# ---- design 1 ----
$ cat src/rtl/audio_i2s_tx.sv
// audio_i2s_tx
// I2S transmitter for the PSG stereo output. Derives the bit clock from clk,
// latches one left/right pair per 32-slot frame and serialises it MSB first
// with the data bit lagging word-select by one bit clock. The frame-start
// strobe next_sample paces the PSG and therefore sets the audio sample rate
// (clk / (64 * BCK_HALF)).
`timescale 1ns/1ps
module audio_i2s_tx #(
   parameter int unsigned BCK_HALF = 8   // clk cycles per half bit-clock, 2..255
) (
   input  logic        clk,
   input  logic        rst,
   input  logic [15:0] left_in,
   input  logic [15:0] right_in,
   input  logic        mute,
   output logic        next_sample,
   output logic        i2s_bck,
   output logic        i2s_lrck,
   output logic        i2s_data
);

   localparam logic [7:0] DIV_LAST = 8'(BCK_HALF - 1);

   logic [7:0]  div_q,   div_d;
   logic        bck_q,   bck_d;
   logic [4:0]  slot_q,  slot_d;
   logic [31:0] shift_q, shift_d;
   logic        lrck_q,  lrck_d;
   logic        data_q,  data_d;
   logic        ns_q,    ns_d;

   // Next-state: divider, bit clock, slot counter and serialiser.
   // The shift register is loaded with the frame word on slot-0 entry and
   // shifted once per slot 1..31, so after 31 shifts its MSB holds the old
   // R LSB, which is exactly the bit owed on the following slot 0.
   always_comb begin
      div_d   = div_q + 8'd1;
      bck_d   = bck_q;
      slot_d  = slot_q;
      shift_d = shift_q;
      lrck_d  = lrck_q;
      data_d  = data_q;
      ns_d    = 1'b0;
      if (div_q == DIV_LAST) begin
         div_d = 8'd0;
         bck_d = ~bck_q;
         if (bck_q) begin
            // falling bit-clock edge: enter the next slot
            slot_d = slot_q + 5'd1;
            lrck_d = slot_d[4];
            data_d = shift_q[31];
            if (slot_d == 5'd0) begin
               shift_d = mute ? 32'h0000_0000 : {left_in, right_in};
               ns_d    = 1'b1;
            end else begin
               shift_d = {shift_q[30:0], 1'b0};
            end
         end else begin
            slot_d = slot_q;
         end
      end else begin
         div_d = div_q + 8'd1;
      end
   end

   // State register with asynchronous reset; slot starts at 31 so the first
   // falling bit-clock edge enters slot 0 and issues the first strobe.
   always_ff @(posedge clk or posedge rst) begin
      if (rst) begin
         div_q   <= 8'd0;
         bck_q   <= 1'b0;
         slot_q  <= 5'd31;
         shift_q <= 32'h0000_0000;
         lrck_q  <= 1'b0;
         data_q  <= 1'b0;
         ns_q    <= 1'b0;
      end else begin
         div_q   <= div_d;
         bck_q   <= bck_d;
         slot_q  <= slot_d;
         shift_q <= shift_d;
         lrck_q  <= lrck_d;
         data_q  <= data_d;
         ns_q    <= ns_d;
      end
   end

   assign next_sample = ns_q;
   assign i2s_bck     = bck_q;
   assign i2s_lrck    = lrck_q;
   assign i2s_data    = data_q;

endmodule

$ cat config.mk
export PLATFORM = sky130hd
export DESIGN_NAME = audio_i2s_tx
export DESIGN_NICKNAME = d
export VERILOG_FILES = /design/src/rtl/audio_i2s_tx.sv
export SDC_FILE = /design/constraint.sdc
export NUM_CORES = 1
export LEC_CHECK = 0
export CORE_ASPECT_RATIO = 0.6
export CORE_MARGIN = 2
export CORE_UTILIZATION = 50
export CTS_BUF_LIST = sky130_fd_sc_hd__clkbuf_8
export CTS_CLUSTER_DIAMETER = 150
export DETAILED_ROUTE_END_ITERATION = 12
export GPL_TIMING_DRIVEN = 0
export PLACE_DENSITY = 0.79
export SYNTH_ARGS = -nofsm -noshare
export SYNTH_HDL_FRONTEND = slang
export SYNTH_SLANG_ARGS = --single-unit
$ cat constraint.sdc
create_clock -name clk -period 1.9 [get_ports clk]
set_input_delay 0.19 -clock clk [delete_from_list [all_inputs] [get_ports clk]]
set_output_delay 0.19 -clock clk [all_outputs]
set_load 0.01 [all_outputs]
design_1/sizes.png
Drawn at 6 px/um.
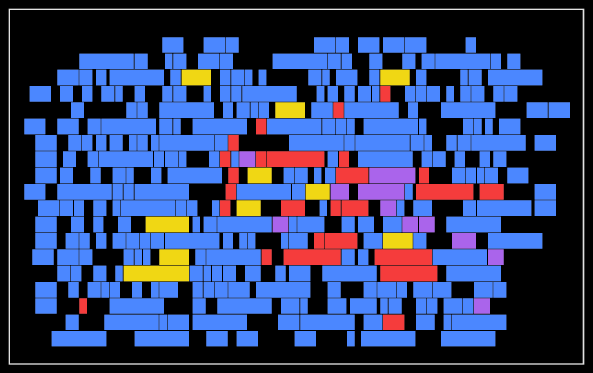
Red stands for _2 cells, cells 26, share 8.0%. Blue stands for _0 and _1 cells, cells 280, share 86%. Yellow stands for _6 and larger, cells 10, share 3.1%. Purple stands for _3 and _4 cells, cells 11, share 3.4%.
Non-clock buffers: 65
Layout Cell Area excl Fill: 3200 sq um
post-route worst setup slack: 80.1 ps

==> summary.txt <==
This note records the results obtained with Yosys and OpenROAD.

Clocking
The post-CTS hold buffer count recorded in the log is 0.

Yosys
A synthesized cell averages 9.06 sq um.

Final timing
The hold violation count in the final report is 0. The final cycle utilization of the critical path is 95.8%. Per the final report, max-transition violations number 0.

Place
In this run the cell area measured after placement is 2990 sq um. The placement summary gives the final routability congestion estimate as 0.803.

Finish
The number of combinational gates with multiple inputs is 203. The flow measured a signed area growth from synthesis to layout of 27.5%. Registers represent a cell area share of 38.5%.

The relative area of clock buffers and inverters in the final design is 3.36%.

Power
The worst vdd rail ir drop is 0.502 mV.

Floorplan
During tapcell insertion the tool placed 63 well taps. The number of top-level design ports is 39.

Routing
The average wire length per cell after detail routing is 15.5 um.

Status
The run finished with clean final reports.
design_1/io_placement.png
Drawn at 6 px/um. Pins as bars across the die edge, other pins in grey.
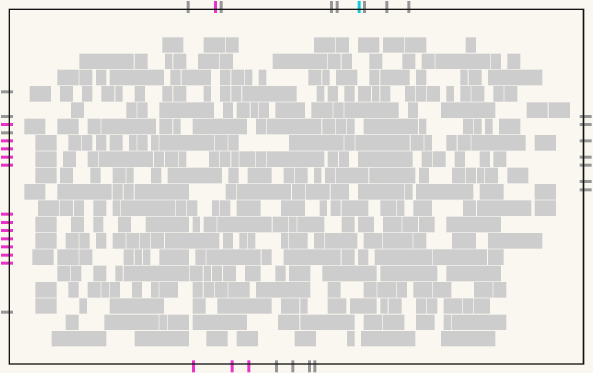
Cyan stands for `mute`, pins 1, direction input, edge north. Magenta stands for `right_in`, pins 16, direction input, edge 12 west, 3 south, 1 north.
All pins by edge: 16 west, 9 north, 7 south, 7 east.
quantity of I/O buffers inserted on ports: 38
width of the chip: 95.4 um
height of the chip: 58.9 um

[stage by stage]
step	worst slack (ps)	total power, mW
detailed placement	-300	1.19
global placement	-422	1.19
finish	80.1	1.92
floorplan	31.6	1.11
CTS	-5.03	1.93
global route	-14.6	1.98
[repair_timing]
action / CTS / global route
gates resized: 22 / 13
setup buffers: 3 / 1
setup endpoints to repair: 41 / 36
pin swaps: 1 / 1
[power by group]
part           switching, mW  internal, mW
sequential                 0          1.04
clock                  0.367         0.386
combinational         0.0455        0.0834
[cell usage after synthesis, types with 3 or more instances]
cell type  number
xor2_1          3
nor2_1         36
clkbuf_1       18
buf_2           4
nand2_1         4
nor2b_1        32
o21ai_0        31
dfstp_2         5
ha_1            3
dfrtp_1        44
xnor2_1         9
nand3_1        36
a31oi_1        31
[how the worst min path moves through the flow]
stage                      from           to  slack [ps]  cells past startpoint
floorplan           right_in[0]   shift_q[0]         340                      2
global placement       div_q[0]     div_q[0]         440                      1
detailed placement     div_q[0]     div_q[0]         460                      1
CTS                         rst   shift_q[9]         190                      2
global route                rst  shift_q[10]         200                      2
finish                      rst   shift_q[9]         170                      2

# ---- design 2 ----
design_2/sizes.png
Drawn at 2 px/um.
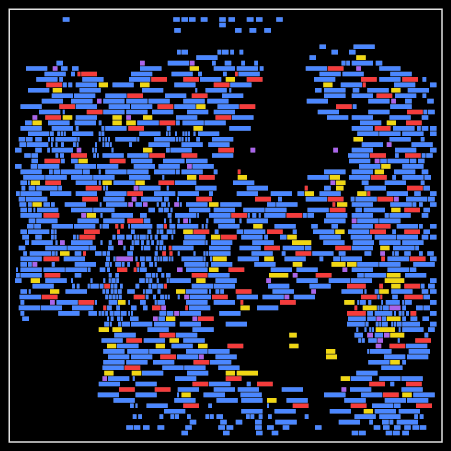
design_2/io_fan.png
Drawn at 1 px/um.
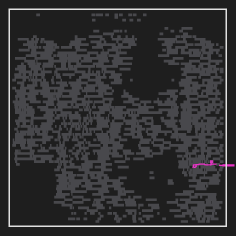
design_2/io_placement.png
Drawn at 2 px/um. Pins as bars across the die edge, other pins in grey.
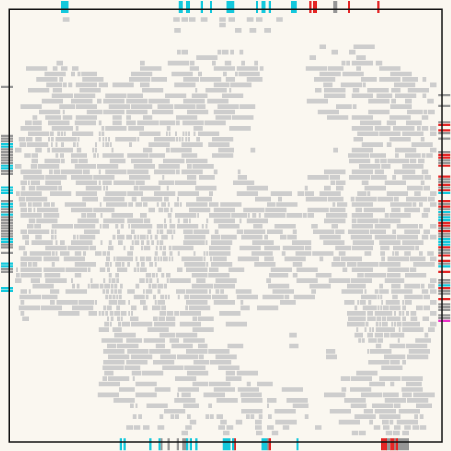
**src/rtl/decode_queue.sv**
```systemverilog
// decode_queue: registered RV32I decode stage feeding an elastic FIFO.
//   Raw words are decoded combinationally on entry; the decoded record, its PC
//   and an illegal flag are stored, so the head is ready for register read.
//   Optional macro DECODE_QUEUE_RVM_EN adds M-extension decode (funct7=0000001).
// Ports:
//   clk, reset_n      clock (rising edge), asynchronous active-low reset
//   flush             drop every queued entry and the word offered this cycle
//   in_valid/in_ready fetch handshake; in_ready depends on registered count only
//   in_pc, in_instr   PC and raw instruction word
//   out_valid/out_ready consumer handshake on the head entry
//   out_pc, out_instr, out_illegal  head entry (reset/idle values when empty)
//   count             number of occupied entries
package decode_queue_pkg;

`ifdef DECODE_QUEUE_RVM_EN
  typedef enum logic [4:0] {
    alu_nop, alu_add, alu_sub, alu_sll, alu_slt, alu_sltu, alu_xor,
    alu_srl, alu_sra, alu_or, alu_and,
    alu_mul, alu_mulh, alu_mulhsu, alu_mulhu,
    alu_div, alu_divu, alu_rem, alu_remu
  } alu_fn_t;
`else
  typedef enum logic [3:0] {
    alu_nop, alu_add, alu_sub, alu_sll, alu_slt, alu_sltu, alu_xor,
    alu_srl, alu_sra, alu_or, alu_and
  } alu_fn_t;
`endif

  typedef struct packed {
    logic [4:0]  rd;
    logic [4:0]  rs1;
    logic [4:0]  rs2;
    logic [31:0] imm;
    logic [2:0]  funct3;
    alu_fn_t     alu_fn;
    logic        use_pc;
    logic        use_imm;
    logic        has_rd;
    logic        is_load;
    logic        is_store;
    logic        is_jump;
    logic        is_branch;
    logic        is_mret;
  } instruction_t;

  // addi x0, x0, 0
  localparam instruction_t instr_nop = '{
    rd: 5'd0, rs1: 5'd0, rs2: 5'd0, imm: 32'd0, funct3: 3'd0,
    alu_fn: alu_add, use_pc: 1'b0, use_imm: 1'b1, has_rd: 1'b0,
    is_load: 1'b0, is_store: 1'b0, is_jump: 1'b0, is_branch: 1'b0,
    is_mret: 1'b0
  };

endpackage

module decode_queue
  import decode_queue_pkg::*;
#(
  parameter int unsigned DEPTH        = 4,
  parameter logic [31:0] RESET_PC_TAG = 32'h0
) (
  input  logic                       clk,
  input  logic                       reset_n,
  input  logic                       flush,
  input  logic                       in_valid,
  output logic                       in_ready,
  input  logic [31:0]                in_pc,
  input  logic [31:0]                in_instr,
  output logic                       out_valid,
  input  logic                       out_ready,
  output logic [31:0]                out_pc,
  output instruction_t               out_instr,
  output logic                       out_illegal,
  output logic [$clog2(DEPTH+1)-1:0] count
);

  localparam int unsigned PTR_W = (DEPTH > 1) ? $clog2(DEPTH) : 1;
  localparam int unsigned CNT_W = $clog2(DEPTH + 1);
  localparam logic [CNT_W-1:0] FULL = CNT_W'(DEPTH);
  localparam logic [PTR_W-1:0] LAST = PTR_W'(DEPTH - 1);

  localparam logic [6:0] OP_LOAD   = 7'b0000011;
  localparam logic [6:0] OP_STORE  = 7'b0100011;
  localparam logic [6:0] OP_BRANCH = 7'b1100011;
  localparam logic [6:0] OP_JALR   = 7'b1100111;
  localparam logic [6:0] OP_JAL    = 7'b1101111;
  localparam logic [6:0] OP_IMM    = 7'b0010011;
  localparam logic [6:0] OP_OP     = 7'b0110011;
  localparam logic [6:0] OP_LUI    = 7'b0110111;
  localparam logic [6:0] OP_AUIPC  = 7'b0010111;
  localparam logic [6:0] OP_SYSTEM = 7'b1110011;

  typedef struct packed {
    logic         illegal;
    logic [31:0]  pc;
    instruction_t instr;
  } entry_t;

  function automatic alu_fn_t base_alu(input logic [2:0] f3, input logic alt);
    alu_fn_t r;
    case (f3)
      3'b000:  r = alt ? alu_sub : alu_add;
      3'b001:  r = alu_sll;
      3'b010:  r = alu_slt;
      3'b011:  r = alu_sltu;
      3'b100:  r = alu_xor;
      3'b101:  r = alt ? alu_sra : alu_srl;
      3'b110:  r = alu_or;
      default: r = alu_and;
    endcase
    return r;
  endfunction

`ifdef DECODE_QUEUE_RVM_EN
  function automatic alu_fn_t m_alu(input logic [2:0] f3);
    alu_fn_t r;
    case (f3)
      3'b000:  r = alu_mul;
      3'b001:  r = alu_mulh;
      3'b010:  r = alu_mulhsu;
      3'b011:  r = alu_mulhu;
      3'b100:  r = alu_div;
      3'b101:  r = alu_divu;
      3'b110:  r = alu_rem;
      default: r = alu_remu;
    endcase
    return r;
  endfunction
`endif

  // ---------------------------------------------------------------- decode
  logic [6:0]   opcode;
  logic [2:0]   f3;
  logic [6:0]   f7;
  logic         rd_nz;
  logic [31:0]  imm_i, imm_s, imm_b, imm_u, imm_j;
  instruction_t dec;
  logic         dec_illegal;

  always_comb begin
    opcode = in_instr[6:0];
    f3     = in_instr[14:12];
    f7     = in_instr[31:25];
    rd_nz  = (in_instr[11:7] != 5'd0);
    imm_i  = {{20{in_instr[31]}}, in_instr[31:20]};
    imm_s  = {{20{in_instr[31]}}, in_instr[31:25], in_instr[11:7]};
    imm_b  = {{19{in_instr[31]}}, in_instr[31], in_instr[7], in_instr[30:25],
              in_instr[11:8], 1'b0};
    imm_u  = {in_instr[31:12], 12'd0};
    imm_j  = {{11{in_instr[31]}}, in_instr[31], in_instr[19:12], in_instr[20],
              in_instr[30:21], 1'b0};

    dec        = '0;
    dec.rd     = in_instr[11:7];
    dec.rs1    = in_instr[19:15];
    dec.rs2    = in_instr[24:20];
    dec.funct3 = f3;
    dec.alu_fn = alu_nop;
    dec_illegal = 1'b0;

    if (in_instr[1:0] != 2'b11) begin
      dec_illegal = 1'b1;
    end else begin
      case (opcode)
        OP_LOAD: begin
          dec.imm     = imm_i;
          dec.use_imm = 1'b1;
          dec.has_rd  = rd_nz;
          dec.is_load = 1'b1;
          dec.alu_fn  = alu_add;
          dec_illegal = (f3 == 3'b011) || (f3 == 3'b110) || (f3 == 3'b111);
        end
        OP_STORE: begin
          dec.imm      = imm_s;
          dec.use_imm  = 1'b1;
          dec.is_store = 1'b1;
          dec.alu_fn   = alu_add;
          dec_illegal  = (f3 > 3'b010);
        end
        OP_BRANCH: begin
          dec.imm       = imm_b;
          dec.is_branch = 1'b1;
          dec.alu_fn    = alu_nop;
          dec_illegal   = (f3 == 3'b010) || (f3 == 3'b011);
        end
        OP_JALR: begin
          dec.imm     = imm_i;
          dec.use_imm = 1'b1;
          dec.has_rd  = rd_nz;
          dec.is_jump = 1'b1;
          dec.alu_fn  = alu_add;
          dec_illegal = (f3 != 3'b000);
        end
        OP_JAL: begin
          dec.imm     = imm_j;
          dec.use_imm = 1'b1;
          dec.use_pc  = 1'b1;
          dec.has_rd  = rd_nz;
          dec.is_jump = 1'b1;
          dec.alu_fn  = alu_add;
        end
        OP_LUI: begin
          dec.imm     = imm_u;
          dec.use_imm = 1'b1;
          dec.has_rd  = rd_nz;
          dec.alu_fn  = alu_add;
        end
        OP_AUIPC: begin
          dec.imm     = imm_u;
          dec.use_imm = 1'b1;
          dec.use_pc  = 1'b1;
          dec.has_rd  = rd_nz;
          dec.alu_fn  = alu_add;
        end
        OP_IMM: begin
          dec.imm     = imm_i;
          dec.use_imm = 1'b1;
          dec.has_rd  = rd_nz;
          // Only shifts constrain the upper bits; srai is the single alternate form.
          if (f3 == 3'b001) begin
            dec.alu_fn  = alu_sll;
            dec_illegal = (f7 != 7'b0000000);
          end else if (f3 == 3'b101) begin
            dec.alu_fn  = base_alu(f3, f7[5]);
            dec_illegal = (f7 != 7'b0000000) && (f7 != 7'b0100000);
          end else begin
            dec.alu_fn = base_alu(f3, 1'b0);
          end
        end
        OP_OP: begin
          dec.has_rd = rd_nz;
          if (f7 == 7'b0000000) begin
            dec.alu_fn = base_alu(f3, 1'b0);
          end else if ((f7 == 7'b0100000) && ((f3 == 3'b000) || (f3 == 3'b101))) begin
            dec.alu_fn = base_alu(f3, 1'b1);
`ifdef DECODE_QUEUE_RVM_EN
          end else if (f7 == 7'b0000001) begin
            dec.alu_fn = m_alu(f3);
`endif
          end else begin
            dec_illegal = 1'b1;
          end
        end
        OP_SYSTEM: begin
          dec.imm     = imm_i;
          dec.use_imm = 1'b1;
          dec.alu_fn  = alu_nop;
          dec.is_mret = 1'b1;
          dec_illegal = (in_instr != 32'h3020_0073);
        end
        default: dec_illegal = 1'b1;
      endcase
    end

    if (dec_illegal) dec = instr_nop;
  end

  // ------------------------------------------------------------------ FIFO
  entry_t           mem [DEPTH];
  logic [PTR_W-1:0] wr_ptr, rd_ptr;
  logic [CNT_W-1:0] count_q;
  logic             push, pop;
  entry_t           head;

  function automatic logic [PTR_W-1:0] next_ptr(input logic [PTR_W-1:0] p);
    return (p == LAST) ? '0 : p + 1'b1;
  endfunction

  assign in_ready  = (count_q != FULL);
  assign out_valid = (count_q != '0);
  assign count     = count_q;
  // flush wins over both handshakes, so neither side advances that cycle.
  assign push = in_valid && in_ready && !flush;
  assign pop  = out_valid && out_ready && !flush;

  always_ff @(posedge clk or negedge reset_n) begin
    if (!reset_n) begin
      wr_ptr  <= '0;
      rd_ptr  <= '0;
      count_q <= '0;
    end else if (flush) begin
      wr_ptr  <= '0;
      rd_ptr  <= '0;
      count_q <= '0;
    end else begin
      if (push) wr_ptr <= next_ptr(wr_ptr);
      if (pop)  rd_ptr <= next_ptr(rd_ptr);
      if (push && !pop)      count_q <= count_q + 1'b1;
      else if (pop && !push) count_q <= count_q - 1'b1;
    end
  end

  always_ff @(posedge clk) begin
    if (push) mem[wr_ptr] <= '{illegal: dec_illegal, pc: in_pc, instr: dec};
  end

  // Storage is not reset; empty-queue output values come from this mux.
  always_comb begin
    head        = mem[rd_ptr];
    out_pc      = RESET_PC_TAG;
    out_instr   = instr_nop;
    out_illegal = 1'b0;
    if (out_valid) begin
      out_pc      = head.pc;
      out_instr   = head.instr;
      out_illegal = head.illegal;
    end
  end

endmodule

```
**config.mk**
```make
export PLATFORM = sky130hd
export DESIGN_NAME = decode_queue
export DESIGN_NICKNAME = d
export VERILOG_FILES = /design/src/rtl/decode_queue.sv
export SDC_FILE = /design/constraint.sdc
export NUM_CORES = 1
export LEC_CHECK = 0
export CAP_MARGIN = 20
export CORE_MARGIN = 2
export CORE_UTILIZATION = 36
export CTS_BUF_LIST = sky130_fd_sc_hd__clkbuf_4 sky130_fd_sc_hd__clkbuf_8
export CTS_CLUSTER_DIAMETER = 50
export DETAILED_ROUTE_END_ITERATION = 10
export GPL_TIMING_DRIVEN = 0
export PLACE_DENSITY = 0.66
export SLEW_MARGIN = 20
export SYNTH_ARGS = -nofsm -noshare
export SYNTH_HDL_FRONTEND = slang
export SYNTH_SLANG_ARGS = --single-unit
```
**constraint.sdc**
```tcl
create_clock -name clk -period 3.5 [get_ports clk]
set_input_delay 0.7 -clock clk [delete_from_list [all_inputs] [get_ports clk]]
set_output_delay 0.7 -clock clk [all_outputs]
set_load 0.01 [all_outputs]
```
==> summary.txt <==
This note records the results obtained with Yosys and OpenROAD.

Yosys
The largest area contributor in the netlist is edfxtp_1. In this run, the synthesized area fraction spent on AND-OR/OR-AND gates is recorded as 3.08%. When the netlist entered floorplanning its net count stood at 986. In the synthesized netlist the async set-or-reset flop fraction comes to 1.81%. The cell count after synthesis came out at 907.

Power
The sequential fraction of design power is 38.7%. The power drawn by the sequential cells is 5.42 mW. Net switching is 28.5% of the power.

Status
The flow ran to the end, and the final reports show no timing, DRC or antenna violations.

Worst setup path
The type of destination of the critical path is an output pin. The OpenROAD report gives the critical path a required time of 2800 ps. The critical-path maximum fanout is 10.

Finish
The leading cell type in the layout, fill and taps excluded is edfxtp_1.

Final timing
The post-route clock skew is 20.7 ps. The fmax is 0.295 GHz. For the pin with the worst max-slew slack, the measured transition is 923 ps.

Routing
The first detailed-routing pass took 5 iterations.
Notes on design_2/sizes.png above:
Red stands for _2 cells, cells 128, share 11%. Yellow stands for _6 and larger, cells 88, share 7.4%. Purple stands for _3 and _4 cells, cells 50, share 4.2%. Blue stands for _0 and _1 cells, cells 931, share 78%.
Non-clock buffers: 222
Layout Cell Area excl Fill: 20200 sq um
post-route worst setup slack: 113 ps
Area Growth Syn to Fin: 25.0%

Notes on design_2/io_fan.png above:
Magenta stands for `in_ready`, bits 1, direction output, end cells 1, wire 38.9 um.

Notes on design_2/io_placement.png above:
Cyan stands for `out_instr`, pins 62, direction output, edge 21 north, 16 south, 16 west, 9 east. Magenta stands for `in_ready`, pins 1, direction output, edge east. Red stands for `in_pc`, pins 32, direction input, edge 19 east, 8 south, 5 north.
All pins by edge: 58 east, 44 west, 39 south, 28 north.

==> per-layer routing <==
layer  vias to the layer above  GRT usage, %  wire, um
met2                       352          26.0     18200
met3                        78          4.92      3100
met4                         6          4.83       824
met1                      4583          22.2     16200
li1                       4046             -         -
met5                         -             0        40
==> cell families after synthesis <==
family	Yosys count
flops	387
mux	97
xor+xnor	7
compound gates	78
fa+ha+maj	10
simple gates	249
buf+inv	79
==> worst max-delay path: cells and delay by family (launching register included) <==
family | cells | cell delay [ps]
buf+inv | 3 | 1050
flops | 1 | 520
mux | 1 | 330
simple gates | 1 | 170
==> area by class of cell <==
cell class                      count  area [sq um]  area share [%]
Buffer                             50           329            1.63
Timing Repair Buffer              172          1840            9.15
Tap cell                          592           741            3.68
Clock inverter                     25           176           0.876
Multi-Input combinational cell    441          4230            21.0
Antenna cell                        1          2.50          0.0124
Sequential cell                   387         11600            57.5
Clock buffer                       95          1140            5.65
Inverter                           27           101           0.503
==> repair_timing <==
item,CTS,global route
setup buffers,1,0
gates resized,48,13
setup endpoints to repair,95,58
pin swaps,0,0

# ---- design 3 ----
design_3/sizes.png
Drawn at 8 px/um.
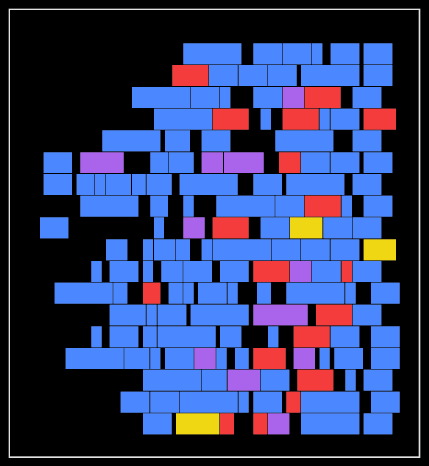
design_3/placement.png
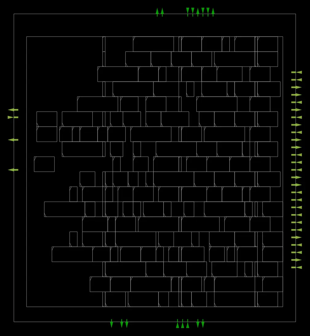
design_3/io_fan.png
Drawn at 4 px/um.
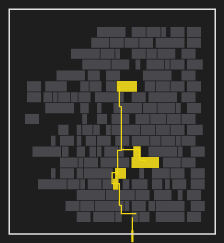
==> src/rtl/writeback_arbiter_if.sv <==
// Writeback arbiter bus: two write sources, downstream stall and the registered write port.
interface writeback_arbiter_if #(
    parameter int N = 8,
    parameter int R = 2
);
    logic         valid1;
    logic         valid2;
    logic [R-1:0] addr1;
    logic [R-1:0] addr2;
    logic [N-1:0] in1;
    logic [N-1:0] in2;
    logic         ready1;
    logic         ready2;
    logic         hold;
    logic         control;
    logic         wb_en;
    logic [R-1:0] wb_addr;
    logic [N-1:0] wb_data;
    logic [7:0]   conflict_count;

    modport master (
        output valid1, valid2, addr1, addr2, in1, in2, hold,
        input  ready1, ready2, control, wb_en, wb_addr, wb_data, conflict_count
    );

    modport slave (
        input  valid1, valid2, addr1, addr2, in1, in2, hold,
        output ready1, ready2, control, wb_en, wb_addr, wb_data, conflict_count
    );
endinterface

==> src/rtl/writeback_arbiter.sv <==
// Two-source register-file writeback arbiter; WB_ROUND_ROBIN_EN selects round-robin, else source 1 wins.
// Latency: 1 cycle from accepted request to wb_en/wb_addr/wb_data/control.
// Backpressure: hold freezes the output stage and drops both readies; the loser of a conflict waits.
module writeback_arbiter #(
    parameter int N = 8,
    parameter int R = 2
) (
    input logic                clock,
    input logic                reset,
    writeback_arbiter_if.slave bus
);
    typedef enum logic {IDLE = 1'b0, WRITE = 1'b1} state_t;

    state_t       state;
    state_t       state_nxt;
    logic [R-1:0] wb_addr_q;
    logic [N-1:0] wb_data_q;
    logic         control_q;
    logic [7:0]   conflict_q;
    logic         conflict;
    logic         pick2;
    logic         ready1;
    logic         ready2;
    logic         xfer;

    assign conflict = bus.valid1 && bus.valid2;

`ifdef WB_ROUND_ROBIN_EN
    // last_is2 = 1 means source 2 was granted last, so a conflict goes to source 1.
    logic last_is2;

    always_ff @(posedge clock) begin
        if (reset) begin
            last_is2 <= 1'b1;
        end else if (xfer) begin
            last_is2 <= ready2;
        end
    end

    assign pick2 = bus.valid2 && (!bus.valid1 || !last_is2);
`else
    assign pick2 = bus.valid2 && !bus.valid1;
`endif

    assign ready1 = !reset && !bus.hold && bus.valid1 && !pick2;
    assign ready2 = !reset && !bus.hold && pick2;
    assign xfer   = ready1 || ready2;

    always_comb begin
        state_nxt = state;
        if (!bus.hold) begin
            state_nxt = xfer ? WRITE : IDLE;
        end
    end

    always_ff @(posedge clock) begin
        if (reset) begin
            state      <= IDLE;
            wb_addr_q  <= '0;
            wb_data_q  <= '0;
            control_q  <= 1'b0;
            conflict_q <= 8'd0;
        end else begin
            state <= state_nxt;
            if (xfer) begin
                wb_addr_q <= ready2 ? bus.addr2 : bus.addr1;
                wb_data_q <= ready2 ? bus.in2 : bus.in1;
                control_q <= ready2;
            end
            if (conflict && !bus.hold && conflict_q != 8'd255) begin
                conflict_q <= conflict_q + 8'd1;
            end
        end
    end

    assign bus.ready1         = ready1;
    assign bus.ready2         = ready2;
    assign bus.wb_en          = (state == WRITE);
    assign bus.wb_addr        = wb_addr_q;
    assign bus.wb_data        = wb_data_q;
    assign bus.control        = control_q;
    assign bus.conflict_count = conflict_q;
endmodule
==> src/flat_wrapper.sv <==
// flat-port wrapper written by rule: the top's interface ports become plain ports
module writeback_arbiter_flat 
#(
    parameter int N = 8,
    parameter int R = 2
)
  (clock, reset, bus_valid1, bus_valid2, bus_addr1, bus_addr2, bus_in1, bus_in2, bus_hold, bus_ready1, bus_ready2, bus_control, bus_wb_en, bus_wb_addr, bus_wb_data, bus_conflict_count);
  writeback_arbiter_if #(.N(N), .R(R)) bus_i ();
  input logic clock;
  input logic reset;
  input wire logic [$bits(bus_i.valid1)-1:0] bus_valid1;
  input wire logic [$bits(bus_i.valid2)-1:0] bus_valid2;
  input wire logic [$bits(bus_i.addr1)-1:0] bus_addr1;
  input wire logic [$bits(bus_i.addr2)-1:0] bus_addr2;
  input wire logic [$bits(bus_i.in1)-1:0] bus_in1;
  input wire logic [$bits(bus_i.in2)-1:0] bus_in2;
  input wire logic [$bits(bus_i.hold)-1:0] bus_hold;
  output wire logic [$bits(bus_i.ready1)-1:0] bus_ready1;
  output wire logic [$bits(bus_i.ready2)-1:0] bus_ready2;
  output wire logic [$bits(bus_i.control)-1:0] bus_control;
  output wire logic [$bits(bus_i.wb_en)-1:0] bus_wb_en;
  output wire logic [$bits(bus_i.wb_addr)-1:0] bus_wb_addr;
  output wire logic [$bits(bus_i.wb_data)-1:0] bus_wb_data;
  output wire logic [$bits(bus_i.conflict_count)-1:0] bus_conflict_count;
  assign bus_i.valid1 = bus_valid1;
  assign bus_i.valid2 = bus_valid2;
  assign bus_i.addr1 = bus_addr1;
  assign bus_i.addr2 = bus_addr2;
  assign bus_i.in1 = bus_in1;
  assign bus_i.in2 = bus_in2;
  assign bus_i.hold = bus_hold;
  assign bus_ready1 = bus_i.ready1;
  assign bus_ready2 = bus_i.ready2;
  assign bus_control = bus_i.control;
  assign bus_wb_en = bus_i.wb_en;
  assign bus_wb_addr = bus_i.wb_addr;
  assign bus_wb_data = bus_i.wb_data;
  assign bus_conflict_count = bus_i.conflict_count;
  writeback_arbiter #(.N(N), .R(R)) u_core (.clock(clock), .reset(reset), .bus(bus_i));
endmodule
==> config.mk <==
export PLATFORM = sky130hd
export DESIGN_NAME = writeback_arbiter_flat
export DESIGN_NICKNAME = d
export VERILOG_FILES = /design/src/rtl/writeback_arbiter_if.sv /design/src/rtl/writeback_arbiter.sv /design/src/flat_wrapper.sv
export SDC_FILE = /design/constraint.sdc
export NUM_CORES = 1
export LEC_CHECK = 0
export CAP_MARGIN = 40
export CORE_ASPECT_RATIO = 1.1
export CORE_MARGIN = 2
export CORE_UTILIZATION = 40
export CTS_CLUSTER_SIZE = 12
export DETAILED_ROUTE_END_ITERATION = 8
export GPL_TIMING_DRIVEN = 0
export PLACE_DENSITY = 0.89
export REMOVE_ABC_BUFFERS = 1
export SLEW_MARGIN = 10
export SYNTH_ARGS = -nofsm -noshare
export SYNTH_HDL_FRONTEND = slang
export SYNTH_SLANG_ARGS = --single-unit
==> constraint.sdc <==
create_clock -name clock -period 2.2 [get_ports clock]
set_input_delay 0.66 -clock clock [delete_from_list [all_inputs] [get_ports clock]]
set_output_delay 0.66 -clock clock [all_outputs]
set_load 0.02 [all_outputs]
==> summary.txt <==
This note records the results obtained with Yosys and OpenROAD.

Status
The run finished with clean final reports.

Finish
The register share of the cell area is 26.1%. The post-route utilization of the core is recorded as 67.4%. Per the final layout report, the fraction of cells sized above drive strength 1 comes to 21.5%.

Worst setup path
The setup slack of the most critical reg-to-reg path is 740 ps. For reference, the critical path cell chain is buf_2 -> nand2b_4 -> or3_4 -> inv_2 -> buf_6. The worst setup path is launched from a primary input.

Clocking
Looking at the clock tree report, the H-tree level count equals 1.

Place
The number of buffers inserted by port buffering is 46. The post-placement cell count is 171.

Yosys
The netlist area before placement is 976 sq um. The synthesis area per yosys is 976 sq um. The sequential area share after synthesis is 41.0%.

In the Yosys report the total cell count is 99. The gate count after technology mapping is 99. The main logic family after synthesis is AND-OR/OR-AND gates.

Final timing
The worst slew slack as a fraction of its limit is 80.9%. In the final report, the number of endpoints failing setup comes to 0. The minimum hold slack is 479 ps.

Routing
In the routed design, unresolved DRC markers number 0. Once iteration 0 of detailed routing completed, the report listed 5 DRC markers.
About design_3/sizes.png:
Purple stands for _3 and _4 cells, cells 11, share 7.4%. Blue stands for _0 and _1 cells, cells 117, share 79%. Yellow stands for _6 and larger, cells 3, share 2.0%. Red stands for _2 cells, cells 18, share 12%.

About design_3/placement.png:
core outline area: 2270 sq um
std cell rows: 18

About design_3/io_fan.png:
Yellow stands for `bus_hold`, bits 1, direction input, end cells 5, wire 54.1 um.

worst paths after layout:
check	startpoint	to
max	bus_hold	bus_ready2
max reg2reg	u_core.bus.conflict_count[3]	u_core.bus.conflict_count[3]
min	u_core.bus.control	u_core.bus.control
min reg2reg	u_core.bus.control	u_core.bus.control
cells in the mapped netlist, drive strengths merged:
cell type	count
nor2	18
xnor2	1
inv	5
nand2	2
and2	1
a41o	2
nor3	2
mux2	1
dfxtp	20
a21oi	3
mux2i	11
buf	5
nor2b	1
a311oi	2
nand2b	1
nor3b	1
and4	1
ha	1
or3	1
xor2	1
clkbuf	1
a211oi	12
o21a	1
a31oi	1
nand3b	1
a221oi	1
nand3	2
layer usage:
layer,up-vias,routed length [um]
li1,458,-
met1,446,1010
met4,0,25
met3,2,213
met2,39,1270
met5,-,0
registers in the layout, indices dropped and copies added, names as in the netlist:
signal and cells:
u_core.bus.conflict_count 8, u_core.bus.wb_data 8, u_core.bus.wb_addr 2, u_core.bus.control 1, u_core.bus.wb_en 1
report_power, final:
group | internal (mW) | total, mW | switching (mW)
Clock | 0.0636 | 0.165 | 0.102
Combinational | 0.0917 | 0.161 | 0.0689
Sequential | 0.376 | 0.384 | 0.00747

# ---- design 4 ----
design_4/logic_types.png
Drawn at 6 px/um.
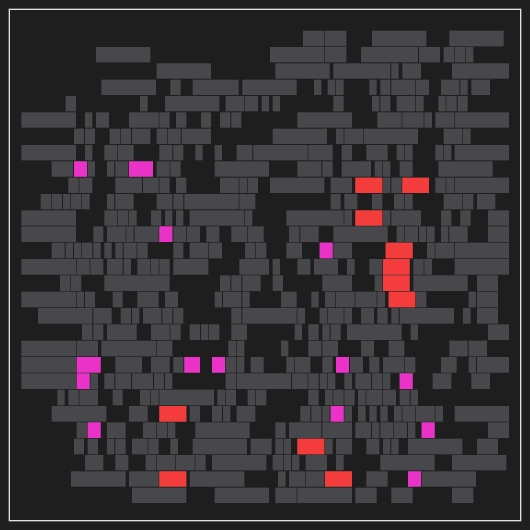
<file path="src/rtl/lock_entry_sequencer.sv">
// lock_entry_sequencer: assembles button symbols into a combination, checks it
// against a reprogrammable stored code, and runs the unlock, inactivity-timeout
// and failed-attempt lockout timing with registered status outputs.
module lock_entry_sequencer #(
    parameter int                    CODE_LEN       = 4,
    parameter logic [2*CODE_LEN-1:0] DEFAULT_CODE   = 8'hE4,
    parameter int                    MAX_FAIL       = 3,
    parameter int                    UNLOCK_CYCLES  = 50_000_000,
    parameter int                    LOCKOUT_CYCLES = 250_000_000,
    parameter int                    TIMEOUT_CYCLES = 500_000_000
) (
    input  logic                clk,
    input  logic                rst,
    input  logic [3:0]          button,
    input  logic                prog,
    output logic                unlocked,
    output logic                alarm,
    output logic [CODE_LEN-1:0] progress,
    output logic [2:0]          fail_count,
    output logic [2:0]          state
);

    localparam logic [2:0] S_IDLE    = 3'd0;
    localparam logic [2:0] S_ENTRY   = 3'd1;
    localparam logic [2:0] S_CHECK   = 3'd2;
    localparam logic [2:0] S_OPEN    = 3'd3;
    localparam logic [2:0] S_PROG    = 3'd4;
    localparam logic [2:0] S_LOCKOUT = 3'd5;

    localparam int MAX_A   = (UNLOCK_CYCLES > LOCKOUT_CYCLES) ? UNLOCK_CYCLES : LOCKOUT_CYCLES;
    localparam int MAX_CYC = (MAX_A > TIMEOUT_CYCLES) ? MAX_A : TIMEOUT_CYCLES;
    localparam int TMR_W   = $clog2(MAX_CYC + 1);
    localparam int IDX_W   = (CODE_LEN > 1) ? $clog2(CODE_LEN) : 1;

    // Timers count down to zero, so a duration of N cycles loads N-1.
    localparam logic [TMR_W-1:0] UNLOCK_LOAD  = TMR_W'(UNLOCK_CYCLES - 1);
    localparam logic [TMR_W-1:0] LOCKOUT_LOAD = TMR_W'(LOCKOUT_CYCLES - 1);
    localparam logic [TMR_W-1:0] TIMEOUT_LOAD = TMR_W'(TIMEOUT_CYCLES - 1);
    localparam logic [IDX_W-1:0] LAST_IDX     = IDX_W'(CODE_LEN - 1);
    localparam logic [2:0]       FAIL_MAX     = 3'(MAX_FAIL);

    logic [TMR_W-1:0]      timer, timer_n;
    logic [IDX_W-1:0]      idx, idx_n;
    logic [2*CODE_LEN-1:0] shadow, shadow_n, shadow_ins;
    logic [2*CODE_LEN-1:0] code, code_n;
    logic [CODE_LEN-1:0]   progress_n, progress_set;
    logic [2:0]            state_n, fail_n, fail_inc;
    logic                  pulse_ok, timer_done;
    logic [1:0]            sym;

    // Qualify the pulse, encode its symbol and precompute the shadow/progress updates.
    always_comb begin
        // NOTE: every signal assigned here gets a default first, so no path leaves it unassigned and no latch is inferred.
        pulse_ok     = (button != 4'b0) && ((button & (button - 4'd1)) == 4'b0);
        sym          = {button[3] | button[2], button[3] | button[1]};
        shadow_ins   = shadow;
        shadow_ins[{idx, 1'b0} +: 2] = sym;
        progress_set = progress | (CODE_LEN'(1) << idx);
        fail_inc     = (fail_count >= FAIL_MAX) ? FAIL_MAX : fail_count + 3'd1;
        timer_done   = (timer == '0);
    end

    // Next-state logic for the sequencer, timer, index, shadow and stored code.
    always_comb begin
        state_n    = state;
        timer_n    = timer;
        idx_n      = idx;
        progress_n = progress;
        fail_n     = fail_count;
        shadow_n   = shadow;
        code_n     = code;
        case (state)
            S_IDLE: begin
                if (pulse_ok) begin
                    shadow_n   = shadow_ins;
                    progress_n = progress_set;
                    timer_n    = TIMEOUT_LOAD;
                    if (CODE_LEN == 1) begin
                        state_n = S_CHECK;
                        idx_n   = '0;
                    end else begin
                        state_n = S_ENTRY;
                        idx_n   = IDX_W'(1);
                    end
                end
            end
            S_ENTRY, S_PROG: begin
                // A pulse on the expiry cycle wins over the timeout.
                if (pulse_ok) begin
                    shadow_n   = shadow_ins;
                    progress_n = progress_set;
                    timer_n    = TIMEOUT_LOAD;
                    if (idx == LAST_IDX) begin
                        idx_n = '0;
                        if (state == S_ENTRY) begin
                            state_n = S_CHECK;
                        end else begin
                            code_n     = shadow_ins;
                            progress_n = '0;
                            state_n    = S_IDLE;
                        end
                    end else begin
                        idx_n = idx + IDX_W'(1);
                    end
                end else if (timer_done) begin
                    state_n    = S_IDLE;
                    idx_n      = '0;
                    progress_n = '0;
                end else begin
                    timer_n = timer - TMR_W'(1);
                end
            end
            S_CHECK: begin
                progress_n = '0;
                if (shadow == code) begin
                    fail_n  = 3'd0;
                    state_n = S_OPEN;
                    timer_n = UNLOCK_LOAD;
                end else begin
                    fail_n = fail_inc;
                    if (fail_inc == FAIL_MAX) begin
                        state_n = S_LOCKOUT;
                        timer_n = LOCKOUT_LOAD;
                    end else begin
                        state_n = S_IDLE;
                    end
                end
            end
            S_OPEN: begin
                // prog takes priority over the unlock hold expiring.
                if (prog) begin
                    state_n    = S_PROG;
                    timer_n    = TIMEOUT_LOAD;
                    idx_n      = '0;
                    progress_n = '0;
                end else if (timer_done) begin
                    state_n = S_IDLE;
                end else begin
                    timer_n = timer - TMR_W'(1);
                end
            end
            S_LOCKOUT: begin
                if (timer_done) begin
                    state_n = S_IDLE;
                    fail_n  = 3'd0;
                end else begin
                    timer_n = timer - TMR_W'(1);
                end
            end
            default: begin
                state_n    = S_IDLE;
                idx_n      = '0;
                progress_n = '0;
            end
        endcase
    end

    // State registers; status flags are registered from the next state so they never glitch.
    always_ff @(posedge clk or posedge rst) begin
        if (rst) begin
            state      <= S_IDLE;
            timer      <= '0;
            idx        <= '0;
            progress   <= '0;
            fail_count <= 3'd0;
            shadow     <= '0;
            // NOTE: the stored code is a plain register, not a RAM, so it can and must return to DEFAULT_CODE on reset.
            code       <= DEFAULT_CODE;
            unlocked   <= 1'b0;
            alarm      <= 1'b0;
        end else begin
            // NOTE: non-blocking assignments make every register update from the same pre-edge values.
            state      <= state_n;
            timer      <= timer_n;
            idx        <= idx_n;
            progress   <= progress_n;
            fail_count <= fail_n;
            shadow     <= shadow_n;
            code       <= code_n;
            unlocked   <= (state_n == S_OPEN);
            alarm      <= (state_n == S_LOCKOUT);
        end
    end

endmodule

</file>
<file path="config.mk">
export PLATFORM = sky130hd
export DESIGN_NAME = lock_entry_sequencer
export DESIGN_NICKNAME = d
export VERILOG_FILES = /design/src/rtl/lock_entry_sequencer.sv
export SDC_FILE = /design/constraint.sdc
export NUM_CORES = 1
export LEC_CHECK = 0
export CORE_MARGIN = 1.5
export CORE_UTILIZATION = 55
export CTS_CLUSTER_SIZE = 10
export DETAILED_ROUTE_END_ITERATION = 12
export GPL_TIMING_DRIVEN = 0
export HOLD_SLACK_MARGIN = 0.08
export PLACE_DENSITY = 0.74
export RECOVER_POWER = 100
export SLEW_MARGIN = 10
export SYNTH_ARGS = -nofsm -noshare
export SYNTH_HDL_FRONTEND = slang
export SYNTH_SLANG_ARGS = --single-unit
</file>
<file path="constraint.sdc">
create_clock -name clk -period 4.98 [get_ports clk]
set_input_delay 0.996 -clock clk [delete_from_list [all_inputs] [get_ports clk]]
set_output_delay 0.996 -clock clk [all_outputs]
set_load 0.1 [all_outputs]
</file>
==> summary.txt <==
This note records the results obtained with Yosys and OpenROAD.

Final timing
The hold violation count in the final report is 0. In the final report, the number of endpoints failing setup comes to 0. The fmax is 0.257 GHz.

Clocking
The number of hold-repair buffers added at the cts stage is 0.

Routing
TritonRoute reported its final design rule violation total as 2.

Yosys
Per the synthesis report, the single largest cell type by area occupies 37.2% of cell area. Counting every net in the synthesized netlist gives 437. The largest area contributor in the netlist is dfrtp_1.

Finish
Per the cell usage report, the commonest logic cells after layout are 58 x nor2_1, 55 x dfrtp_1, 46 x a21oi_1. The number of combinational gates with multiple inputs is 329.

Power
The flow reported a cell area power density of 528 nW/um^2. The clock network accounts for 20.4% of the total power. The worst vdd rail ir drop is 0.248 mV.

Worst setup path
The type of destination of the critical path is a flip-flop. The arrival time at the worst endpoint is 4100 ps. Listed in order, past its start point the critical path passes dlygate4sd3_1 -> xor2_1 -> a2111oi_0 -> a211oi_1 -> a221oi_1 -> o41ai_2 -> a21oi_1 -> a311oi_1. Grouping stages by cell kind, the critical path spends the most delay in AND-OR/OR-AND gates.

Global route
The total congestion overflow after global routing is 0.

Worst hold path
The most critical min-delay path falls under flip-flop to flip-flop. The launch point of the worst min-delay path is recorded as timer[4].

Status
The run finished, with violations left. The checks that failed: design-rule violations.

Place
The routability-driven placement congestion ratio is 1.01.

Floorplan
The chip occupies 7220 sq um.
About design_4/logic_types.png:
Magenta stands for and/or cells, cells 14. Red stands for fa/ha/maj cells, cells 11.
most frequent logic cell in the layout: nor2_1
Comb area share: 49.6%
final cell count without fillers: 531

## layer usage
metal	wire length (um)	part of all wire, %	track usage, %
met5	0	0	0
met4	155	1.6	9.99
met3	620	6.5	4.18
met2	4540	48	45.8
met1	4160	44	38.2
## kinds of logic (layout without fill, tap and decap cells)
group,after synthesis,after routing,share of synthesized area (%)
AOI/OAI and AO/OA,142,142,25.8
muxes,8,8,2.30
buffers and inverters,31,66,3.42
adders and majority gates,11,11,3.72
xor gates and xnor gates,10,10,2.37
and+or+nand+nor,158,158,22.3
DFF,59,59,40.1
## state kept, by name (all words and copies together) (netlist names)
name        cells
timer          29
code            8
shadow          8
progress        4
fail_count      3
state           3
idx             2
alarm           1
unlocked        1
## worst max-delay path by stage
stage,start,end,slack [ps],depth (start not counted)
final,button[3],timer[19],1090,8
after global routing,button[3],timer[19],960,8
after CTS,button[3],timer[5],1750,8
after detailed placement,button[3],timer[5],1390,8
after global placement,button[3],timer[5],1420,8
after floorplan,fail_count[0],timer[1],2100,9
## through the flow
stage	util (%)	hold WS [ps]	total power, mW
finish	64.2	479	2.17
global placement	61.9	453	1.73
floorplan	-	437	1.49
CTS	65.2	467	2.19
detailed placement	62.2	455	1.75
global route	64.2	511	2.30

# ---- design 5 ----
design_5/placement.png
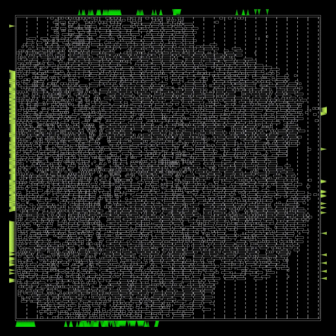
===== src/rtl/mmio_pkg.sv =====
// Shared constants and helpers for the data memory / MMIO block.
package mmio_pkg;

  localparam int unsigned WORD_W     = 32;
  localparam int unsigned REG_IDX_W  = 5;

  // I/O register indices (addr[6:2] inside the I/O window)
  localparam int unsigned OUT_BASE   = 0;
  localparam int unsigned IN_BASE    = 8;
  localparam int unsigned STATUS_IDX = 16;
  localparam int unsigned CYCLE_IDX  = 17;

  typedef logic [WORD_W-1:0] word_t;

  // Replace the byte lanes of old_word selected by be with those of new_word
  function automatic word_t merge_be(input word_t old_word, input word_t new_word,
                                     input logic [3:0] be);
    word_t res;
    for (int i = 0; i < 4; i++) begin
      res[8*i +: 8] = be[i] ? new_word[8*i +: 8] : old_word[8*i +: 8];
    end
    return res;
  endfunction

endpackage


===== src/rtl/mmio_in_sync.sv =====
// One input port: synchroniser chain, previous-value register and sticky change flag.
module mmio_in_sync #(
  parameter int unsigned SYNC_STAGES = 2
) (
  input  logic        clock,
  input  logic        reset,
  input  logic [31:0] in_async,
  input  logic        clr,
  output logic [31:0] synced,
  output logic        changed
);

  logic [31:0] stage_q [SYNC_STAGES];
  logic [31:0] stage_d [SYNC_STAGES];
  logic [31:0] prev_q, prev_d;
  logic        changed_q, changed_d;

  // Shift the chain, remember last synced value, set-dominant change flag
  always_comb begin
    stage_d[0] = in_async;
    for (int i = 1; i < SYNC_STAGES; i++) begin
      stage_d[i] = stage_q[i-1];
    end
    prev_d    = stage_q[SYNC_STAGES-1];
    changed_d = (stage_q[SYNC_STAGES-1] != prev_q) | (changed_q & ~clr);
  end

  // State registers with synchronous reset
  always_ff @(posedge clock) begin
    if (reset) begin
      for (int i = 0; i < SYNC_STAGES; i++) begin
        stage_q[i] <= '0;
      end
      prev_q    <= '0;
      changed_q <= 1'b0;
    end else begin
      stage_q   <= stage_d;
      prev_q    <= prev_d;
      changed_q <= changed_d;
    end
  end

  assign synced  = stage_q[SYNC_STAGES-1];
  assign changed = changed_q;

endmodule


===== src/rtl/sc_datamem_mmio.sv =====
// Data memory with memory-mapped I/O window for the single-cycle CPU.
module sc_datamem_mmio
  import mmio_pkg::*;
#(
  parameter int unsigned DEPTH_LOG2  = 5,
  parameter int unsigned NUM_OUT     = 3,
  parameter int unsigned NUM_IN      = 3,
  parameter int unsigned IO_SEL_BIT  = 7,
  parameter int unsigned SYNC_STAGES = 2
) (
  input  logic                  clock,
  input  logic                  reset,
  input  logic [31:0]           addr,
  input  logic [31:0]           datain,
  input  logic                  we,
  input  logic [3:0]            be,
  output logic [31:0]           dataout,
  output logic [31:0]           mem_dataout,
  output logic [31:0]           io_read_data,
  output logic [NUM_OUT*32-1:0] out_port,
  input  logic [NUM_IN*32-1:0]  in_port,
  output logic [NUM_IN-1:0]     in_changed
);

  localparam int unsigned DEPTH = 1 << DEPTH_LOG2;

  logic                  ram_sel, io_sel, io_wr;
  logic [REG_IDX_W-1:0]  reg_idx;
  logic [DEPTH_LOG2-1:0] word_idx;
  logic                  unused_addr;

  logic [31:0]       ram [DEPTH];
  logic [31:0]       out_q [NUM_OUT];
  logic [31:0]       out_d [NUM_OUT];
  logic [31:0]       cycle_q, cycle_d;
  logic [31:0]       in_synced [NUM_IN];
  logic [NUM_IN-1:0] in_chg;
  logic [NUM_IN-1:0] w1c_clr;

  assign io_sel      = addr[IO_SEL_BIT];
  assign ram_sel     = ~addr[IO_SEL_BIT];
  assign reg_idx     = addr[6:2];
  assign word_idx    = addr[DEPTH_LOG2+1:2];
  assign io_wr       = we & io_sel;
  assign unused_addr = ^addr;

  // RAM: per-byte write, no reset, blocked while reset is asserted
  always_ff @(posedge clock) begin
    if (!reset && we && ram_sel) begin
      for (int i = 0; i < 4; i++) begin
        if (be[i]) ram[word_idx][8*i +: 8] <= datain[8*i +: 8];
      end
    end
  end

  assign mem_dataout = ram[word_idx];

  // Status W1C bits all live in byte lane 0
  always_comb begin
    w1c_clr = '0;
    for (int k = 0; k < NUM_IN; k++) begin
      w1c_clr[k] = io_wr & (reg_idx == REG_IDX_W'(STATUS_IDX)) & be[0] & datain[k];
    end
  end

  genvar gk;
  generate
    for (gk = 0; gk < NUM_IN; gk++) begin : g_in
      mmio_in_sync #(.SYNC_STAGES(SYNC_STAGES)) u_sync (
        .clock    (clock),
        .reset    (reset),
        .in_async (in_port[32*gk +: 32]),
        .clr      (w1c_clr[gk]),
        .synced   (in_synced[gk]),
        .changed  (in_chg[gk])
      );
    end
  endgenerate

  // Next state for output registers and the cycle counter
  always_comb begin
    for (int k = 0; k < NUM_OUT; k++) begin
      out_d[k] = out_q[k];
      if (io_wr && (reg_idx == REG_IDX_W'(OUT_BASE + k))) begin
        out_d[k] = merge_be(out_q[k], datain, be);
      end
    end
    cycle_d = cycle_q + 32'd1;
    if (io_wr && (reg_idx == REG_IDX_W'(CYCLE_IDX)) && (be != 4'b0000)) begin
      cycle_d = merge_be(cycle_q, datain, be);
    end
  end

  // Register update; reset dominates any same-cycle write
  always_ff @(posedge clock) begin
    if (reset) begin
      for (int k = 0; k < NUM_OUT; k++) begin
        out_q[k] <= '0;
      end
      cycle_q <= '0;
    end else begin
      out_q   <= out_d;
      cycle_q <= cycle_d;
    end
  end

  // Combinational I/O read decode
  always_comb begin
    io_read_data = '0;
    for (int k = 0; k < NUM_OUT; k++) begin
      if (reg_idx == REG_IDX_W'(OUT_BASE + k)) io_read_data = out_q[k];
    end
    for (int k = 0; k < NUM_IN; k++) begin
      if (reg_idx == REG_IDX_W'(IN_BASE + k)) io_read_data = in_synced[k];
    end
    if (reg_idx == REG_IDX_W'(STATUS_IDX)) io_read_data = 32'(in_chg);
    if (reg_idx == REG_IDX_W'(CYCLE_IDX))  io_read_data = cycle_q;
  end

  assign dataout = io_sel ? io_read_data : mem_dataout;

  // Flatten output registers onto the port bus
  always_comb begin
    for (int k = 0; k < NUM_OUT; k++) begin
      out_port[32*k +: 32] = out_q[k];
    end
  end

  assign in_changed = in_chg;

endmodule

===== config.mk =====
export PLATFORM = sky130hd
export DESIGN_NAME = sc_datamem_mmio
export DESIGN_NICKNAME = d
export VERILOG_FILES = /design/src/rtl/mmio_pkg.sv /design/src/rtl/mmio_in_sync.sv /design/src/rtl/sc_datamem_mmio.sv
export SDC_FILE = /design/constraint.sdc
export NUM_CORES = 2
export LEC_CHECK = 0
export CORE_UTILIZATION = 35
export DETAILED_ROUTE_END_ITERATION = 10
export PLACE_DENSITY = 0.48
export RECOVER_POWER = 25
export SYNTH_ARGS = -nofsm -noshare
export SYNTH_HDL_FRONTEND = slang
export SYNTH_SLANG_ARGS = --single-unit

===== constraint.sdc =====
create_clock -name clock -period 2.8 [get_ports clock]
set_input_delay 0.56 -clock clock [delete_from_list [all_inputs] [get_ports clock]]
set_output_delay 0.56 -clock clock [all_outputs]
set_load 0.01 [all_outputs]

==> summary.txt <==
This note records the results obtained with Yosys and OpenROAD.

Status
The flow ran to the end, but the final reports show violations. The checks that failed: max-capacitance violations, max-slew violations, negative setup slack.

Final timing
The max-slew violation count is 728. Once routing completed, OpenROAD measured the worst setup slack at -484 ps. The final-report setup violation count is 96. The fmax is 0.305 GHz.

Global route
The total congestion overflow after global routing is 0.

Worst setup path
The family with the most delay on the worst path is buffers and inverters.

Finish
The post-route cell area is 81800 sq um. The area used by multi-input combinational logic is 20800 sq um.

Power
The part of the power in the clock network is 42.7%. The design draws 49.1 mW. Summed over all nets, the switching power comes to 11.5 mW.

Place
The number of buffers inserted by port buffering is 335.

Job
The number of maximum-capacitance constraint violations is 15.

Clocking
The total clock sinks is 1443.

Yosys
Post-synth the commonest register cell is edfxtp_1.
Notes on design_5/placement.png above:
sequential fraction of total cell area: 47.9%
number of sequential storage elements: 1443
number of inserted filler cells in the final layout: 13600
Finished Core Util: 50.8%

[layer usage]
metal | vias up | GRT usage (%) | part of all wire (%) | wire (um)
met5 | - | 0 | 0 | 0
met4 | 0 | 11.9 | 4.6 | 10100
met3 | 376 | 3.92 | 6.1 | 13400
met2 | 1654 | 42.3 | 47 | 104000
met1 | 20400 | 35.0 | 42 | 92500
li1 | 17700 | - | - | -
[what timing repair did]
item	4_1_cts	5_1_grt
hold buffers	0	0
gates cloned	24	7
buffers inserted	163	107
setup endpoints to repair	96	96
pin swaps	202	196
gates resized	1279	370
[kinds of logic after synthesis]
| logic type | share of synthesized area (%) |
|---|---|
| AND-OR/OR-AND | 6.90 |
| XOR/XNOR | 1.50 |
| adder cells (fa/ha/maj) | 0.0220 |
| buffers and inverters | 2.58 |
| flip-flops | 68.9 |
| multiplexers | 9.92 |
| AND/OR/NAND/NOR | 10.2 |
[worst register-to-register path, cell delays in order, from the launching register on]
cell       delay (ps)
dfxtp_1           450
ha_1              270
nand3_2           160
nor4_4            320
buf_4             220
and2_1            360
a311oi_1          170
a2111oi_2         340

# ---- design 6 ----
design_6/sizes.png
Drawn at 4 px/um.
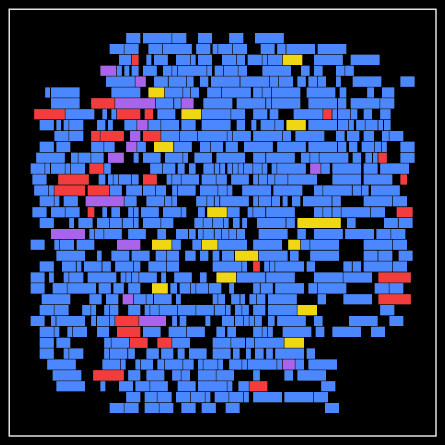
==> src/rtl/vga_bitmap_window.sv <==
// Overlays a 1-bpp ROM bitmap as a window on the sync generator's raster.
// Four-stage pipeline: window/index, ROM address, ROM wait, colour select.
module vga_bitmap_window #(
  parameter int H_ORIGIN     = 216,
  parameter int V_ORIGIN     = 27,
  parameter int IMG_W        = 128,
  parameter int IMG_H        = 128,
  parameter int SCALE_LOG2   = 0,
  parameter int ROM_AW       = 11,
  parameter int BLINK_FRAMES = 30
) (
  input  logic              clk,
  input  logic              rst,
  input  logic [10:0]       c1,
  input  logic [10:0]       c2,
  input  logic              frame_start,
  input  logic [9:0]        x_off,
  input  logic [9:0]        y_off,
  input  logic [2:0]        fg_color,
  input  logic [2:0]        bg_color,
  input  logic [1:0]        mode,
  input  logic [7:0]        rom_data,
  output logic [ROM_AW-1:0] rom_addr,
  output logic [2:0]        rgb,
  output logic              in_window
);

  localparam int IW = $clog2(IMG_W);
  localparam int IH = $clog2(IMG_H);
  localparam int BW = (BLINK_FRAMES > 1) ? $clog2(BLINK_FRAMES) : 1;
  localparam logic [11:0]   WIN_W      = 12'(IMG_W << SCALE_LOG2);
  localparam logic [11:0]   WIN_H      = 12'(IMG_H << SCALE_LOG2);
  localparam logic [11:0]   H_BASE     = 12'(H_ORIGIN + 1);
  localparam logic [11:0]   V_BASE     = 12'(V_ORIGIN + 1);
  localparam logic [BW-1:0] BLINK_LAST = BW'(BLINK_FRAMES - 1);

  typedef enum logic [1:0] {
    MODE_NORMAL = 2'd0,
    MODE_INVERT = 2'd1,
    MODE_BLINK  = 2'd2,
    MODE_TRANSP = 2'd3
  } mode_e;

  // Everything the colour stage needs, carried alongside each pixel so a
  // mid-frame shadow update never touches pixels already in flight.
  typedef struct packed {
    logic [2:0] fg;
    logic [2:0] bg;
    mode_e      mode;
    logic       phase;
  } render_t;

  logic [9:0]    xs, ys;
  render_t       sh;
  logic [BW-1:0] blink_cnt;

  // NOTE: sequential state uses non-blocking assignments so every register
  // sees pre-edge values regardless of statement order.
  always_ff @(posedge clk) begin
    if (rst) begin
      xs        <= '0;
      ys        <= '0;
      sh        <= '0;
      blink_cnt <= '0;
    end else if (frame_start) begin
      xs       <= x_off;
      ys       <= y_off;
      sh.fg    <= fg_color;
      sh.bg    <= bg_color;
      sh.mode  <= mode_e'(mode);
      if (blink_cnt == BLINK_LAST) begin
        blink_cnt <= '0;
        sh.phase  <= ~sh.phase;
      end else begin
        blink_cnt <= blink_cnt + 1'b1;
      end
    end
  end

  // Window test at 12 bits: far edge is at most 2263, so nothing wraps.
  logic [11:0]   h_lo, h_hi, v_lo, v_hi, dx, dy;
  logic          win_act;
  logic [IW-1:0] ix_next;
  logic [IH-1:0] iy_next;

  // NOTE: every always_comb output gets a default first, so no path can
  // leave it unassigned and infer a latch.
  always_comb begin
    h_lo    = H_BASE + {2'b00, xs};
    v_lo    = V_BASE + {2'b00, ys};
    h_hi    = h_lo + WIN_W - 12'd1;
    v_hi    = v_lo + WIN_H - 12'd1;
    dx      = {1'b0, c1} - h_lo;
    dy      = {1'b0, c2} - v_lo;
    win_act = ({1'b0, c1} >= h_lo) && ({1'b0, c1} <= h_hi) &&
              ({1'b0, c2} >= v_lo) && ({1'b0, c2} <= v_hi);
    ix_next = IW'(dx >> SCALE_LOG2);
    iy_next = IH'(dy >> SCALE_LOG2);
  end

  logic [IW-1:0] ix0;
  logic [IH-1:0] iy0;
  logic          valid0, valid1, valid2;
  logic [2:0]    bi1, bi2;
  render_t       rp0, rp1, rp2;

  always_ff @(posedge clk) begin
    if (rst) begin
      ix0      <= '0;
      iy0      <= '0;
      valid0   <= 1'b0;
      rp0      <= '0;
      rom_addr <= '0;
      bi1      <= '0;
      valid1   <= 1'b0;
      rp1      <= '0;
      bi2      <= '0;
      valid2   <= 1'b0;
      rp2      <= '0;
    end else begin
      valid0   <= win_act;
      ix0      <= win_act ? ix_next : '0;
      iy0      <= win_act ? iy_next : '0;
      rp0      <= sh;
      // Row-major byte address; IMG_W/8 is a power of 2, so concatenation is the multiply.
      rom_addr <= ROM_AW'({iy0, ix0[IW-1:3]});
      bi1      <= ix0[2:0];
      valid1   <= valid0;
      rp1      <= rp0;
      bi2      <= bi1;
      valid2   <= valid1;
      rp2      <= rp1;
    end
  end

  logic       pix;
  logic [2:0] rgb_next;

  always_comb begin
    pix      = rom_data[bi2];
    rgb_next = 3'b000;
    if (valid2) begin
      unique case (rp2.mode)
        MODE_NORMAL: rgb_next = pix ? rp2.fg : rp2.bg;
        MODE_INVERT: rgb_next = pix ? rp2.bg : rp2.fg;
        MODE_BLINK:  rgb_next = (rp2.phase || !pix) ? rp2.bg : rp2.fg;
        MODE_TRANSP: rgb_next = pix ? rp2.fg : 3'b000;
      endcase
    end
  end

  always_ff @(posedge clk) begin
    if (rst) begin
      rgb       <= 3'b000;
      in_window <= 1'b0;
    end else begin
      rgb       <= rgb_next;
      in_window <= valid2;
    end
  end

endmodule

==> config.mk <==
export PLATFORM = sky130hd
export DESIGN_NAME = vga_bitmap_window
export DESIGN_NICKNAME = d
export VERILOG_FILES = /design/src/rtl/vga_bitmap_window.sv
export SDC_FILE = /design/constraint.sdc
export NUM_CORES = 1
export LEC_CHECK = 0
export CORE_MARGIN = 5
export CORE_UTILIZATION = 54
export DETAILED_ROUTE_END_ITERATION = 10
export GPL_TIMING_DRIVEN = 1
export MAX_ROUTING_LAYER = met4
export PLACE_DENSITY = 0.9
export SETUP_SLACK_MARGIN = 0.5
export SYNTH_ARGS = -nofsm -noshare
export SYNTH_HDL_FRONTEND = slang
export SYNTH_SLANG_ARGS = --single-unit
==> constraint.sdc <==
create_clock -name clk -period 3.97 [get_ports clk]
set_input_delay 0.397 -clock clk [delete_from_list [all_inputs] [get_ports clk]]
set_output_delay 0.397 -clock clk [all_outputs]
set_load 0.01 [all_outputs]
==> summary.txt <==
This note records the results obtained with Yosys and OpenROAD.

Finish
The number of flip-flops and latches is 99. The number of flip-flops under the largest register name is 11. By area, the class that comes first in the final layout consists of multi-input combinational cells.

Measured on the final layout, buffering overhead outside the clock network stands at 13.0%. The proportion of cell area occupied by multi-input gates is 47.5%. The number of logic inverters in the finished layout is 30. The registers reported with the highest flop counts are rom_addr: 11 flops, xs: 10 flops, ys: 10 flops. The count of clock buffers in the final design is 9.

Floorplan
During I/O placement, the number of pins put on the boundary was 76. The overall die height is 106 um.

Routing
The iteration count recorded for the first detailed-route pass is 5. The DRC violation total left in the routed layout is recorded as 0. The wire length on met1 is 4650 um. The script logs the ratio of routed vias to standard cells as 5.38.

Global route
The first global-routing pass estimated 17600 um of wire. The met3 capacity usage during global routing is 4.43%. The total congestion overflow after global routing is 0.

Clocking
Post-CTS repair changed the size of 5 cells. The CTS H-tree depth is 3. TritonCTS created 9 clock buffers.

Worst setup path
The endpoint identified for the worst register-to-register timing path is iy0[5]. The critical path goes through a311oi_4 -> xnor2_2 -> or4_4 -> nor2_4 -> nor2_2 -> xor2_1 -> ha_1 -> nand4_1 -> nor2_1 -> a21boi_0 -> o221ai_1 -> nand4_1 -> buf_2 -> nor2_1.

Final timing
The final timing report lists clock skew as 20.7 ps. The slew at the pin closest to its max-slew limit is 744 ps.

Worst hold path
The worst hold path belongs to the class flip-flop to flip-flop.

Yosys
Per the post-synthesis report, the number of cells in the design is 528.

Status
The run finished with clean final reports.
About design_6/sizes.png:
Red stands for _2 cells, cells 27, share 4.4%. Yellow stands for _6 and larger, cells 15, share 2.5%. Purple stands for _3 and _4 cells, cells 15, share 2.5%. Blue stands for _0 and _1 cells, cells 553, share 91%.
Area Growth Syn to Fin: 24.3%
Layout Cell Area excl Fill: 6220 sq um
Non-clock buffers: 84
post-route worst setup slack: 592 ps

==> cell usage after synthesis, types with 2 or more instances <==
cell type,number
a211oi_1,9
a21boi_0,4
a21o_1,2
a21oi_1,21
a311oi_1,2
a41oi_1,2
and3_1,5
buf_1,3
clkbuf_1,12
dfxtp_1,99
fa_1,2
ha_1,51
inv_1,30
mux2i_1,30
mux4_2,2
nand2_1,21
nand2b_1,9
nand3_1,5
nand4_1,11
nand4b_1,2
nor2_1,51
nor2b_1,56
nor3_1,9
nor3b_1,2
o21a_1,2
o21ai_0,16
o221ai_1,5
o31a_1,4
o31ai_1,2
or2_2,2
or3_1,2
xnor2_1,21
xor2_1,17
==> cell families after synthesis <==
logic type | count (synthesis) | share of synthesized area [%]
AOI/OAI and AO/OA | 78 | 10.5
xor gates and xnor gates | 38 | 6.65
adders and majority gates | 53 | 13.5
buffers and inverters | 48 | 3.80
DFF | 99 | 39.6
muxes | 33 | 7.12
and+or+nand+nor | 179 | 18.8
==> power by group <==
| part | switching, mW | internal [mW] |
|---|---|---|
| logic | 0.243 | 0.234 |
| registers | 0.0284 | 1.03 |
| clock network | 0.376 | 0.310 |

# ---- design 7 ----
==> config.mk <==
export PLATFORM = sky130hd
export DESIGN_NAME = iob2axi_burst
export DESIGN_NICKNAME = d
export VERILOG_FILES = /design/src/rtl/iob2axi_burst.sv
export SDC_FILE = /design/constraint.sdc
export NUM_CORES = 1
export LEC_CHECK = 0
export CORE_AREA = 2 2 124 126
export CTS_BUF_LIST = sky130_fd_sc_hd__clkbuf_2 sky130_fd_sc_hd__clkbuf_4 sky130_fd_sc_hd__clkbuf_8
export DETAILED_ROUTE_END_ITERATION = 6
export DIE_AREA = 0 0 126 128
export GPL_ROUTABILITY_DRIVEN = 0
export GPL_TIMING_DRIVEN = 1
export PLACE_DENSITY = 0.71
export SLEW_MARGIN = 15
export SYNTH_ARGS = -nofsm -noshare
export SYNTH_HDL_FRONTEND = slang
export SYNTH_SLANG_ARGS = --single-unit
export TNS_END_PERCENT = 1
==> constraint.sdc <==
create_clock -name clk -period 1.9 [get_ports clk]
set_clock_uncertainty 0.05 [all_clocks]
set_input_delay 0.19 -clock clk [delete_from_list [all_inputs] [get_ports clk]]
set_output_delay 0.19 -clock clk [all_outputs]
set_load 0.02 [all_outputs]
==> src/rtl/iob2axi_burst.sv <==
// Native valid/ready slave to AXI4 master bridge: one INCR burst per run pulse.
// A control port starts the burst; data beats then move one per native handshake.
module iob2axi_burst #(
    parameter int ADDR_W    = 32,
    parameter int DATA_W    = 32,
    parameter int AXI_ID_W  = 1,
    parameter int AXI_LEN_W = 8
) (
    input  logic                  clk,
    input  logic                  rst,
    input  logic                  run,
    input  logic                  direction,
    input  logic [AXI_LEN_W-1:0]  length,
    output logic                  ready,
    output logic                  error,
    input  logic                  s_valid,
    input  logic [ADDR_W-1:0]     s_addr,
    input  logic [DATA_W-1:0]     s_wdata,
    input  logic [DATA_W/8-1:0]   s_wstrb,
    output logic [DATA_W-1:0]     s_rdata,
    output logic                  s_ready,
    output logic [AXI_ID_W-1:0]   m_axi_awid,
    output logic [ADDR_W-1:0]     m_axi_awaddr,
    output logic [AXI_LEN_W-1:0]  m_axi_awlen,
    output logic [2:0]            m_axi_awsize,
    output logic [1:0]            m_axi_awburst,
    output logic                  m_axi_awlock,
    output logic [3:0]            m_axi_awcache,
    output logic [2:0]            m_axi_awprot,
    output logic [3:0]            m_axi_awqos,
    output logic                  m_axi_awvalid,
    input  logic                  m_axi_awready,
    output logic [DATA_W-1:0]     m_axi_wdata,
    output logic [DATA_W/8-1:0]   m_axi_wstrb,
    output logic                  m_axi_wlast,
    output logic                  m_axi_wvalid,
    input  logic                  m_axi_wready,
    input  logic [AXI_ID_W-1:0]   m_axi_bid,
    input  logic [1:0]            m_axi_bresp,
    input  logic                  m_axi_bvalid,
    output logic                  m_axi_bready,
    output logic [AXI_ID_W-1:0]   m_axi_arid,
    output logic [ADDR_W-1:0]     m_axi_araddr,
    output logic [AXI_LEN_W-1:0]  m_axi_arlen,
    output logic [2:0]            m_axi_arsize,
    output logic [1:0]            m_axi_arburst,
    output logic                  m_axi_arlock,
    output logic [3:0]            m_axi_arcache,
    output logic [2:0]            m_axi_arprot,
    output logic [3:0]            m_axi_arqos,
    output logic                  m_axi_arvalid,
    input  logic                  m_axi_arready,
    input  logic [AXI_ID_W-1:0]   m_axi_rid,
    input  logic [DATA_W-1:0]     m_axi_rdata,
    input  logic [1:0]            m_axi_rresp,
    input  logic                  m_axi_rlast,
    input  logic                  m_axi_rvalid,
    output logic                  m_axi_rready,
    output logic [1:0]            fsm_state
);

    typedef enum logic [1:0] {IDLE, ADDR, DATA, RESP} state_t;

    state_t                 state_q, state_d;
    logic                   dir_q;
    logic [AXI_LEN_W-1:0]   len_q;
    logic [AXI_LEN_W-1:0]   cnt_q;
    logic [ADDR_W-1:0]      addr_q;
    logic                   w_hs, r_hs, last_beat;
    logic                   unused_ids;

    assign unused_ids = ^{m_axi_bid, m_axi_rid};

    // Every channel transfers on the clock edge where valid and ready are both 1.
    // Native side: s_ready is a registered one-cycle ack; while it is high the
    // AXI data valid/ready is masked so the held beat is never issued twice.
    assign w_hs      = m_axi_wvalid & m_axi_wready;
    assign r_hs      = m_axi_rvalid & m_axi_rready;
    assign last_beat = (cnt_q == len_q);

    assign ready     = (state_q == IDLE);
    assign fsm_state = state_q;

    assign m_axi_awid    = '0;
    assign m_axi_awaddr  = addr_q;
    assign m_axi_awlen   = len_q;
    assign m_axi_awsize  = 3'($clog2(DATA_W/8));
    assign m_axi_awburst = 2'b01;
    assign m_axi_awlock  = 1'b0;
    assign m_axi_awcache = 4'b0011;
    assign m_axi_awprot  = 3'b010;
    assign m_axi_awqos   = 4'b0000;
    assign m_axi_awvalid = (state_q == ADDR) & dir_q;

    assign m_axi_arid    = '0;
    assign m_axi_araddr  = addr_q;
    assign m_axi_arlen   = len_q;
    assign m_axi_arsize  = 3'($clog2(DATA_W/8));
    assign m_axi_arburst = 2'b01;
    assign m_axi_arlock  = 1'b0;
    assign m_axi_arcache = 4'b0011;
    assign m_axi_arprot  = 3'b010;
    assign m_axi_arqos   = 4'b0000;
    assign m_axi_arvalid = (state_q == ADDR) & ~dir_q;

    assign m_axi_wdata   = s_wdata;
    assign m_axi_wstrb   = s_wstrb;
    assign m_axi_wlast   = (state_q == DATA) & dir_q & last_beat;
    assign m_axi_wvalid  = (state_q == DATA) & dir_q & s_valid & ~s_ready;
    assign m_axi_rready  = (state_q == DATA) & ~dir_q & s_valid & ~s_ready;
    assign m_axi_bready  = (state_q == RESP);

    always_ff @(posedge clk) begin
        if (!rst) state_q <= IDLE;
        else      state_q <= state_d;
    end

    always_comb begin
        state_d = state_q;
        case (state_q)
            IDLE: if (run) state_d = ADDR;
            ADDR: if (dir_q ? m_axi_awready : m_axi_arready) state_d = DATA;
            DATA: begin
                if (dir_q) begin
                    if (w_hs && last_beat) state_d = RESP;
                end else if (r_hs && (m_axi_rlast || last_beat)) begin
                    state_d = IDLE;
                end
            end
            RESP: if (m_axi_bvalid) state_d = IDLE;
            default: state_d = IDLE;
        endcase
    end

    always_ff @(posedge clk) begin
        if (!rst) begin
            dir_q   <= 1'b0;
            len_q   <= '0;
            cnt_q   <= '0;
            addr_q  <= '0;
            error   <= 1'b0;
            s_ready <= 1'b0;
            s_rdata <= '0;
        end else begin
            s_ready <= 1'b0;
            if (state_q == IDLE && run) begin
                dir_q  <= direction;
                len_q  <= length;
                addr_q <= s_addr;
                cnt_q  <= '0;
                error  <= 1'b0;
            end
            if (w_hs) begin
                cnt_q   <= cnt_q + 1'b1;
                s_ready <= 1'b1;
            end
            if (r_hs) begin
                cnt_q   <= cnt_q + 1'b1;
                s_ready <= 1'b1;
                s_rdata <= m_axi_rdata;
                if (m_axi_rresp != 2'b00) error <= 1'b1;
            end
            if (state_q == RESP && m_axi_bvalid) error <= (m_axi_bresp != 2'b00);
        end
    end

endmodule

design_7/logic_types.png
Drawn at 4 px/um.
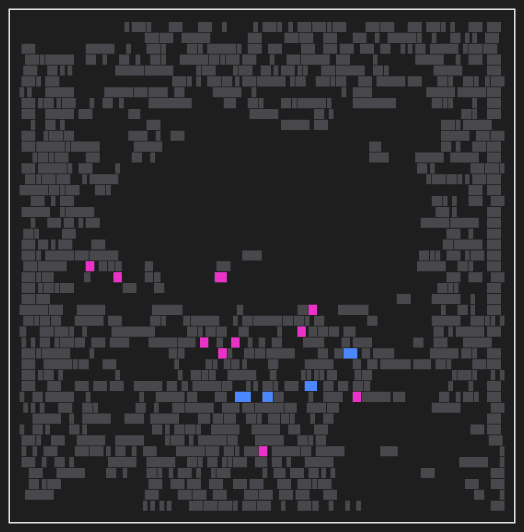
Magenta stands for and/or cells, cells 10. Blue stands for non-inverting ao/oa cells, cells 4, where south.

design_7/sizes.png
Drawn at 4 px/um.
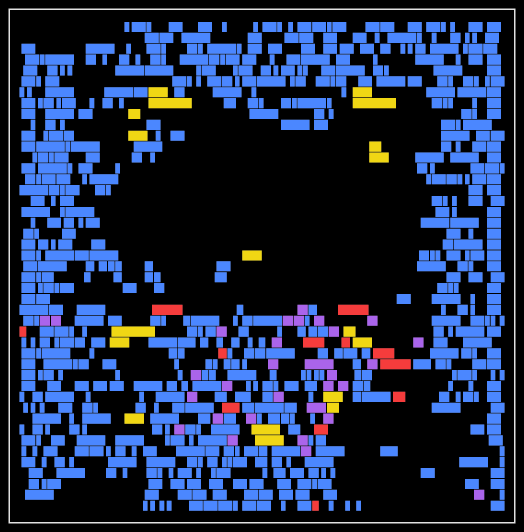
Blue stands for _0 and _1 cells, cells 628, share 91%. Yellow stands for _6 and larger, cells 18, share 2.6%. Purple stands for _3 and _4 cells, cells 30, share 4.4%. Red stands for _2 cells, cells 12, share 1.7%.

[layer usage]
layer  GRT usage (%)  wire, um  share of wire (%)  vias up
li1                -         -                  -     1881
met1            16.7      5030                 41     1688
met2            25.3      5800                 47      178
met3            6.34      1190                9.8       16
met4            5.49       200                1.6        0
met5               0         0                  0        -
[registers in the layout, indices dropped and copies added (netlist names)]
signal,count
dir_q,1
error,1
m_axi_araddr,32
cnt_q,8
s_ready,1
fsm_state,2
s_rdata,32
m_axi_arlen,8
[synth_stat cells (all sizes together) (2+ instances only)]
master	instances	area share, %
a211oi	2	0.63
a21boi	78	13
a21oi	5	0.57
and2	4	0.57
and3	3	0.43
buf	125	21
clkbuf	16	1.4
conb	2	0.17
dfxtp	85	39
nand2	155	13
nand2b	6	1.1
nand3	4	0.45
nand3b	4	0.68
nor2	14	1.2
nor2b	3	0.43
nor3	3	0.45
nor3b	3	0.51
nor4	2	0.28
o21ai	6	0.68
xor2	8	1.6
[worst paths after layout]
path,start,end,cells past startpoint
max,cnt_q[7],m_axi_wlast,5
min,m_axi_rdata[2],s_rdata[2],3
max reg2reg,fsm_state[1],fsm_state[1],6
min reg2reg,s_rdata[25],s_rdata[25],2
==> summary.txt <==
This note records the results obtained with Yosys and OpenROAD.

Status
The run finished with clean final reports.

Finish
After the flow finishes, the layout carries non-filler instances totaling 876. The final layout contains a sequential cell count of 85. Per the layout report, the design carries 1565 filler cells. The number of multi-input combinational cells in the layout is 348. The library cell used most frequently in the layout, excluding fill and tap cells, is clkdlybuf4s50_1.

Of the total standard cell area in the layout, the sequential portion is 26.8%.

Yosys
Averaged over all synthesized cells, the footprint is 8.14 sq um. Summing the areas of all and, or, nand and nor instances in the mapped netlist gives 20.1% of the synthesized area. The number of synthesized flops with an enable pin is 0.

Power
The net switching fraction of the power is 36.1%. The analysis attributes to cell leakage a power of 2.45 nW. In this run, power in flip-flops and latches comes to 2.19 mW.

Floorplan
The overall die area is 16100 sq um. After floorplanning, the core was divided into 45 placement rows.

Routing
The average wire length per cell after detail routing is 13.9 um. The wire length reported by the detailed router is 12200 um.

Place
The number of buffers inserted by port buffering is 209.

Global route
The total track usage is 14.9%.

Clocking
The maximum buffer depth of the clock tree is 2.

# ---- design 8 ----
===== src/rtl/forward_ctrl_pkg.sv =====
// Shared definitions for the operand-forwarding controller.
//
// Contents:
//   fwd_sel_e     - 2-bit EX operand mux select codes
//                   (register file, EX/MEM result, MEM/WB result)
//   DEF_REG_W     - default register-index width (8 architectural registers)
//   DEF_CNT_W     - default stall performance counter width
package forward_ctrl_pkg;

  // Mux select codes for the EX-stage 3:1 operand muxes. 2'b11 is unused.
  typedef enum logic [1:0] {
    FWD_REGFILE = 2'b00,
    FWD_EXMEM   = 2'b01,
    FWD_MEMWB   = 2'b10
  } fwd_sel_e;

  localparam int DEF_REG_W = 3;
  localparam int DEF_CNT_W = 16;

endpackage


===== src/rtl/forward_ctrl_compare.sv =====
// Combinational per-operand forwarding decision (module fwd_compare).
//
// Ports:
//   src         in   REG_W  source register index being read in ID
//   use_src     in   1      ID instruction actually reads src
//   ex_valid    in   1      EX slot holds a real instruction
//   ex_wr_en    in   1      EX slot instruction writes a register
//   ex_rd       in   REG_W  EX slot destination register
//   ex_is_load  in   1      EX slot instruction is a load
//   mem_valid   in   1      MEM slot holds a real instruction
//   mem_wr_en   in   1      MEM slot instruction writes a register
//   mem_rd      in   REG_W  MEM slot destination register
//   sel         out  2      forwarding select for this operand
//   load_hazard out  1      operand depends on a load still in EX
module fwd_compare
  import forward_ctrl_pkg::*;
#(
  parameter int REG_W = DEF_REG_W
) (
  input  logic [REG_W-1:0] src,
  input  logic             use_src,
  input  logic             ex_valid,
  input  logic             ex_wr_en,
  input  logic [REG_W-1:0] ex_rd,
  input  logic             ex_is_load,
  input  logic             mem_valid,
  input  logic             mem_wr_en,
  input  logic [REG_W-1:0] mem_rd,
  output logic [1:0]       sel,
  output logic             load_hazard
);

  logic src_live;
  logic ex_match;
  logic mem_match;

  // R0 is hardwired to zero, so a read of R0 never needs forwarding.
  assign src_live  = use_src && (src != '0);
  assign ex_match  = src_live && ex_valid  && ex_wr_en  && (ex_rd  == src);
  assign mem_match = src_live && mem_valid && mem_wr_en && (mem_rd == src);

  // The younger producer (EX) holds the newest value, so it wins over MEM.
  always_comb begin
    sel = FWD_REGFILE;
    if (ex_match)
      sel = FWD_EXMEM;
    else if (mem_match)
      sel = FWD_MEMWB;
  end

  // A load in EX has no data yet; the consumer must wait one cycle.
  assign load_hazard = ex_match && ex_is_load;

endmodule


===== src/rtl/forward_ctrl.sv =====
// Operand-forwarding and load-use hazard controller for the 16-bit pipeline.
// Tracks the destination registers of the instructions in EX and MEM, produces
// registered EX operand mux selects, and stalls ID for one cycle on load-use.
//
// Ports:
//   clk          in   1      system clock, rising edge
//   rst          in   1      asynchronous active-high reset
//   id_valid     in   1      ID holds a real instruction
//   id_rs        in   REG_W  source register A
//   id_rt        in   REG_W  source register B
//   id_use_rs    in   1      instruction reads rs
//   id_use_rt    in   1      instruction reads rt
//   id_wr_en     in   1      instruction writes a register
//   id_rd        in   REG_W  destination register
//   id_is_load   in   1      instruction is a memory load
//   flush        in   1      branch taken, kill the ID instruction
//   fwd_sel_a    out  2      registered EX operand A select
//   fwd_sel_b    out  2      registered EX operand B select
//   stall        out  1      combinational hold of PC and IF/ID
//   stall_count  out  CNT_W  saturating count of stall cycles
module forward_ctrl
  import forward_ctrl_pkg::*;
#(
  parameter int REG_W = DEF_REG_W,
  parameter int CNT_W = DEF_CNT_W
) (
  input  logic             clk,
  input  logic             rst,
  input  logic             id_valid,
  input  logic [REG_W-1:0] id_rs,
  input  logic [REG_W-1:0] id_rt,
  input  logic             id_use_rs,
  input  logic             id_use_rt,
  input  logic             id_wr_en,
  input  logic [REG_W-1:0] id_rd,
  input  logic             id_is_load,
  input  logic             flush,
  output logic [1:0]       fwd_sel_a,
  output logic [1:0]       fwd_sel_b,
  output logic             stall,
  output logic [CNT_W-1:0] stall_count
);

  // EX slot: instruction issued at the last edge.
  logic             ex_valid;
  logic             ex_wr_en;
  logic [REG_W-1:0] ex_rd;
  logic             ex_is_load;

  // MEM slot: by the time a load reaches MEM its data is forwardable, so the
  // load flag is not needed here.
  logic             mem_valid;
  logic             mem_wr_en;
  logic [REG_W-1:0] mem_rd;

  logic [1:0] sel_a;
  logic [1:0] sel_b;
  logic       haz_a;
  logic       haz_b;
  logic       issue;

  fwd_compare #(.REG_W(REG_W)) u_cmp_a (
    .src         (id_rs),
    .use_src     (id_use_rs),
    .ex_valid    (ex_valid),
    .ex_wr_en    (ex_wr_en),
    .ex_rd       (ex_rd),
    .ex_is_load  (ex_is_load),
    .mem_valid   (mem_valid),
    .mem_wr_en   (mem_wr_en),
    .mem_rd      (mem_rd),
    .sel         (sel_a),
    .load_hazard (haz_a)
  );

  fwd_compare #(.REG_W(REG_W)) u_cmp_b (
    .src         (id_rt),
    .use_src     (id_use_rt),
    .ex_valid    (ex_valid),
    .ex_wr_en    (ex_wr_en),
    .ex_rd       (ex_rd),
    .ex_is_load  (ex_is_load),
    .mem_valid   (mem_valid),
    .mem_wr_en   (mem_wr_en),
    .mem_rd      (mem_rd),
    .sel         (sel_b),
    .load_hazard (haz_b)
  );

  // Flush outranks stall: a killed instruction never waits on a load.
  assign stall = id_valid && !flush && (haz_a || haz_b);
  assign issue = id_valid && !flush && !stall;

  // Slot shift, output select registers and stall counter. Anything that does
  // not issue (idle, stalled, flushed) enters EX as a bubble with select 00.
  always_ff @(posedge clk or posedge rst) begin
    if (rst) begin
      ex_valid    <= 1'b0;
      ex_wr_en    <= 1'b0;
      ex_rd       <= '0;
      ex_is_load  <= 1'b0;
      mem_valid   <= 1'b0;
      mem_wr_en   <= 1'b0;
      mem_rd      <= '0;
      fwd_sel_a   <= FWD_REGFILE;
      fwd_sel_b   <= FWD_REGFILE;
      stall_count <= '0;
    end else begin
      mem_valid <= ex_valid;
      mem_wr_en <= ex_wr_en;
      mem_rd    <= ex_rd;
      if (issue) begin
        ex_valid   <= 1'b1;
        ex_wr_en   <= id_wr_en;
        ex_rd      <= id_rd;
        ex_is_load <= id_is_load;
        fwd_sel_a  <= sel_a;
        fwd_sel_b  <= sel_b;
      end else begin
        ex_valid   <= 1'b0;
        ex_wr_en   <= 1'b0;
        ex_rd      <= '0;
        ex_is_load <= 1'b0;
        fwd_sel_a  <= FWD_REGFILE;
        fwd_sel_b  <= FWD_REGFILE;
      end
      if (stall && (stall_count != {CNT_W{1'b1}}))
        stall_count <= stall_count + CNT_W'(1);
    end
  end

endmodule

===== config.mk =====
export PLATFORM = sky130hd
export DESIGN_NAME = forward_ctrl
export DESIGN_NICKNAME = d
export VERILOG_FILES = /design/src/rtl/forward_ctrl_pkg.sv /design/src/rtl/forward_ctrl_compare.sv /design/src/rtl/forward_ctrl.sv
export SDC_FILE = /design/constraint.sdc
export NUM_CORES = 1
export LEC_CHECK = 0
export CAP_MARGIN = 5
export CORE_MARGIN = 2
export CORE_UTILIZATION = 52
export DETAILED_ROUTE_END_ITERATION = 12
export PLACE_DENSITY = 0.83
export REMOVE_ABC_BUFFERS = 1
export SYNTH_ARGS = -nofsm -noshare
export SYNTH_HDL_FRONTEND = slang
export SYNTH_SLANG_ARGS = --single-unit

===== constraint.sdc =====
create_clock -name clk -period 4 [get_ports clk]
set_input_delay 0.8 -clock clk [delete_from_list [all_inputs] [get_ports clk]]
set_output_delay 0.8 -clock clk [all_outputs]
set_load 0.005 [all_outputs]

==> summary.txt <==
This note records the results obtained with Yosys and OpenROAD.

Global route
The first global-routing pass estimated 5270 um of wire. The global route stage reports its total congestion overflow as 0.

Status
The flow ran to the end, and the final reports show no timing, DRC or antenna violations.

Final timing
The clock period minus worst slack is 3420 ps. The hold violation count in the final report is 0. Post-route period utilization is reported as 85.6%. Summed over all failing endpoints, the final setup total negative slack is 0 ps. For reference, the final report shows the max-slew violation count at 0.

Power
The power report lists the clock group at 0.172 mW.

Yosys
Yosys reported a register bit count of 31. Yosys mapped the design onto 33 distinct sky130hd cell types. The main flop type after synthesis is dfrtp_1.

In this run, the synthesized area fraction spent on xor and xnor cells is recorded as 15.4%. The multiplexer share of the synthesized area is 0.733%.

Finish
The top register by number of flip-flops is stall_count. Counting the fill cells in the layout gives 210. The net count reported at finish is 194. The area growth from synthesis to final layout is 31.2%.

Floorplan
According to the I/O placement log, the pin count is 38.

Clocking
Per the skew report, the later register of the worst-skew pair sees a clock latency of 330 ps. The CTS H-tree depth is 2. The number of hold-repair buffers added at the cts stage is 0.

The longest clock path from root to sink contains 2 buffers.

Worst hold path
The report gives the cell count of the worst hold path as 0.

Worst setup path
According to the timing report, the critical path is launched from id_rs[2].
## critical path: stages
cell and delay (ps):
clkdlybuf4s50_1 500, xnor2_1 270, nand4_2 210, nor3_4 200, or2_1 140, clkdlybuf4s50_1 500
## layout make-up
class / instances / share of cell area (%)
Clock inverter: 1 / 0.248
Clock buffer: 7 / 2.23
Timing Repair Buffer: 40 / 20.5
Sequential cell: 31 / 38.5
Tap cell: 31 / 1.92
Inverter: 2 / 0.372
Multi-Input combinational cell: 96 / 36.3
## stage by stage
| step | hold slack [ps] | area (sq um) | total power, mW | std cells | worst slack (ps) |
|---|---|---|---|---|---|
| 6_report | 383 | 2020 | 0.540 | 208 | 578 |
| 3_3_place_gp | 353 | 1940 | 0.369 | 199 | 665 |
| 3_5_place_dp | 358 | 1940 | 0.371 | 199 | 630 |
| 2_1_floorplan | 347 | 1510 | 0.347 | 129 | 1400 |
| 5_1_grt | 392 | 2020 | 0.563 | 208 | 421 |
| 4_1_cts | 379 | 1990 | 0.541 | 207 | 623 |
## per-layer routing
metal	global-route usage, %	wire length (um)	vias to the layer above
met2	31.6	1580	48
met5	0	0	-
met4	8.97	64	0
li1	-	-	566
met1	28.4	1340	552
met3	5.49	203	9
design_8/sizes.png
Drawn at 8 px/um.
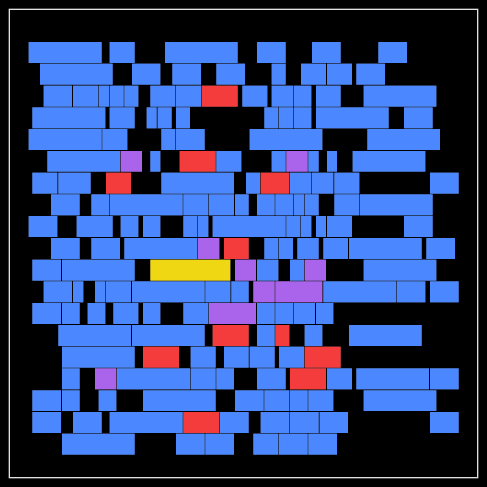
Red stands for _2 cells, cells 11, share 6.2%. Purple stands for _3 and _4 cells, cells 9, share 5.1%. Blue stands for _0 and _1 cells, cells 156, share 88%. Yellow stands for _6 and larger, cells 1, share 0.56%.

design_8/logic_types.png
Drawn at 8 px/um.
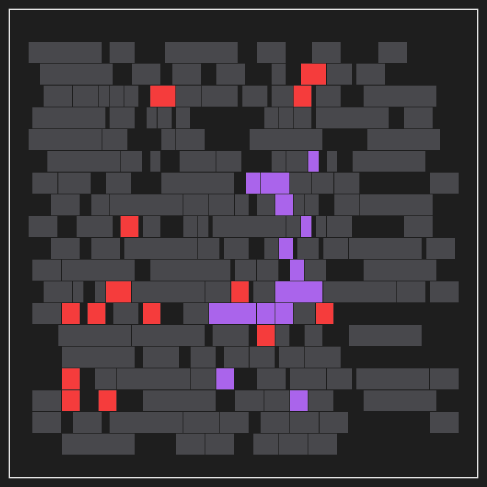
Red stands for and/or cells, cells 14. Purple stands for nor cells, cells 13.


# ---- design 9 ----
design_9/io_fan.png
Drawn at 1 px/um.
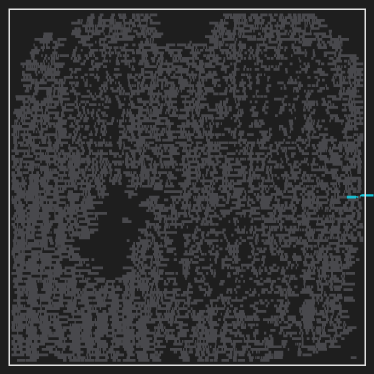
===== config.mk =====
export PLATFORM = sky130hd
export DESIGN_NAME = accelerator_tensor_stream_transmitter
export DESIGN_NICKNAME = d
export VERILOG_FILES = /design/src/rtl/accelerator_tensor_stream_transmitter.sv
export SDC_FILE = /design/constraint.sdc
export NUM_CORES = 2
export LEC_CHECK = 0
export CORE_UTILIZATION = 45
export CTS_CLUSTER_DIAMETER = 50
export DETAILED_ROUTE_END_ITERATION = 7
export PLACE_DENSITY = 0.69
export SYNTH_ARGS = -nofsm -noshare
export SYNTH_HDL_FRONTEND = slang
export SYNTH_SLANG_ARGS = --single-unit

===== constraint.sdc =====
create_clock -name CLK -period 8.06 [get_ports CLK]
set_input_delay 1.612 -clock CLK [delete_from_list [all_inputs] [get_ports CLK]]
set_output_delay 1.612 -clock CLK [all_outputs]
set_load 0.01 [all_outputs]

===== src/rtl/accelerator_tensor_stream_transmitter.sv =====
// Buffers upstream words in a small FIFO and replays them as a row-major I/J/K tensor stream.
// Optional DATA_OUT_LAST port is enabled by defining ACCELERATOR_TENSOR_STREAM_TRANSMITTER_LAST_EN.
module accelerator_tensor_stream_transmitter #(
    parameter int DATA_SIZE    = 64,
    parameter int CONTROL_SIZE = 64,
    parameter int FIFO_DEPTH   = 4
) (
    input  logic                 CLK,
    input  logic                 RST,
    input  logic                 START,
    output logic                 READY,
    input  logic [DATA_SIZE-1:0] SIZE_I_IN,
    input  logic [DATA_SIZE-1:0] SIZE_J_IN,
    input  logic [DATA_SIZE-1:0] SIZE_K_IN,
    input  logic [DATA_SIZE-1:0] DATA_IN,
    input  logic                 DATA_IN_VALID,
    output logic                 DATA_IN_READY,
    output logic [DATA_SIZE-1:0] DATA_OUT,
    output logic                 DATA_OUT_I_ENABLE,
    output logic                 DATA_OUT_J_ENABLE,
    output logic                 DATA_OUT_K_ENABLE
`ifdef ACCELERATOR_TENSOR_STREAM_TRANSMITTER_LAST_EN
    ,
    output logic                 DATA_OUT_LAST
`endif
);

    localparam int PTR_W = $clog2(FIFO_DEPTH);
    localparam int CNT_W = PTR_W + 1;

    typedef enum logic [1:0] {
        IDLE,
        STREAM,
        ENDER
    } state_t;

    state_t state_q, state_d;

    logic [CONTROL_SIZE-1:0] size_i, size_j, size_k;
    logic [CONTROL_SIZE-1:0] start_i, start_j, start_k;
    logic [CONTROL_SIZE-1:0] in_i, in_j, in_k;
    logic [CONTROL_SIZE-1:0] out_i, out_j, out_k;
    logic                    in_done;

    logic [DATA_SIZE-1:0] fifo_mem [FIFO_DEPTH];
    logic [PTR_W-1:0]     wr_ptr, rd_ptr;
    logic [CNT_W-1:0]     count;

    logic push, pop, start_ok, start_zero;
    logic in_k_last, in_j_last, in_i_last;
    logic out_k_last, out_j_last, out_i_last, out_final;

    assign start_i    = CONTROL_SIZE'(SIZE_I_IN);
    assign start_j    = CONTROL_SIZE'(SIZE_J_IN);
    assign start_k    = CONTROL_SIZE'(SIZE_K_IN);
    assign start_ok   = (state_q == IDLE) && START;
    assign start_zero = (start_i == '0) || (start_j == '0) || (start_k == '0);

    assign in_k_last  = in_k == size_k - CONTROL_SIZE'(1);
    assign in_j_last  = in_j == size_j - CONTROL_SIZE'(1);
    assign in_i_last  = in_i == size_i - CONTROL_SIZE'(1);
    assign out_k_last = out_k == size_k - CONTROL_SIZE'(1);
    assign out_j_last = out_j == size_j - CONTROL_SIZE'(1);
    assign out_i_last = out_i == size_i - CONTROL_SIZE'(1);
    assign out_final  = out_i_last && out_j_last && out_k_last;

    // Ready uses the registered count, so a full FIFO stays closed even while popping.
    assign DATA_IN_READY = (state_q == STREAM) && (count != CNT_W'(FIFO_DEPTH)) && !in_done;
    assign push          = DATA_IN_VALID && DATA_IN_READY;
    assign pop           = (state_q == STREAM) && (count != '0);

    always_comb begin
        state_d = state_q;
        case (state_q)
            IDLE:    if (START) state_d = start_zero ? ENDER : STREAM;
            STREAM:  if (pop && out_final) state_d = ENDER;
            ENDER:   state_d = IDLE;
            default: state_d = IDLE;
        endcase
    end

    always_ff @(posedge CLK or negedge RST) begin
        if (!RST) state_q <= IDLE;
        else      state_q <= state_d;
    end

    always_ff @(posedge CLK or negedge RST) begin
        if (!RST) begin
            size_i  <= '0;
            size_j  <= '0;
            size_k  <= '0;
            in_i    <= '0;
            in_j    <= '0;
            in_k    <= '0;
            in_done <= 1'b0;
            out_i   <= '0;
            out_j   <= '0;
            out_k   <= '0;
        end else if (start_ok) begin
            size_i  <= start_i;
            size_j  <= start_j;
            size_k  <= start_k;
            in_i    <= '0;
            in_j    <= '0;
            in_k    <= '0;
            in_done <= 1'b0;
            out_i   <= '0;
            out_j   <= '0;
            out_k   <= '0;
        end else begin
            if (push) begin
                if (in_k_last) begin
                    in_k <= '0;
                    if (in_j_last) begin
                        in_j <= '0;
                        if (in_i_last) in_done <= 1'b1;
                        else           in_i    <= in_i + CONTROL_SIZE'(1);
                    end else begin
                        in_j <= in_j + CONTROL_SIZE'(1);
                    end
                end else begin
                    in_k <= in_k + CONTROL_SIZE'(1);
                end
            end
            if (pop) begin
                if (out_k_last) begin
                    out_k <= '0;
                    if (out_j_last) begin
                        out_j <= '0;
                        out_i <= out_i_last ? '0 : out_i + CONTROL_SIZE'(1);
                    end else begin
                        out_j <= out_j + CONTROL_SIZE'(1);
                    end
                end else begin
                    out_k <= out_k + CONTROL_SIZE'(1);
                end
            end
        end
    end

    always_ff @(posedge CLK) begin
        if (push) fifo_mem[wr_ptr] <= DATA_IN;
    end

    always_ff @(posedge CLK or negedge RST) begin
        if (!RST) begin
            wr_ptr <= '0;
            rd_ptr <= '0;
            count  <= '0;
        end else begin
            if (push) wr_ptr <= wr_ptr + PTR_W'(1);
            if (pop)  rd_ptr <= rd_ptr + PTR_W'(1);
            case ({push, pop})
                2'b10:   count <= count + CNT_W'(1);
                2'b01:   count <= count - CNT_W'(1);
                default: count <= count;
            endcase
        end
    end

    always_ff @(posedge CLK or negedge RST) begin
        if (!RST) begin
            READY             <= 1'b0;
            DATA_OUT          <= '0;
            DATA_OUT_I_ENABLE <= 1'b0;
            DATA_OUT_J_ENABLE <= 1'b0;
            DATA_OUT_K_ENABLE <= 1'b0;
        end else begin
            READY             <= state_q == ENDER;
            DATA_OUT_K_ENABLE <= pop;
            DATA_OUT_J_ENABLE <= pop && (out_k == '0);
            DATA_OUT_I_ENABLE <= pop && (out_k == '0) && (out_j == '0);
            if (pop) DATA_OUT <= fifo_mem[rd_ptr];
        end
    end

`ifdef ACCELERATOR_TENSOR_STREAM_TRANSMITTER_LAST_EN
    always_ff @(posedge CLK or negedge RST) begin
        if (!RST) DATA_OUT_LAST <= 1'b0;
        else      DATA_OUT_LAST <= pop && out_final;
    end
`endif

endmodule

==> summary.txt <==
This note records the results obtained with Yosys and OpenROAD.

Status
The run finished with clean final reports.

Yosys
Counting flops and latches in the post-synthesis netlist gives 910. During synthesis, Yosys emitted a total of 0 warnings.

Global route
The via count of the first global-routing pass was 48100.

Finish
The layout report lists the clock-cell share of area as 6.09%. The non-clock buffer total of the final layout is 408. In the final layout, excluding clock inverters the inverter count is 126.

Floorplan
Row generation in the floorplan step produced 128 rows.

Final timing
Setup slack closes at 1100 ps. The max-slew violation count is 0. The clock period minus worst slack is 6960 ps.

Routing
The routed via count divided by cell count is 6.38.

Power
Cell internal power was estimated by the tool at 11.8 mW. The part of the power in the clock network is 25.3%.

Clocking
The number of clock sinks came to 910.

Worst setup path
The arrival time at the worst endpoint is 7660 ps. The cell type with the highest occurrence count on the critical path is or4_1.
## Picture notes: design_9/io_fan.png
Cyan stands for `READY`, bits 1, direction output, end cells 1, wire 6.00 um.

-- layer usage --
| layer | vias up | part of all wire [%] |
|---|---|---|
| met2 | 2633 | 43 |
| met1 | 25400 | 43 |
| met3 | 452 | 9.9 |
| li1 | 22900 | - |
| met4 | 12 | 4.1 |
| met5 | - | 0.037 |
-- worst paths after layout --
| path | endpoint | slack, ps | from |
|---|---|---|---|
| setup / recovery | in_i[55] | 1100 | size_k[0] |
| hold / removal | DATA_OUT[62] | 470 | DATA_OUT[62] |
| setup reg to reg | in_i[55] | 1100 | size_k[0] |
| hold reg to reg | DATA_OUT[62] | 470 | DATA_OUT[62] |
| max in group asynchronous | rd_ptr[0] | 5810 | RST |
| min in group asynchronous | size_k[48] | 890 | RST |
-- kinds of logic (layout without fill, tap and decap cells) --
| kind of cell | after synthesis | in the layout | share of synthesized area (%) |
|---|---|---|---|
| and+or+nand+nor | 3135 | 3135 | 28.9 |
| AOI/OAI and AO/OA | 974 | 974 | 11.1 |
| DFF | 910 | 910 | 43.0 |
| buffers and inverters | 564 | 742 | 3.90 |
| xor gates and xnor gates | 562 | 562 | 9.68 |
| muxes | 85 | 85 | 2.96 |
| adders and majority gates | 18 | 18 | 0.412 |
| other | 0 | 2 | 0 |

# ---- design 10 ----
design_10/logic_types.png
Drawn at 6 px/um.
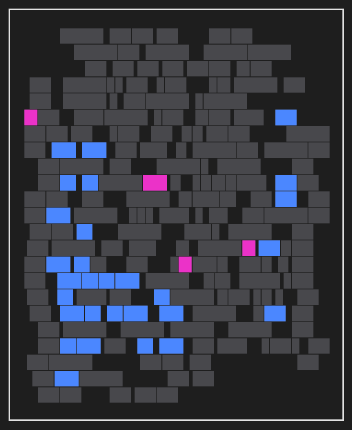
design_10/io_fan.png
Drawn at 4 px/um.
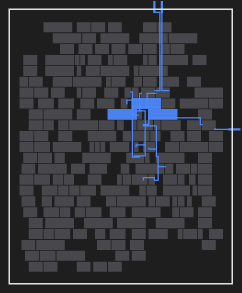
==> config.mk <==
export PLATFORM = sky130hd
export DESIGN_NAME = ram_arbiter
export DESIGN_NICKNAME = d
export VERILOG_FILES = /design/src/rtl/ram_arbiter.sv
export SDC_FILE = /design/constraint.sdc
export NUM_CORES = 1
export LEC_CHECK = 0
export CORE_ASPECT_RATIO = 1.25
export CORE_MARGIN = 2
export CORE_UTILIZATION = 43
export CTS_BUF_LIST = sky130_fd_sc_hd__clkbuf_4 sky130_fd_sc_hd__clkbuf_8
export DETAILED_ROUTE_END_ITERATION = 10
export PLACE_DENSITY = 0.87
export SLEW_MARGIN = 20
export SYNTH_ARGS = -nofsm -noshare
export SYNTH_HDL_FRONTEND = slang
export SYNTH_SLANG_ARGS = --single-unit
==> constraint.sdc <==
create_clock -name clock -period 4 [get_ports clock]
set_input_delay 0.4 -clock clock [delete_from_list [all_inputs] [get_ports clock]]
set_output_delay 0.4 -clock clock [all_outputs]
set_load 0.05 [all_outputs]
==> src/rtl/ram_arbiter.sv <==
// ram_arbiter: shares one RAM between a fixed-priority cpu port and a dma port with starvation guard
module ram_arbiter #(
  parameter int ADDR_W   = 12,
  parameter int DATA_W   = 4,
  parameter int MAX_WAIT = 4
) (
  input  logic              clock,
  input  logic              reset,
  input  logic              cpu_req,
  input  logic              cpu_we,
  input  logic [ADDR_W-1:0] cpu_addr,
  input  logic [DATA_W-1:0] cpu_wdata,
  output logic              cpu_gnt,
  output logic [DATA_W-1:0] cpu_rdata,
  output logic              cpu_rvalid,
  input  logic              dma_req,
  input  logic              dma_we,
  input  logic [ADDR_W-1:0] dma_addr,
  input  logic [DATA_W-1:0] dma_wdata,
  output logic              dma_gnt,
  output logic [DATA_W-1:0] dma_rdata,
  output logic              dma_rvalid,
  output logic [ADDR_W-1:0] ram_addr,
  output logic              ram_cs,
  output logic              ram_we,
  output logic [DATA_W-1:0] ram_wdata,
  output logic              ram_wdata_en,
  input  logic [DATA_W-1:0] ram_rdata,
  output logic [2:0]        wait_cnt
);
  typedef enum logic [1:0] {IDLE, ACC_CPU, ACC_DMA} state_t;
  state_t state;
  logic dma_win, cpu_win;
  always_comb begin
    dma_win = dma_req && (wait_cnt == 3'(MAX_WAIT) || !cpu_req);
    cpu_win = cpu_req && !dma_win;
  end
  assign ram_wdata_en = ram_cs & ram_we;
  // ram_addr/ram_we/ram_wdata double as the command register; they read 0 outside an access
  always_ff @(posedge clock) begin
    if (reset) begin
      state      <= IDLE;
      cpu_gnt    <= 1'b0;
      dma_gnt    <= 1'b0;
      cpu_rdata  <= '0;
      dma_rdata  <= '0;
      cpu_rvalid <= 1'b0;
      dma_rvalid <= 1'b0;
      ram_addr   <= '0;
      ram_cs     <= 1'b0;
      ram_we     <= 1'b0;
      ram_wdata  <= '0;
      wait_cnt   <= '0;
    end else begin
      cpu_rvalid <= 1'b0;
      dma_rvalid <= 1'b0;
      if (state == IDLE) begin
        wait_cnt <= (!dma_req || dma_win) ? 3'd0 :
                    (wait_cnt == 3'(MAX_WAIT)) ? wait_cnt : wait_cnt + 3'd1;
        if (cpu_win || dma_win) begin
          state     <= cpu_win ? ACC_CPU : ACC_DMA;
          cpu_gnt   <= cpu_win;
          dma_gnt   <= dma_win;
          ram_cs    <= 1'b1;
          ram_addr  <= cpu_win ? cpu_addr : dma_addr;
          ram_we    <= cpu_win ? cpu_we : dma_we;
          ram_wdata <= cpu_win ? cpu_wdata : dma_wdata;
        end
      end else begin
        state     <= IDLE;
        cpu_gnt   <= 1'b0;
        dma_gnt   <= 1'b0;
        ram_cs    <= 1'b0;
        ram_we    <= 1'b0;
        ram_addr  <= '0;
        ram_wdata <= '0;
        if (!ram_we && state == ACC_CPU) begin
          cpu_rdata  <= ram_rdata;
          cpu_rvalid <= 1'b1;
        end
        if (!ram_we && state == ACC_DMA) begin
          dma_rdata  <= ram_rdata;
          dma_rvalid <= 1'b1;
        end
      end
    end
  end
endmodule

==> summary.txt <==
This note records the results obtained with Yosys and OpenROAD.

Status
The run finished with clean final reports.

Finish
The top register by number of flip-flops is ram_addr. In the final layout, flip-flops and latches occupy 681 sq um. Per the cell usage report, the commonest logic cells after layout are 75 x clkdlybuf4s50_1, 34 x dfxtp_1, 13 x nor2_1. Summing all non-filler instances in the final layout gives an area of 2250 sq um.

Final timing
Counting pins that exceed their max-slew limit in the final report gives 0. The worst slew slack as a fraction of its limit is 53.3%. The aggregate negative setup slack is 0 ps.

The post-route clock skew is 2.88 ps. Hold timing on the final database bottoms out at a slack of 492 ps.

Power
The power report puts the leakage power at 0.835 nW.

Worst setup path
The arrival time at the worst endpoint is 1700 ps. The number of cells on the worst reg-to-reg path is 5. The worst setup path is captured at an output pin. In this run the critical register-to-register path is launched from wait_cnt[0].

Job
Warnings raised by the tools during the run amount to 27.

Worst hold path
The path class of the tightest hold or removal check is flip-flop to flip-flop. For the worst min-delay path, the startpoint reported by OpenROAD is ram_addr[0].

Clocking
The number of CTS-inserted buffers is 5. The clock net in this run drives a total of 34 sinks. After clock tree synthesis, the flow added hold-fix buffers numbering 0.

Floorplan
The horizontal extent of the die is 55.4 um.

Routing
The average wire length per cell after detail routing is 16.2 um. The iteration-0 DRC count of the detailed router is 34. The wire length reported by the detailed router is 3960 um.

Yosys
For reference, simple AND, OR, NAND and NOR cells occupy 15.9% of the area reported after synthesis. The flip-flop and latch count after synthesis is 34.
Notes on design_10/logic_types.png above:
Blue stands for non-inverting ao/oa cells, cells 29. Magenta stands for and/or cells, cells 4.
final cell count without fillers: 245
Comb area share: 29.9%
most frequent logic cell in the layout: clkdlybuf4s50_1

Notes on design_10/io_fan.png above:
Blue stands for `wait_cnt`, bits 3, direction output, end cells 3, wire 154 um.
quantity of I/O buffers inserted on ports: 75
number of ports placed on the die boundary: 76

-- worst max-delay path, delay by kind of cell (launching register included) --
family        cells  cell delay (ps)
flops             1              440
buf+inv           1              800
simple gates      1              170
-- worst min path at each step --
stage               cells after the start            to  slack (ps)
CTS                                     1  ram_wdata[2]         490
global placement                        1  ram_wdata[1]         470
detailed placement                      1  ram_wdata[2]         470
finish                                  1   ram_addr[0]         490
global route                            1   ram_addr[1]         510
floorplan                               1   wait_cnt[2]         470
-- report_power, final --
group          switching [mW]  leakage (nW)  total, mW  internal, mW
Combinational           0.119         0.509      0.216        0.0970
Clock                   0.122        0.0472      0.261         0.138
Sequential             0.0154         0.279      0.375         0.359
-- routing by layer --
metal  part of all wire (%)  vias to the layer above  GRT usage (%)
li1                       -                      644              -
met1                     39                      616           22.0
met2                     53                       67           39.4
met3                    6.5                        9           6.62
met4                    2.2                        0           14.3
met5                      0                        -              0
-- area by class of cell --
cell class,instances,share of cell area (%)
flip-flops and latches,34,30.2
clock buffers,6,3.66
multi-input cells,89,29.9
inverters,2,0.333
clock inverters,2,0.555
well taps,37,2.05
repair buffers,75,33.3

# ---- design 11 ----
design_11/placement.png
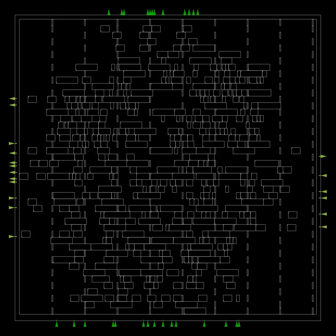
design_11/io_placement.png
Drawn at 4 px/um. Pins as bars across the die edge, other pins in grey.
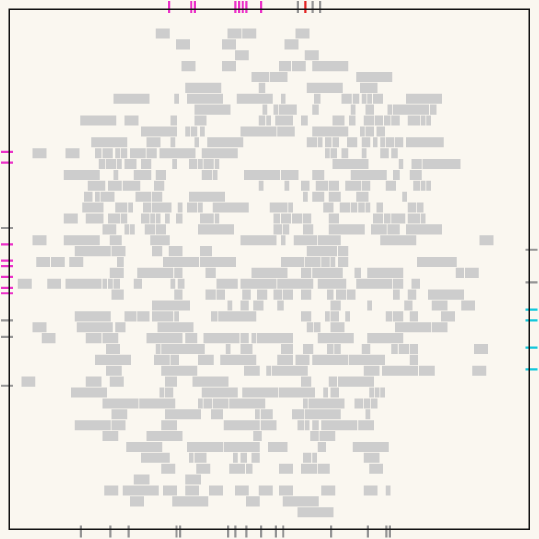
## config.mk

```make
export PLATFORM = sky130hd
export DESIGN_NAME = seg_scan_scheduler
export DESIGN_NICKNAME = d
export VERILOG_FILES = /design/src/rtl/seg7_pkg.sv /design/src/rtl/seg7_decoder.sv /design/src/rtl/seg_scan_scheduler.sv
export SDC_FILE = /design/constraint.sdc
export NUM_CORES = 1
export LEC_CHECK = 0
export ABC_CLOCK_PERIOD_IN_PS = 3700
export CORE_MARGIN = 1.5
export CORE_UTILIZATION = 24
export CTS_CLUSTER_SIZE = 12
export DETAILED_ROUTE_END_ITERATION = 10
export GPL_TIMING_DRIVEN = 0
export PLACE_DENSITY = 0.45
export SYNTH_ARGS = -nofsm -noshare
export SYNTH_HDL_FRONTEND = slang
export SYNTH_SLANG_ARGS = --single-unit
```

## constraint.sdc

```tcl
create_clock -name clk_i -period 3.7 [get_ports clk_i]
set_input_delay 0.555 -clock clk_i [delete_from_list [all_inputs] [get_ports clk_i]]
set_output_delay 0.555 -clock clk_i [all_outputs]
set_load 0.005 [all_outputs]
```

## src/rtl/seg7_pkg.sv

```systemverilog
// Shared 7-segment definitions: hex glyph table, segment bit positions and scan FSM states.
package seg7_pkg;

    localparam int SEG_A  = 0;
    localparam int SEG_B  = 1;
    localparam int SEG_C  = 2;
    localparam int SEG_D  = 3;
    localparam int SEG_E  = 4;
    localparam int SEG_F  = 5;
    localparam int SEG_G  = 6;
    localparam int SEG_DP = 7;

    // Active-high {g,f,e,d,c,b,a} glyphs for 0..F, indexed by nibble value.
    localparam logic [6:0] HEX_SEG [16] = '{
        7'h3F, 7'h06, 7'h5B, 7'h4F, 7'h66, 7'h6D, 7'h7D, 7'h07,
        7'h7F, 7'h6F, 7'h77, 7'h7C, 7'h39, 7'h5E, 7'h79, 7'h71
    };

    typedef enum logic [1:0] {
        ST_IDLE,
        ST_LOAD,
        ST_SHIFT,
        ST_DWELL
    } state_t;

endpackage

```

## src/rtl/seg7_decoder.sv

```systemverilog
// Combinational hex nibble to 7-segment decode.
module seg7_decoder
    import seg7_pkg::*;
(
    input  logic [3:0] nib_i,
    output logic [6:0] seg_o
);

    assign seg_o = HEX_SEG[nib_i];

endmodule

```

## src/rtl/seg_scan_scheduler.sv

```systemverilog
// Digit scan sequencer for a 595-driven multiplexed 7-segment display, with
// frame-aligned content updates so a new value never tears across a frame.
module seg_scan_scheduler
    import seg7_pkg::*;
#(
    parameter int NUM_DIGITS   = 4,
    parameter int SHIFT_CYCLES = 34,
    parameter int DWELL_CYCLES = 1000
) (
    input  logic                    clk_i,
    input  logic                    rst_i,
    input  logic                    load_i,
    input  logic [4*NUM_DIGITS-1:0] digits_i,
    input  logic [NUM_DIGITS-1:0]   dp_i,
    input  logic                    blank_i,
    output logic                    sr_trigger_o,
    output logic [15:0]             sr_data_o,
    output logic [2:0]              digit_idx_o,
    output logic                    frame_start_o
);

    localparam int CNT_MAX = (SHIFT_CYCLES > DWELL_CYCLES) ? SHIFT_CYCLES : DWELL_CYCLES;
    localparam int CW      = (CNT_MAX > 1) ? $clog2(CNT_MAX) : 1;

    state_t                  state, state_nxt;
    logic [CW-1:0]           cnt, cnt_nxt;
    logic [2:0]              idx, idx_nxt;
    logic                    enter_load, apply;

    logic [4*NUM_DIGITS-1:0] act_dig, pend_dig, nxt_dig;
    logic [NUM_DIGITS-1:0]   act_dp, pend_dp, nxt_dp;
    logic                    pend_vld;

    logic [31:0]             dig_ext;
    logic [7:0]              dp_ext;
    logic [3:0]              nib;
    logic [6:0]              seg;
    logic [7:0]              seg_byte;

    always_ff @(posedge clk_i or posedge rst_i) begin
        if (rst_i) begin
            state <= ST_IDLE;
            cnt   <= '0;
            idx   <= '0;
        end else begin
            state <= state_nxt;
            cnt   <= cnt_nxt;
            idx   <= idx_nxt;
        end
    end

    always_comb begin
        state_nxt  = state;
        cnt_nxt    = cnt;
        idx_nxt    = idx;
        enter_load = 1'b0;
        apply      = 1'b0;
        case (state)
            ST_IDLE: begin
                state_nxt  = ST_LOAD;
                idx_nxt    = '0;
                enter_load = 1'b1;
            end
            ST_LOAD: begin
                state_nxt = ST_SHIFT;
                cnt_nxt   = CW'(SHIFT_CYCLES - 1);
            end
            ST_SHIFT: begin
                if (cnt == '0) begin
                    state_nxt = ST_DWELL;
                    cnt_nxt   = CW'(DWELL_CYCLES - 1);
                end else begin
                    cnt_nxt = cnt - 1'b1;
                end
            end
            ST_DWELL: begin
                if (cnt == '0) begin
                    state_nxt  = ST_LOAD;
                    enter_load = 1'b1;
                    apply      = (idx == 3'(NUM_DIGITS - 1));
                    idx_nxt    = apply ? 3'd0 : idx + 3'd1;
                end else begin
                    cnt_nxt = cnt - 1'b1;
                end
            end
            default: state_nxt = ST_IDLE;
        endcase
    end

    // Content in effect for the word being loaded; a same-cycle load beats the pending buffer.
    always_comb begin
        nxt_dig = act_dig;
        nxt_dp  = act_dp;
        if (apply) begin
            if (load_i) begin
                nxt_dig = digits_i;
                nxt_dp  = dp_i;
            end else if (pend_vld) begin
                nxt_dig = pend_dig;
                nxt_dp  = pend_dp;
            end
        end
    end

    assign dig_ext = 32'(nxt_dig);
    assign dp_ext  = 8'(nxt_dp);
    assign nib     = dig_ext[{idx_nxt, 2'b00} +: 4];

    seg7_decoder u_dec (
        .nib_i (nib),
        .seg_o (seg)
    );

    always_comb begin
        seg_byte         = {1'b0, seg};
        seg_byte[SEG_DP] = dp_ext[idx_nxt];
    end

    always_ff @(posedge clk_i or posedge rst_i) begin
        if (rst_i) begin
            act_dig   <= '0;
            act_dp    <= '0;
            pend_dig  <= '0;
            pend_dp   <= '0;
            pend_vld  <= 1'b0;
            sr_data_o <= '0;
        end else begin
            if (apply) begin
                act_dig  <= nxt_dig;
                act_dp   <= nxt_dp;
                pend_vld <= 1'b0;
            end else if (load_i) begin
                pend_dig <= digits_i;
                pend_dp  <= dp_i;
                pend_vld <= 1'b1;
            end
            if (enter_load)
                sr_data_o <= blank_i ? 16'h0000 : {seg_byte, 8'd1 << idx_nxt};
        end
    end

    assign sr_trigger_o  = (state == ST_LOAD);
    assign frame_start_o = (state == ST_LOAD) && (idx == 3'd0);
    assign digit_idx_o   = idx;

endmodule

```

==> summary.txt <==
This note records the results obtained with Yosys and OpenROAD.

Yosys
The synthesized design devotes to its leading area cell type 46.8% of total area. The netlist area before placement is 3850 sq um. After synthesis, the most frequently instantiated cells are 72 x dfrtp_1, 30 x nor2_1, 21 x mux2_2, 20 x nand2_1, 16 x a21oi_1. In the Yosys report the total cell count is 367. The gate count after technology mapping is 367.

Clocking
The clock tree from TritonCTS is built. The timing report gives the clock slew at the launch and capture registers of the worst setup and hold paths as 60 ps. For this design, the CTS-stage hold fixing added 0 buffers.

Floorplan
The overall die height is 130 um.

Routing
The first-pass iteration count of the detailed router is 5.

Status
The flow ran to the end, but the final reports show violations. The checks that failed: negative setup slack.

Final timing
Endpoints with negative setup slack in the final report add up to 3. The final setup slack of the worst path is -160 ps.

Worst setup path
The setup slack of the most critical reg-to-reg path is -160 ps. Traced cell by cell, the critical path runs through or4_4 -> or4_4 -> o32a_1 -> o221a_4 -> a22o_1 -> a221oi_2 -> nand2b_4 -> inv_4 -> ha_4 -> or4_4 -> a32o_1. The arrival time at the worst endpoint is 4090 ps.

Place
The post-placement cell count is 627. The HPWL after detailed placement is 7570 um.

Finish
The final report gives the standard cell area, fillers excluded, as 5190 sq um.
## Picture notes: design_11/placement.png
number of inserted filler cells in the final layout: 1659
number of sequential storage elements: 72

## Picture notes: design_11/io_placement.png
Red stands for `frame_start_o`, pins 1, direction output, edge north. Cyan stands for `dp_i`, pins 4, direction input, edge east. Magenta stands for `sr_data_o`, pins 16, direction output, edge 8 west, 8 north.
All pins by edge: 15 south, 12 west, 12 north, 6 east.

[report_power, final]
part	internal (mW)	switching, mW	total (mW)
logic	0.0606	0.0480	0.109
registers	0.817	0.0151	0.832
clock network	0.526	0.349	0.874
total	1.40	0.412	1.81
[worst max-delay path: cells and delay by family, from the launching register on]
kind / cells / cell delay [ps]
adders and majority gates: 1 / 170
AOI/OAI and AO/OA: 5 / 1190
and+or+nand+nor: 4 / 1910
buffers and inverters: 1 / 50
DFF: 1 / 430
[routing by layer]
metal / wire length, um / vias to the layer above
met5: 0 / -
met2: 5190 / 47
met1: 5100 / 1577
met3: 311 / 10
met4: 136 / 0
li1: - / 1543
[cell type report]
class,count,area share (%)
buffer,16,1.59
clock buffer,10,4.41
clock inverter,6,1.33
inverter,17,1.33
multi-input combinational,258,38.4
sequential,72,34.8
tap,216,5.21
timing repair buffer,71,13.0
[state kept, by name, summed over array words and instances, names as in the netlist]
register	cells
act_dig	16
act_dp	4
cnt	10
digit_idx_o	3
pend_dig	16
pend_dp	4
pend_vld	1
sr_data_o	16
state	2
[what timing repair did]
item	in CTS	in global routing
pin swaps	7	6
endpoints found under the hold margin	0	0
gates resized	15	10
setup buffers	23	4
endpoints found under the setup margin	7	7

# ---- design 12 ----
design_12/io_placement.png
Drawn at 4 px/um. Pins as bars across the die edge, other pins in grey.
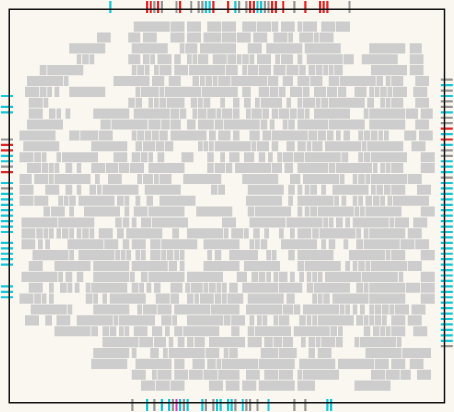
design_12/placement.png
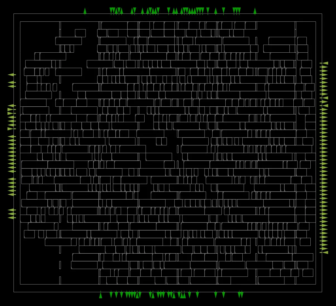
[src/rtl/toa_pkg.sv]
// Shared constants for the time-of-arrival counter: mode encodings and capture FSM states.
package toa_pkg;

    localparam int unsigned MODE_W  = 2;
    localparam int unsigned STATE_W = 2;

    localparam logic [MODE_W-1:0] MODE_CLEAR = 2'b00;
    localparam logic [MODE_W-1:0] MODE_HOLD  = 2'b01;
    localparam logic [MODE_W-1:0] MODE_LOAD  = 2'b10;
    localparam logic [MODE_W-1:0] MODE_COUNT = 2'b11;

    typedef enum logic [STATE_W-1:0] {
        ST_IDLE     = 2'b00,
        ST_ARMED    = 2'b01,
        ST_COMPLETE = 2'b10,
        ST_TIMEOUT  = 2'b11
    } state_t;

endpackage

[src/rtl/toa_capture_channel.sv]
// One hydrophone channel: rising-edge detect plus first-edge timestamp latch.
module toa_capture_channel
    import toa_pkg::*;
#(
    parameter int unsigned WIDTH = 20
) (
    input  logic             clk,
    input  logic             reset_b,
    input  logic             trig_i,
    input  logic             clear_i,
    input  logic             enable_i,
    input  logic [WIDTH-1:0] count_i,
    output logic             valid_o,
    output logic [WIDTH-1:0] data_o,
    output logic             valid_next_c_o
);

    logic             trig_q;
    logic             rise_c;
    logic             valid_q;
    logic             valid_d;
    logic [WIDTH-1:0] data_q;
    logic [WIDTH-1:0] data_d;

    // Only the first edge inside a capture window is kept; a level high at arm time is not an edge.
    always_comb begin
        rise_c  = trig_i & ~trig_q;
        valid_d = valid_q;
        data_d  = data_q;
        if (clear_i) begin
            valid_d = 1'b0;
            data_d  = '0;
        end else if (enable_i && rise_c && !valid_q) begin
            valid_d = 1'b1;
            data_d  = count_i;
        end
    end

    // Edge-detect history runs every cycle regardless of capture state.
    always_ff @(posedge clk or negedge reset_b) begin
        if (!reset_b) begin
            trig_q  <= 1'b0;
            valid_q <= 1'b0;
            data_q  <= '0;
        end else begin
            trig_q  <= trig_i;
            valid_q <= valid_d;
            data_q  <= data_d;
        end
    end

    assign valid_o        = valid_q;
    assign data_o         = data_q;
    assign valid_next_c_o = valid_d;

endmodule

[src/rtl/toa_timestamp_counter.sv]
// Time-of-arrival counter with per-channel first-edge capture and arm/ack release handshake.
module toa_timestamp_counter
    import toa_pkg::*;
#(
    parameter int unsigned WIDTH    = 20,
    parameter int unsigned NUM_CH   = 4,
    parameter bit          SATURATE = 1'b0
) (
    input  logic                    clk,
    input  logic                    reset_b,
    input  logic [MODE_W-1:0]       mode,
    input  logic [WIDTH-1:0]        load_value,
    input  logic                    arm,
    input  logic                    ack,
    input  logic [NUM_CH-1:0]       trig,
    output logic [WIDTH-1:0]        count_value,
    output logic                    overflow,
    output logic                    armed,
    output logic                    complete,
    output logic                    timed_out,
    output logic [NUM_CH-1:0]       capture_valid,
    output logic [NUM_CH*WIDTH-1:0] capture_data
);

    localparam logic [WIDTH-1:0] CNT_MAX = '1;

    logic [WIDTH-1:0]  count_q;
    logic [WIDTH-1:0]  count_d;
    logic              overflow_q;
    logic              overflow_d;
    logic              tc_c;
    state_t            state_q;
    logic              armed_q;
    logic              complete_q;
    logic              timed_out_q;
    logic              clear_c;
    logic              enable_c;
    logic              all_valid_c;
    logic [NUM_CH-1:0] ch_valid;
    logic [NUM_CH-1:0] ch_valid_next;
    logic [WIDTH-1:0]  ch_data [NUM_CH];

    assign tc_c        = (mode == MODE_COUNT) && (count_q == CNT_MAX);
    assign clear_c     = (state_q == ST_IDLE) && arm;
    assign enable_c    = (state_q == ST_ARMED);
    assign all_valid_c = &ch_valid_next;

    // Counter next-state by mode; overflow is sticky until clear or load.
    always_comb begin
        count_d    = count_q;
        overflow_d = overflow_q;
        case (mode)
            MODE_CLEAR: begin
                count_d    = '0;
                overflow_d = 1'b0;
            end
            MODE_LOAD: begin
                count_d    = load_value;
                overflow_d = 1'b0;
            end
            MODE_COUNT: begin
                if (count_q != CNT_MAX) begin
                    count_d = count_q + WIDTH'(1);
                end else begin
                    overflow_d = 1'b1;
                    count_d    = SATURATE ? CNT_MAX : '0;
                end
            end
            default: begin
                count_d    = count_q;
                overflow_d = overflow_q;
            end
        endcase
    end

    // Counter registers.
    always_ff @(posedge clk or negedge reset_b) begin
        if (!reset_b) begin
            count_q    <= '0;
            overflow_q <= 1'b0;
        end else begin
            count_q    <= count_d;
            overflow_q <= overflow_d;
        end
    end

    // Capture controller; completion takes priority over a same-cycle terminal count.
    always_ff @(posedge clk or negedge reset_b) begin
        if (!reset_b) begin
            state_q     <= ST_IDLE;
            armed_q     <= 1'b0;
            complete_q  <= 1'b0;
            timed_out_q <= 1'b0;
        end else begin
            case (state_q)
                ST_IDLE: begin
                    if (arm) begin
                        state_q <= ST_ARMED;
                        armed_q <= 1'b1;
                    end
                end
                ST_ARMED: begin
                    if (all_valid_c) begin
                        state_q    <= ST_COMPLETE;
                        armed_q    <= 1'b0;
                        complete_q <= 1'b1;
                    end else if (tc_c) begin
                        state_q     <= ST_TIMEOUT;
                        armed_q     <= 1'b0;
                        timed_out_q <= 1'b1;
                    end
                end
                ST_COMPLETE, ST_TIMEOUT: begin
                    if (ack) begin
                        state_q     <= ST_IDLE;
                        complete_q  <= 1'b0;
                        timed_out_q <= 1'b0;
                    end
                end
                default: begin
                    state_q     <= ST_IDLE;
                    armed_q     <= 1'b0;
                    complete_q  <= 1'b0;
                    timed_out_q <= 1'b0;
                end
            endcase
        end
    end

    // One capture engine per hydrophone channel.
    for (genvar n = 0; n < NUM_CH; n++) begin : g_ch
        toa_capture_channel #(
            .WIDTH(WIDTH)
        ) u_ch (
            .clk           (clk),
            .reset_b       (reset_b),
            .trig_i        (trig[n]),
            .clear_i       (clear_c),
            .enable_i      (enable_c),
            .count_i       (count_q),
            .valid_o       (ch_valid[n]),
            .data_o        (ch_data[n]),
            .valid_next_c_o(ch_valid_next[n])
        );
        assign capture_data[n*WIDTH +: WIDTH] = ch_data[n];
    end

    assign count_value   = count_q;
    assign overflow      = overflow_q;
    assign armed         = armed_q;
    assign complete      = complete_q;
    assign timed_out     = timed_out_q;
    assign capture_valid = ch_valid;

endmodule

[config.mk]
export PLATFORM = sky130hd
export DESIGN_NAME = toa_timestamp_counter
export DESIGN_NICKNAME = d
export VERILOG_FILES = /design/src/rtl/toa_pkg.sv /design/src/rtl/toa_capture_channel.sv /design/src/rtl/toa_timestamp_counter.sv
export SDC_FILE = /design/constraint.sdc
export NUM_CORES = 1
export LEC_CHECK = 0
export CORE_ASPECT_RATIO = 0.9
export CORE_MARGIN = 2
export CORE_UTILIZATION = 52
export CTS_BUF_LIST = sky130_fd_sc_hd__clkbuf_16
export DETAILED_ROUTE_END_ITERATION = 8
export HOLD_SLACK_MARGIN = 0.1
export PLACE_DENSITY = 0.95
export SETUP_SLACK_MARGIN = 0.4
export SYNTH_ARGS = -nofsm -noshare
export SYNTH_HDL_FRONTEND = slang
export SYNTH_SLANG_ARGS = --single-unit
[constraint.sdc]
create_clock -name clk -period 2.6 [get_ports clk]
set_input_delay 0.65 -clock clk [delete_from_list [all_inputs] [get_ports clk]]
set_output_delay 0.65 -clock clk [all_outputs]
set_load 0.03 [all_outputs]
==> summary.txt <==
This note records the results obtained with Yosys and OpenROAD.

Status
The flow ran to the end, and the final reports show no timing, DRC or antenna violations.

Yosys
Among the non-sequential cells, simple AND/OR/NAND/NOR gates take the most area. In the Yosys stats the netlist draws on 50 distinct library cells. Summed over all instances, the cell type with the most area after synthesis is dfrtp_1. Summing the areas of all compound-gate instances in the mapped netlist gives 13.8% of the synthesized area.

The gate count after technology mapping is 575.

Global route
The initial antenna violation count is 0. The busiest layer in global routing is met2.

Power
The design internal power is 4.50 mW.

Worst setup path
The worst setup path is captured at an output pin. The signal on the critical path passes through clkdlybuf4s50_1. The setup slack of the most critical reg-to-reg path is 530 ps. The startpoint kind of the worst setup timing path is a flip-flop. Measured in cells, the most critical reg-to-reg path has a length of 6. The critical path endpoint has a required time of 1950 ps. The endpoint identified for the worst register-to-register timing path is count_value[14].

Following the worst setup path forward leads to its endpoint at capture_valid[1].

Final timing
OpenROAD reports that the post-layout worst path occupies 83.4% of the period.

Clocking
The clock slew at the register clock pins of the worst setup and hold paths is 50 ps. The later-pin clock latency in the skew report is 410 ps.

Routing
The count of nets left with antenna violations after detail routing is 0.
About design_12/io_placement.png:
Cyan stands for `capture_data`, pins 80, direction output, edge 38 east, 22 west, 14 south, 6 north. Red stands for `load_value`, pins 20, direction input, edge 15 north, 3 west, 2 east. Magenta stands for `timed_out`, pins 1, direction output, edge south.

About design_12/placement.png:
number of inserted filler cells in the final layout: 680
core outline area: 9610 sq um
std cell rows: 34
final cell count without fillers: 840
sequential fraction of total cell area: 40.0%

[cell type report]
class | count | share of cell area, %
clock buffer | 17 | 5.96
multi-input combinational | 405 | 28.4
tap | 126 | 2.21
inverter | 5 | 0.263
sequential | 114 | 40.0
clock inverter | 14 | 1.33
timing repair buffer | 159 | 21.8
[cells in the final DEF, fill, tap and decap left out, types with 3 or more instances in the layout]
cell             instances
and3_1                   3
inv_1                    5
clkbuf_16               17
nor3_1                   8
xor2_1                   3
buf_12                   3
xnor2_1                  6
o21ai_0                 10
buf_4                   20
clkdlybuf4s50_1        116
clkinv_4                 4
dfrtp_1                113
clkinv_2                 6
nand3_1                 11
a22o_1                   3
dlymetal6s2s_1           3
nand2b_1                 6
dlygate4sd2_1           17
nand2_1                188
nor2b_1                  6
a21oi_1                 94
clkinvlp_4               4
nor2_1                  17
nand4_1                  9
[repair_timing]
action                     in CTS  in global routing
pin swaps                       0                  2
setup endpoints to repair      18                  7
resized                        18                  4
setup buffers                   0                  3
[sequential cells by signal, summed over array words and instances (netlist names)]
register / count
timed_out: 1
complete: 1
overflow: 1
state_q: 2
g_ch.u_ch.trig_q: 4
count_value: 20
g_ch.u_ch.data_o: 80
armed: 1
g_ch.u_ch.valid_o: 4

# ---- design 13 ----
design_13/io_fan.png
Drawn at 1.5 px/um.
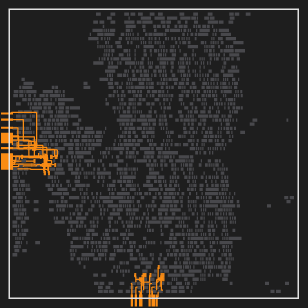
==> src/rtl/motoro3_pkg.sv <==
// Shared types and constants for the 3-phase step scheduler.
// Period values are always kept at or above PERIOD_MIN.
package motoro3_pkg;

    localparam int unsigned CNT_W      = 25;
    localparam int unsigned STEP_MAX   = 11;
    localparam int unsigned PERIOD_MIN = 4;

    typedef enum logic [1:0] {
        ST_IDLE     = 2'd0,
        ST_RAMP     = 2'd1,
        ST_RUN      = 2'd2,
        ST_STOPPING = 2'd3
    } state_e;

    function automatic logic [CNT_W-1:0] clamp_period(input logic [CNT_W-1:0] p);
        return (p < CNT_W'(PERIOD_MIN)) ? CNT_W'(PERIOD_MIN) : p;
    endfunction

endpackage

==> src/rtl/motoro3_step_scheduler_if.sv <==
// Control/config and timebase bus between the register file, the scheduler
// and the PWM generator.
interface motoro3_step_scheduler_if;
    import motoro3_pkg::*;

    logic                 start;
    logic                 stop;
    logic [CNT_W-1:0]     m3r_periodStart;
    logic [CNT_W-1:0]     m3r_periodWant;
    logic [15:0]          m3r_periodDec;
    logic [15:0]          m3r_plLenWant;

    logic [CNT_W-1:0]     m3cnt;
    logic                 m3cntLast1;
    logic                 m3cntLast2;
    logic [3:0]           sgStep;
    logic [15:0]          plLen;
    logic                 running;
    logic [15:0]          revCnt;

    modport master (
        output start, stop, m3r_periodStart, m3r_periodWant, m3r_periodDec, m3r_plLenWant,
        input  m3cnt, m3cntLast1, m3cntLast2, sgStep, plLen, running, revCnt
    );

    modport slave (
        input  start, stop, m3r_periodStart, m3r_periodWant, m3r_periodDec, m3r_plLenWant,
        output m3cnt, m3cntLast1, m3cntLast2, sgStep, plLen, running, revCnt
    );

endinterface

==> src/rtl/motoro3_step_timebase.sv <==
// Step timebase: position counter inside a step, end-of-step strobes and the
// 12-step commutation index.
module motoro3_step_timebase
    import motoro3_pkg::*;
(
    input  logic             clk,
    input  logic             rst,
    input  logic             enable_i,
    input  logic             clear_i,
    input  logic [CNT_W-1:0] p_eff_i,
    output logic [CNT_W-1:0] m3cnt_o,
    output logic             last1_o,
    output logic             last2_o,
    output logic [3:0]       sg_step_o
);

    logic [CNT_W-1:0] cnt_q, cnt_d;
    logic [3:0]       step_q, step_d;
    logic             last1, last2;

    always_comb begin
        // p_eff_i is never below PERIOD_MIN, so both strobe positions are distinct and valid
        last1  = enable_i && (cnt_q == p_eff_i - CNT_W'(1));
        last2  = enable_i && (cnt_q == p_eff_i - CNT_W'(2));
        cnt_d  = cnt_q;
        step_d = step_q;
        if (clear_i) begin
            cnt_d  = '0;
            step_d = '0;
        end else if (enable_i) begin
            if (last1) begin
                cnt_d  = '0;
                step_d = (step_q == 4'(STEP_MAX)) ? 4'd0 : step_q + 4'd1;
            end else begin
                cnt_d = cnt_q + CNT_W'(1);
            end
        end
    end

    always_ff @(posedge clk) begin
        if (rst) begin
            cnt_q  <= '0;
            step_q <= '0;
        end else begin
            cnt_q  <= cnt_d;
            step_q <= step_d;
        end
    end

    assign m3cnt_o   = cnt_q;
    assign last1_o   = last1;
    assign last2_o   = last2;
    assign sg_step_o = step_q;

endmodule

==> src/rtl/motoro3_step_scheduler.sv <==
// Step scheduler top: run/stop state machine, open-loop start-up ramp and
// revolution counter around the step timebase.
module motoro3_step_scheduler
    import motoro3_pkg::*;
(
    input  logic                       clk,
    input  logic                       rst,
    motoro3_step_scheduler_if.slave    bus
);

    state_e           state_q, state_d;
    logic [CNT_W-1:0] period_q, period_d;
    logic [15:0]      rev_q, rev_d;

    logic [CNT_W-1:0] p_eff;
    logic [CNT_W:0]   ramp_diff;
    logic             ramp_done;
    logic             rev_end;
    logic             tb_enable;
    logic             tb_clear;
    logic             last1;
    logic             last2;
    logic [3:0]       sg_step;
    logic [CNT_W-1:0] m3cnt;
    logic             rotating;

    assign p_eff     = clamp_period(period_q);
    assign tb_enable = (state_q != ST_IDLE);
    assign tb_clear  = (state_q == ST_IDLE);
    assign rev_end   = last1 && (sg_step == 4'(STEP_MAX));
    assign rotating  = (state_q == ST_RAMP) || (state_q == ST_RUN);

    motoro3_step_timebase u_timebase (
        .clk       (clk),
        .rst       (rst),
        .enable_i  (tb_enable),
        .clear_i   (tb_clear),
        .p_eff_i   (p_eff),
        .m3cnt_o   (m3cnt),
        .last1_o   (last1),
        .last2_o   (last2),
        .sg_step_o (sg_step)
    );

    // One extra bit so an oversized decrement shows up as underflow, not a wrap
    assign ramp_diff = {1'b0, period_q} - {{(CNT_W - 15){1'b0}}, bus.m3r_periodDec};
    assign ramp_done = (bus.m3r_periodDec == 16'd0) || ramp_diff[CNT_W] ||
                       (ramp_diff <= {1'b0, bus.m3r_periodWant});

    always_comb begin
        state_d  = state_q;
        period_d = period_q;
        rev_d    = rev_q;
        unique case (state_q)
            ST_IDLE: begin
                if (bus.start && !bus.stop) begin
                    state_d  = ST_RAMP;
                    period_d = clamp_period(bus.m3r_periodStart);
                    rev_d    = '0;
                end
            end
            ST_RAMP: begin
                if (rev_end) begin
                    rev_d = rev_q + 16'd1;
                    if (ramp_done) begin
                        period_d = clamp_period(bus.m3r_periodWant);
                        state_d  = ST_RUN;
                    end else begin
                        period_d = clamp_period(ramp_diff[CNT_W-1:0]);
                    end
                end
                if (bus.stop) begin
                    state_d = ST_STOPPING;
                end
            end
            ST_RUN: begin
                if (rev_end) begin
                    rev_d    = rev_q + 16'd1;
                    period_d = clamp_period(bus.m3r_periodWant);
                end
                if (bus.stop) begin
                    state_d = ST_STOPPING;
                end
            end
            ST_STOPPING: begin
                if (rev_end) begin
                    state_d = ST_IDLE;
                end
            end
            default: state_d = ST_IDLE;
        endcase
    end

    always_ff @(posedge clk) begin
        if (rst) begin
            state_q  <= ST_IDLE;
            period_q <= CNT_W'(PERIOD_MIN);
            rev_q    <= '0;
        end else begin
            state_q  <= state_d;
            period_q <= period_d;
            rev_q    <= rev_d;
        end
    end

    assign bus.m3cnt      = m3cnt;
    assign bus.m3cntLast1 = last1;
    assign bus.m3cntLast2 = last2;
    assign bus.sgStep     = sg_step;
    // Reset drops the pulse length immediately, before the state register clears
    assign bus.plLen      = (rotating && !rst) ? bus.m3r_plLenWant : 16'd0;
    assign bus.running    = rotating;
    assign bus.revCnt     = rev_q;

endmodule

==> src/flat_wrapper.sv <==
// flat-port wrapper written by rule: the top's interface ports become plain ports
module motoro3_step_scheduler_flat import motoro3_pkg::*;
  (clk, rst, bus_start, bus_stop, bus_m3r_periodStart, bus_m3r_periodWant, bus_m3r_periodDec, bus_m3r_plLenWant, bus_m3cnt, bus_m3cntLast1, bus_m3cntLast2, bus_sgStep, bus_plLen, bus_running, bus_revCnt);
  motoro3_step_scheduler_if bus_i ();
  input  logic clk;
  input  logic rst;
  input wire logic [$bits(bus_i.start)-1:0] bus_start;
  input wire logic [$bits(bus_i.stop)-1:0] bus_stop;
  input wire logic [$bits(bus_i.m3r_periodStart)-1:0] bus_m3r_periodStart;
  input wire logic [$bits(bus_i.m3r_periodWant)-1:0] bus_m3r_periodWant;
  input wire logic [$bits(bus_i.m3r_periodDec)-1:0] bus_m3r_periodDec;
  input wire logic [$bits(bus_i.m3r_plLenWant)-1:0] bus_m3r_plLenWant;
  output wire logic [$bits(bus_i.m3cnt)-1:0] bus_m3cnt;
  output wire logic [$bits(bus_i.m3cntLast1)-1:0] bus_m3cntLast1;
  output wire logic [$bits(bus_i.m3cntLast2)-1:0] bus_m3cntLast2;
  output wire logic [$bits(bus_i.sgStep)-1:0] bus_sgStep;
  output wire logic [$bits(bus_i.plLen)-1:0] bus_plLen;
  output wire logic [$bits(bus_i.running)-1:0] bus_running;
  output wire logic [$bits(bus_i.revCnt)-1:0] bus_revCnt;
  assign bus_i.start = bus_start;
  assign bus_i.stop = bus_stop;
  assign bus_i.m3r_periodStart = bus_m3r_periodStart;
  assign bus_i.m3r_periodWant = bus_m3r_periodWant;
  assign bus_i.m3r_periodDec = bus_m3r_periodDec;
  assign bus_i.m3r_plLenWant = bus_m3r_plLenWant;
  assign bus_m3cnt = bus_i.m3cnt;
  assign bus_m3cntLast1 = bus_i.m3cntLast1;
  assign bus_m3cntLast2 = bus_i.m3cntLast2;
  assign bus_sgStep = bus_i.sgStep;
  assign bus_plLen = bus_i.plLen;
  assign bus_running = bus_i.running;
  assign bus_revCnt = bus_i.revCnt;
  motoro3_step_scheduler u_core (.clk(clk), .rst(rst), .bus(bus_i));
endmodule
==> config.mk <==
export PLATFORM = sky130hd
export DESIGN_NAME = motoro3_step_scheduler_flat
export DESIGN_NICKNAME = d
export VERILOG_FILES = /design/src/rtl/motoro3_pkg.sv /design/src/rtl/motoro3_step_scheduler_if.sv /design/src/rtl/motoro3_step_timebase.sv /design/src/rtl/motoro3_step_scheduler.sv /design/src/flat_wrapper.sv
export SDC_FILE = /design/constraint.sdc
export NUM_CORES = 1
export LEC_CHECK = 0
export ABC_AREA = 1
export CAP_MARGIN = 5
export CORE_MARGIN = 1
export CORE_UTILIZATION = 25
export CTS_BUF_LIST = sky130_fd_sc_hd__clkbuf_2 sky130_fd_sc_hd__clkbuf_4 sky130_fd_sc_hd__clkbuf_8
export CTS_CLUSTER_SIZE = 10
export DETAILED_ROUTE_END_ITERATION = 8
export SLEW_MARGIN = 10
export SYNTH_ARGS = -nofsm -noshare
export SYNTH_HDL_FRONTEND = slang
export SYNTH_HIERARCHICAL = 1
export SYNTH_SLANG_ARGS = --single-unit
==> constraint.sdc <==
create_clock -name clk -period 3.75 [get_ports clk]
set_clock_uncertainty 0.1 [all_clocks]
set_input_delay 0.5625 -clock clk [delete_from_list [all_inputs] [get_ports clk]]
set_output_delay 0.5625 -clock clk [all_outputs]
set_load 0.005 [all_outputs]
==> summary.txt <==
This note records the results obtained with Yosys and OpenROAD.

Status
The run finished, with violations left. The final reports fail on negative setup slack.

Clocking
The cell at the root of the clock tree is clkbuf_8.

Worst hold path
The worst hold path was traced through 2 stages.

Finish
The number of flip-flops and latches is 72.

Final timing
The critical path in the final layout is reported with a setup slack of -496 ps. For this run, the final setup violation count is recorded as 41. After routing, the total negative slack on setup checks comes to -12330 ps.

Power
The design internal power is 6.28 mW.

Worst setup path
The start-to-end type of the worst setup path is flip-flop to flip-flop. STA classifies the critical path endpoint as a flip-flop.

Yosys
In this run, the synthesized area fraction spent on AND-OR/OR-AND gates is recorded as 11.7%. The synthesis area per yosys is 9000 sq um. The largest area contributor in the netlist is nand2_1.

Routing
Per the post-route antenna check, the number of violating nets is 0.
Notes on design_13/io_fan.png above:
Orange stands for `bus_m3r_periodStart`, bits 25, direction input, end cells 29, wire 644 um.
quantity of I/O buffers inserted on ports: 149
number of ports placed on the die boundary: 150

==> routing by layer <==
| metal | GRT usage [%] | vias to the layer above | wire, um |
|---|---|---|---|
| li1 | - | 5829 | - |
| met1 | 26.2 | 5370 | 17100 |
| met2 | 36.8 | 355 | 18800 |
| met3 | 2.61 | 59 | 1980 |
| met4 | 5.92 | 0 | 1100 |
| met5 | 0 | - | 0 |
==> layout by cell type (no fill, tap or decap), drive strengths merged, types with 4 or more instances in the layout <==
master / count
a21oi: 106
buf: 259
bufinv: 4
clkbuf: 10
clkdlybuf4s50: 133
dfxtp: 72
dlygate4sd2: 9
dlymetal6s2s: 4
ha: 50
inv: 279
nand2: 471
nand3: 104
nand4: 37
nor2: 233
nor3: 30
nor3b: 8
nor4: 18
o21ai: 70
o22ai: 4
xnor2: 14
xor2: 40
==> what timing repair did <==
item / in CTS / in global routing
setup buffers: 34 / 16
resized: 148 / 156
pin swaps: 41 / 39
cloned: 1 / 2
setup endpoints to repair: 41 / 45
==> power groups by stage <==
stage	registers, mW	logic [mW]	clock network (mW)
finish	0.979	11.3	0.851
global placement	0.973	9.20	0
global route	0.991	12.3	0.890
floorplan	0.992	5.43	0
detailed placement	0.975	9.25	0
CTS	0.972	10.3	0.874

# ---- design 14 ----
design_14/sizes.png
Drawn at 8 px/um.
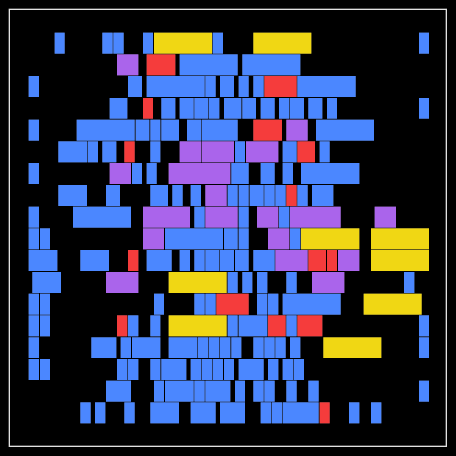
design_14/logic_types.png
Drawn at 8 px/um.
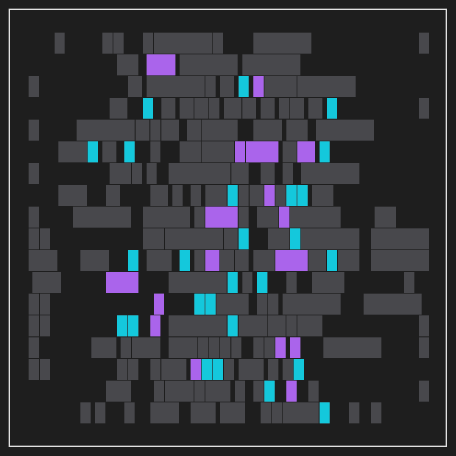
===== src/rtl/pipeline_hazard_ctrl.sv =====
// Stall/flush sequencer for the 5-stage pipeline (FD, DE, EM, MW registers).
// Drives per-stage freeze and local_clr controls, detects load-use hazards,
// branch redirects, imem/dmem stalls and halt, and watchdogs dmem stalls.
// Optional feature: define HAZARD_PERF_CNT_EN to build the stall/flush counters;
// otherwise stall_cycles and flush_count are tied to 0.
module pipeline_hazard_ctrl #(
  parameter int unsigned DMEM_TIMEOUT = 64,
  parameter int unsigned CNT_W        = 16
) (
  input  logic             clk,
  input  logic             global_rst,
  input  logic [2:0]       rs_FD,
  input  logic             rs_valid_FD,
  input  logic [2:0]       rt_FD,
  input  logic             rt_valid_FD,
  input  logic [2:0]       write_reg_sel_DE,
  input  logic             reg_write_en_DE,
  input  logic             mem_read_DE,
  input  logic             branch_taken_EX,
  input  logic             imem_stall,
  input  logic             dmem_stall,
  input  logic             dump_MW,
  output logic             freeze_PC,
  output logic             freeze_FD,
  output logic             freeze_DE,
  output logic             freeze_EM,
  output logic             clr_FD,
  output logic             clr_DE,
  output logic             clr_MW,
  output logic             halted,
  output logic             mem_timeout_err,
  output logic [CNT_W-1:0] stall_cycles,
  output logic [CNT_W-1:0] flush_count
);

  localparam int unsigned TW = (DMEM_TIMEOUT > 2) ? $clog2(DMEM_TIMEOUT) : 1;
  localparam logic [TW-1:0] TcntLast = TW'(DMEM_TIMEOUT - 1);

  typedef enum logic [1:0] {StRun, StMemWait, StHalted} state_e;

  state_e        state_q, state_d;
  logic [TW-1:0] tcnt_q, tcnt_d;
  logic          squash_pend_q, squash_pend_d;
  logic          err_q, err_d;
  logic          lu;

  assign lu = mem_read_DE & reg_write_en_DE &
              ((rs_valid_FD & (rs_FD == write_reg_sel_DE)) |
               (rt_valid_FD & (rt_FD == write_reg_sel_DE)));

  assign halted          = (state_q == StHalted);
  assign mem_timeout_err = err_q;

  // Pipeline control outputs, priority-encoded from inputs and registered state.
  always_comb begin
    freeze_PC = 1'b0;
    freeze_FD = 1'b0;
    freeze_DE = 1'b0;
    freeze_EM = 1'b0;
    clr_FD    = 1'b0;
    clr_DE    = 1'b0;
    clr_MW    = 1'b0;
    if (global_rst) begin
      // keep every control quiet while reset is held
    end else if (state_q == StHalted) begin
      freeze_PC = 1'b1;
      freeze_FD = 1'b1;
      freeze_DE = 1'b1;
      freeze_EM = 1'b1;
    end else if (dmem_stall) begin
      // execute is frozen, so a coincident branch is re-presented later
      freeze_PC = 1'b1;
      freeze_FD = 1'b1;
      freeze_DE = 1'b1;
      freeze_EM = 1'b1;
      clr_MW    = 1'b1;
    end else if (branch_taken_EX) begin
      clr_FD = 1'b1;
      clr_DE = 1'b1;
    end else if (lu) begin
      freeze_PC = 1'b1;
      freeze_FD = 1'b1;
      clr_DE    = 1'b1;
    end else if (imem_stall || squash_pend_q) begin
      freeze_PC = 1'b1;
      clr_FD    = 1'b1;
    end
  end

  // Next-state: FSM, dmem watchdog and pending squash of a redirected fetch.
  always_comb begin
    state_d       = state_q;
    tcnt_d        = tcnt_q;
    err_d         = err_q;
    squash_pend_d = squash_pend_q;
    if (state_q != StHalted) begin
      if (dmem_stall) begin
        if (state_q == StRun) begin
          state_d = StMemWait;
          tcnt_d  = TW'(1);
        end else if (tcnt_q == TcntLast) begin
          err_d   = 1'b1;
          state_d = StHalted;
        end else begin
          tcnt_d = tcnt_q + TW'(1);
        end
      end else begin
        if (state_q == StMemWait) begin
          state_d = StRun;
          tcnt_d  = '0;
        end
        // the fetch outstanding at redirect time is dropped when it finally returns
        if (branch_taken_EX) begin
          squash_pend_d = imem_stall;
        end else if (!imem_stall && !lu) begin
          squash_pend_d = 1'b0;
        end
      end
      if (dump_MW) begin
        state_d = StHalted;
      end
    end
  end

  // State registers with synchronous reset.
  always_ff @(posedge clk) begin
    if (global_rst) begin
      state_q       <= StRun;
      tcnt_q        <= '0;
      squash_pend_q <= 1'b0;
      err_q         <= 1'b0;
    end else begin
      state_q       <= state_d;
      tcnt_q        <= tcnt_d;
      squash_pend_q <= squash_pend_d;
      err_q         <= err_d;
    end
  end

`ifdef HAZARD_PERF_CNT_EN
  logic [CNT_W-1:0] stall_q, flush_q;

  // Saturating performance counters, frozen while halted.
  always_ff @(posedge clk) begin
    if (global_rst) begin
      stall_q <= '0;
      flush_q <= '0;
    end else if (state_q != StHalted) begin
      if (freeze_PC && (stall_q != '1)) begin
        stall_q <= stall_q + CNT_W'(1);
      end
      if (branch_taken_EX && !dmem_stall && (flush_q != '1)) begin
        flush_q <= flush_q + CNT_W'(1);
      end
    end
  end

  assign stall_cycles = stall_q;
  assign flush_count  = flush_q;
`else
  assign stall_cycles = '0;
  assign flush_count  = '0;
`endif

endmodule


===== config.mk =====
export PLATFORM = sky130hd
export DESIGN_NAME = pipeline_hazard_ctrl
export DESIGN_NICKNAME = d
export VERILOG_FILES = /design/src/rtl/pipeline_hazard_ctrl.sv
export SDC_FILE = /design/constraint.sdc
export NUM_CORES = 1
export LEC_CHECK = 0
export ABC_AREA = 1
export CAP_MARGIN = 20
export CORE_MARGIN = 2
export CORE_UTILIZATION = 41
export DETAILED_ROUTE_END_ITERATION = 8
export PLACE_DENSITY = 0.91
export SLEW_MARGIN = 15
export SYNTH_ARGS = -nofsm -noshare
export SYNTH_HDL_FRONTEND = slang
export SYNTH_SLANG_ARGS = --single-unit

===== constraint.sdc =====
create_clock -name clk -period 2.3 [get_ports clk]
set_input_delay 0.46 -clock clk [delete_from_list [all_inputs] [get_ports clk]]
set_output_delay 0.46 -clock clk [all_outputs]
set_load 0.1 [all_outputs]

==> summary.txt <==
This note records the results obtained with Yosys and OpenROAD.

Status
The flow ran to the end, and the final reports show no timing, DRC or antenna violations.

Floorplan
The overall die area is 2960 sq um. The number of top-level design ports is 60.

Power
Power attributed to the clock group is 0.121 mW. The total power draw is 0.775 mW. The power drawn by the sequential cells is 0.181 mW. The power dissipated in combinational cells is 0.472 mW.

Yosys
The dominant cell by count in the synthesized netlist is nand2_1. Of the total synthesized cell area, the portion taken by XOR and XNOR cells is 0%. The largest area contributor in the netlist is buf_4. The complex-gate fraction of the synthesized area is 11.4%.

Worst setup path
Traced cell by cell, the critical path runs through clkdlybuf4s50_1 -> nand2_1 -> nand2_1 -> nor2_1 -> nand2_1 -> nand2_2 -> nand3_4 -> nand2_2 -> nand2_4 -> nand2_8 -> buf_12. All stages included, the depth of the critical timing path comes to 11. According to the timing report, the critical path is launched from rt_FD[2]. Per the timing report, the biggest fanout along the worst path comes to 4.

Routing
The routed design has 2160 um of wire. After detailed routing, the average wire length per cell comes to 9.46 um. The routed via count divided by cell count is 4.43.

Finish
The area used by multi-input combinational logic is 677 sq um. 0 antenna diodes ended up in the layout.

Final timing
In the post-route analysis, the smallest setup slack over all paths is 87.0 ps. In this build the clock could be raised as far as 0.452 GHz. The minimum hold slack is 481 ps.

Clocking
The later-pin clock latency in the skew report is 270 ps.
Notes on design_14/sizes.png above:
Blue stands for _0 and _1 cells, cells 155, share 78%. Purple stands for _3 and _4 cells, cells 19, share 9.6%. Red stands for _2 cells, cells 15, share 7.6%. Yellow stands for _6 and larger, cells 9, share 4.5%.
Area Growth Syn to Fin: 36.2%
Layout Cell Area excl Fill: 1420 sq um

Notes on design_14/logic_types.png above:
Purple stands for nor cells, cells 17. Cyan stands for inv cells, cells 26.
final cell count without fillers: 228
Comb area share: 47.6%
most frequent logic cell in the layout: nand2_1

[cells in the final DEF (no fill, tap or decap), types with 2 or more instances in the layout]
master / n
a21oi_1: 8
buf_12: 8
buf_4: 7
clkbuf_4: 3
clkdlybuf4s50_1: 10
conb_1: 32
dfxtp_1: 10
dlygate4sd2_1: 7
inv_1: 19
inv_2: 7
nand2_1: 37
nand2_2: 2
nand2_4: 2
nand3_1: 8
nand4_1: 5
nor2_1: 10
nor2_4: 4
o21ai_1: 3
[per-layer routing]
metal / vias to the layer above / GRT usage (%) / share of wire [%]
met3: 2 / 6.28 / 6.9
li1: 524 / - / -
met1: 448 / 19.6 / 43
met5: - / 0 / 0
met2: 37 / 28.9 / 49
met4: 0 / 5.83 / 0.93
[sequential cells by signal (all words and copies together), names as in the netlist]
name             flops
squash_pend_q        1
state_q              2
mem_timeout_err      1
tcnt_q               6
[repair_timing]
item | in CTS | in global routing
pin swaps | 5 | 5
gates resized | 10 | 6
endpoints found under the setup margin | 3 | 4
hold buffers | 0 | 0
setup buffers | 1 | 0
gates cloned | 0 | 0
[final cells by class]
type	instances	area share, %
multi-input combinational	126	47.6
sequential	10	14.1
inverter	26	6.87
tap	30	2.64
timing repair buffer	33	27.2
clock buffer	3	1.58

# ---- design 15 ----
<file path="config.mk">
export PLATFORM = sky130hd
export DESIGN_NAME = pbpix_stream_arbiter
export DESIGN_NICKNAME = d
export VERILOG_FILES = /design/src/rtl/pbpix_stream_arbiter.sv
export SDC_FILE = /design/constraint.sdc
export NUM_CORES = 1
export LEC_CHECK = 0
export ABC_AREA = 1
export CORE_MARGIN = 2
export CORE_UTILIZATION = 36
export CTS_CLUSTER_SIZE = 16
export DETAILED_ROUTE_END_ITERATION = 8
export HOLD_SLACK_MARGIN = 0.12
export PLACE_DENSITY_LB_ADDON = 0.08
export SLEW_MARGIN = 40
export SYNTH_ARGS = -nofsm -noshare
export SYNTH_HDL_FRONTEND = slang
export SYNTH_SLANG_ARGS = --single-unit
</file>
<file path="constraint.sdc">
create_clock -name i_clk -period 1.8 [get_ports i_clk]
set_clock_uncertainty 0.1 [all_clocks]
set_input_delay 0.54 -clock i_clk [delete_from_list [all_inputs] [get_ports i_clk]]
set_output_delay 0.54 -clock i_clk [all_outputs]
set_load 0.02 [all_outputs]
</file>
<file path="src/rtl/pbpix_stream_arbiter.sv">
// Burst-locked round-robin arbiter sharing one registered pbpix stream
// among N_REQ producers; one beat per cycle within a burst.
module pbpix_stream_arbiter #(
    parameter int N_REQ = 4,
    parameter int DW    = 16,
    parameter int BURST = 8,
    localparam int IDW  = $clog2(N_REQ)
) (
    input  logic               i_clk,
    input  logic               i_rst,
    input  logic [N_REQ-1:0]   req_rdy,
    output logic [N_REQ-1:0]   req_ack,
    input  logic [N_REQ-1:0]   req_zero,
    input  logic [N_REQ*DW-1:0] req_data,
    output logic               gnt_rdy,
    input  logic               gnt_ack,
    output logic               gnt_zero,
    output logic [DW-1:0]      gnt_data,
    output logic [IDW-1:0]     gnt_id,
    output logic               busy
);

    localparam int CW = $clog2(BURST + 1);

    typedef enum logic {
        S_IDLE,
        S_GRANT
    } state_t;

    state_t          r_state;
    state_t          w_state_nxt;
    logic [IDW-1:0]  r_rr_ptr;
    logic [IDW-1:0]  r_owner;
    logic [CW-1:0]   r_cnt;
    logic            r_gnt_rdy;
    logic            r_gnt_zero;
    logic [DW-1:0]   r_gnt_data;
    logic [IDW-1:0]  r_gnt_id;

    logic [IDW-1:0]  w_pick;
    logic [IDW:0]    w_idx;
    logic            w_any;
    logic            w_owner_rdy;
    logic            w_xfer;
    logic            w_last;
    logic            w_release;
    logic [IDW-1:0]  w_owner_inc;
    logic [DW-1:0]   w_sel_data;

    // Descending scan so the lowest cyclic offset from r_rr_ptr wins.
    always_comb begin
        w_pick = '0;
        w_idx  = '0;
        for (int k = N_REQ - 1; k >= 0; k--) begin
            w_idx = {1'b0, r_rr_ptr} + (IDW+1)'(k);
            if (w_idx >= (IDW+1)'(N_REQ))
                w_idx = w_idx - (IDW+1)'(N_REQ);
            if (req_rdy[w_idx])
                w_pick = w_idx[IDW-1:0];
        end
    end

    assign w_any       = |req_rdy;
    assign w_owner_rdy = req_rdy[r_owner];
    assign w_xfer      = (r_state == S_GRANT) && w_owner_rdy
                         && (!r_gnt_rdy || gnt_ack);
    assign w_last      = (r_cnt == CW'(BURST - 1));
    assign w_release   = (r_state == S_GRANT)
                         && (!w_owner_rdy || (w_xfer && w_last));
    assign w_owner_inc = (r_owner == IDW'(N_REQ - 1)) ? '0
                                                       : r_owner + 1'b1;
    assign w_sel_data  = req_data[r_owner*DW +: DW];

    always_ff @(posedge i_clk or posedge i_rst) begin
        if (i_rst)
            r_state <= S_IDLE;
        else
            r_state <= w_state_nxt;
    end

    always_comb begin
        w_state_nxt = r_state;
        case (r_state)
            S_IDLE:  if (w_any)     w_state_nxt = S_GRANT;
            S_GRANT: if (w_release) w_state_nxt = S_IDLE;
            default: w_state_nxt = S_IDLE;
        endcase
    end

    always_comb begin
        req_ack = '0;
        if (w_xfer)
            req_ack[r_owner] = 1'b1;
    end

    always_ff @(posedge i_clk or posedge i_rst) begin
        if (i_rst) begin
            r_rr_ptr <= '0;
            r_owner  <= '0;
            r_cnt    <= '0;
        end else begin
            if (r_state == S_IDLE && w_any) begin
                r_owner <= w_pick;
                r_cnt   <= '0;
            end else if (w_xfer) begin
                r_cnt <= w_last ? '0 : r_cnt + 1'b1;
            end
            if (w_release)
                r_rr_ptr <= w_owner_inc;
        end
    end

    // Load wins over drain, so a concurrent load/drain keeps gnt_rdy high.
    always_ff @(posedge i_clk or posedge i_rst) begin
        if (i_rst) begin
            r_gnt_rdy  <= 1'b0;
            r_gnt_zero <= 1'b0;
            r_gnt_data <= '0;
            r_gnt_id   <= '0;
        end else if (w_xfer) begin
            r_gnt_rdy  <= 1'b1;
            r_gnt_zero <= req_zero[r_owner];
            r_gnt_data <= w_sel_data;
            r_gnt_id   <= r_owner;
        end else if (gnt_ack) begin
            r_gnt_rdy  <= 1'b0;
        end
    end

    assign gnt_rdy  = r_gnt_rdy;
    assign gnt_zero = r_gnt_zero;
    assign gnt_data = r_gnt_data;
    assign gnt_id   = r_gnt_id;
    assign busy     = (r_state == S_GRANT) || r_gnt_rdy;

endmodule
</file>
design_15/io_placement.png
Drawn at 6 px/um. Pins as bars across the die edge, other pins in grey.
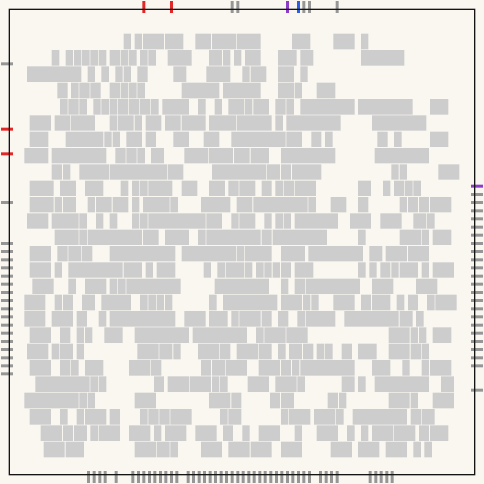
Purple stands for `gnt_id`, pins 2, direction output, edge 1 east, 1 north. Red stands for `req_rdy`, pins 4, direction input, edge 2 north, 2 west. Blue stands for `busy`, pins 1, direction output, edge north.
All pins by edge: 46 south, 24 east, 21 west, 9 north.

design_15/sizes.png
Drawn at 6 px/um.
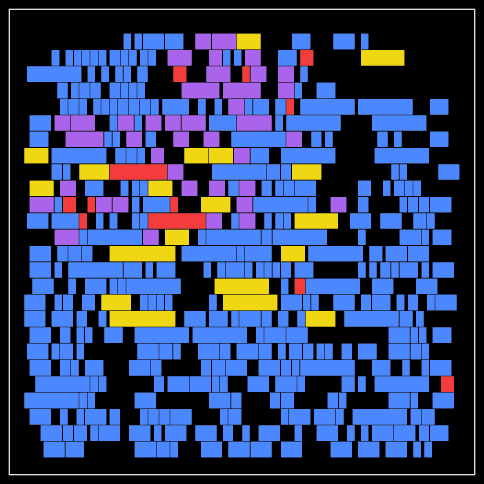
Red stands for _2 cells, cells 12, share 2.9%. Blue stands for _0 and _1 cells, cells 344, share 83%. Yellow stands for _6 and larger, cells 19, share 4.6%. Purple stands for _3 and _4 cells, cells 40, share 9.6%.
Layout Cell Area excl Fill: 3460 sq um
Area Growth Syn to Fin: 78.7%
post-route worst setup slack: -344 ps
Non-clock buffers: 133

-- final cells by class --
type / count / area, sq um / area share (%)
repair buffers: 133 / 1290 / 37.4
inverters: 21 / 83.8 / 2.42
clock buffers: 5 / 68.8 / 1.99
clock inverters: 3 / 65.1 / 1.88
flip-flops and latches: 29 / 728 / 21.0
multi-input cells: 224 / 1130 / 32.7
well taps: 70 / 87.6 / 2.53
-- through the flow --
step / worst slack (ps) / instance area, sq um
2_1_floorplan: -20.9 / 2020
4_1_cts: -370 / 3330
3_3_place_gp: -1080 / 3200
6_report: -344 / 3460
5_1_grt: -422 / 3460
3_5_place_dp: -1120 / 3200
-- registers in the layout, indices dropped and copies added, names as in the netlist --
register / flops
gnt_rdy: 1
gnt_zero: 1
r_rr_ptr: 2
r_owner: 2
r_cnt: 4
gnt_data: 16
gnt_id: 2
r_state: 1
-- logic make-up (layout without fill, tap and decap cells) --
kind of cell,after synthesis,after routing
DFF,29,29
and+or+nand+nor,155,155
adders and majority gates,5,5
xor gates and xnor gates,1,1
muxes,1,1
buffers and inverters,38,162
AOI/OAI and AO/OA,62,62
==> summary.txt <==
This note records the results obtained with Yosys and OpenROAD.

Finish
Per the layout report, the design carries 483 filler cells. At the end of the flow, the number of nets in the layout was 494. The antenna diode count is 0.

Status
The final reports fail on negative setup slack. The flow ran to the end, but the final reports show violations.

Final timing
The fmax is 0.466 GHz. The aggregate negative setup slack is -1330 ps. The minimum hold slack is 375 ps. The final-report setup violation count is 4. Counting I/O delays and the setup requirement, the final critical path takes 2140 ps. The final setup slack of the worst path is -344 ps.

Yosys
The share of the synthesized netlist area taken by xor and xnor gates is 0.452%. The count of synthesis-stage warnings from yosys is 0. The largest total area in the synthesized netlist belongs to dfrtp_1.

Power
The total power draw is 5.89 mW. The flow reports power dissipated in the clock network as 0.819 mW.

Worst setup path
The timing report gives the worst reg2reg path a setup slack of 50 ps.

Clocking
The total clock sinks is 29. The clock tree from TritonCTS is built. Post-CTS repair changed the size of 57 cells.

Routing
The iteration-0 DRC count of the detailed router is 141.

Global route
The global routing usage on met2 is 41.7%. The wire length of the first global-routing pass is 11000 um.

# ---- design 16 ----
design_16/io_placement.png
Drawn at 4 px/um. Pins as bars across the die edge, other pins in grey.
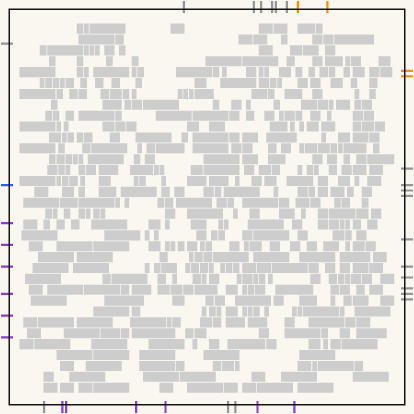
<file path="config.mk">
export PLATFORM = sky130hd
export DESIGN_NAME = priority_grant_scheduler
export DESIGN_NICKNAME = d
export VERILOG_FILES = /design/src/rtl/priority_sched_pkg.sv /design/src/rtl/pri_top2_pick.sv /design/src/rtl/priority_grant_scheduler.sv
export SDC_FILE = /design/constraint.sdc
export NUM_CORES = 1
export LEC_CHECK = 0
export CAP_MARGIN = 40
export CORE_MARGIN = 2
export CORE_UTILIZATION = 45
export CTS_CLUSTER_SIZE = 10
export DETAILED_ROUTE_END_ITERATION = 10
export PLACE_DENSITY_LB_ADDON = 0.05
export SETUP_SLACK_MARGIN = 0.1
export SLEW_MARGIN = 0
export SYNTH_ARGS = -nofsm -noshare
export SYNTH_HDL_FRONTEND = slang
export SYNTH_SLANG_ARGS = --single-unit
export TNS_END_PERCENT = 5
</file>
<file path="constraint.sdc">
create_clock -name clk -period 3.1 [get_ports clk]
set_input_delay 0.31 -clock clk [delete_from_list [all_inputs] [get_ports clk]]
set_output_delay 0.31 -clock clk [all_outputs]
set_load 0.005 [all_outputs]
</file>
<file path="src/rtl/priority_sched_pkg.sv">
// priority_sched_pkg: shared sizes, FSM encoding and the 1..12 id code helper.
package priority_sched_pkg;
  localparam int N_REQ = 12;
  localparam int ID_W = 4;
  localparam logic [ID_W-1:0] ID_NONE = 4'd0;
  typedef enum logic [1:0] {IDLE = 2'd0, GRANT = 2'd1, GAP = 2'd2} state_t;
  function automatic logic [ID_W-1:0] idx_to_id(input int i);
    return ID_W'(i + 1);
  endfunction
endpackage

</file>
<file path="src/rtl/pri_top2_pick.sv">
// pri_top2_pick: ids (1..12, 0 = none) of the highest and second-highest set bits of a vector.
module pri_top2_pick
  import priority_sched_pkg::*;
(
  input  logic [N_REQ-1:0] vector,
  output logic [ID_W-1:0]  first_id,
  output logic [ID_W-1:0]  second_id
);
  always_comb begin
    first_id = ID_NONE;
    second_id = ID_NONE;
    for (int i = 0; i < N_REQ; i++)
      if (vector[i]) begin
        second_id = first_id;
        first_id = idx_to_id(i);
      end
  end
endmodule

</file>
<file path="src/rtl/priority_grant_scheduler.sv">
// priority_grant_scheduler: fixed-priority single-resource scheduler for 12 async requesters.
// Define PRIORITY_SCHED_AGING_EN to add per-request skip counters that force starved requests.
module priority_grant_scheduler
  import priority_sched_pkg::*;
#(
  parameter int SVC_CYCLES = 50
`ifdef PRIORITY_SCHED_AGING_EN
  , parameter int MAX_SKIP = 4
`endif
)(
  input  logic             clk,
  input  logic             reset_n,
  input  logic [N_REQ-1:0] req,
  input  logic             done,
  output logic [N_REQ-1:0] grant,
  output logic [ID_W-1:0]  grant_id,
  output logic [ID_W-1:0]  next_id,
  output logic             busy,
  output logic             overflow
);
  state_t r_state;
  logic [N_REQ-1:0] r_sync1, r_sync2, r_prev, r_pending, r_grant;
  logic [ID_W-1:0] r_grant_id;
  logic [15:0] r_cnt;
  logic r_busy, r_overflow;
  logic [N_REQ-1:0] w_rise, w_arb_vec, w_win_oh, w_clr;
  logic [ID_W-1:0] w_win_id, w_unused_arb_second, w_nx_first, w_nx_second;
  logic w_take, w_exit;
  assign w_rise = r_sync2 & ~r_prev;
  assign w_take = (r_state == IDLE) && (r_pending != '0);
  assign w_exit = done || (r_cnt == 16'(SVC_CYCLES - 1));
  assign w_win_oh = (w_win_id == ID_NONE) ? '0 : N_REQ'(1) << (w_win_id - ID_W'(1));
  assign w_clr = w_take ? w_win_oh : '0;
`ifdef PRIORITY_SCHED_AGING_EN
  logic [2:0] r_skip [N_REQ];
  logic [N_REQ-1:0] w_forced;
  for (genvar i = 0; i < N_REQ; i++) begin : g_forced
    assign w_forced[i] = r_pending[i] && (r_skip[i] >= 3'(MAX_SKIP));
  end
  assign w_arb_vec = (w_forced != '0) ? w_forced : r_pending;
  // a request is bypassed whenever another one wins while it is pending
  always_ff @(posedge clk or negedge reset_n)
    if (!reset_n)
      for (int i = 0; i < N_REQ; i++) r_skip[i] <= '0;
    else if (w_take)
      for (int i = 0; i < N_REQ; i++)
        r_skip[i] <= (w_win_oh[i] || !r_pending[i]) ? 3'd0 :
                     (r_skip[i] >= 3'(MAX_SKIP)) ? r_skip[i] : r_skip[i] + 3'd1;
`else
  assign w_arb_vec = r_pending;
`endif
  pri_top2_pick u_arb (.vector(w_arb_vec), .first_id(w_win_id), .second_id(w_unused_arb_second));
  pri_top2_pick u_next (.vector(r_pending | r_grant), .first_id(w_nx_first), .second_id(w_nx_second));
  // the grantee is in the vector, so skip it when it is the top entry
  assign next_id = (r_grant_id != ID_NONE && w_nx_first == r_grant_id) ? w_nx_second : w_nx_first;
  always_ff @(posedge clk or negedge reset_n)
    if (!reset_n) begin
      r_sync1 <= '0;
      r_sync2 <= '0;
      r_prev <= '0;
      r_pending <= '0;
      r_grant <= '0;
      r_grant_id <= ID_NONE;
      r_cnt <= '0;
      r_busy <= 1'b0;
      r_overflow <= 1'b0;
      r_state <= IDLE;
    end else begin
      r_sync1 <= req;
      r_sync2 <= r_sync1;
      r_prev <= r_sync2;
      r_pending <= (r_pending & ~w_clr) | w_rise;
      r_overflow <= r_overflow | (|(w_rise & r_pending));
      case (r_state)
        IDLE: if (w_take) begin
          r_state <= GRANT;
          r_grant <= w_win_oh;
          r_grant_id <= w_win_id;
          r_busy <= 1'b1;
          r_cnt <= '0;
        end
        GRANT: if (w_exit) begin
          r_state <= GAP;
          r_grant <= '0;
          r_grant_id <= ID_NONE;
          r_cnt <= '0;
        end else r_cnt <= r_cnt + 16'd1;
        GAP: begin
          r_state <= IDLE;
          r_busy <= 1'b0;
        end
        default: r_state <= IDLE;
      endcase
    end
  assign grant = r_grant;
  assign grant_id = r_grant_id;
  assign busy = r_busy;
  assign overflow = r_overflow;
endmodule

</file>
==> summary.txt <==
This note records the results obtained with Yosys and OpenROAD.

Worst setup path
Per the OpenROAD timing report, the critical path contains 9 cells. The startpoint kind of the worst setup timing path is a flip-flop. Grouping stages by cell kind, the critical path spends the most delay in simple AND/OR/NAND/NOR gates. The count of buffer and inverter cells on the critical path is 3.

Counting stages on the worst path, the most repeated cell is buf_4.

Floorplan
The die is 98.5 um tall. According to the I/O placement log, the pin count is 37.

Clocking
The skew report gives the latency at the later pin of the worst-skew pair as 350 ps. The buffers inserted during post-CTS setup optimization is 13. TritonCTS built the clock tree.

Worst hold path
The worst min-delay path class is primary input to asynchronous set/reset pin.

Place
The post-detailed-placement cell area is 4770 sq um.

Global route
The initial antenna violation count was 0.

Yosys
The netlist area before placement is 4020 sq um. The total nets after synthesis is 429. The distinct cell type count of the synthesized netlist is 60. The chip area line in the Yosys stat output reads 4020 sq um. The number of synthesized flops with an enable pin is 0. The synthesized netlist was found by Yosys to have 412 cells.

The flip-flop and latch count after synthesis is 84.

Final timing
Looking at the max-slew report, the worst-margin pin has a slew of 642 ps. The final-report setup violation count is 1. Checking max transition, the worst relative margin is 56.7%. The final setup slack of the worst path is -7.64 ps.

Finish
The number of flip-flops under the largest register name is 16. Once layout is complete, the utilization of the core stands at 60.7%.

Job
Max-cap violations in this run came to 0.

Status
The checks that failed: negative setup slack. The run finished, with violations left.
## Picture notes: design_16/io_placement.png
Orange stands for `next_id`, pins 4, direction output, edge 2 east, 2 north. Blue stands for `busy`, pins 1, direction output, edge west. Purple stands for `req`, pins 12, direction input, edge 6 west, 6 south.
All pins by edge: 12 east, 9 south, 8 west, 8 north.

## kinds of logic after synthesis
logic type	share of synthesized area, %
DFF	52.3
and+or+nand+nor	20.1
muxes	0.529
AOI/OAI and AO/OA	21.2
adders and majority gates	0.623
xor gates and xnor gates	1.31
buffers and inverters	3.92
## cell usage in the layout (no fill, tap or decap), types with 10 or more instances in the layout
cell type,Yosys,final
o21ai_0,41,41
nand2_1,40,39
clkdlybuf4s50_1,0,31
nand3_1,12,12
nor2_1,40,36
buf_4,2,55
inv_1,15,15
a21oi_1,12,10
dfrtp_1,84,82
nor3_1,11,11
## cell type report
type	instances	area, sq um
Fill cell	751	3410
Timing Repair Buffer	96	842
Multi-Input combinational cell	294	1930
Inverter	15	56.3
Tap cell	108	135
Sequential cell	84	2100
Clock inverter	7	81.3
Clock buffer	9	124
## power by group
| part | leakage, nW | internal (mW) | switching, mW |
|---|---|---|---|
| Sequential | 1.01 | 1.24 | 0.123 |
| Clock | 0.107 | 0.387 | 0.417 |
| Combinational | 1.11 | 0.781 | 0.942 |

# ---- design 17 ----
design_17/placement.png
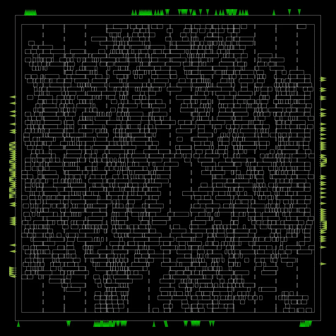
design_17/logic_types.png
Drawn at 2 px/um.
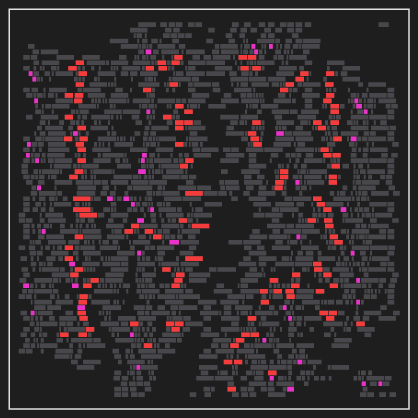
<file path="src/rtl/tick_gen_pkg.sv">
// rtl/tick_gen_pkg.sv - shared channel state, mode encodings and reset terminal count
package tick_gen_pkg;

    typedef enum logic {
        IDLE = 1'b0,
        RUN  = 1'b1
    } chan_state_t;

    localparam logic MODE_PERIODIC = 1'b0;
    localparam logic MODE_ONESHOT  = 1'b1;

    // One-second tick at the given clock rate, clipped to the counter width.
    function automatic logic [63:0] reset_tc(input int clk_hz, input int w);
        logic [63:0] v;
        v = 64'(clk_hz) - 64'd1;
        if (w < 64) begin
            v = v & ((64'd1 << w) - 64'd1);
        end
        return v;
    endfunction

endpackage

</file>
<file path="src/rtl/tick_gen_n_chan.sv">
// rtl/tick_gen_n_chan.sv - one tick channel: IDLE/RUN state, counter, terminal count, rco
module tick_chan
    import tick_gen_pkg::*;
#(
    parameter int            W      = 32,
    parameter logic [W-1:0]  TC_RST = '1
) (
    input  logic         mclk,
    input  logic         reset,
    input  logic         en,
    input  logic         mode,
    input  logic         cas_ok,
    input  logic         start,
    input  logic         stop,
    input  logic         tc_wr,
    input  logic [W-1:0] tc_wdata,
    output logic         rco,
    output logic         busy,
    output logic [W-1:0] cnt
);

    localparam logic [W-1:0] CNT_ONE = {{(W-1){1'b0}}, 1'b1};

    chan_state_t  state_q, state_d;
    logic [W-1:0] cnt_q, cnt_d;
    logic [W-1:0] tc_q;
    logic         rco_q, rco_d;
    logic         adv;

    assign adv = (state_q == RUN) && en && cas_ok;

    always_ff @(posedge mclk or negedge reset) begin
        if (!reset) begin
            state_q <= IDLE;
            cnt_q   <= '0;
            rco_q   <= 1'b0;
        end else begin
            state_q <= state_d;
            cnt_q   <= cnt_d;
            rco_q   <= rco_d;
        end
    end

    always_ff @(posedge mclk or negedge reset) begin
        if (!reset) begin
            tc_q <= TC_RST;
        end else if (tc_wr) begin
            tc_q <= tc_wdata;
        end
    end

    // Stop outranks start, start outranks counting; >= lets a lowered tc wrap at once.
    always_comb begin
        state_d = state_q;
        cnt_d   = cnt_q;
        rco_d   = 1'b0;
        if (stop) begin
            state_d = IDLE;
            cnt_d   = '0;
        end else if (start) begin
            state_d = RUN;
            cnt_d   = '0;
        end else if (adv) begin
            if (cnt_q >= tc_q) begin
                cnt_d = '0;
                rco_d = 1'b1;
                if (mode == MODE_ONESHOT) begin
                    state_d = IDLE;
                end
            end else begin
                cnt_d = cnt_q + CNT_ONE;
            end
        end
    end

    assign rco  = rco_q;
    assign busy = (state_q == RUN);
    assign cnt  = cnt_q;

endmodule

</file>
<file path="src/rtl/tick_gen_n.sv">
// rtl/tick_gen_n.sv - multi-channel tick generator: write decode and cascade wiring
module tick_gen_n
    import tick_gen_pkg::*;
#(
    parameter int CLK_HZ = 50000000,
    parameter int NCH    = 4,
    parameter int W      = 32,
    parameter int AW     = (NCH > 1) ? $clog2(NCH) : 1
) (
    input  logic             mclk,
    input  logic             reset,
    input  logic [NCH-1:0]   en,
    input  logic [NCH-1:0]   mode,
    input  logic [NCH-1:0]   casc,
    input  logic [NCH-1:0]   start,
    input  logic [NCH-1:0]   stop,
    input  logic             wr,
    input  logic [AW-1:0]    wr_ch,
    input  logic [W-1:0]     wr_data,
    output logic [NCH-1:0]   rco,
    output logic [NCH-1:0]   busy,
    output logic [NCH*W-1:0] cnt
);

    localparam logic [W-1:0] TC_RST = W'(reset_tc(CLK_HZ, W));

    // Channel 0 has no upstream neighbour, so its cascade select has no effect.
    logic casc0_unused;
    assign casc0_unused = casc[0];

    for (genvar i = 0; i < NCH; i++) begin : g_ch
        logic cas_ok;
        logic tc_wr;

        if (i == 0) begin : g_head
            assign cas_ok = 1'b1;
        end else begin : g_link
            assign cas_ok = ~casc[i] | rco[i-1];
        end

        assign tc_wr = wr && (wr_ch == AW'(i));

        tick_chan #(
            .W      (W),
            .TC_RST (TC_RST)
        ) u_chan (
            .mclk     (mclk),
            .reset    (reset),
            .en       (en[i]),
            .mode     (mode[i]),
            .cas_ok   (cas_ok),
            .start    (start[i]),
            .stop     (stop[i]),
            .tc_wr    (tc_wr),
            .tc_wdata (wr_data),
            .rco      (rco[i]),
            .busy     (busy[i]),
            .cnt      (cnt[i*W +: W])
        );
    end

endmodule

</file>
<file path="config.mk">
export PLATFORM = sky130hd
export DESIGN_NAME = tick_gen_n
export DESIGN_NICKNAME = d
export VERILOG_FILES = /design/src/rtl/tick_gen_pkg.sv /design/src/rtl/tick_gen_n_chan.sv /design/src/rtl/tick_gen_n.sv
export SDC_FILE = /design/constraint.sdc
export NUM_CORES = 1
export LEC_CHECK = 0
export CORE_MARGIN = 4
export CORE_UTILIZATION = 40
export CTS_CLUSTER_SIZE = 14
export DETAILED_ROUTE_END_ITERATION = 12
export SLEW_MARGIN = 0
export SYNTH_ARGS = -nofsm -noshare
export SYNTH_HDL_FRONTEND = slang
export SYNTH_SLANG_ARGS = --single-unit
</file>
<file path="constraint.sdc">
create_clock -name mclk -period 2.7 [get_ports mclk]
set_input_delay 0.81 -clock mclk [delete_from_list [all_inputs] [get_ports mclk]]
set_output_delay 0.81 -clock mclk [all_outputs]
set_load 0.01 [all_outputs]
</file>
==> summary.txt <==
This note records the results obtained with Yosys and OpenROAD.

Global route
The global routing report lists combined usage of all routing layers as 20.0%. The wire length of the first global-routing pass is 63400 um.

Floorplan
The floorplan step set the die width to 199 um. The initial utilization of the core area, before any placement, comes to 40.8%.

Worst setup path
The number of cells on the critical path is 10. The critical path data required time is 3150 ps.

Clocking
The buffers inserted during post-CTS setup optimization is 3. The number of hold-repair buffers added at the cts stage is 0.

Final timing
Setup repair after global routing could not meet its margin everywhere. The slew at the pin closest to its max-slew limit is 611 ps. The final setup slack of the worst path is -48.0 ps. Setup violations remaining at the end of the flow were counted as 28.

Worst hold path
The worst min-delay path class is primary input to asynchronous set/reset pin.

Yosys
Multiplexer cells account for 7.69% of the synthesized area. The synthesized netlist devotes 16.6% of its cell area to simple gates. The gate count after technology mapping is 1464.

The number of standard cells reported by yosys is 1464.

Power
The worst vdd rail ir drop is 0.493 mV. For this design the static power due to leakage is 8.73 nW. The group that draws the most power in this run is registers. The total power draw is 10.5 mW.

Status
The run finished, with violations left. The checks that failed: negative setup slack.

Place
At the end of routability-driven placement, the weighted congestion stood at 0.885.

Routing
The total via count in the routed design is 11500.
Notes on design_17/placement.png above:
tap cell count: 461
number of inserted filler cells in the final layout: 3151

Notes on design_17/logic_types.png above:
Red stands for fa/ha/maj cells, cells 132, where spread over the die. Magenta stands for and/or cells, cells 50, where spread over the die.

## state kept, by name, summed over array words and instances, names as in the netlist
register and count:
g_ch.u_chan.cnt 128, g_ch.u_chan.rco 4, g_ch.u_chan.tc_q 128, g_ch.u_chan.busy 4
## metrics by stage
stage / setup slack (ps) / setup TNS, ps
after detailed placement: -233 / -7240
after floorplan: 68.7 / 0
after CTS: -81.2 / -1890
after global routing: -179 / -4910
after global placement: -168 / -5850
final: -48.0 / -1020
## final cells by class
type / count / area, sq um / share of cell area [%]
multi-input combinational: 1014 / 7390 / 38.2
timing repair buffer: 318 / 3040 / 15.7
antenna: 3 / 7.51 / 0.0388
clock buffer: 41 / 822 / 4.25
tap: 461 / 577 / 2.98
sequential: 264 / 6700 / 34.6
clock inverter: 15 / 267 / 1.38
inverter: 148 / 556 / 2.87
## layer usage
layer / vias up / GRT usage, % / part of all wire [%]
li1: 5671 / - / -
met1: 5541 / 26.8 / 45
met2: 236 / 33.2 / 47
met3: 71 / 3.30 / 4.7
met4: 0 / 6.36 / 3.3
met5: - / 0 / 0

# ---- design 18 ----
File: config.mk
export PLATFORM = sky130hd
export DESIGN_NAME = rv0_ifu
export DESIGN_NICKNAME = d
export VERILOG_FILES = /design/src/rtl/rv0_ifu.sv
export SDC_FILE = /design/constraint.sdc
export NUM_CORES = 1
export LEC_CHECK = 0
export CELL_PAD_IN_SITES_DETAIL_PLACEMENT = 0
export CELL_PAD_IN_SITES_GLOBAL_PLACEMENT = 1
export CORE_MARGIN = 8
export CORE_UTILIZATION = 38
export DETAILED_ROUTE_END_ITERATION = 16
export GPL_TIMING_DRIVEN = 0
export PLACE_DENSITY = 0.88
export SETUP_SLACK_MARGIN = 0.5
export SKIP_CTS_REPAIR_TIMING = 1
export SYNTH_ARGS = -nofsm -noshare
export SYNTH_HDL_FRONTEND = slang
export SYNTH_SLANG_ARGS = --single-unit
export TNS_END_PERCENT = 10
File: constraint.sdc
create_clock -name clk -period 4.3 [get_ports clk]
set_clock_uncertainty 0.05 [all_clocks]
set_input_delay 0.645 -clock clk [delete_from_list [all_inputs] [get_ports clk]]
set_output_delay 0.645 -clock clk [all_outputs]
set_load 0.03 [all_outputs]
File: src/rtl/rv0_ifu.sv
// -----------------------------------------------------------------------------
// rv0_ifu -- instruction fetch unit for a small RV32 core.
//
// Fetches one 32-bit word at a time over an AHB-Lite master port (single,
// non-burst, read-only transfers) and buffers the results in a 2-entry FIFO
// that feeds decode.
//
// Ports
//   clk, rst        : single rising-edge clock, synchronous active-high reset
//   haddr, htrans   : AHB address / transfer type (IDLE or NONSEQ only)
//   hsize, hburst,
//   hwrite          : constant WORD / SINGLE / read
//   hrdata, hready,
//   hresp           : AHB read data, transfer done, OKAY/ERROR
//   redirect_req,
//   redirect_pc     : branch/jump/trap redirect; flushes and restarts fetch
//   insn_valid,
//   insn_ready      : decode handshake
//   insn, insn_pc,
//   insn_fault      : FIFO head, qualified by insn_valid
//   dbg_state       : current FSM state (IDLE=0, ADDR=1, DATA=2, HALT=3)
//
// Decode handshake: insn_valid/insn/insn_pc/insn_fault are driven straight
// from registers. An entry transfers (pops) on every rising edge where
// insn_valid && insn_ready; while insn_valid is high and insn_ready is low the
// head entry is held stable. insn_valid never depends on insn_ready.
//
// Only XLEN = 32 is supported.
// -----------------------------------------------------------------------------
module rv0_ifu #(
  parameter int              XLEN       = 32,
  parameter logic [XLEN-1:0] PC_RST_VAL = 'h0010_0000
) (
  input  logic            clk,
  input  logic            rst,
  output logic [XLEN-1:0] haddr,
  output logic [1:0]      htrans,
  output logic [2:0]      hsize,
  output logic [2:0]      hburst,
  output logic            hwrite,
  input  logic [31:0]     hrdata,
  input  logic            hready,
  input  logic            hresp,
  input  logic            redirect_req,
  input  logic [XLEN-1:0] redirect_pc,
  output logic            insn_valid,
  input  logic            insn_ready,
  output logic [31:0]     insn,
  output logic [XLEN-1:0] insn_pc,
  output logic            insn_fault,
  output logic [1:0]      dbg_state
);

  localparam logic [1:0] HTRANS_IDLE   = 2'b00;
  localparam logic [1:0] HTRANS_NONSEQ = 2'b10;
  localparam logic [2:0] HSIZE_WORD    = 3'b010;
  localparam logic [2:0] HBURST_SINGLE = 3'b000;

  typedef enum logic [1:0] {
    IDLE = 2'd0,
    ADDR = 2'd1,
    DATA = 2'd2,
    HALT = 2'd3
  } state_e;

  state_e          state_q, state_d;
  // Next address to fetch.
  logic [XLEN-1:0] fetch_pc_q, fetch_pc_d;
  // Address of the transfer currently in its address or data phase. Kept
  // separate from fetch_pc so a redirect can retarget fetch_pc while haddr
  // is held for a stalled address phase.
  logic [XLEN-1:0] addr_pc_q, addr_pc_d;
  // The in-flight transfer was overtaken by a redirect; its result is dropped.
  logic            kill_q, kill_d;

  logic [1:0][31:0]     ent_insn_q, ent_insn_d;
  logic [1:0][XLEN-1:0] ent_pc_q, ent_pc_d;
  logic [1:0]           ent_fault_q, ent_fault_d;
  logic                 wr_ptr_q, wr_ptr_d;
  logic                 rd_ptr_q, rd_ptr_d;
  logic [1:0]           count_q, count_d;

  logic        pop;
  logic        push;
  logic [31:0] push_insn;
  logic        push_fault;
  logic        data_done;
  logic        kill_now;

  always_comb begin
    state_d     = state_q;
    fetch_pc_d  = fetch_pc_q;
    addr_pc_d   = addr_pc_q;
    kill_d      = kill_q;
    ent_insn_d  = ent_insn_q;
    ent_pc_d    = ent_pc_q;
    ent_fault_d = ent_fault_q;
    wr_ptr_d    = wr_ptr_q;
    rd_ptr_d    = rd_ptr_q;
    count_d     = count_q;
    push_insn   = '0;
    push_fault  = 1'b0;
    push        = 1'b0;

    pop       = (count_q != 2'd0) && insn_ready;
    data_done = (state_q == DATA) && hready;
    // A redirect arriving in the completing cycle kills the result too.
    kill_now  = kill_q || redirect_req;

    // Fetches are only launched with room reserved, so the fullness guard
    // only keeps the pointers coherent.
    if (data_done && !kill_now && ((count_q != 2'd2) || pop)) begin
      push       = 1'b1;
      push_fault = hresp;
      push_insn  = hresp ? 32'h0 : hrdata;
    end

    // FIFO: a redirect flushes everything, including a same-cycle push/pop.
    if (redirect_req) begin
      count_d  = 2'd0;
      wr_ptr_d = 1'b0;
      rd_ptr_d = 1'b0;
    end else begin
      if (pop) begin
        rd_ptr_d = ~rd_ptr_q;
      end
      if (push) begin
        ent_insn_d[wr_ptr_q]  = push_insn;
        ent_pc_d[wr_ptr_q]    = addr_pc_q;
        ent_fault_d[wr_ptr_q] = push_fault;
        wr_ptr_d              = ~wr_ptr_q;
      end
      count_d = count_q + {1'b0, push} - {1'b0, pop};
    end

    case (state_q)
      IDLE: begin
        if (count_q < 2'd2) begin
          state_d = ADDR;
        end
      end
      ADDR: begin
        kill_d = kill_now;
        if (hready) begin
          state_d = DATA;
          // A killed fetch does not advance; fetch_pc already holds (or is
          // about to take) the redirect target.
          if (!kill_now) begin
            fetch_pc_d = fetch_pc_q + XLEN'(4);
          end
        end
      end
      DATA: begin
        kill_d = kill_now;
        if (hready) begin
          kill_d = 1'b0;
          if (push && push_fault) begin
            state_d = HALT;
          end else if (count_d < 2'd2) begin
            state_d = ADDR;
          end else begin
            state_d = IDLE;
          end
        end
      end
      HALT: begin
        if (redirect_req) begin
          state_d = IDLE;
        end
      end
      default: state_d = IDLE;
    endcase

    if (redirect_req) begin
      fetch_pc_d = redirect_pc & ~XLEN'(3);
    end

    // Latch the address only when an address phase begins; it is then held
    // for as long as hready stays low.
    if ((state_d == ADDR) && (state_q != ADDR)) begin
      addr_pc_d = fetch_pc_d;
    end
  end

  always_ff @(posedge clk) begin
    if (rst) begin
      state_q     <= IDLE;
      fetch_pc_q  <= PC_RST_VAL;
      addr_pc_q   <= PC_RST_VAL;
      kill_q      <= 1'b0;
      ent_insn_q  <= '0;
      ent_pc_q    <= '0;
      ent_fault_q <= '0;
      wr_ptr_q    <= 1'b0;
      rd_ptr_q    <= 1'b0;
      count_q     <= 2'd0;
    end else begin
      state_q     <= state_d;
      fetch_pc_q  <= fetch_pc_d;
      addr_pc_q   <= addr_pc_d;
      kill_q      <= kill_d;
      ent_insn_q  <= ent_insn_d;
      ent_pc_q    <= ent_pc_d;
      ent_fault_q <= ent_fault_d;
      wr_ptr_q    <= wr_ptr_d;
      rd_ptr_q    <= rd_ptr_d;
      count_q     <= count_d;
    end
  end

  assign haddr      = addr_pc_q;
  assign htrans     = (state_q == ADDR) ? HTRANS_NONSEQ : HTRANS_IDLE;
  assign hsize      = HSIZE_WORD;
  assign hburst     = HBURST_SINGLE;
  assign hwrite     = 1'b0;
  assign insn_valid = (count_q != 2'd0);
  assign insn       = ent_insn_q[rd_ptr_q];
  assign insn_pc    = ent_pc_q[rd_ptr_q];
  assign insn_fault = ent_fault_q[rd_ptr_q];
  assign dbg_state  = state_q;

endmodule

design_18/logic_types.png
Drawn at 3 px/um.
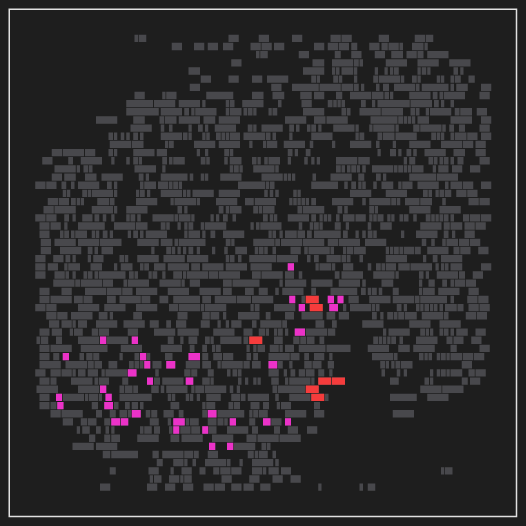
Red stands for fa/ha/maj cells, cells 7, where south. Magenta stands for and/or cells, cells 35.
Comb area share: 38.0%
most frequent logic cell in the layout: nand2_1
final cell count without fillers: 1586

design_18/io_fan.png
Drawn at 1.5 px/um.
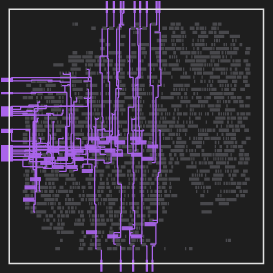
Purple stands for `haddr`, bits 32, direction output, end cells 32, wire 3140 um.

==> summary.txt <==
This note records the results obtained with Yosys and OpenROAD.

Routing
Summed over all nets, wire length on met2 after detailed routing comes to 12900 um. In the post-route report, total wirelength is listed as 28300 um.

Worst setup path
The critical path data required time is 4600 ps. The family with the most delay on the worst path is simple AND/OR/NAND/NOR gates. The timing report notes that buffer and inverter cells on the critical path total 2.

Floorplan
After floorplanning, the core was divided into 56 placement rows. The core utilization at floorplan is 38.1%.

Finish
The net count reported at finish is 1329. The antenna diode count is 0. In the final layout, excluding clock buffers the buffer count is 249. The number of filler instances in the final layout is 2273.

The storage element area is 4020 sq um.

Final timing
The fmax is 0.273 GHz. The clock period minus worst slack is 3660 ps. The worst slew slack as a fraction of its limit is 30.5%.

Status
The flow ran to the end, and the final reports show no timing, DRC or antenna violations.

Clocking
Clock tree synthesis found a total of 201 sinks. The tree is rooted in a clkbuf_16. In this run the number of H-tree levels came out at 1. The later-pin clock latency in the skew report is 500 ps.

Power
The part of the power in the clock network is 36.5%. Cell internal power was estimated by the tool at 3.77 mW.

Place
The congestion estimate from routability-driven global placement came to 0.861.

Worst hold path
The start point of the worst hold path is ent_fault_q[1].

Yosys
The synthesized netlist handed to floorplanning was reported with a cell count of 1056.

Global route
The via count of the first global-routing pass is 7894.
-- cells by family after synthesis --
group | Yosys count | share of synthesized area, %
flip-flops | 201 | 45.5
AND-OR/OR-AND | 220 | 15.5
multiplexers | 70 | 8.84
buffers and inverters | 98 | 4.51
other | 2 | 0.0849
AND/OR/NAND/NOR | 448 | 23.5
adder cells (fa/ha/maj) | 7 | 0.990
XOR/XNOR | 10 | 1.15
-- power groups by stage --
stage	combinational, mW	clock [mW]	sequential (mW)
global route	1.34	2.14	2.27
global placement	1.23	0	2.30
CTS	1.25	2.06	2.26
detailed placement	1.24	0	2.30
floorplan	0.487	0	2.44
finish	1.25	2.01	2.26
-- metrics by stage --
stage | instance area (sq um) | setup slack, ps | total power [mW] | TNS [ps] | hold slack, ps
final | 11700 | 643 | 5.52 | 0 | 402
after global routing | 11700 | 447 | 5.76 | 0 | 421
after CTS | 11700 | 99.1 | 5.56 | 0 | 403
after detailed placement | 10900 | -95.9 | 3.53 | -616 | 394
after global placement | 10900 | 1.61 | 3.53 | 0 | 388
after floorplan | 8870 | 911 | 2.93 | 0 | 379

# ---- design 19 ----
design_19/placement.png
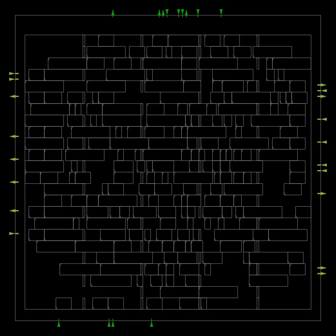
design_19/io_fan.png
Drawn at 4 px/um.
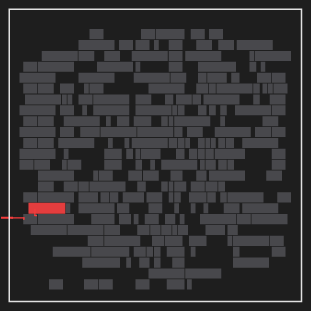
design_19/logic_types.png
Drawn at 6 px/um.
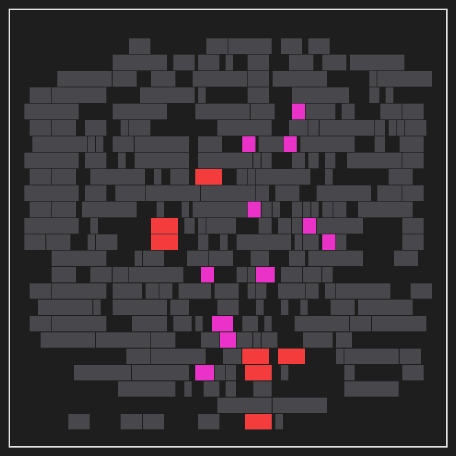
File: config.mk
export PLATFORM = sky130hd
export DESIGN_NAME = spi_slave_responder
export DESIGN_NICKNAME = d
export VERILOG_FILES = /design/src/rtl/spi_slave_responder.sv
export SDC_FILE = /design/constraint.sdc
export NUM_CORES = 1
export LEC_CHECK = 0
export CAP_MARGIN = 25
export CORE_MARGIN = 2
export CORE_UTILIZATION = 50
export DETAILED_ROUTE_END_ITERATION = 10
export GPL_TIMING_DRIVEN = 0
export HOLD_SLACK_MARGIN = 0.02
export PLACE_DENSITY = 0.75
export SYNTH_ARGS = -nofsm -noshare
export SYNTH_HDL_FRONTEND = slang
export SYNTH_SLANG_ARGS = --single-unit
File: constraint.sdc
create_clock -name PCLK -period 3.7 [get_ports PCLK]
set_input_delay 0.74 -clock PCLK [delete_from_list [all_inputs] [get_ports PCLK]]
set_output_delay 0.74 -clock PCLK [all_outputs]
set_load 0.02 [all_outputs]
File: src/rtl/spi_slave_responder.sv
// SPI responder: oversamples SCK/SS/MOSI in the PCLK domain, supports all four
// SPI modes, and streams MSB-first bytes in both directions with no inter-byte gap.
module spi_slave_responder #(
  parameter int         SYNC_STAGES = 2,
  parameter logic [7:0] IDLE_TX     = 8'hFF
) (
  input  logic       PCLK,
  input  logic       PRESET,
  input  logic       spe,
  input  logic [1:0] spi_mode,
  input  logic       sclk_in,
  input  logic       ss_in,
  input  logic       mosi_in,
  output logic       miso_out,
  output logic       miso_oe,
  input  logic [7:0] tx_data,
  input  logic       tx_load,
  output logic       tx_empty,
  output logic [7:0] rx_data,
  output logic       rx_valid,
  output logic       tx_underrun,
  output logic       frame_err
);

  typedef enum logic [1:0] {IDLE, ARM, SHIFT} state_t;

  state_t                 state, state_next;
  logic [SYNC_STAGES-1:0] sclk_sync, ss_sync, mosi_sync;
  logic                   sclk_q, ss_q;
  logic                   sclk_s, ss_s, mosi_s;
  logic [1:0]             mode_q;
  logic [7:0]             tx_buf, shift_tx, shift_rx;
  logic [2:0]             bit_cnt;
  logic                   first_bit;

  logic       cpol, cpha;
  logic       sclk_rise, sclk_fall, lead_edge, trail_edge;
  logic       sample_edge, shift_edge, ss_fall;
  logic [7:0] tx_src;
  logic       tx_starved;
  logic       load_tx, do_sample, do_shift, abort;

  // Idle level of SS is high so a deselected bus never looks like a falling edge.
  always_ff @(posedge PCLK or posedge PRESET) begin
    if (PRESET) begin
      sclk_sync <= '0;
      ss_sync   <= '1;
      mosi_sync <= '0;
      sclk_q    <= 1'b0;
      ss_q      <= 1'b1;
    end else begin
      // NOTE: non-blocking assignments so each stage takes the previous stage's old value.
      sclk_sync <= {sclk_sync[SYNC_STAGES-2:0], sclk_in};
      ss_sync   <= {ss_sync[SYNC_STAGES-2:0], ss_in};
      mosi_sync <= {mosi_sync[SYNC_STAGES-2:0], mosi_in};
      sclk_q    <= sclk_sync[SYNC_STAGES-1];
      ss_q      <= ss_sync[SYNC_STAGES-1];
    end
  end

  assign sclk_s = sclk_sync[SYNC_STAGES-1];
  assign ss_s   = ss_sync[SYNC_STAGES-1];
  assign mosi_s = mosi_sync[SYNC_STAGES-1];

  assign cpol        = mode_q[1];
  assign cpha        = mode_q[0];
  assign sclk_rise   = sclk_s & ~sclk_q;
  assign sclk_fall   = ~sclk_s & sclk_q;
  assign lead_edge   = cpol ? sclk_fall : sclk_rise;
  assign trail_edge  = cpol ? sclk_rise : sclk_fall;
  assign sample_edge = cpha ? trail_edge : lead_edge;
  assign shift_edge  = cpha ? lead_edge : trail_edge;
  assign ss_fall     = ss_q & ~ss_s;

  // A tx_load coinciding with a reload feeds the shifter directly.
  assign tx_src     = tx_load ? tx_data : (tx_empty ? IDLE_TX : tx_buf);
  assign tx_starved = ~tx_load & tx_empty;

  always_ff @(posedge PCLK or posedge PRESET) begin
    if (PRESET) state <= IDLE;
    else        state <= state_next;
  end

  always_comb begin
    // NOTE: every comb output gets a default first so no path infers a latch.
    state_next = state;
    load_tx    = 1'b0;
    do_sample  = 1'b0;
    do_shift   = 1'b0;
    abort      = 1'b0;
    case (state)
      IDLE: if (spe && ss_fall) state_next = ARM;
      ARM: begin
        if (!spe || ss_s) begin
          state_next = IDLE;
          abort      = 1'b1;
        end else begin
          state_next = SHIFT;
          load_tx    = 1'b1;
        end
      end
      SHIFT: begin
        if (!spe || ss_s) begin
          state_next = IDLE;
          abort      = 1'b1;
        end else begin
          do_sample = sample_edge;
          do_shift  = shift_edge;
          load_tx   = sample_edge && (bit_cnt == 3'd7);
        end
      end
      default: state_next = IDLE;
    endcase
  end

  // Mode is frozen for the whole selected period.
  always_ff @(posedge PCLK or posedge PRESET) begin
    if (PRESET)                  mode_q <= 2'b00;
    else if (state == IDLE && ss_s) mode_q <= spi_mode;
  end

  always_ff @(posedge PCLK or posedge PRESET) begin
    if (PRESET) begin
      miso_out    <= 1'b0;
      miso_oe     <= 1'b0;
      tx_empty    <= 1'b1;
      tx_buf      <= 8'h00;
      rx_data     <= 8'h00;
      rx_valid    <= 1'b0;
      tx_underrun <= 1'b0;
      frame_err   <= 1'b0;
      shift_tx    <= 8'h00;
      shift_rx    <= 8'h00;
      bit_cnt     <= 3'd0;
      first_bit   <= 1'b0;
    end else begin
      rx_valid  <= 1'b0;
      frame_err <= 1'b0;
      miso_oe   <= (state_next != IDLE);

      if (tx_load) begin
        tx_buf      <= tx_data;
        tx_underrun <= 1'b0;
      end
      if (load_tx)      tx_empty <= 1'b1;
      else if (tx_load) tx_empty <= 1'b0;

      // After a reload the next shift edge presents the new MSB instead of shifting.
      if (load_tx) begin
        shift_tx <= tx_src;
        if (tx_starved) tx_underrun <= 1'b1;
        if (state == ARM && !cpha) begin
          miso_out  <= tx_src[7];
          first_bit <= 1'b0;
        end else begin
          first_bit <= 1'b1;
        end
      end

      if (do_shift) begin
        if (first_bit) begin
          miso_out  <= shift_tx[7];
          first_bit <= 1'b0;
        end else begin
          shift_tx <= {shift_tx[6:0], 1'b0};
          miso_out <= shift_tx[6];
        end
      end

      if (do_sample) begin
        shift_rx <= {shift_rx[6:0], mosi_s};
        bit_cnt  <= bit_cnt + 3'd1;
        if (bit_cnt == 3'd7) begin
          rx_data  <= {shift_rx[6:0], mosi_s};
          rx_valid <= 1'b1;
        end
      end

      if (abort) frame_err <= (bit_cnt != 3'd0);

      if (state_next == IDLE) begin
        bit_cnt  <= 3'd0;
        shift_rx <= 8'h00;
        miso_out <= 1'b0;
      end
    end
  end

endmodule

==> summary.txt <==
This note records the results obtained with Yosys and OpenROAD.

Final timing
The final-report setup violation count is 0. Counting pins that exceed their max-slew limit in the final report gives 0.

Global route
For met2 alone, demand over resource in global routing was 26.8%. Overall routing resource usage recorded by global route was 16.5%. The maximum number of pins on one net before global-route repair is 31. The first global-routing pass estimated 6710 um of wire.

Clocking
The number of hold-repair buffers added at the cts stage is 0. The CTS H-tree depth is 2.

Worst setup path
The critical path data required time is 3880 ps. The highest-delay cell along the critical path is clkdlybuf4s50_1.

Yosys
For this run, the register share of the synthesized area comes to 56.4%. In the synthesized netlist, mux cells make up 14.0% of the area. The distinct cell type count of the synthesized netlist is 43.

The number of synthesized flops with an enable pin is 0.

Finish
The final antenna diode tally reported by the flow is 0. In the final layout, the share of cells above drive strength 1 is 22.0%.

Job
The tool warning count for the run is 30.

Routing
In the routed design, unresolved DRC markers number 0.

Status
The run finished with clean final reports.

Floorplan
The overall die area is 5280 sq um.

Power
The largest power group is registers. In this run, power in the clock network comes to 0.336 mW. The worst vdd rail ir drop is 0.286 mV.
## Picture notes: design_19/placement.png
core outline area: 4440 sq um
final cell count without fillers: 284

## Picture notes: design_19/io_fan.png
Red stands for `sclk_in`, bits 1, direction input, end cells 1, wire 5.70 um.
number of ports placed on the die boundary: 31
quantity of I/O buffers inserted on ports: 30

## Picture notes: design_19/logic_types.png
Magenta stands for and/or cells, cells 11. Red stands for fa/ha/maj cells, cells 7.

==> placed cells by master, fill, tap and decap left out, types with 3 or more instances in the layout <==
cell	synthesis	layout
inv_1	10	9
o31ai_1	3	3
mux2i_1	10	10
buf_6	3	3
or3_1	5	5
clkdlybuf4s50_1	0	30
nor2b_1	3	3
nand2_1	10	10
o22ai_1	5	5
ha_1	7	7
dfrtp_1	49	49
mux2_2	19	19
clkbuf_8	0	5
nor2_1	17	17
o21ai_0	11	11
a21oi_1	7	7
dfstp_2	4	4
==> worst max-delay path, delay by kind of cell <==
| kind | cells | cell delay [ps] |
|---|---|---|
| AND/OR/NAND/NOR | 3 | 990 |
| AND-OR/OR-AND | 2 | 230 |
| buffers and inverters | 1 | 490 |
==> how the worst min path moves through the flow <==
stage / from / end / slack (ps) / depth (start not counted)
final: ss_sync[0] / ss_sync[1] / 360 / 0
after global routing: ss_sync[0] / ss_sync[1] / 370 / 0
after CTS: ss_sync[0] / ss_sync[1] / 360 / 0
after detailed placement: sclk_sync[0] / sclk_sync[1] / 340 / 0
after global placement: mosi_sync[0] / mosi_sync[1] / 330 / 0
after floorplan: mosi_sync[0] / mosi_sync[1] / 330 / 0

# ---- design 20 ----
design_20/placement.png
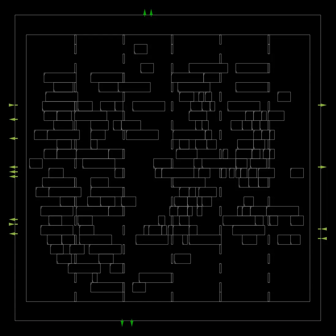
design_20/sizes.png
Drawn at 6 px/um.
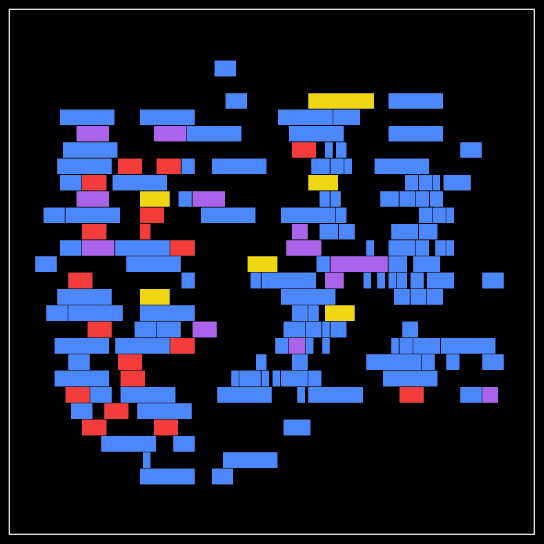
design_20/logic_types.png
Drawn at 6 px/um.
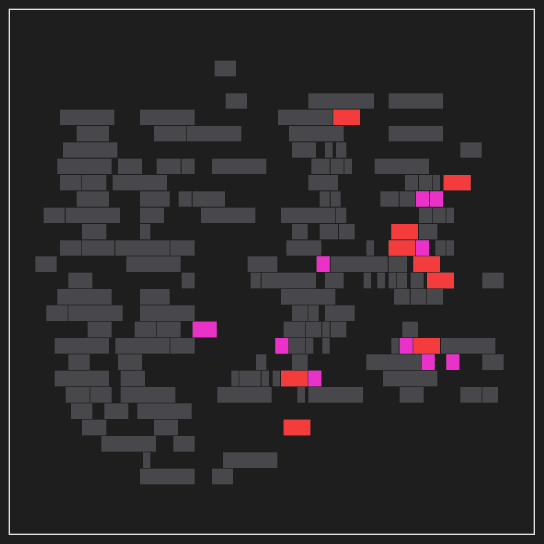
[src/rtl/serial_paralelo_alineado.sv]
// 10-bit serial-to-parallel receiver, MSB first, that aligns word boundaries on K28.5 commas.
// It declares lock after a run of aligned commas and drops lock after repeated misaligned commas.
module serial_paralelo_alineado #(
  parameter int unsigned COMMAS_BLOQUEO  = 3,
  parameter int unsigned ERRORES_PERDIDA = 2,
  parameter logic [9:0]  COMA_NEG        = 10'h0FA,
  parameter logic [9:0]  COMA_POS        = 10'h305
) (
  input  logic       clk,
  input  logic       rst,
  input  logic       enb,
  input  logic       entrada,
  output logic [9:0] salida,
  output logic       valida,
  output logic       coma,
  output logic       alineado
);

  typedef enum logic [1:0] {
    BUSCANDO    = 2'd0,
    VERIFICANDO = 2'd1,
    ALINEADO    = 2'd2
  } estado_t;

  localparam logic [2:0] CB = 3'(COMMAS_BLOQUEO);
  localparam logic [2:0] EP = 3'(ERRORES_PERDIDA);

  estado_t    estado_q, estado_d;
  logic [9:0] sr_q, sr_d;
  logic [9:0] salida_q, salida_d;
  logic [3:0] fase_q, fase_d;
  logic [2:0] cuenta_q, cuenta_d;
  logic [2:0] errores_q, errores_d;
  logic       valida_q, valida_d;
  logic       coma_q, coma_d;
  logic       alineado_q, alineado_d;

  logic       es_coma;
  logic       palabra_llena;
  logic [3:0] fase_inc;
  logic [2:0] cuenta_inc;
  logic [2:0] errores_inc;
  logic       captura;
  logic       rearranque;

  assign es_coma       = (sr_q == COMA_NEG) || (sr_q == COMA_POS);
  assign palabra_llena = (fase_q == 4'd10);
  assign fase_inc      = (fase_q >= 4'd10) ? 4'd10 : fase_q + 4'd1;
  assign cuenta_inc    = (cuenta_q == 3'd7) ? 3'd7 : cuenta_q + 3'd1;
  assign errores_inc   = (errores_q == 3'd7) ? 3'd7 : errores_q + 3'd1;

  always_comb begin
    sr_d       = sr_q;
    fase_d     = fase_q;
    cuenta_d   = cuenta_q;
    errores_d  = errores_q;
    estado_d   = estado_q;
    salida_d   = salida_q;
    valida_d   = 1'b0;
    coma_d     = 1'b0;
    captura    = 1'b0;
    rearranque = 1'b0;

    if (enb) begin
      sr_d   = {sr_q[8:0], entrada};
      fase_d = fase_inc;
      case (estado_q)
        BUSCANDO: begin
          if (es_coma) rearranque = 1'b1;
        end
        VERIFICANDO: begin
          if (palabra_llena) begin
            captura = 1'b1;
            if (es_coma) begin
              cuenta_d = cuenta_inc;
              if (cuenta_inc >= CB) estado_d = ALINEADO;
            end
          end else if (es_coma) begin
            rearranque = 1'b1;
          end
        end
        ALINEADO: begin
          if (palabra_llena) begin
            captura = 1'b1;
            if (es_coma) errores_d = '0;
          end else if (es_coma) begin
            if (errores_inc >= EP) rearranque = 1'b1;
            else                   errores_d  = errores_inc;
          end
        end
        default: estado_d = BUSCANDO;
      endcase

      // Re-phasing on a comma: that comma becomes the new word boundary.
      if (rearranque) begin
        captura   = 1'b1;
        cuenta_d  = 3'd1;
        errores_d = '0;
        estado_d  = (CB == 3'd1) ? ALINEADO : VERIFICANDO;
      end

      if (captura) begin
        salida_d = sr_q;
        valida_d = 1'b1;
        coma_d   = es_coma;
        fase_d   = 4'd1;
      end
    end

    alineado_d = (estado_d == ALINEADO);
  end

  always_ff @(posedge clk or negedge rst) begin
    if (!rst) begin
      estado_q   <= BUSCANDO;
      sr_q       <= '0;
      salida_q   <= '0;
      fase_q     <= '0;
      cuenta_q   <= '0;
      errores_q  <= '0;
      valida_q   <= 1'b0;
      coma_q     <= 1'b0;
      alineado_q <= 1'b0;
    end else begin
      estado_q   <= estado_d;
      sr_q       <= sr_d;
      salida_q   <= salida_d;
      fase_q     <= fase_d;
      cuenta_q   <= cuenta_d;
      errores_q  <= errores_d;
      valida_q   <= valida_d;
      coma_q     <= coma_d;
      alineado_q <= alineado_d;
    end
  end

  assign salida   = salida_q;
  assign valida   = valida_q;
  assign coma     = coma_q;
  assign alineado = alineado_q;

endmodule

[config.mk]
export PLATFORM = sky130hd
export DESIGN_NAME = serial_paralelo_alineado
export DESIGN_NICKNAME = d
export VERILOG_FILES = /design/src/rtl/serial_paralelo_alineado.sv
export SDC_FILE = /design/constraint.sdc
export NUM_CORES = 1
export LEC_CHECK = 0
export ABC_CLOCK_PERIOD_IN_PS = 3190
export CAP_MARGIN = 20
export CORE_MARGIN = 3
export CORE_UTILIZATION = 26
export CTS_CLUSTER_DIAMETER = 60
export DETAILED_ROUTE_END_ITERATION = 12
export PLACE_DENSITY = 0.47
export REMOVE_ABC_BUFFERS = 1
export SLEW_MARGIN = 20
export SYNTH_ARGS = -nofsm -noshare
export SYNTH_HDL_FRONTEND = slang
export SYNTH_SLANG_ARGS = --single-unit
[constraint.sdc]
create_clock -name clk -period 3.19 [get_ports clk]
set_input_delay 0.4785 -clock clk [delete_from_list [all_inputs] [get_ports clk]]
set_output_delay 0.4785 -clock clk [all_outputs]
set_load 0.005 [all_outputs]
==> summary.txt <==
This note records the results obtained with Yosys and OpenROAD.

Status
The flow ran to the end, and the final reports show no timing, DRC or antenna violations.

Yosys
The distinct cell type count of the synthesized netlist is 42. The gate count after technology mapping is 137. According to the Yosys statistics, the synthesized design has a chip area of 1720 sq um. By area the synthesized netlist is led by dfrtp_1 51%, mux2_2 11%, ha_1 6.6%, mux2_4 4.4%, nand2_1 2.0%. The number of standard cells reported by yosys is 137. The fraction of synthesized cell area taken by the top area cell type is 51.0%. The netlist area before placement is 1720 sq um.

Routing
The first detailed-routing pass took 4 iterations. After detailed routing, the total wire length is 3440 um. Routed signal wires occupy layers up through met4. The detailed router put a total of 1680 um of wire on met1.

Floorplan
The overall die height is 87.3 um. The floorplan report gives the top-level pin count as 17.

Final timing
The fmax is 0.384 GHz. The max-slew violation count is 0.

Clocking
In this run the post-CTS setup repair buffer count came out at 0. The later-pin clock latency in the skew report is 290 ps. The tree is rooted in a clkbuf_8. The maximum buffer depth of the clock tree is 2.

Finish
Leaving out buffers and inverters, the combinational logic in the layout accounts for 800 sq um. Per the final layout report, the fraction of cells sized above drive strength 1 comes to 22.5%. The net count of the finished layout is 172.

Worst setup path
Along the worst path, the maximum fanout reaches 15.

Global route
For met3 alone, demand over resource in global routing was 3.88%. The initial antenna violation count came to 0.

Place
The congestion estimate from routability-driven global placement came to 0.773. The post-placement cell count is 227.
About design_20/placement.png:
tap cell count: 75
core outline area: 6170 sq um
number of inserted filler cells in the final layout: 614
std cell rows: 28

About design_20/sizes.png:
Yellow stands for _6 and larger, cells 6, share 3.8%. Blue stands for _0 and _1 cells, cells 124, share 78%. Purple stands for _3 and _4 cells, cells 12, share 7.5%. Red stands for _2 cells, cells 18, share 11%.

About design_20/logic_types.png:
Magenta stands for and/or cells, cells 10. Red stands for fa/ha/maj cells, cells 9, where east.

-- area by class of cell --
| class | count | share of cell area, % |
|---|---|---|
| Clock inverter | 3 | 2.10 |
| Timing Repair Buffer | 19 | 8.77 |
| Tap cell | 75 | 4.50 |
| Inverter | 5 | 0.901 |
| Sequential cell | 35 | 42.0 |
| Multi-Input combinational cell | 93 | 38.4 |
| Clock buffer | 5 | 3.30 |
-- state kept, by name (all words and copies together), names as in the netlist --
name / cells
errores_q: 3
cuenta_q: 3
sr_q: 10
alineado: 1
salida: 10
fase_q: 4
valida: 1
estado_q: 2
coma: 1
-- where the power goes --
group | switching [mW] | internal [mW] | total (mW)
combinational | 0.177 | 0.295 | 0.471
sequential | 0.127 | 0.577 | 0.705
clock | 0.164 | 0.233 | 0.396
-- logic make-up after synthesis --
group           count (synthesis)
compound gates                 26
fa+ha+maj                       9
buf+inv                         9
flops                          35
mux                            22
simple gates                   36
-- worst max-delay path, cell delays in order (launching register included) --
cell and delay [ps]:
dfrtp_1 400, ha_1 290, or3_1 330, a31oi_1 370
a221oi_4 190, o21ai_4 510, mux2_2 400

# ---- design 21 ----
design_21/io_placement.png
Drawn at 4 px/um. Pins as bars across the die edge, other pins in grey.
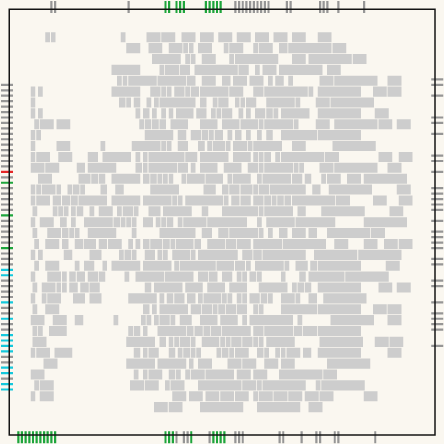
design_21/placement.png
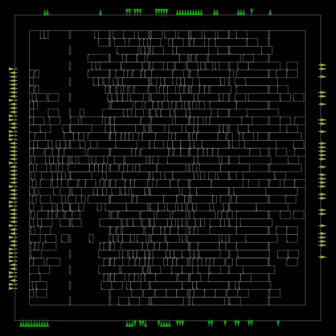
--- src/rtl/roi_pkg.sv ---
// Shared register map, bit positions, coordinate field layout and FSM states for roi_ctrl.
package roi_pkg;

    localparam int ADDR_CTRL      = 'h000;
    localparam int ADDR_XY0       = 'h004;
    localparam int ADDR_XY1       = 'h008;
    localparam int ADDR_STATUS    = 'h00C;
    localparam int ADDR_FRAME_CNT = 'h010;

    localparam int CTRL_EN_BIT     = 0;
    localparam int CTRL_COMMIT_BIT = 1;

    localparam int STAT_PEND_BIT = 0;
    localparam int STAT_ERR_BIT  = 1;
    localparam int STAT_RUN_BIT  = 2;

    localparam int X_LSB = 16;
    localparam int X_MSB = 26;
    localparam int Y_LSB = 0;
    localparam int Y_MSB = 9;
    localparam int XW    = X_MSB - X_LSB + 1;
    localparam int YW    = Y_MSB - Y_LSB + 1;

    localparam int FRAME_CNT_W = 16;

    typedef enum logic [1:0] {
        ST_OFF   = 2'd0,
        ST_ARM   = 2'd1,
        ST_RUN   = 2'd2,
        ST_DRAIN = 2'd3
    } roi_state_e;

endpackage

--- src/rtl/roi_ctrl_regs.sv ---
// APB slave with zero wait states: address decode, enable and shadow corner registers,
// commit / cfg_err-clear strobes and the read-back mux.
module roi_ctrl_regs
    import roi_pkg::*;
#(
    parameter int WIDTH      = 800,
    parameter int HEIGHT     = 600,
    parameter int APB_DATA_W = 32,
    parameter int APB_ADDR_W = 12
) (
    input  logic                   clk_i,
    input  logic                   arst_i,
    input  logic [APB_DATA_W-1:0]  apb_pwdata_i,
    input  logic [APB_ADDR_W-1:0]  apb_paddr_i,
    input  logic                   apb_pwrite_i,
    input  logic                   apb_psel_i,
    input  logic                   apb_penable_i,
    output logic                   apb_pready_o,
    output logic [APB_DATA_W-1:0]  apb_prdata_o,
    output logic                   o_enable,
    output logic [XW-1:0]          o_x0,
    output logic [YW-1:0]          o_y0,
    output logic [XW-1:0]          o_x1,
    output logic [YW-1:0]          o_y1,
    output logic                   o_commit,
    output logic                   o_err_clr,
    input  logic                   i_pending,
    input  logic                   i_cfg_err,
    input  logic                   i_running,
    input  logic [FRAME_CNT_W-1:0] i_frame_cnt
);

    localparam logic [XW-1:0] X_MAX = XW'(WIDTH - 1);
    localparam logic [YW-1:0] Y_MAX = YW'(HEIGHT - 1);

    logic                  r_enable;
    logic [XW-1:0]         r_x0, r_x1;
    logic [YW-1:0]         r_y0, r_y1;
    logic                  w_access, w_wr, w_rd;
    logic                  w_sel_ctrl, w_sel_xy0, w_sel_xy1, w_sel_stat, w_sel_cnt;
    logic [APB_DATA_W-1:0] w_rdata;
    logic                  w_unused;

    assign w_access = apb_psel_i & apb_penable_i;
    assign w_wr     = w_access & apb_pwrite_i;
    assign w_rd     = w_access & ~apb_pwrite_i;

    assign w_sel_ctrl = (apb_paddr_i == APB_ADDR_W'(ADDR_CTRL));
    assign w_sel_xy0  = (apb_paddr_i == APB_ADDR_W'(ADDR_XY0));
    assign w_sel_xy1  = (apb_paddr_i == APB_ADDR_W'(ADDR_XY1));
    assign w_sel_stat = (apb_paddr_i == APB_ADDR_W'(ADDR_STATUS));
    assign w_sel_cnt  = (apb_paddr_i == APB_ADDR_W'(ADDR_FRAME_CNT));

    assign w_unused = ^{apb_pwdata_i[APB_DATA_W-1:X_MSB+1], apb_pwdata_i[X_LSB-1:Y_MSB+1]};

    always_ff @(posedge clk_i) begin
        if (!arst_i) begin
            r_enable <= 1'b0;
            r_x0     <= '0;
            r_y0     <= '0;
            r_x1     <= X_MAX;
            r_y1     <= Y_MAX;
        end else if (w_wr) begin
            if (w_sel_ctrl) begin
                r_enable <= apb_pwdata_i[CTRL_EN_BIT];
            end
            if (w_sel_xy0) begin
                r_x0 <= apb_pwdata_i[X_MSB:X_LSB];
                r_y0 <= apb_pwdata_i[Y_MSB:Y_LSB];
            end
            if (w_sel_xy1) begin
                r_x1 <= apb_pwdata_i[X_MSB:X_LSB];
                r_y1 <= apb_pwdata_i[Y_MSB:Y_LSB];
            end
        end
    end

    // Single-cycle strobes; pending and cfg_err live with the frame logic in the top.
    assign o_commit  = w_wr & w_sel_ctrl & apb_pwdata_i[CTRL_COMMIT_BIT];
    assign o_err_clr = w_wr & w_sel_stat & apb_pwdata_i[STAT_ERR_BIT];

    always_comb begin
        w_rdata = '0;
        if (w_rd) begin
            if (w_sel_ctrl) begin
                w_rdata[CTRL_EN_BIT]     = r_enable;
                w_rdata[CTRL_COMMIT_BIT] = i_pending;
            end else if (w_sel_xy0) begin
                w_rdata[X_MSB:X_LSB] = r_x0;
                w_rdata[Y_MSB:Y_LSB] = r_y0;
            end else if (w_sel_xy1) begin
                w_rdata[X_MSB:X_LSB] = r_x1;
                w_rdata[Y_MSB:Y_LSB] = r_y1;
            end else if (w_sel_stat) begin
                w_rdata[STAT_PEND_BIT] = i_pending;
                w_rdata[STAT_ERR_BIT]  = i_cfg_err;
                w_rdata[STAT_RUN_BIT]  = i_running;
            end else if (w_sel_cnt) begin
                w_rdata[FRAME_CNT_W-1:0] = i_frame_cnt;
            end
        end
    end

    assign apb_pready_o = w_access;
    assign apb_prdata_o = w_rdata;
    assign o_enable     = r_enable;
    assign o_x0         = r_x0;
    assign o_y0         = r_y0;
    assign o_x1         = r_x1;
    assign o_y1         = r_y1;

endmodule

--- src/rtl/roi_ctrl.sv ---
// ROI controller top: enable FSM, frame-synchronous commit of shadow corners with range check.
// Optional frame counter is built only when ROI_CTRL_FRAME_CNT_EN is defined.
module roi_ctrl
    import roi_pkg::*;
#(
    parameter int WIDTH      = 800,
    parameter int HEIGHT     = 600,
    parameter int APB_DATA_W = 32,
    parameter int APB_ADDR_W = 12
) (
    input  logic                  clk_i,
    input  logic                  arst_i,
    input  logic                  tvalid_i,
    input  logic                  tlast_i,
    input  logic [APB_DATA_W-1:0] apb_pwdata_i,
    input  logic [APB_ADDR_W-1:0] apb_paddr_i,
    input  logic                  apb_pwrite_i,
    input  logic                  apb_psel_i,
    input  logic                  apb_penable_i,
    output logic                  apb_pready_o,
    output logic [APB_DATA_W-1:0] apb_prdata_o,
    output logic [APB_DATA_W-1:0] xy_0_o,
    output logic [APB_DATA_W-1:0] xy_1_o,
    output logic                  roi_en_o,
    output logic                  irq_o
);

    localparam logic [XW-1:0] X_MAX = XW'(WIDTH - 1);
    localparam logic [YW-1:0] Y_MAX = YW'(HEIGHT - 1);

    roi_state_e             r_state, w_state_next;
    logic                   r_pending, r_cfg_err;
    logic [XW-1:0]          r_act_x [2];
    logic [YW-1:0]          r_act_y [2];
    logic [XW-1:0]          w_sh_x  [2];
    logic [YW-1:0]          w_sh_y  [2];
    logic [APB_DATA_W-1:0]  w_xy    [2];
    logic                   w_eof, w_enable, w_commit, w_err_clr, w_ok, w_apply, w_running;
    logic [FRAME_CNT_W-1:0] w_frame_cnt;

    assign w_eof = tvalid_i & tlast_i;

    roi_ctrl_regs #(
        .WIDTH      (WIDTH),
        .HEIGHT     (HEIGHT),
        .APB_DATA_W (APB_DATA_W),
        .APB_ADDR_W (APB_ADDR_W)
    ) u_regs (
        .clk_i         (clk_i),
        .arst_i        (arst_i),
        .apb_pwdata_i  (apb_pwdata_i),
        .apb_paddr_i   (apb_paddr_i),
        .apb_pwrite_i  (apb_pwrite_i),
        .apb_psel_i    (apb_psel_i),
        .apb_penable_i (apb_penable_i),
        .apb_pready_o  (apb_pready_o),
        .apb_prdata_o  (apb_prdata_o),
        .o_enable      (w_enable),
        .o_x0          (w_sh_x[0]),
        .o_y0          (w_sh_y[0]),
        .o_x1          (w_sh_x[1]),
        .o_y1          (w_sh_y[1]),
        .o_commit      (w_commit),
        .o_err_clr     (w_err_clr),
        .i_pending     (r_pending),
        .i_cfg_err     (r_cfg_err),
        .i_running     (w_running),
        .i_frame_cnt   (w_frame_cnt)
    );

    assign w_ok = (w_sh_x[0] <= w_sh_x[1]) && (w_sh_x[1] <= X_MAX) &&
                  (w_sh_y[0] <= w_sh_y[1]) && (w_sh_y[1] <= Y_MAX);
    assign w_apply = w_eof & r_pending;

    always_ff @(posedge clk_i) begin
        if (!arst_i) begin
            r_state    <= ST_OFF;
            r_pending  <= 1'b0;
            r_cfg_err  <= 1'b0;
            r_act_x[0] <= '0;
            r_act_y[0] <= '0;
            r_act_x[1] <= X_MAX;
            r_act_y[1] <= Y_MAX;
        end else begin
            r_state <= w_state_next;
            if (w_apply && w_ok) begin
                for (int i = 0; i < 2; i++) begin
                    r_act_x[i] <= w_sh_x[i];
                    r_act_y[i] <= w_sh_y[i];
                end
            end
            // A commit landing on the EOF cycle survives to the following EOF.
            r_pending <= w_commit | (r_pending & ~w_eof);
            r_cfg_err <= (w_apply & ~w_ok) | (r_cfg_err & ~w_err_clr);
        end
    end

    always_comb begin
        w_state_next = r_state;
        roi_en_o     = 1'b0;
        case (r_state)
            ST_OFF: begin
                if (w_enable) w_state_next = ST_ARM;
            end
            ST_ARM: begin
                if (!w_enable)  w_state_next = ST_OFF;
                else if (w_eof) w_state_next = ST_RUN;
            end
            ST_RUN: begin
                roi_en_o = 1'b1;
                if (!w_enable) w_state_next = ST_DRAIN;
            end
            ST_DRAIN: begin
                roi_en_o = 1'b1;
                if (w_eof)         w_state_next = ST_OFF;
                else if (w_enable) w_state_next = ST_RUN;
            end
            default: w_state_next = ST_OFF;
        endcase
    end

    assign w_running = (r_state == ST_RUN) || (r_state == ST_DRAIN);
    assign irq_o     = r_cfg_err;

`ifdef ROI_CTRL_FRAME_CNT_EN
    logic [FRAME_CNT_W-1:0] r_frame_cnt;

    always_ff @(posedge clk_i) begin
        if (!arst_i) begin
            r_frame_cnt <= '0;
        end else if (w_eof && (r_state == ST_RUN)) begin
            r_frame_cnt <= r_frame_cnt + 1'b1;
        end
    end

    assign w_frame_cnt = r_frame_cnt;
`else
    assign w_frame_cnt = '0;
`endif

    genvar gi;
    generate
        for (gi = 0; gi < 2; gi++) begin : g_xy
            assign w_xy[gi] = {{(APB_DATA_W-X_MSB-1){1'b0}}, r_act_x[gi],
                               {(X_LSB-Y_MSB-1){1'b0}}, r_act_y[gi]};
        end
    endgenerate

    assign xy_0_o = w_xy[0];
    assign xy_1_o = w_xy[1];

endmodule

--- config.mk ---
export PLATFORM = sky130hd
export DESIGN_NAME = roi_ctrl
export DESIGN_NICKNAME = d
export VERILOG_FILES = /design/src/rtl/roi_pkg.sv /design/src/rtl/roi_ctrl_regs.sv /design/src/rtl/roi_ctrl.sv
export SDC_FILE = /design/constraint.sdc
export NUM_CORES = 1
export LEC_CHECK = 0
export ABC_AREA = 0
export CAP_MARGIN = 20
export CORE_MARGIN = 5
export CORE_UTILIZATION = 50
export CTS_BUF_LIST = sky130_fd_sc_hd__clkbuf_16
export DETAILED_ROUTE_END_ITERATION = 8
export GPL_TIMING_DRIVEN = 1
export PLACE_DENSITY = 0.9
export SLEW_MARGIN = 20
export SYNTH_ARGS = -nofsm -noshare
export SYNTH_HDL_FRONTEND = slang
export SYNTH_SLANG_ARGS = --single-unit
--- constraint.sdc ---
create_clock -name clk_i -period 9.3 [get_ports clk_i]
set_clock_uncertainty 0.1 [all_clocks]
set_input_delay 1.86 -clock clk_i [delete_from_list [all_inputs] [get_ports clk_i]]
set_output_delay 1.86 -clock clk_i [all_outputs]
set_load 0.05 [all_outputs]
==> summary.txt <==
This note records the results obtained with Yosys and OpenROAD.

Final timing
The fmax is 0.146 GHz. Subtracting the final worst setup slack from the clock period gives 6830 ps.

Clocking
The CTS H-tree depth is 3. TritonCTS built the clock tree. In this run the post-CTS setup repair buffer count came out at 0. The number of hold-repair buffers added at the cts stage is 0.

Yosys
In this run, the synthesized area fraction spent on AND-OR/OR-AND gates is recorded as 13.5%. Per the synthesis report, the XOR/XNOR share of the synthesized area is 0.190%. The gate count after technology mapping is 497. Of the total synthesized cell area, the portion taken by full adders, half adders and majority gates is 5.69%. The main flop type after synthesis is dfxtp_1. Once synthesis finished, the tally of register bits stood at 89. The sequential area share after synthesis is 47.7%.

Worst hold path
The most critical min-delay path falls under flip-flop to flip-flop.

Global route
The first global-routing pass estimated 19400 um of wire. The via count of the first global-routing pass is 4015.

Finish
The number of combinational gates with multiple inputs is 337. The number of antenna diodes in the final layout is 0. Per the layout report, the design carries 109 non-clock buffers.

Routing
The top layer used by detailed routing is met4.

Status
The run finished with clean final reports.

Worst setup path
The critical path data required time is 7340 ps.

Place
According to the dpl log, the detail-placed design has an HPWL of 8810 um.
## Picture notes: design_21/io_placement.png
Green stands for `apb_pwdata_i`, pins 32, direction input, edge 19 south, 10 north, 3 west. Cyan stands for `apb_paddr_i`, pins 12, direction input, edge west. Red stands for `apb_pwrite_i`, pins 1, direction input, edge west.
All pins by edge: 57 west, 34 south, 30 north, 29 east.
height of the chip: 106 um
quantity of I/O buffers inserted on ports: 105
width of the chip: 106 um

## Picture notes: design_21/placement.png
number of inserted filler cells in the final layout: 714
Finished Core Util: 65.0%
std cell rows: 35
number of sequential storage elements: 89

where the power goes:
| part | switching [mW] | internal, mW | total, mW | leakage, nW |
|---|---|---|---|---|
| clock | 0.152 | 0.183 | 0.335 | 0.138 |
| sequential | 0.00122 | 0.413 | 0.414 | 0.766 |
| combinational | 0.0655 | 0.0269 | 0.0924 | 1.17 |
| total | 0.219 | 0.623 | 0.842 | 2.07 |
path summary, 6_finish.rpt:
check / startpoint / endpoint / cells after the start
worst max-delay path: apb_paddr_i[7] / apb_prdata_o[24] / 6
worst min-delay path: u_regs.o_x1[7] / u_regs.o_x1[7] / 2
worst max register to register: u_regs.o_y1[9] / r_act_x[0][11] / 8
worst min register to register: u_regs.o_x1[7] / u_regs.o_x1[7] / 2
metrics by stage:
| stage | util [%] | hold WS (ps) |
|---|---|---|
| after floorplan | - | 349 |
| after global placement | 61.3 | 359 |
| after detailed placement | 61.9 | 367 |
| after CTS | 65.0 | 375 |
| after global routing | 65.0 | 397 |
| final | 65.0 | 378 |
critical path: cells and delay by family:
family	cells	cell delay (ps)
compound gates	1	220
buf+inv	2	1260
simple gates	3	1510

# ---- design 22 ----
design_22/io_placement.png
Drawn at 4 px/um. Pins as bars across the die edge, other pins in grey.
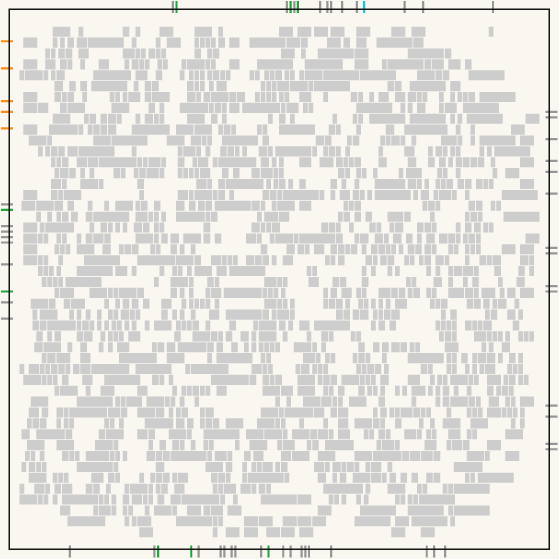
design_22/sizes.png
Drawn at 4 px/um.
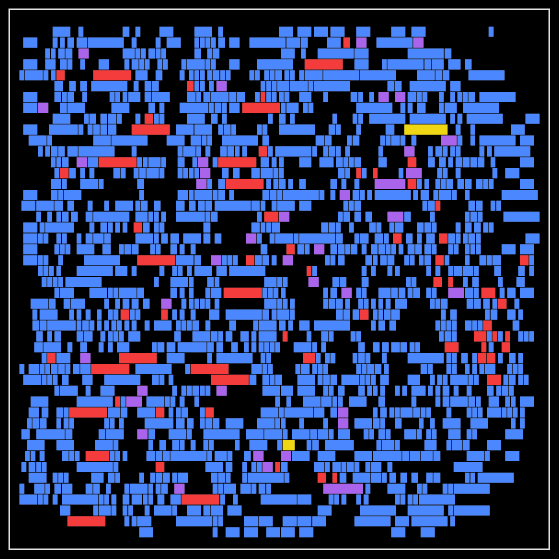
design_22/logic_types.png
Drawn at 4 px/um.
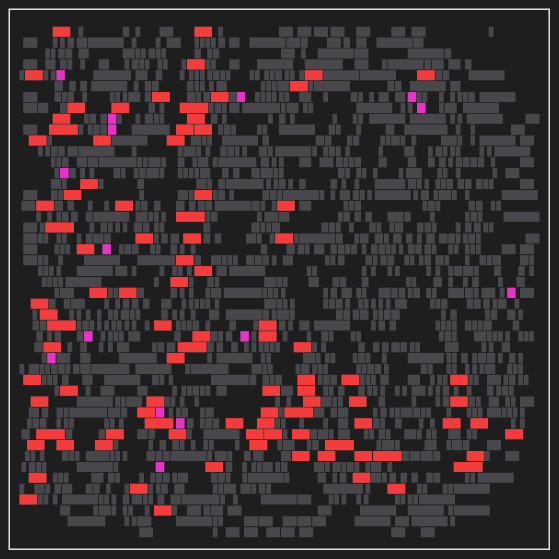
**src/rtl/vend_controller_param.sv**
```systemverilog
// rtl/vend_controller_param.sv - parametrised vending transaction controller
//
// Purpose: accumulates coin credit, runs the purchase FSM, tracks per-slot
// stock with restock, forces a refund after an idle timeout, and pays change
// back one coin per cycle using the largest denomination that fits.
//
// Ports:
//   CLK, RESET                     clock, asynchronous active-high reset
//   coin_valid, coin_code          coin strobe and denomination (5/10/20/50)
//   sel_valid, sel_id              product selection strobe and slot
//   cancel                         refund request
//   restock_valid, restock_id, restock_qty   restock strobe, slot, units
//   credit, state                  current credit and FSM state
//   vend_valid, vend_id            dispense pulse and slot
//   change_valid, change_code      one change coin per cycle
//   low_stock_mask, empty_mask     per-slot stock flags
//   err_funds, err_stock, err_select, coin_reject   one-cycle error pulses
module vend_controller_param #(
  parameter int NUM_PRODUCTS   = 8,
  parameter int STOCK_W        = 5,
  parameter int INIT_STOCK     = 10,
  parameter int CREDIT_W       = 16,
  parameter int MAX_CREDIT     = 500,
  parameter int PRICE_BASE     = 10,
  parameter int PRICE_STEP     = 5,
  parameter int LOW_THRESHOLD  = 5,
  parameter int TIMEOUT_CYCLES = 64,
  localparam int ID_W = (NUM_PRODUCTS > 1) ? $clog2(NUM_PRODUCTS) : 1
) (
  input  logic                    CLK,
  input  logic                    RESET,
  input  logic                    coin_valid,
  input  logic [1:0]              coin_code,
  input  logic                    sel_valid,
  input  logic [ID_W-1:0]         sel_id,
  input  logic                    cancel,
  input  logic                    restock_valid,
  input  logic [ID_W-1:0]         restock_id,
  input  logic [STOCK_W-1:0]      restock_qty,
  output logic [CREDIT_W-1:0]     credit,
  output logic [1:0]              state,
  output logic                    vend_valid,
  output logic [ID_W-1:0]         vend_id,
  output logic                    change_valid,
  output logic [1:0]              change_code,
  output logic [NUM_PRODUCTS-1:0] low_stock_mask,
  output logic [NUM_PRODUCTS-1:0] empty_mask,
  output logic                    err_funds,
  output logic                    err_stock,
  output logic                    err_select,
  output logic                    coin_reject
);

  localparam int TMR_W = $clog2(TIMEOUT_CYCLES + 1);
  localparam logic [TMR_W-1:0]  TMR_LAST  = TMR_W'(TIMEOUT_CYCLES - 1);
  localparam logic [CREDIT_W:0] MAX_C     = (CREDIT_W + 1)'(MAX_CREDIT);
  localparam logic [STOCK_W:0]  STOCK_MAX = {1'b0, {STOCK_W{1'b1}}};
  localparam logic [STOCK_W:0]  LOW_T     = (STOCK_W + 1)'(LOW_THRESHOLD);

  typedef enum logic [1:0] {
    S_IDLE   = 2'd0,
    S_CREDIT = 2'd1,
    S_VEND   = 2'd2,
    S_CHANGE = 2'd3
  } state_t;

  function automatic logic [CREDIT_W-1:0] coin_value(input logic [1:0] code);
    case (code)
      2'd0:    return CREDIT_W'(5);
      2'd1:    return CREDIT_W'(10);
      2'd2:    return CREDIT_W'(20);
      default: return CREDIT_W'(50);
    endcase
  endfunction

  // Largest denomination not exceeding the remaining credit.
  function automatic logic [1:0] change_denom(input logic [CREDIT_W-1:0] c);
    if (c >= CREDIT_W'(50))      return 2'd3;
    else if (c >= CREDIT_W'(20)) return 2'd2;
    else if (c >= CREDIT_W'(10)) return 2'd1;
    else                         return 2'd0;
  endfunction

  state_t                 state_q, state_d;
  logic [CREDIT_W-1:0]    credit_q, credit_d;
  logic [TMR_W-1:0]       timer_q, timer_d;
  logic [STOCK_W-1:0]     stock_q [NUM_PRODUCTS];
  logic [STOCK_W-1:0]     stock_d [NUM_PRODUCTS];
  logic                   vend_valid_q, vend_valid_d;
  logic [ID_W-1:0]        vend_id_q, vend_id_d;
  logic                   change_valid_q, change_valid_d;
  logic [1:0]             change_code_q, change_code_d;
  logic                   err_funds_q, err_funds_d;
  logic                   err_stock_q, err_stock_d;
  logic                   err_select_q, err_select_d;
  logic                   coin_reject_q, coin_reject_d;

  logic                   vend_take;
  logic [CREDIT_W-1:0]    coin_val, price, chg_val;
  logic [CREDIT_W:0]      coin_sum;
  logic [1:0]             chg_code;
  logic                   sel_in_range;
  logic [STOCK_W:0]       stk_tmp;

  always_comb begin
    state_d        = state_q;
    credit_d       = credit_q;
    timer_d        = '0;
    vend_valid_d   = 1'b0;
    vend_id_d      = vend_id_q;
    change_valid_d = 1'b0;
    change_code_d  = '0;
    err_funds_d    = 1'b0;
    err_stock_d    = 1'b0;
    err_select_d   = 1'b0;
    coin_reject_d  = 1'b0;
    vend_take      = 1'b0;
    coin_val       = coin_value(coin_code);
    coin_sum       = {1'b0, credit_q} + {1'b0, coin_val};
    price          = CREDIT_W'(PRICE_BASE + PRICE_STEP * int'(sel_id));
    sel_in_range   = 32'(sel_id) < NUM_PRODUCTS;
    chg_code       = change_denom(credit_q);
    chg_val        = coin_value(chg_code);

    case (state_q)
      S_IDLE: begin
        if (coin_valid) begin
          if ({1'b0, coin_val} > MAX_C) begin
            coin_reject_d = 1'b1;
          end else begin
            credit_d = coin_val;
            state_d  = S_CREDIT;
          end
        end
      end

      S_CREDIT: begin
        if (cancel) begin
          coin_reject_d = coin_valid;
          state_d       = S_CHANGE;
        end else if (sel_valid) begin
          // A selection attempt of any outcome restarts the idle timer.
          coin_reject_d = coin_valid;
          if (!sel_in_range) begin
            err_select_d = 1'b1;
          end else if (stock_q[sel_id] == '0) begin
            err_stock_d = 1'b1;
          end else if (credit_q < price) begin
            err_funds_d = 1'b1;
          end else begin
            credit_d     = credit_q - price;
            vend_take    = 1'b1;
            vend_id_d    = sel_id;
            vend_valid_d = 1'b1;
            state_d      = S_VEND;
          end
        end else if (coin_valid && coin_sum <= MAX_C) begin
          credit_d = coin_sum[CREDIT_W-1:0];
        end else begin
          coin_reject_d = coin_valid;
          if (timer_q == TMR_LAST) begin
            state_d = S_CHANGE;
          end else begin
            timer_d = timer_q + TMR_W'(1);
          end
        end
      end

      S_VEND: begin
        coin_reject_d = coin_valid;
        state_d       = (credit_q == '0) ? S_IDLE : S_CHANGE;
      end

      default: begin
        coin_reject_d = coin_valid;
        if (credit_q == '0) begin
          state_d = S_IDLE;
        end else begin
          change_valid_d = 1'b1;
          change_code_d  = chg_code;
          credit_d       = credit_q - chg_val;
        end
      end
    endcase
  end

  // Vend decrement and restock of the same slot combine before saturation.
  always_comb begin
    stk_tmp = '0;
    for (int i = 0; i < NUM_PRODUCTS; i++) begin
      stk_tmp = {1'b0, stock_q[i]};
      if (vend_take && 32'(sel_id) == i)
        stk_tmp = stk_tmp - (STOCK_W + 1)'(1);
      if (restock_valid && 32'(restock_id) == i)
        stk_tmp = stk_tmp + {1'b0, restock_qty};
      if (stk_tmp > STOCK_MAX)
        stk_tmp = STOCK_MAX;
      stock_d[i] = stk_tmp[STOCK_W-1:0];
    end
  end

  always_comb begin
    low_stock_mask = '0;
    empty_mask     = '0;
    for (int i = 0; i < NUM_PRODUCTS; i++) begin
      low_stock_mask[i] = {1'b0, stock_q[i]} < LOW_T;
      empty_mask[i]     = stock_q[i] == '0;
    end
  end

  always_ff @(posedge CLK or posedge RESET) begin
    if (RESET) begin
      state_q        <= S_IDLE;
      credit_q       <= '0;
      timer_q        <= '0;
      vend_valid_q   <= 1'b0;
      vend_id_q      <= '0;
      change_valid_q <= 1'b0;
      change_code_q  <= '0;
      err_funds_q    <= 1'b0;
      err_stock_q    <= 1'b0;
      err_select_q   <= 1'b0;
      coin_reject_q  <= 1'b0;
      for (int i = 0; i < NUM_PRODUCTS; i++)
        stock_q[i] <= STOCK_W'(INIT_STOCK);
    end else begin
      state_q        <= state_d;
      credit_q       <= credit_d;
      timer_q        <= timer_d;
      vend_valid_q   <= vend_valid_d;
      vend_id_q      <= vend_id_d;
      change_valid_q <= change_valid_d;
      change_code_q  <= change_code_d;
      err_funds_q    <= err_funds_d;
      err_stock_q    <= err_stock_d;
      err_select_q   <= err_select_d;
      coin_reject_q  <= coin_reject_d;
      for (int i = 0; i < NUM_PRODUCTS; i++)
        stock_q[i] <= stock_d[i];
    end
  end

  assign credit       = credit_q;
  assign state        = state_q;
  assign vend_valid   = vend_valid_q;
  assign vend_id      = vend_id_q;
  assign change_valid = change_valid_q;
  assign change_code  = change_code_q;
  assign err_funds    = err_funds_q;
  assign err_stock    = err_stock_q;
  assign err_select   = err_select_q;
  assign coin_reject  = coin_reject_q;

endmodule

```
**config.mk**
```make
export PLATFORM = sky130hd
export DESIGN_NAME = vend_controller_param
export DESIGN_NICKNAME = d
export VERILOG_FILES = /design/src/rtl/vend_controller_param.sv
export SDC_FILE = /design/constraint.sdc
export NUM_CORES = 1
export LEC_CHECK = 0
export ABC_AREA = 1
export ABC_CLOCK_PERIOD_IN_PS = 6200
export CORE_MARGIN = 2
export CORE_UTILIZATION = 50
export CTS_BUF_LIST = sky130_fd_sc_hd__clkbuf_4
export CTS_CLUSTER_DIAMETER = 40
export DETAILED_ROUTE_END_ITERATION = 10
export PLACE_DENSITY = 0.66
export SLEW_MARGIN = 5
export SYNTH_ARGS = -nofsm -noshare
export SYNTH_HDL_FRONTEND = slang
export SYNTH_SLANG_ARGS = --single-unit
```
**constraint.sdc**
```tcl
create_clock -name CLK -period 6.2 [get_ports CLK]
set_input_delay 1.24 -clock CLK [delete_from_list [all_inputs] [get_ports CLK]]
set_output_delay 1.24 -clock CLK [all_outputs]
set_load 0.05 [all_outputs]
```
==> summary.txt <==
This note records the results obtained with Yosys and OpenROAD.

Worst setup path
For reference, the critical path is launched at sel_id[2].

Status
The flow ran to the end, and the final reports show no timing, DRC or antenna violations.

Yosys
After technology mapping, the gate count stands at 1315. The dominant cell by count in the synthesized netlist is nand2_1.

Finish
Clock tree buffers and inverters occupy 1.45% of the routed design's cell area. The number of flip-flops and latches is 75. The post-route cell area is 9570 sq um.

Clocking
The clock tree from TritonCTS is built. The cell at the root of the clock tree is clkbuf_4. For this design, the CTS-stage hold fixing added 0 buffers. The clock slew at the register clock pins of the worst setup and hold paths is 130 ps.

Final timing
For this run, the top clock speed supported by timing is 0.177 GHz.

Place
Routability-driven placement finished with a final weighted congestion of 0.977. The post-detailed-placement cell area is 9430 sq um.

Floorplan
The initialized floorplan defines 47 standard-cell rows.
## Picture notes: design_22/io_placement.png
Green stands for `empty_mask`, pins 8, direction output, edge 3 north, 3 south, 2 west. Orange stands for `restock_qty`, pins 5, direction input, edge west. Cyan stands for `change_valid`, pins 1, direction output, edge north.
quantity of I/O buffers inserted on ports: 62
width of the chip: 135 um

## Picture notes: design_22/sizes.png
Red stands for _2 cells, cells 65, share 4.7%. Blue stands for _0 and _1 cells, cells 1284, share 92%. Yellow stands for _6 and larger, cells 2, share 0.14%. Purple stands for _3 and _4 cells, cells 38, share 2.7%.

## Picture notes: design_22/logic_types.png
Red stands for fa/ha/maj cells, cells 94, where spread over the die. Magenta stands for and/or cells, cells 15.

==> worst max-delay path, delay by kind of cell <==
family                     cells  cell delay [ps]
adders and majority gates      6             1680
and+or+nand+nor               12             1140
buffers and inverters          7              940
AOI/OAI and AO/OA              6              820
xor gates and xnor gates       1              150
==> cells by family (layout without fill, tap and decap cells) <==
kind of cell	count (synthesis)	in the layout	synth area share, %
compound gates	191	191	13.1
xor+xnor	36	36	3.78
fa+ha+maj	94	94	14.8
buf+inv	235	309	11.0
flops	75	75	22.2
other cells	1	2	0.0440
simple gates	683	683	35.0
==> power breakdown <==
part	switching (mW)	internal, mW
clock	0.207	0.127
sequential	0.253	0.735
combinational	2.11	1.14
==> registers in the layout (all words and copies together), names as in the netlist <==
signal and cells:
change_valid 1, err_stock 1, coin_reject 1, timer_q 7
stock_q 40, change_code 2, vend_id 3, credit 16
state 2, err_funds 1, vend_valid 1
==> routing by layer <==
| metal | GRT usage, % | wire length (um) |
|---|---|---|
| met2 | 45.8 | 10800 |
| met5 | 0 | 0 |
| met4 | 11.5 | 892 |
| met3 | 3.83 | 1040 |
| met1 | 31.8 | 10100 |

# ---- design 23 ----
design_23/logic_types.png
Drawn at 4 px/um.
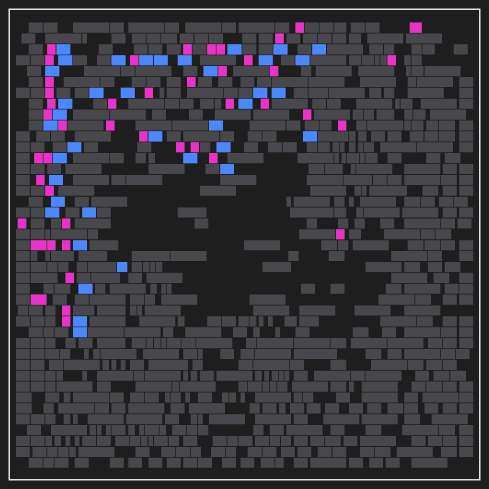
design_23/io_placement.png
Drawn at 4 px/um. Pins as bars across the die edge, other pins in grey.
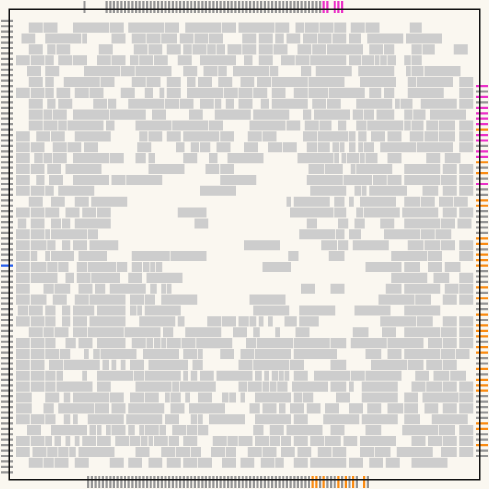
design_23/io_fan.png
Drawn at 2 px/um.
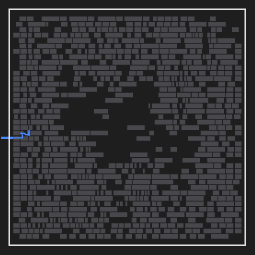
### config.mk
export PLATFORM = sky130hd
export DESIGN_NAME = ula_arbitro
export DESIGN_NICKNAME = d
export VERILOG_FILES = /design/src/rtl/ula_arbitro.sv
export SDC_FILE = /design/constraint.sdc
export NUM_CORES = 1
export LEC_CHECK = 0
export ABC_CLOCK_PERIOD_IN_PS = 1900
export CAP_MARGIN = 20
export CORE_MARGIN = 1
export CORE_UTILIZATION = 38
export CTS_CLUSTER_DIAMETER = 60
export DETAILED_ROUTE_END_ITERATION = 12
export GPL_ROUTABILITY_DRIVEN = 0
export PLACE_DENSITY = 0.82
export SETUP_SLACK_MARGIN = 0.02
export SLEW_MARGIN = 20
export SYNTH_ARGS = -nofsm -noshare
export SYNTH_HDL_FRONTEND = slang
export SYNTH_SLANG_ARGS = --single-unit
### constraint.sdc
create_clock -name clk -period 1.9 [get_ports clk]
set_clock_uncertainty 0.2 [all_clocks]
set_input_delay 0.285 -clock clk [delete_from_list [all_inputs] [get_ports clk]]
set_output_delay 0.285 -clock clk [all_outputs]
set_load 0.005 [all_outputs]
### src/rtl/ula_arbitro.sv
`default_nettype none
// ============================================================================
// Module  : ula_arbitro
// Brief   : Round-robin sequencer sharing one combinational ULA among N_REQ
//           requesters. Define ULA_ARB_OPCHK_EN to reject opcodes 011/101.
// Revision: 1.0 - initial release
// ============================================================================
module ula_arbitro #(
    parameter int WIDTH = 32,
    parameter int N_REQ = 2,
    parameter int ID_W  = 1,
    parameter int CNT_W = 16
) (
    input  logic                   clk,
    input  logic                   rst_n,
    input  logic [N_REQ-1:0]       req_valid,
    output logic [N_REQ-1:0]       req_ready,
    input  logic [N_REQ*WIDTH-1:0] req_a,
    input  logic [N_REQ*WIDTH-1:0] req_b,
    input  logic [N_REQ*3-1:0]     req_op,
    output logic [WIDTH-1:0]       ula_a,
    output logic [WIDTH-1:0]       ula_b,
    output logic [2:0]             ula_control,
    input  logic [WIDTH-1:0]       ula_result,
    input  logic                   ula_zero,
    output logic                   resp_valid,
    input  logic                   resp_ready,
    output logic [ID_W-1:0]        resp_id,
    output logic [WIDTH-1:0]       resp_result,
    output logic                   resp_zero,
    output logic                   resp_erro,
    output logic                   busy,
    output logic [CNT_W-1:0]       op_count
);

    typedef enum logic [1:0] {
        OCIOSO = 2'd0,
        EXEC   = 2'd1,
        RESP   = 2'd2
    } state_t;

    state_t             r_state;
    logic [ID_W-1:0]    r_prio;
    logic [WIDTH-1:0]   r_ula_a;
    logic [WIDTH-1:0]   r_ula_b;
    logic [2:0]         r_ula_control;
    logic               r_resp_valid;
    logic [ID_W-1:0]    r_resp_id;
    logic [WIDTH-1:0]   r_resp_result;
    logic               r_resp_zero;
    logic [CNT_W-1:0]   r_op_count;
`ifdef ULA_ARB_OPCHK_EN
    logic               r_resp_erro;
`endif

    logic               w_found;
    logic [N_REQ-1:0]   w_grant_oh;
    logic [ID_W-1:0]    w_grant_id;
    logic [WIDTH-1:0]   w_grant_a;
    logic [WIDTH-1:0]   w_grant_b;
    logic [2:0]         w_grant_op;
    logic               w_illegal;
    logic [ID_W-1:0]    w_next_prio;

    // Pass 0 scans indices >= prio, pass 1 wraps around to indices < prio.
    always_comb begin
        w_found    = 1'b0;
        w_grant_oh = '0;
        w_grant_id = '0;
        w_grant_a  = '0;
        w_grant_b  = '0;
        w_grant_op = '0;
        for (int p = 0; p < 2; p++) begin
            for (int j = 0; j < N_REQ; j++) begin
                if (!w_found && req_valid[j] && ((j >= int'(r_prio)) == (p == 0))) begin
                    w_found       = 1'b1;
                    w_grant_oh[j] = 1'b1;
                    w_grant_id    = ID_W'(j);
                    w_grant_a     = req_a[j*WIDTH +: WIDTH];
                    w_grant_b     = req_b[j*WIDTH +: WIDTH];
                    w_grant_op    = req_op[j*3 +: 3];
                end
            end
        end
    end

`ifdef ULA_ARB_OPCHK_EN
    assign w_illegal = (w_grant_op == 3'b011) || (w_grant_op == 3'b101);
    assign resp_erro = r_resp_erro;
`else
    assign w_illegal = 1'b0;
    assign resp_erro = 1'b0;
`endif

    assign w_next_prio = (r_resp_id == ID_W'(N_REQ - 1)) ? '0 : r_resp_id + ID_W'(1);

    assign req_ready   = (rst_n && (r_state == OCIOSO)) ? w_grant_oh : '0;
    assign busy        = (r_state != OCIOSO);
    assign ula_a       = r_ula_a;
    assign ula_b       = r_ula_b;
    assign ula_control = r_ula_control;
    assign resp_valid  = r_resp_valid;
    assign resp_id     = r_resp_id;
    assign resp_result = r_resp_result;
    assign resp_zero   = r_resp_zero;
    assign op_count    = r_op_count;

    always_ff @(posedge clk or negedge rst_n) begin
        if (!rst_n) begin
            r_state       <= OCIOSO;
            r_prio        <= '0;
            r_ula_a       <= '0;
            r_ula_b       <= '0;
            r_ula_control <= '0;
            r_resp_valid  <= 1'b0;
            r_resp_id     <= '0;
            r_resp_result <= '0;
            r_resp_zero   <= 1'b0;
            r_op_count    <= '0;
`ifdef ULA_ARB_OPCHK_EN
            r_resp_erro   <= 1'b0;
`endif
        end else begin
            case (r_state)
                OCIOSO: begin
                    if (w_found) begin
                        r_resp_id <= w_grant_id;
                        if (w_illegal) begin
                            // Illegal op bypasses the ULA; operand registers keep old values.
                            r_resp_result <= '0;
                            r_resp_zero   <= 1'b0;
                            r_resp_valid  <= 1'b1;
`ifdef ULA_ARB_OPCHK_EN
                            r_resp_erro   <= 1'b1;
`endif
                            r_state       <= RESP;
                        end else begin
                            r_ula_a       <= w_grant_a;
                            r_ula_b       <= w_grant_b;
                            r_ula_control <= w_grant_op;
                            r_state       <= EXEC;
                        end
                    end
                end
                EXEC: begin
                    r_resp_result <= ula_result;
                    r_resp_zero   <= ula_zero;
                    r_resp_valid  <= 1'b1;
`ifdef ULA_ARB_OPCHK_EN
                    r_resp_erro   <= 1'b0;
`endif
                    r_state       <= RESP;
                end
                RESP: begin
                    if (resp_ready) begin
                        r_resp_valid <= 1'b0;
                        r_prio       <= w_next_prio;
                        r_op_count   <= r_op_count + CNT_W'(1);
                        r_state      <= OCIOSO;
                    end
                end
                default: r_state <= OCIOSO;
            endcase
        end
    end

endmodule
`default_nettype wire

==> summary.txt <==
This note records the results obtained with Yosys and OpenROAD.

Status
The flow ran to the end, and the final reports show no timing, DRC or antenna violations.

Power
The worst vdd rail ir drop is 0.757 mV. The power density of the placed cells is 1480 nW/um^2.

Clocking
The CTS H-tree depth is 4. The cell at the root of the clock tree is clkbuf_16. The buffers inserted during post-CTS setup optimization is 1. The maximum buffer depth of the clock tree is 2. The later-pin clock latency in the skew report is 400 ps.

Yosys
The commonest cells after synthesis are 121 x dfrtp_1, 41 x and3_1, 39 x nand2_1, 37 x a221o_1, 34 x mux2_2. The complex-gate fraction of the synthesized area is 15.7%. After synthesis the cells add up to 5050 sq um. The main area contributors are dfrtp_1 60%, mux2_2 7.6%, a221o_1 7.3%, and3_1 5.1%, a22oi_1 4.5%. The largest area contributor in the netlist is dfrtp_1. The gate count after technology mapping is 412.

Worst hold path
The cell count of the worst hold path is 1.

Routing
After detailed routing, the wire length on met1 is 5990 um. Per the detail_route report, routed wire per instance is 17.5 um. The sum of met3 wire segment lengths after detailed routing is 1360 um. In the log, the iteration count for the first detailed-route pass is 4.

Final timing
Setup repair after global routing could not meet its margin everywhere. The final max-slew violation count recorded for this run is 0. For reference, the final report shows the hold violation count at 0. The most critical hold endpoint after final layout shows a slack of 278 ps.

Worst setup path
The critical-path maximum fanout is 8. The number of cells on the critical path is 4.

Place
The HPWL after detailed placement is 11500 um.

Global route
The initial antenna violation count came to 0.
## Picture notes: design_23/logic_types.png
Blue stands for non-inverting ao/oa cells, cells 38. Magenta stands for and/or cells, cells 44.
final cell count without fillers: 913
Comb area share: 21.0%
most frequent logic cell in the layout: clkdlybuf4s50_1

## Picture notes: design_23/io_placement.png
Blue stands for `busy`, pins 1, direction output, edge west. Magenta stands for `op_count`, pins 16, direction output, edge 11 east, 5 north. Orange stands for `ula_result`, pins 32, direction input, edge 25 east, 7 south.
width of the chip: 117 um
height of the chip: 117 um
quantity of I/O buffers inserted on ports: 292

## Picture notes: design_23/io_fan.png
Blue stands for `busy`, bits 1, direction output, end cells 1, wire 12.7 um.

how the worst min path moves through the flow:
stage | endpoint | slack [ps] | from
finish | op_count[15] | 280 | op_count[15]
global route | ula_a[21] | 280 | req_a[53]
CTS | ula_a[25] | 270 | req_a[57]
detailed placement | ula_b[19] | 270 | ula_b[19]
global placement | ula_b[17] | 260 | ula_b[17]
floorplan | op_count[0] | -210 | rst_n
metrics by stage:
stage	instances	utilization [%]	setup slack (ps)	total power, mW	setup TNS, ps
2_1_floorplan	412	-	216	6.58	0
3_3_place_gp	871	65.7	-288	10.0	-6070
3_5_place_dp	871	65.7	-288	10.2	-7390
4_1_cts	903	70.4	6.37	13.4	0
5_1_grt	913	71.4	-14.3	14.3	-104
6_report	913	71.4	24.0	13.5	0
where the power goes:
part | switching, mW | internal (mW)
combinational | 2.24 | 3.86
sequential | 0.657 | 3.71
clock | 1.09 | 1.98
total | 3.99 | 9.55
area by class of cell:
class / instances / area (sq um)
Sequential cell: 121 / 3030
Timing Repair Buffer: 332 / 3390
Multi-Input combinational cell: 254 / 1910
Fill cell: 897 / 3650
Clock buffer: 22 / 464
Tap cell: 172 / 215
Inverter: 4 / 15.0
Clock inverter: 8 / 97.6

# ---- design 24 ----
### src/rtl/sinh_shift_accum.sv
// sinh_shift_accum
//   Multi-cycle shift-and-add evaluator. An accepted operand x is summed as
//   x>>>sh(0) + x>>>sh(1) + ... + x>>>sh(NTERMS-1), one term per clock, where
//   sh(k) = base + k*SHIFT_STEP and base is SHIFT_HI (scomp=1) or SHIFT_LO.
//   The sum wraps modulo 2^DWIDTH and is presented with a valid/ready handshake.
//
// Ports
//   clk      in   clock, rising edge
//   rstn     in   asynchronous active-low reset
//   iValid   in   operand valid
//   iReady   out  operand accepted this cycle (IDLE only)
//   iData    in   two's-complement operand, DWIDTH bits
//   scomp    in   shift base select, 1 = SHIFT_HI, 0 = SHIFT_LO
//   oValid   out  result valid (HOLD only)
//   oReady   in   consumer takes the result
//   sinhOut  out  two's-complement result, DWIDTH bits
//   busy     out  FSM not in IDLE
//
// state | meaning
// IDLE  | waiting for an operand, iReady=1
// ACCUM | adding one shifted term per cycle, k = term index
// HOLD  | result on sinhOut, oValid=1 until oReady

module sinh_shift_accum #(
    parameter int DWIDTH     = 16,
    parameter int NTERMS     = 4,
    parameter int SHIFT_LO   = 7,
    parameter int SHIFT_HI   = 4,
    parameter int SHIFT_STEP = 2
) (
    input  logic              clk,
    input  logic              rstn,
    input  logic              iValid,
    output logic              iReady,
    input  logic [DWIDTH-1:0] iData,
    input  logic              scomp,
    output logic              oValid,
    input  logic              oReady,
    output logic [DWIDTH-1:0] sinhOut,
    output logic              busy
);

    localparam int KW = (NTERMS > 1) ? $clog2(NTERMS) : 1;
    localparam logic [KW-1:0] K_LAST = KW'(NTERMS - 1);

    typedef enum logic [1:0] {
        IDLE  = 2'd0,
        ACCUM = 2'd1,
        HOLD  = 2'd2
    } state_t;

    state_t             state;
    logic [KW-1:0]      k;
    logic [DWIDTH-1:0]  acc;
    logic [DWIDTH-1:0]  data_q;
    logic               scomp_q;

    int                 sh_amt;
    logic [DWIDTH-1:0]  term;
    logic [DWIDTH-1:0]  acc_next;

    // Shifts at or past the word width collapse to pure sign fill; the
    // explicit branch avoids relying on out-of-range shift semantics.
    always_comb begin
        sh_amt = (scomp_q ? SHIFT_HI : SHIFT_LO) + int'(k) * SHIFT_STEP;
        term   = '0;
        if (sh_amt >= DWIDTH) begin
            term = {DWIDTH{data_q[DWIDTH-1]}};
        end else begin
            term = DWIDTH'($signed(data_q) >>> sh_amt);
        end
        acc_next = acc + term;
    end

    always_ff @(posedge clk or negedge rstn) begin
        if (!rstn) begin
            state   <= IDLE;
            k       <= '0;
            acc     <= '0;
            data_q  <= '0;
            scomp_q <= 1'b0;
            sinhOut <= '0;
            iReady  <= 1'b1;
            oValid  <= 1'b0;
            busy    <= 1'b0;
        end else begin
            case (state)
                IDLE: begin
                    if (iValid && iReady) begin
                        data_q  <= iData;
                        scomp_q <= scomp;
                        acc     <= '0;
                        k       <= '0;
                        state   <= ACCUM;
                        iReady  <= 1'b0;
                        busy    <= 1'b1;
                    end
                end
                ACCUM: begin
                    acc <= acc_next;
                    k   <= k + KW'(1);
                    if (k == K_LAST) begin
                        state   <= HOLD;
                        sinhOut <= acc_next;
                        oValid  <= 1'b1;
                    end
                end
                HOLD: begin
                    if (oReady) begin
                        state  <= IDLE;
                        oValid <= 1'b0;
                        iReady <= 1'b1;
                        busy   <= 1'b0;
                    end
                end
                default: begin
                    state  <= IDLE;
                    oValid <= 1'b0;
                    iReady <= 1'b1;
                    busy   <= 1'b0;
                end
            endcase
        end
    end

endmodule

### config.mk
export PLATFORM = sky130hd
export DESIGN_NAME = sinh_shift_accum
export DESIGN_NICKNAME = d
export VERILOG_FILES = /design/src/rtl/sinh_shift_accum.sv
export SDC_FILE = /design/constraint.sdc
export NUM_CORES = 1
export LEC_CHECK = 0
export ABC_CLOCK_PERIOD_IN_PS = 3900
export CAP_MARGIN = 10
export CORE_ASPECT_RATIO = 0.5
export CORE_MARGIN = 2
export CORE_UTILIZATION = 45
export DETAILED_ROUTE_END_ITERATION = 16
export GPL_TIMING_DRIVEN = 0
export PLACE_DENSITY = 0.76
export SYNTH_ARGS = -nofsm -noshare
export SYNTH_HDL_FRONTEND = slang
export SYNTH_SLANG_ARGS = --single-unit
export TNS_END_PERCENT = 5
### constraint.sdc
create_clock -name clk -period 3.9 [get_ports clk]
set_input_delay 0.39 -clock clk [delete_from_list [all_inputs] [get_ports clk]]
set_output_delay 0.39 -clock clk [all_outputs]
set_load 0.01 [all_outputs]
design_24/io_placement.png
Drawn at 4 px/um. Pins as bars across the die edge, other pins in grey.
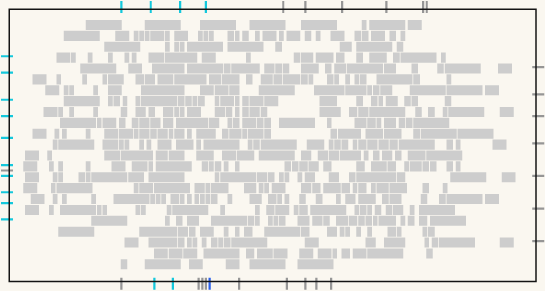
Cyan stands for `iData`, pins 16, direction input, edge 10 west, 4 north, 2 south. Blue stands for `busy`, pins 1, direction output, edge south.
All pins by edge: 12 south, 11 west, 10 north, 7 east.

==> summary.txt <==
This note records the results obtained with Yosys and OpenROAD.

Status
The run finished with clean final reports.

Yosys
After synthesis, flip-flops and latches occupy 38.5% of the total area. The main area contributors are dfrtp_1 38%, nand2_1 9.9%, o21ai_0 6.3%, ha_1 6.2%, mux2i_1 5.5%. The largest area contributor in the netlist is dfrtp_1. Of the total synthesized cell area, the portion taken by XOR and XNOR cells is 2.64%.

Final timing
The clock period minus worst slack is 3680 ps.

Global route
The via count of the first global-routing pass is 2959.

Job
In this run the maximum-capacitance check reported violations numbering 0. The total tool warning count is 26.

Worst setup path
The family with the most delay on the worst path is AND-OR/OR-AND gates. The critical path is of the flip-flop to flip-flop type. In this run the number of cells on the critical path is 18. The worst reg2reg path endpoint is sinhOut[14].

Clocking
TritonCTS built the clock tree.

Routing
In the detailed route, the total length drawn on met3 is 568 um.

Finish
The post-route cell area is 4500 sq um.
design_24/sizes.png
Drawn at 4 px/um.
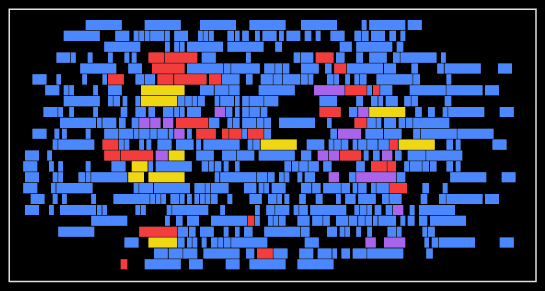
Purple stands for _3 and _4 cells, cells 17, share 3.6%. Red stands for _2 cells, cells 30, share 6.3%. Yellow stands for _6 and larger, cells 10, share 2.1%. Blue stands for _0 and _1 cells, cells 421, share 88%.

[cells by family after synthesis]
| family | after synthesis |
|---|---|
| AND-OR/OR-AND | 103 |
| XOR/XNOR | 11 |
| adder cells (fa/ha/maj) | 19 |
| buffers and inverters | 35 |
| flip-flops | 56 |
| multiplexers | 33 |
| AND/OR/NAND/NOR | 165 |
[cell usage in the layout, fill, tap and decap left out, types with 2 or more instances in the layout]
cell / instances
nand4_1: 7
clkbuf_1: 18
dfrtp_1: 55
o31ai_1: 4
nor3_1: 2
nor4_1: 2
a21oi_1: 24
mux2i_1: 19
o211ai_1: 4
or2_2: 2
nand3_1: 17
mux4_2: 5
nor2b_1: 3
clkdlybuf4s50_1: 38
ha_2: 2
or4_1: 3
a31oi_1: 2
o21ai_1: 2
nand2b_1: 3
o211ai_2: 2
clkbuf_16: 5
xnor2_1: 6
o21ai_0: 44
nor2_1: 21
inv_1: 8
a31o_2: 2
buf_2: 2
buf_6: 3
ha_1: 16
buf_4: 10
a211oi_1: 2
and2_1: 2
xor2_1: 5
or3_1: 4
o21a_1: 4
mux2_2: 7
nand2_1: 96
[timing repair]
item                       4_1_cts  5_1_grt
pin swaps                        1        3
setup buffers                    2        7
resized                         12       10
setup endpoints to repair       22       17


==> screenshots <==
Placed standard cells.
shot_01.png
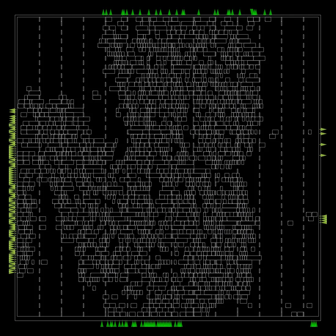
shot_02.png
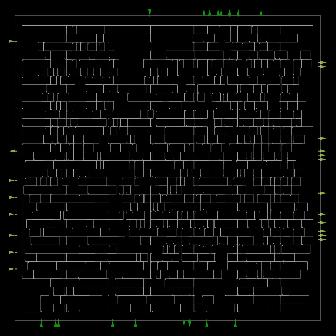
shot_03.png
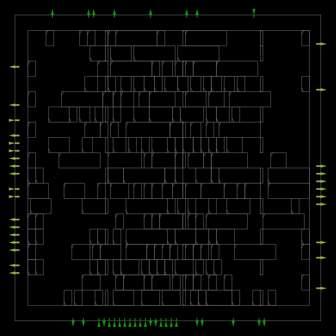
shot_04.png
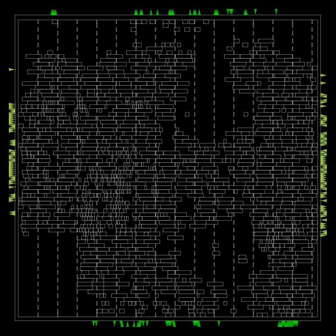
shot_05.png
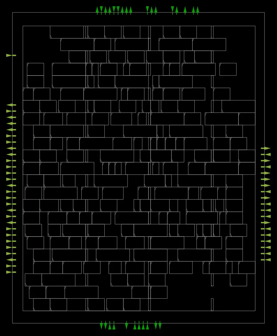
shot_06.png
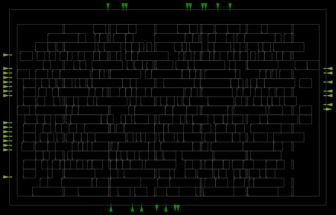
shot_06.png -> design 1
shot_04.png -> design 2
shot_02.png -> design 16
shot_01.png -> design 13
shot_05.png -> design 10
shot_03.png -> design 14
Of these, most sequential cells: shot_04.png
Of these, most cells: shot_01.png


## Gallery

Nets reached from selected ports.
panel A
Drawn at 2 px/um.
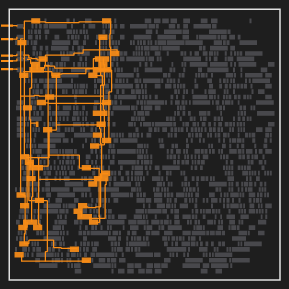
panel B
Drawn at 1.5 px/um.
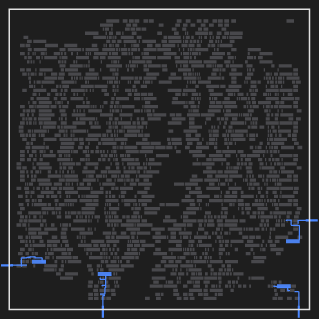
panel C
Drawn at 2 px/um.
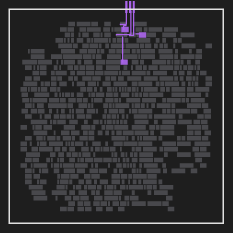
panel D
Drawn at 3 px/um.
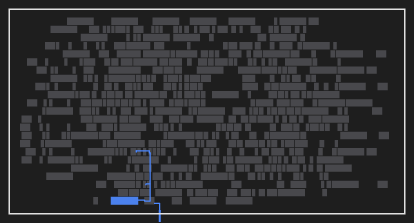
panel E
Drawn at 3 px/um.
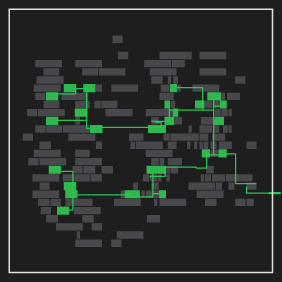
panel F
Drawn at 2 px/um.
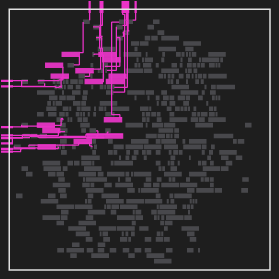
Panel B comes from design 17.
Panel D comes from design 24.
Panel E comes from design 20.
Panel A comes from design 22.
Panel F comes from design 11.
Panel C comes from design 6.
Of these, fewest cells: panel E
Of these, largest die: panel B

Key to panel C:
Purple stands for `bg_color`, bits 3, direction input, end cells 3, wire 64.2 um.

Power is estimated from default activity; no workload was simulated.
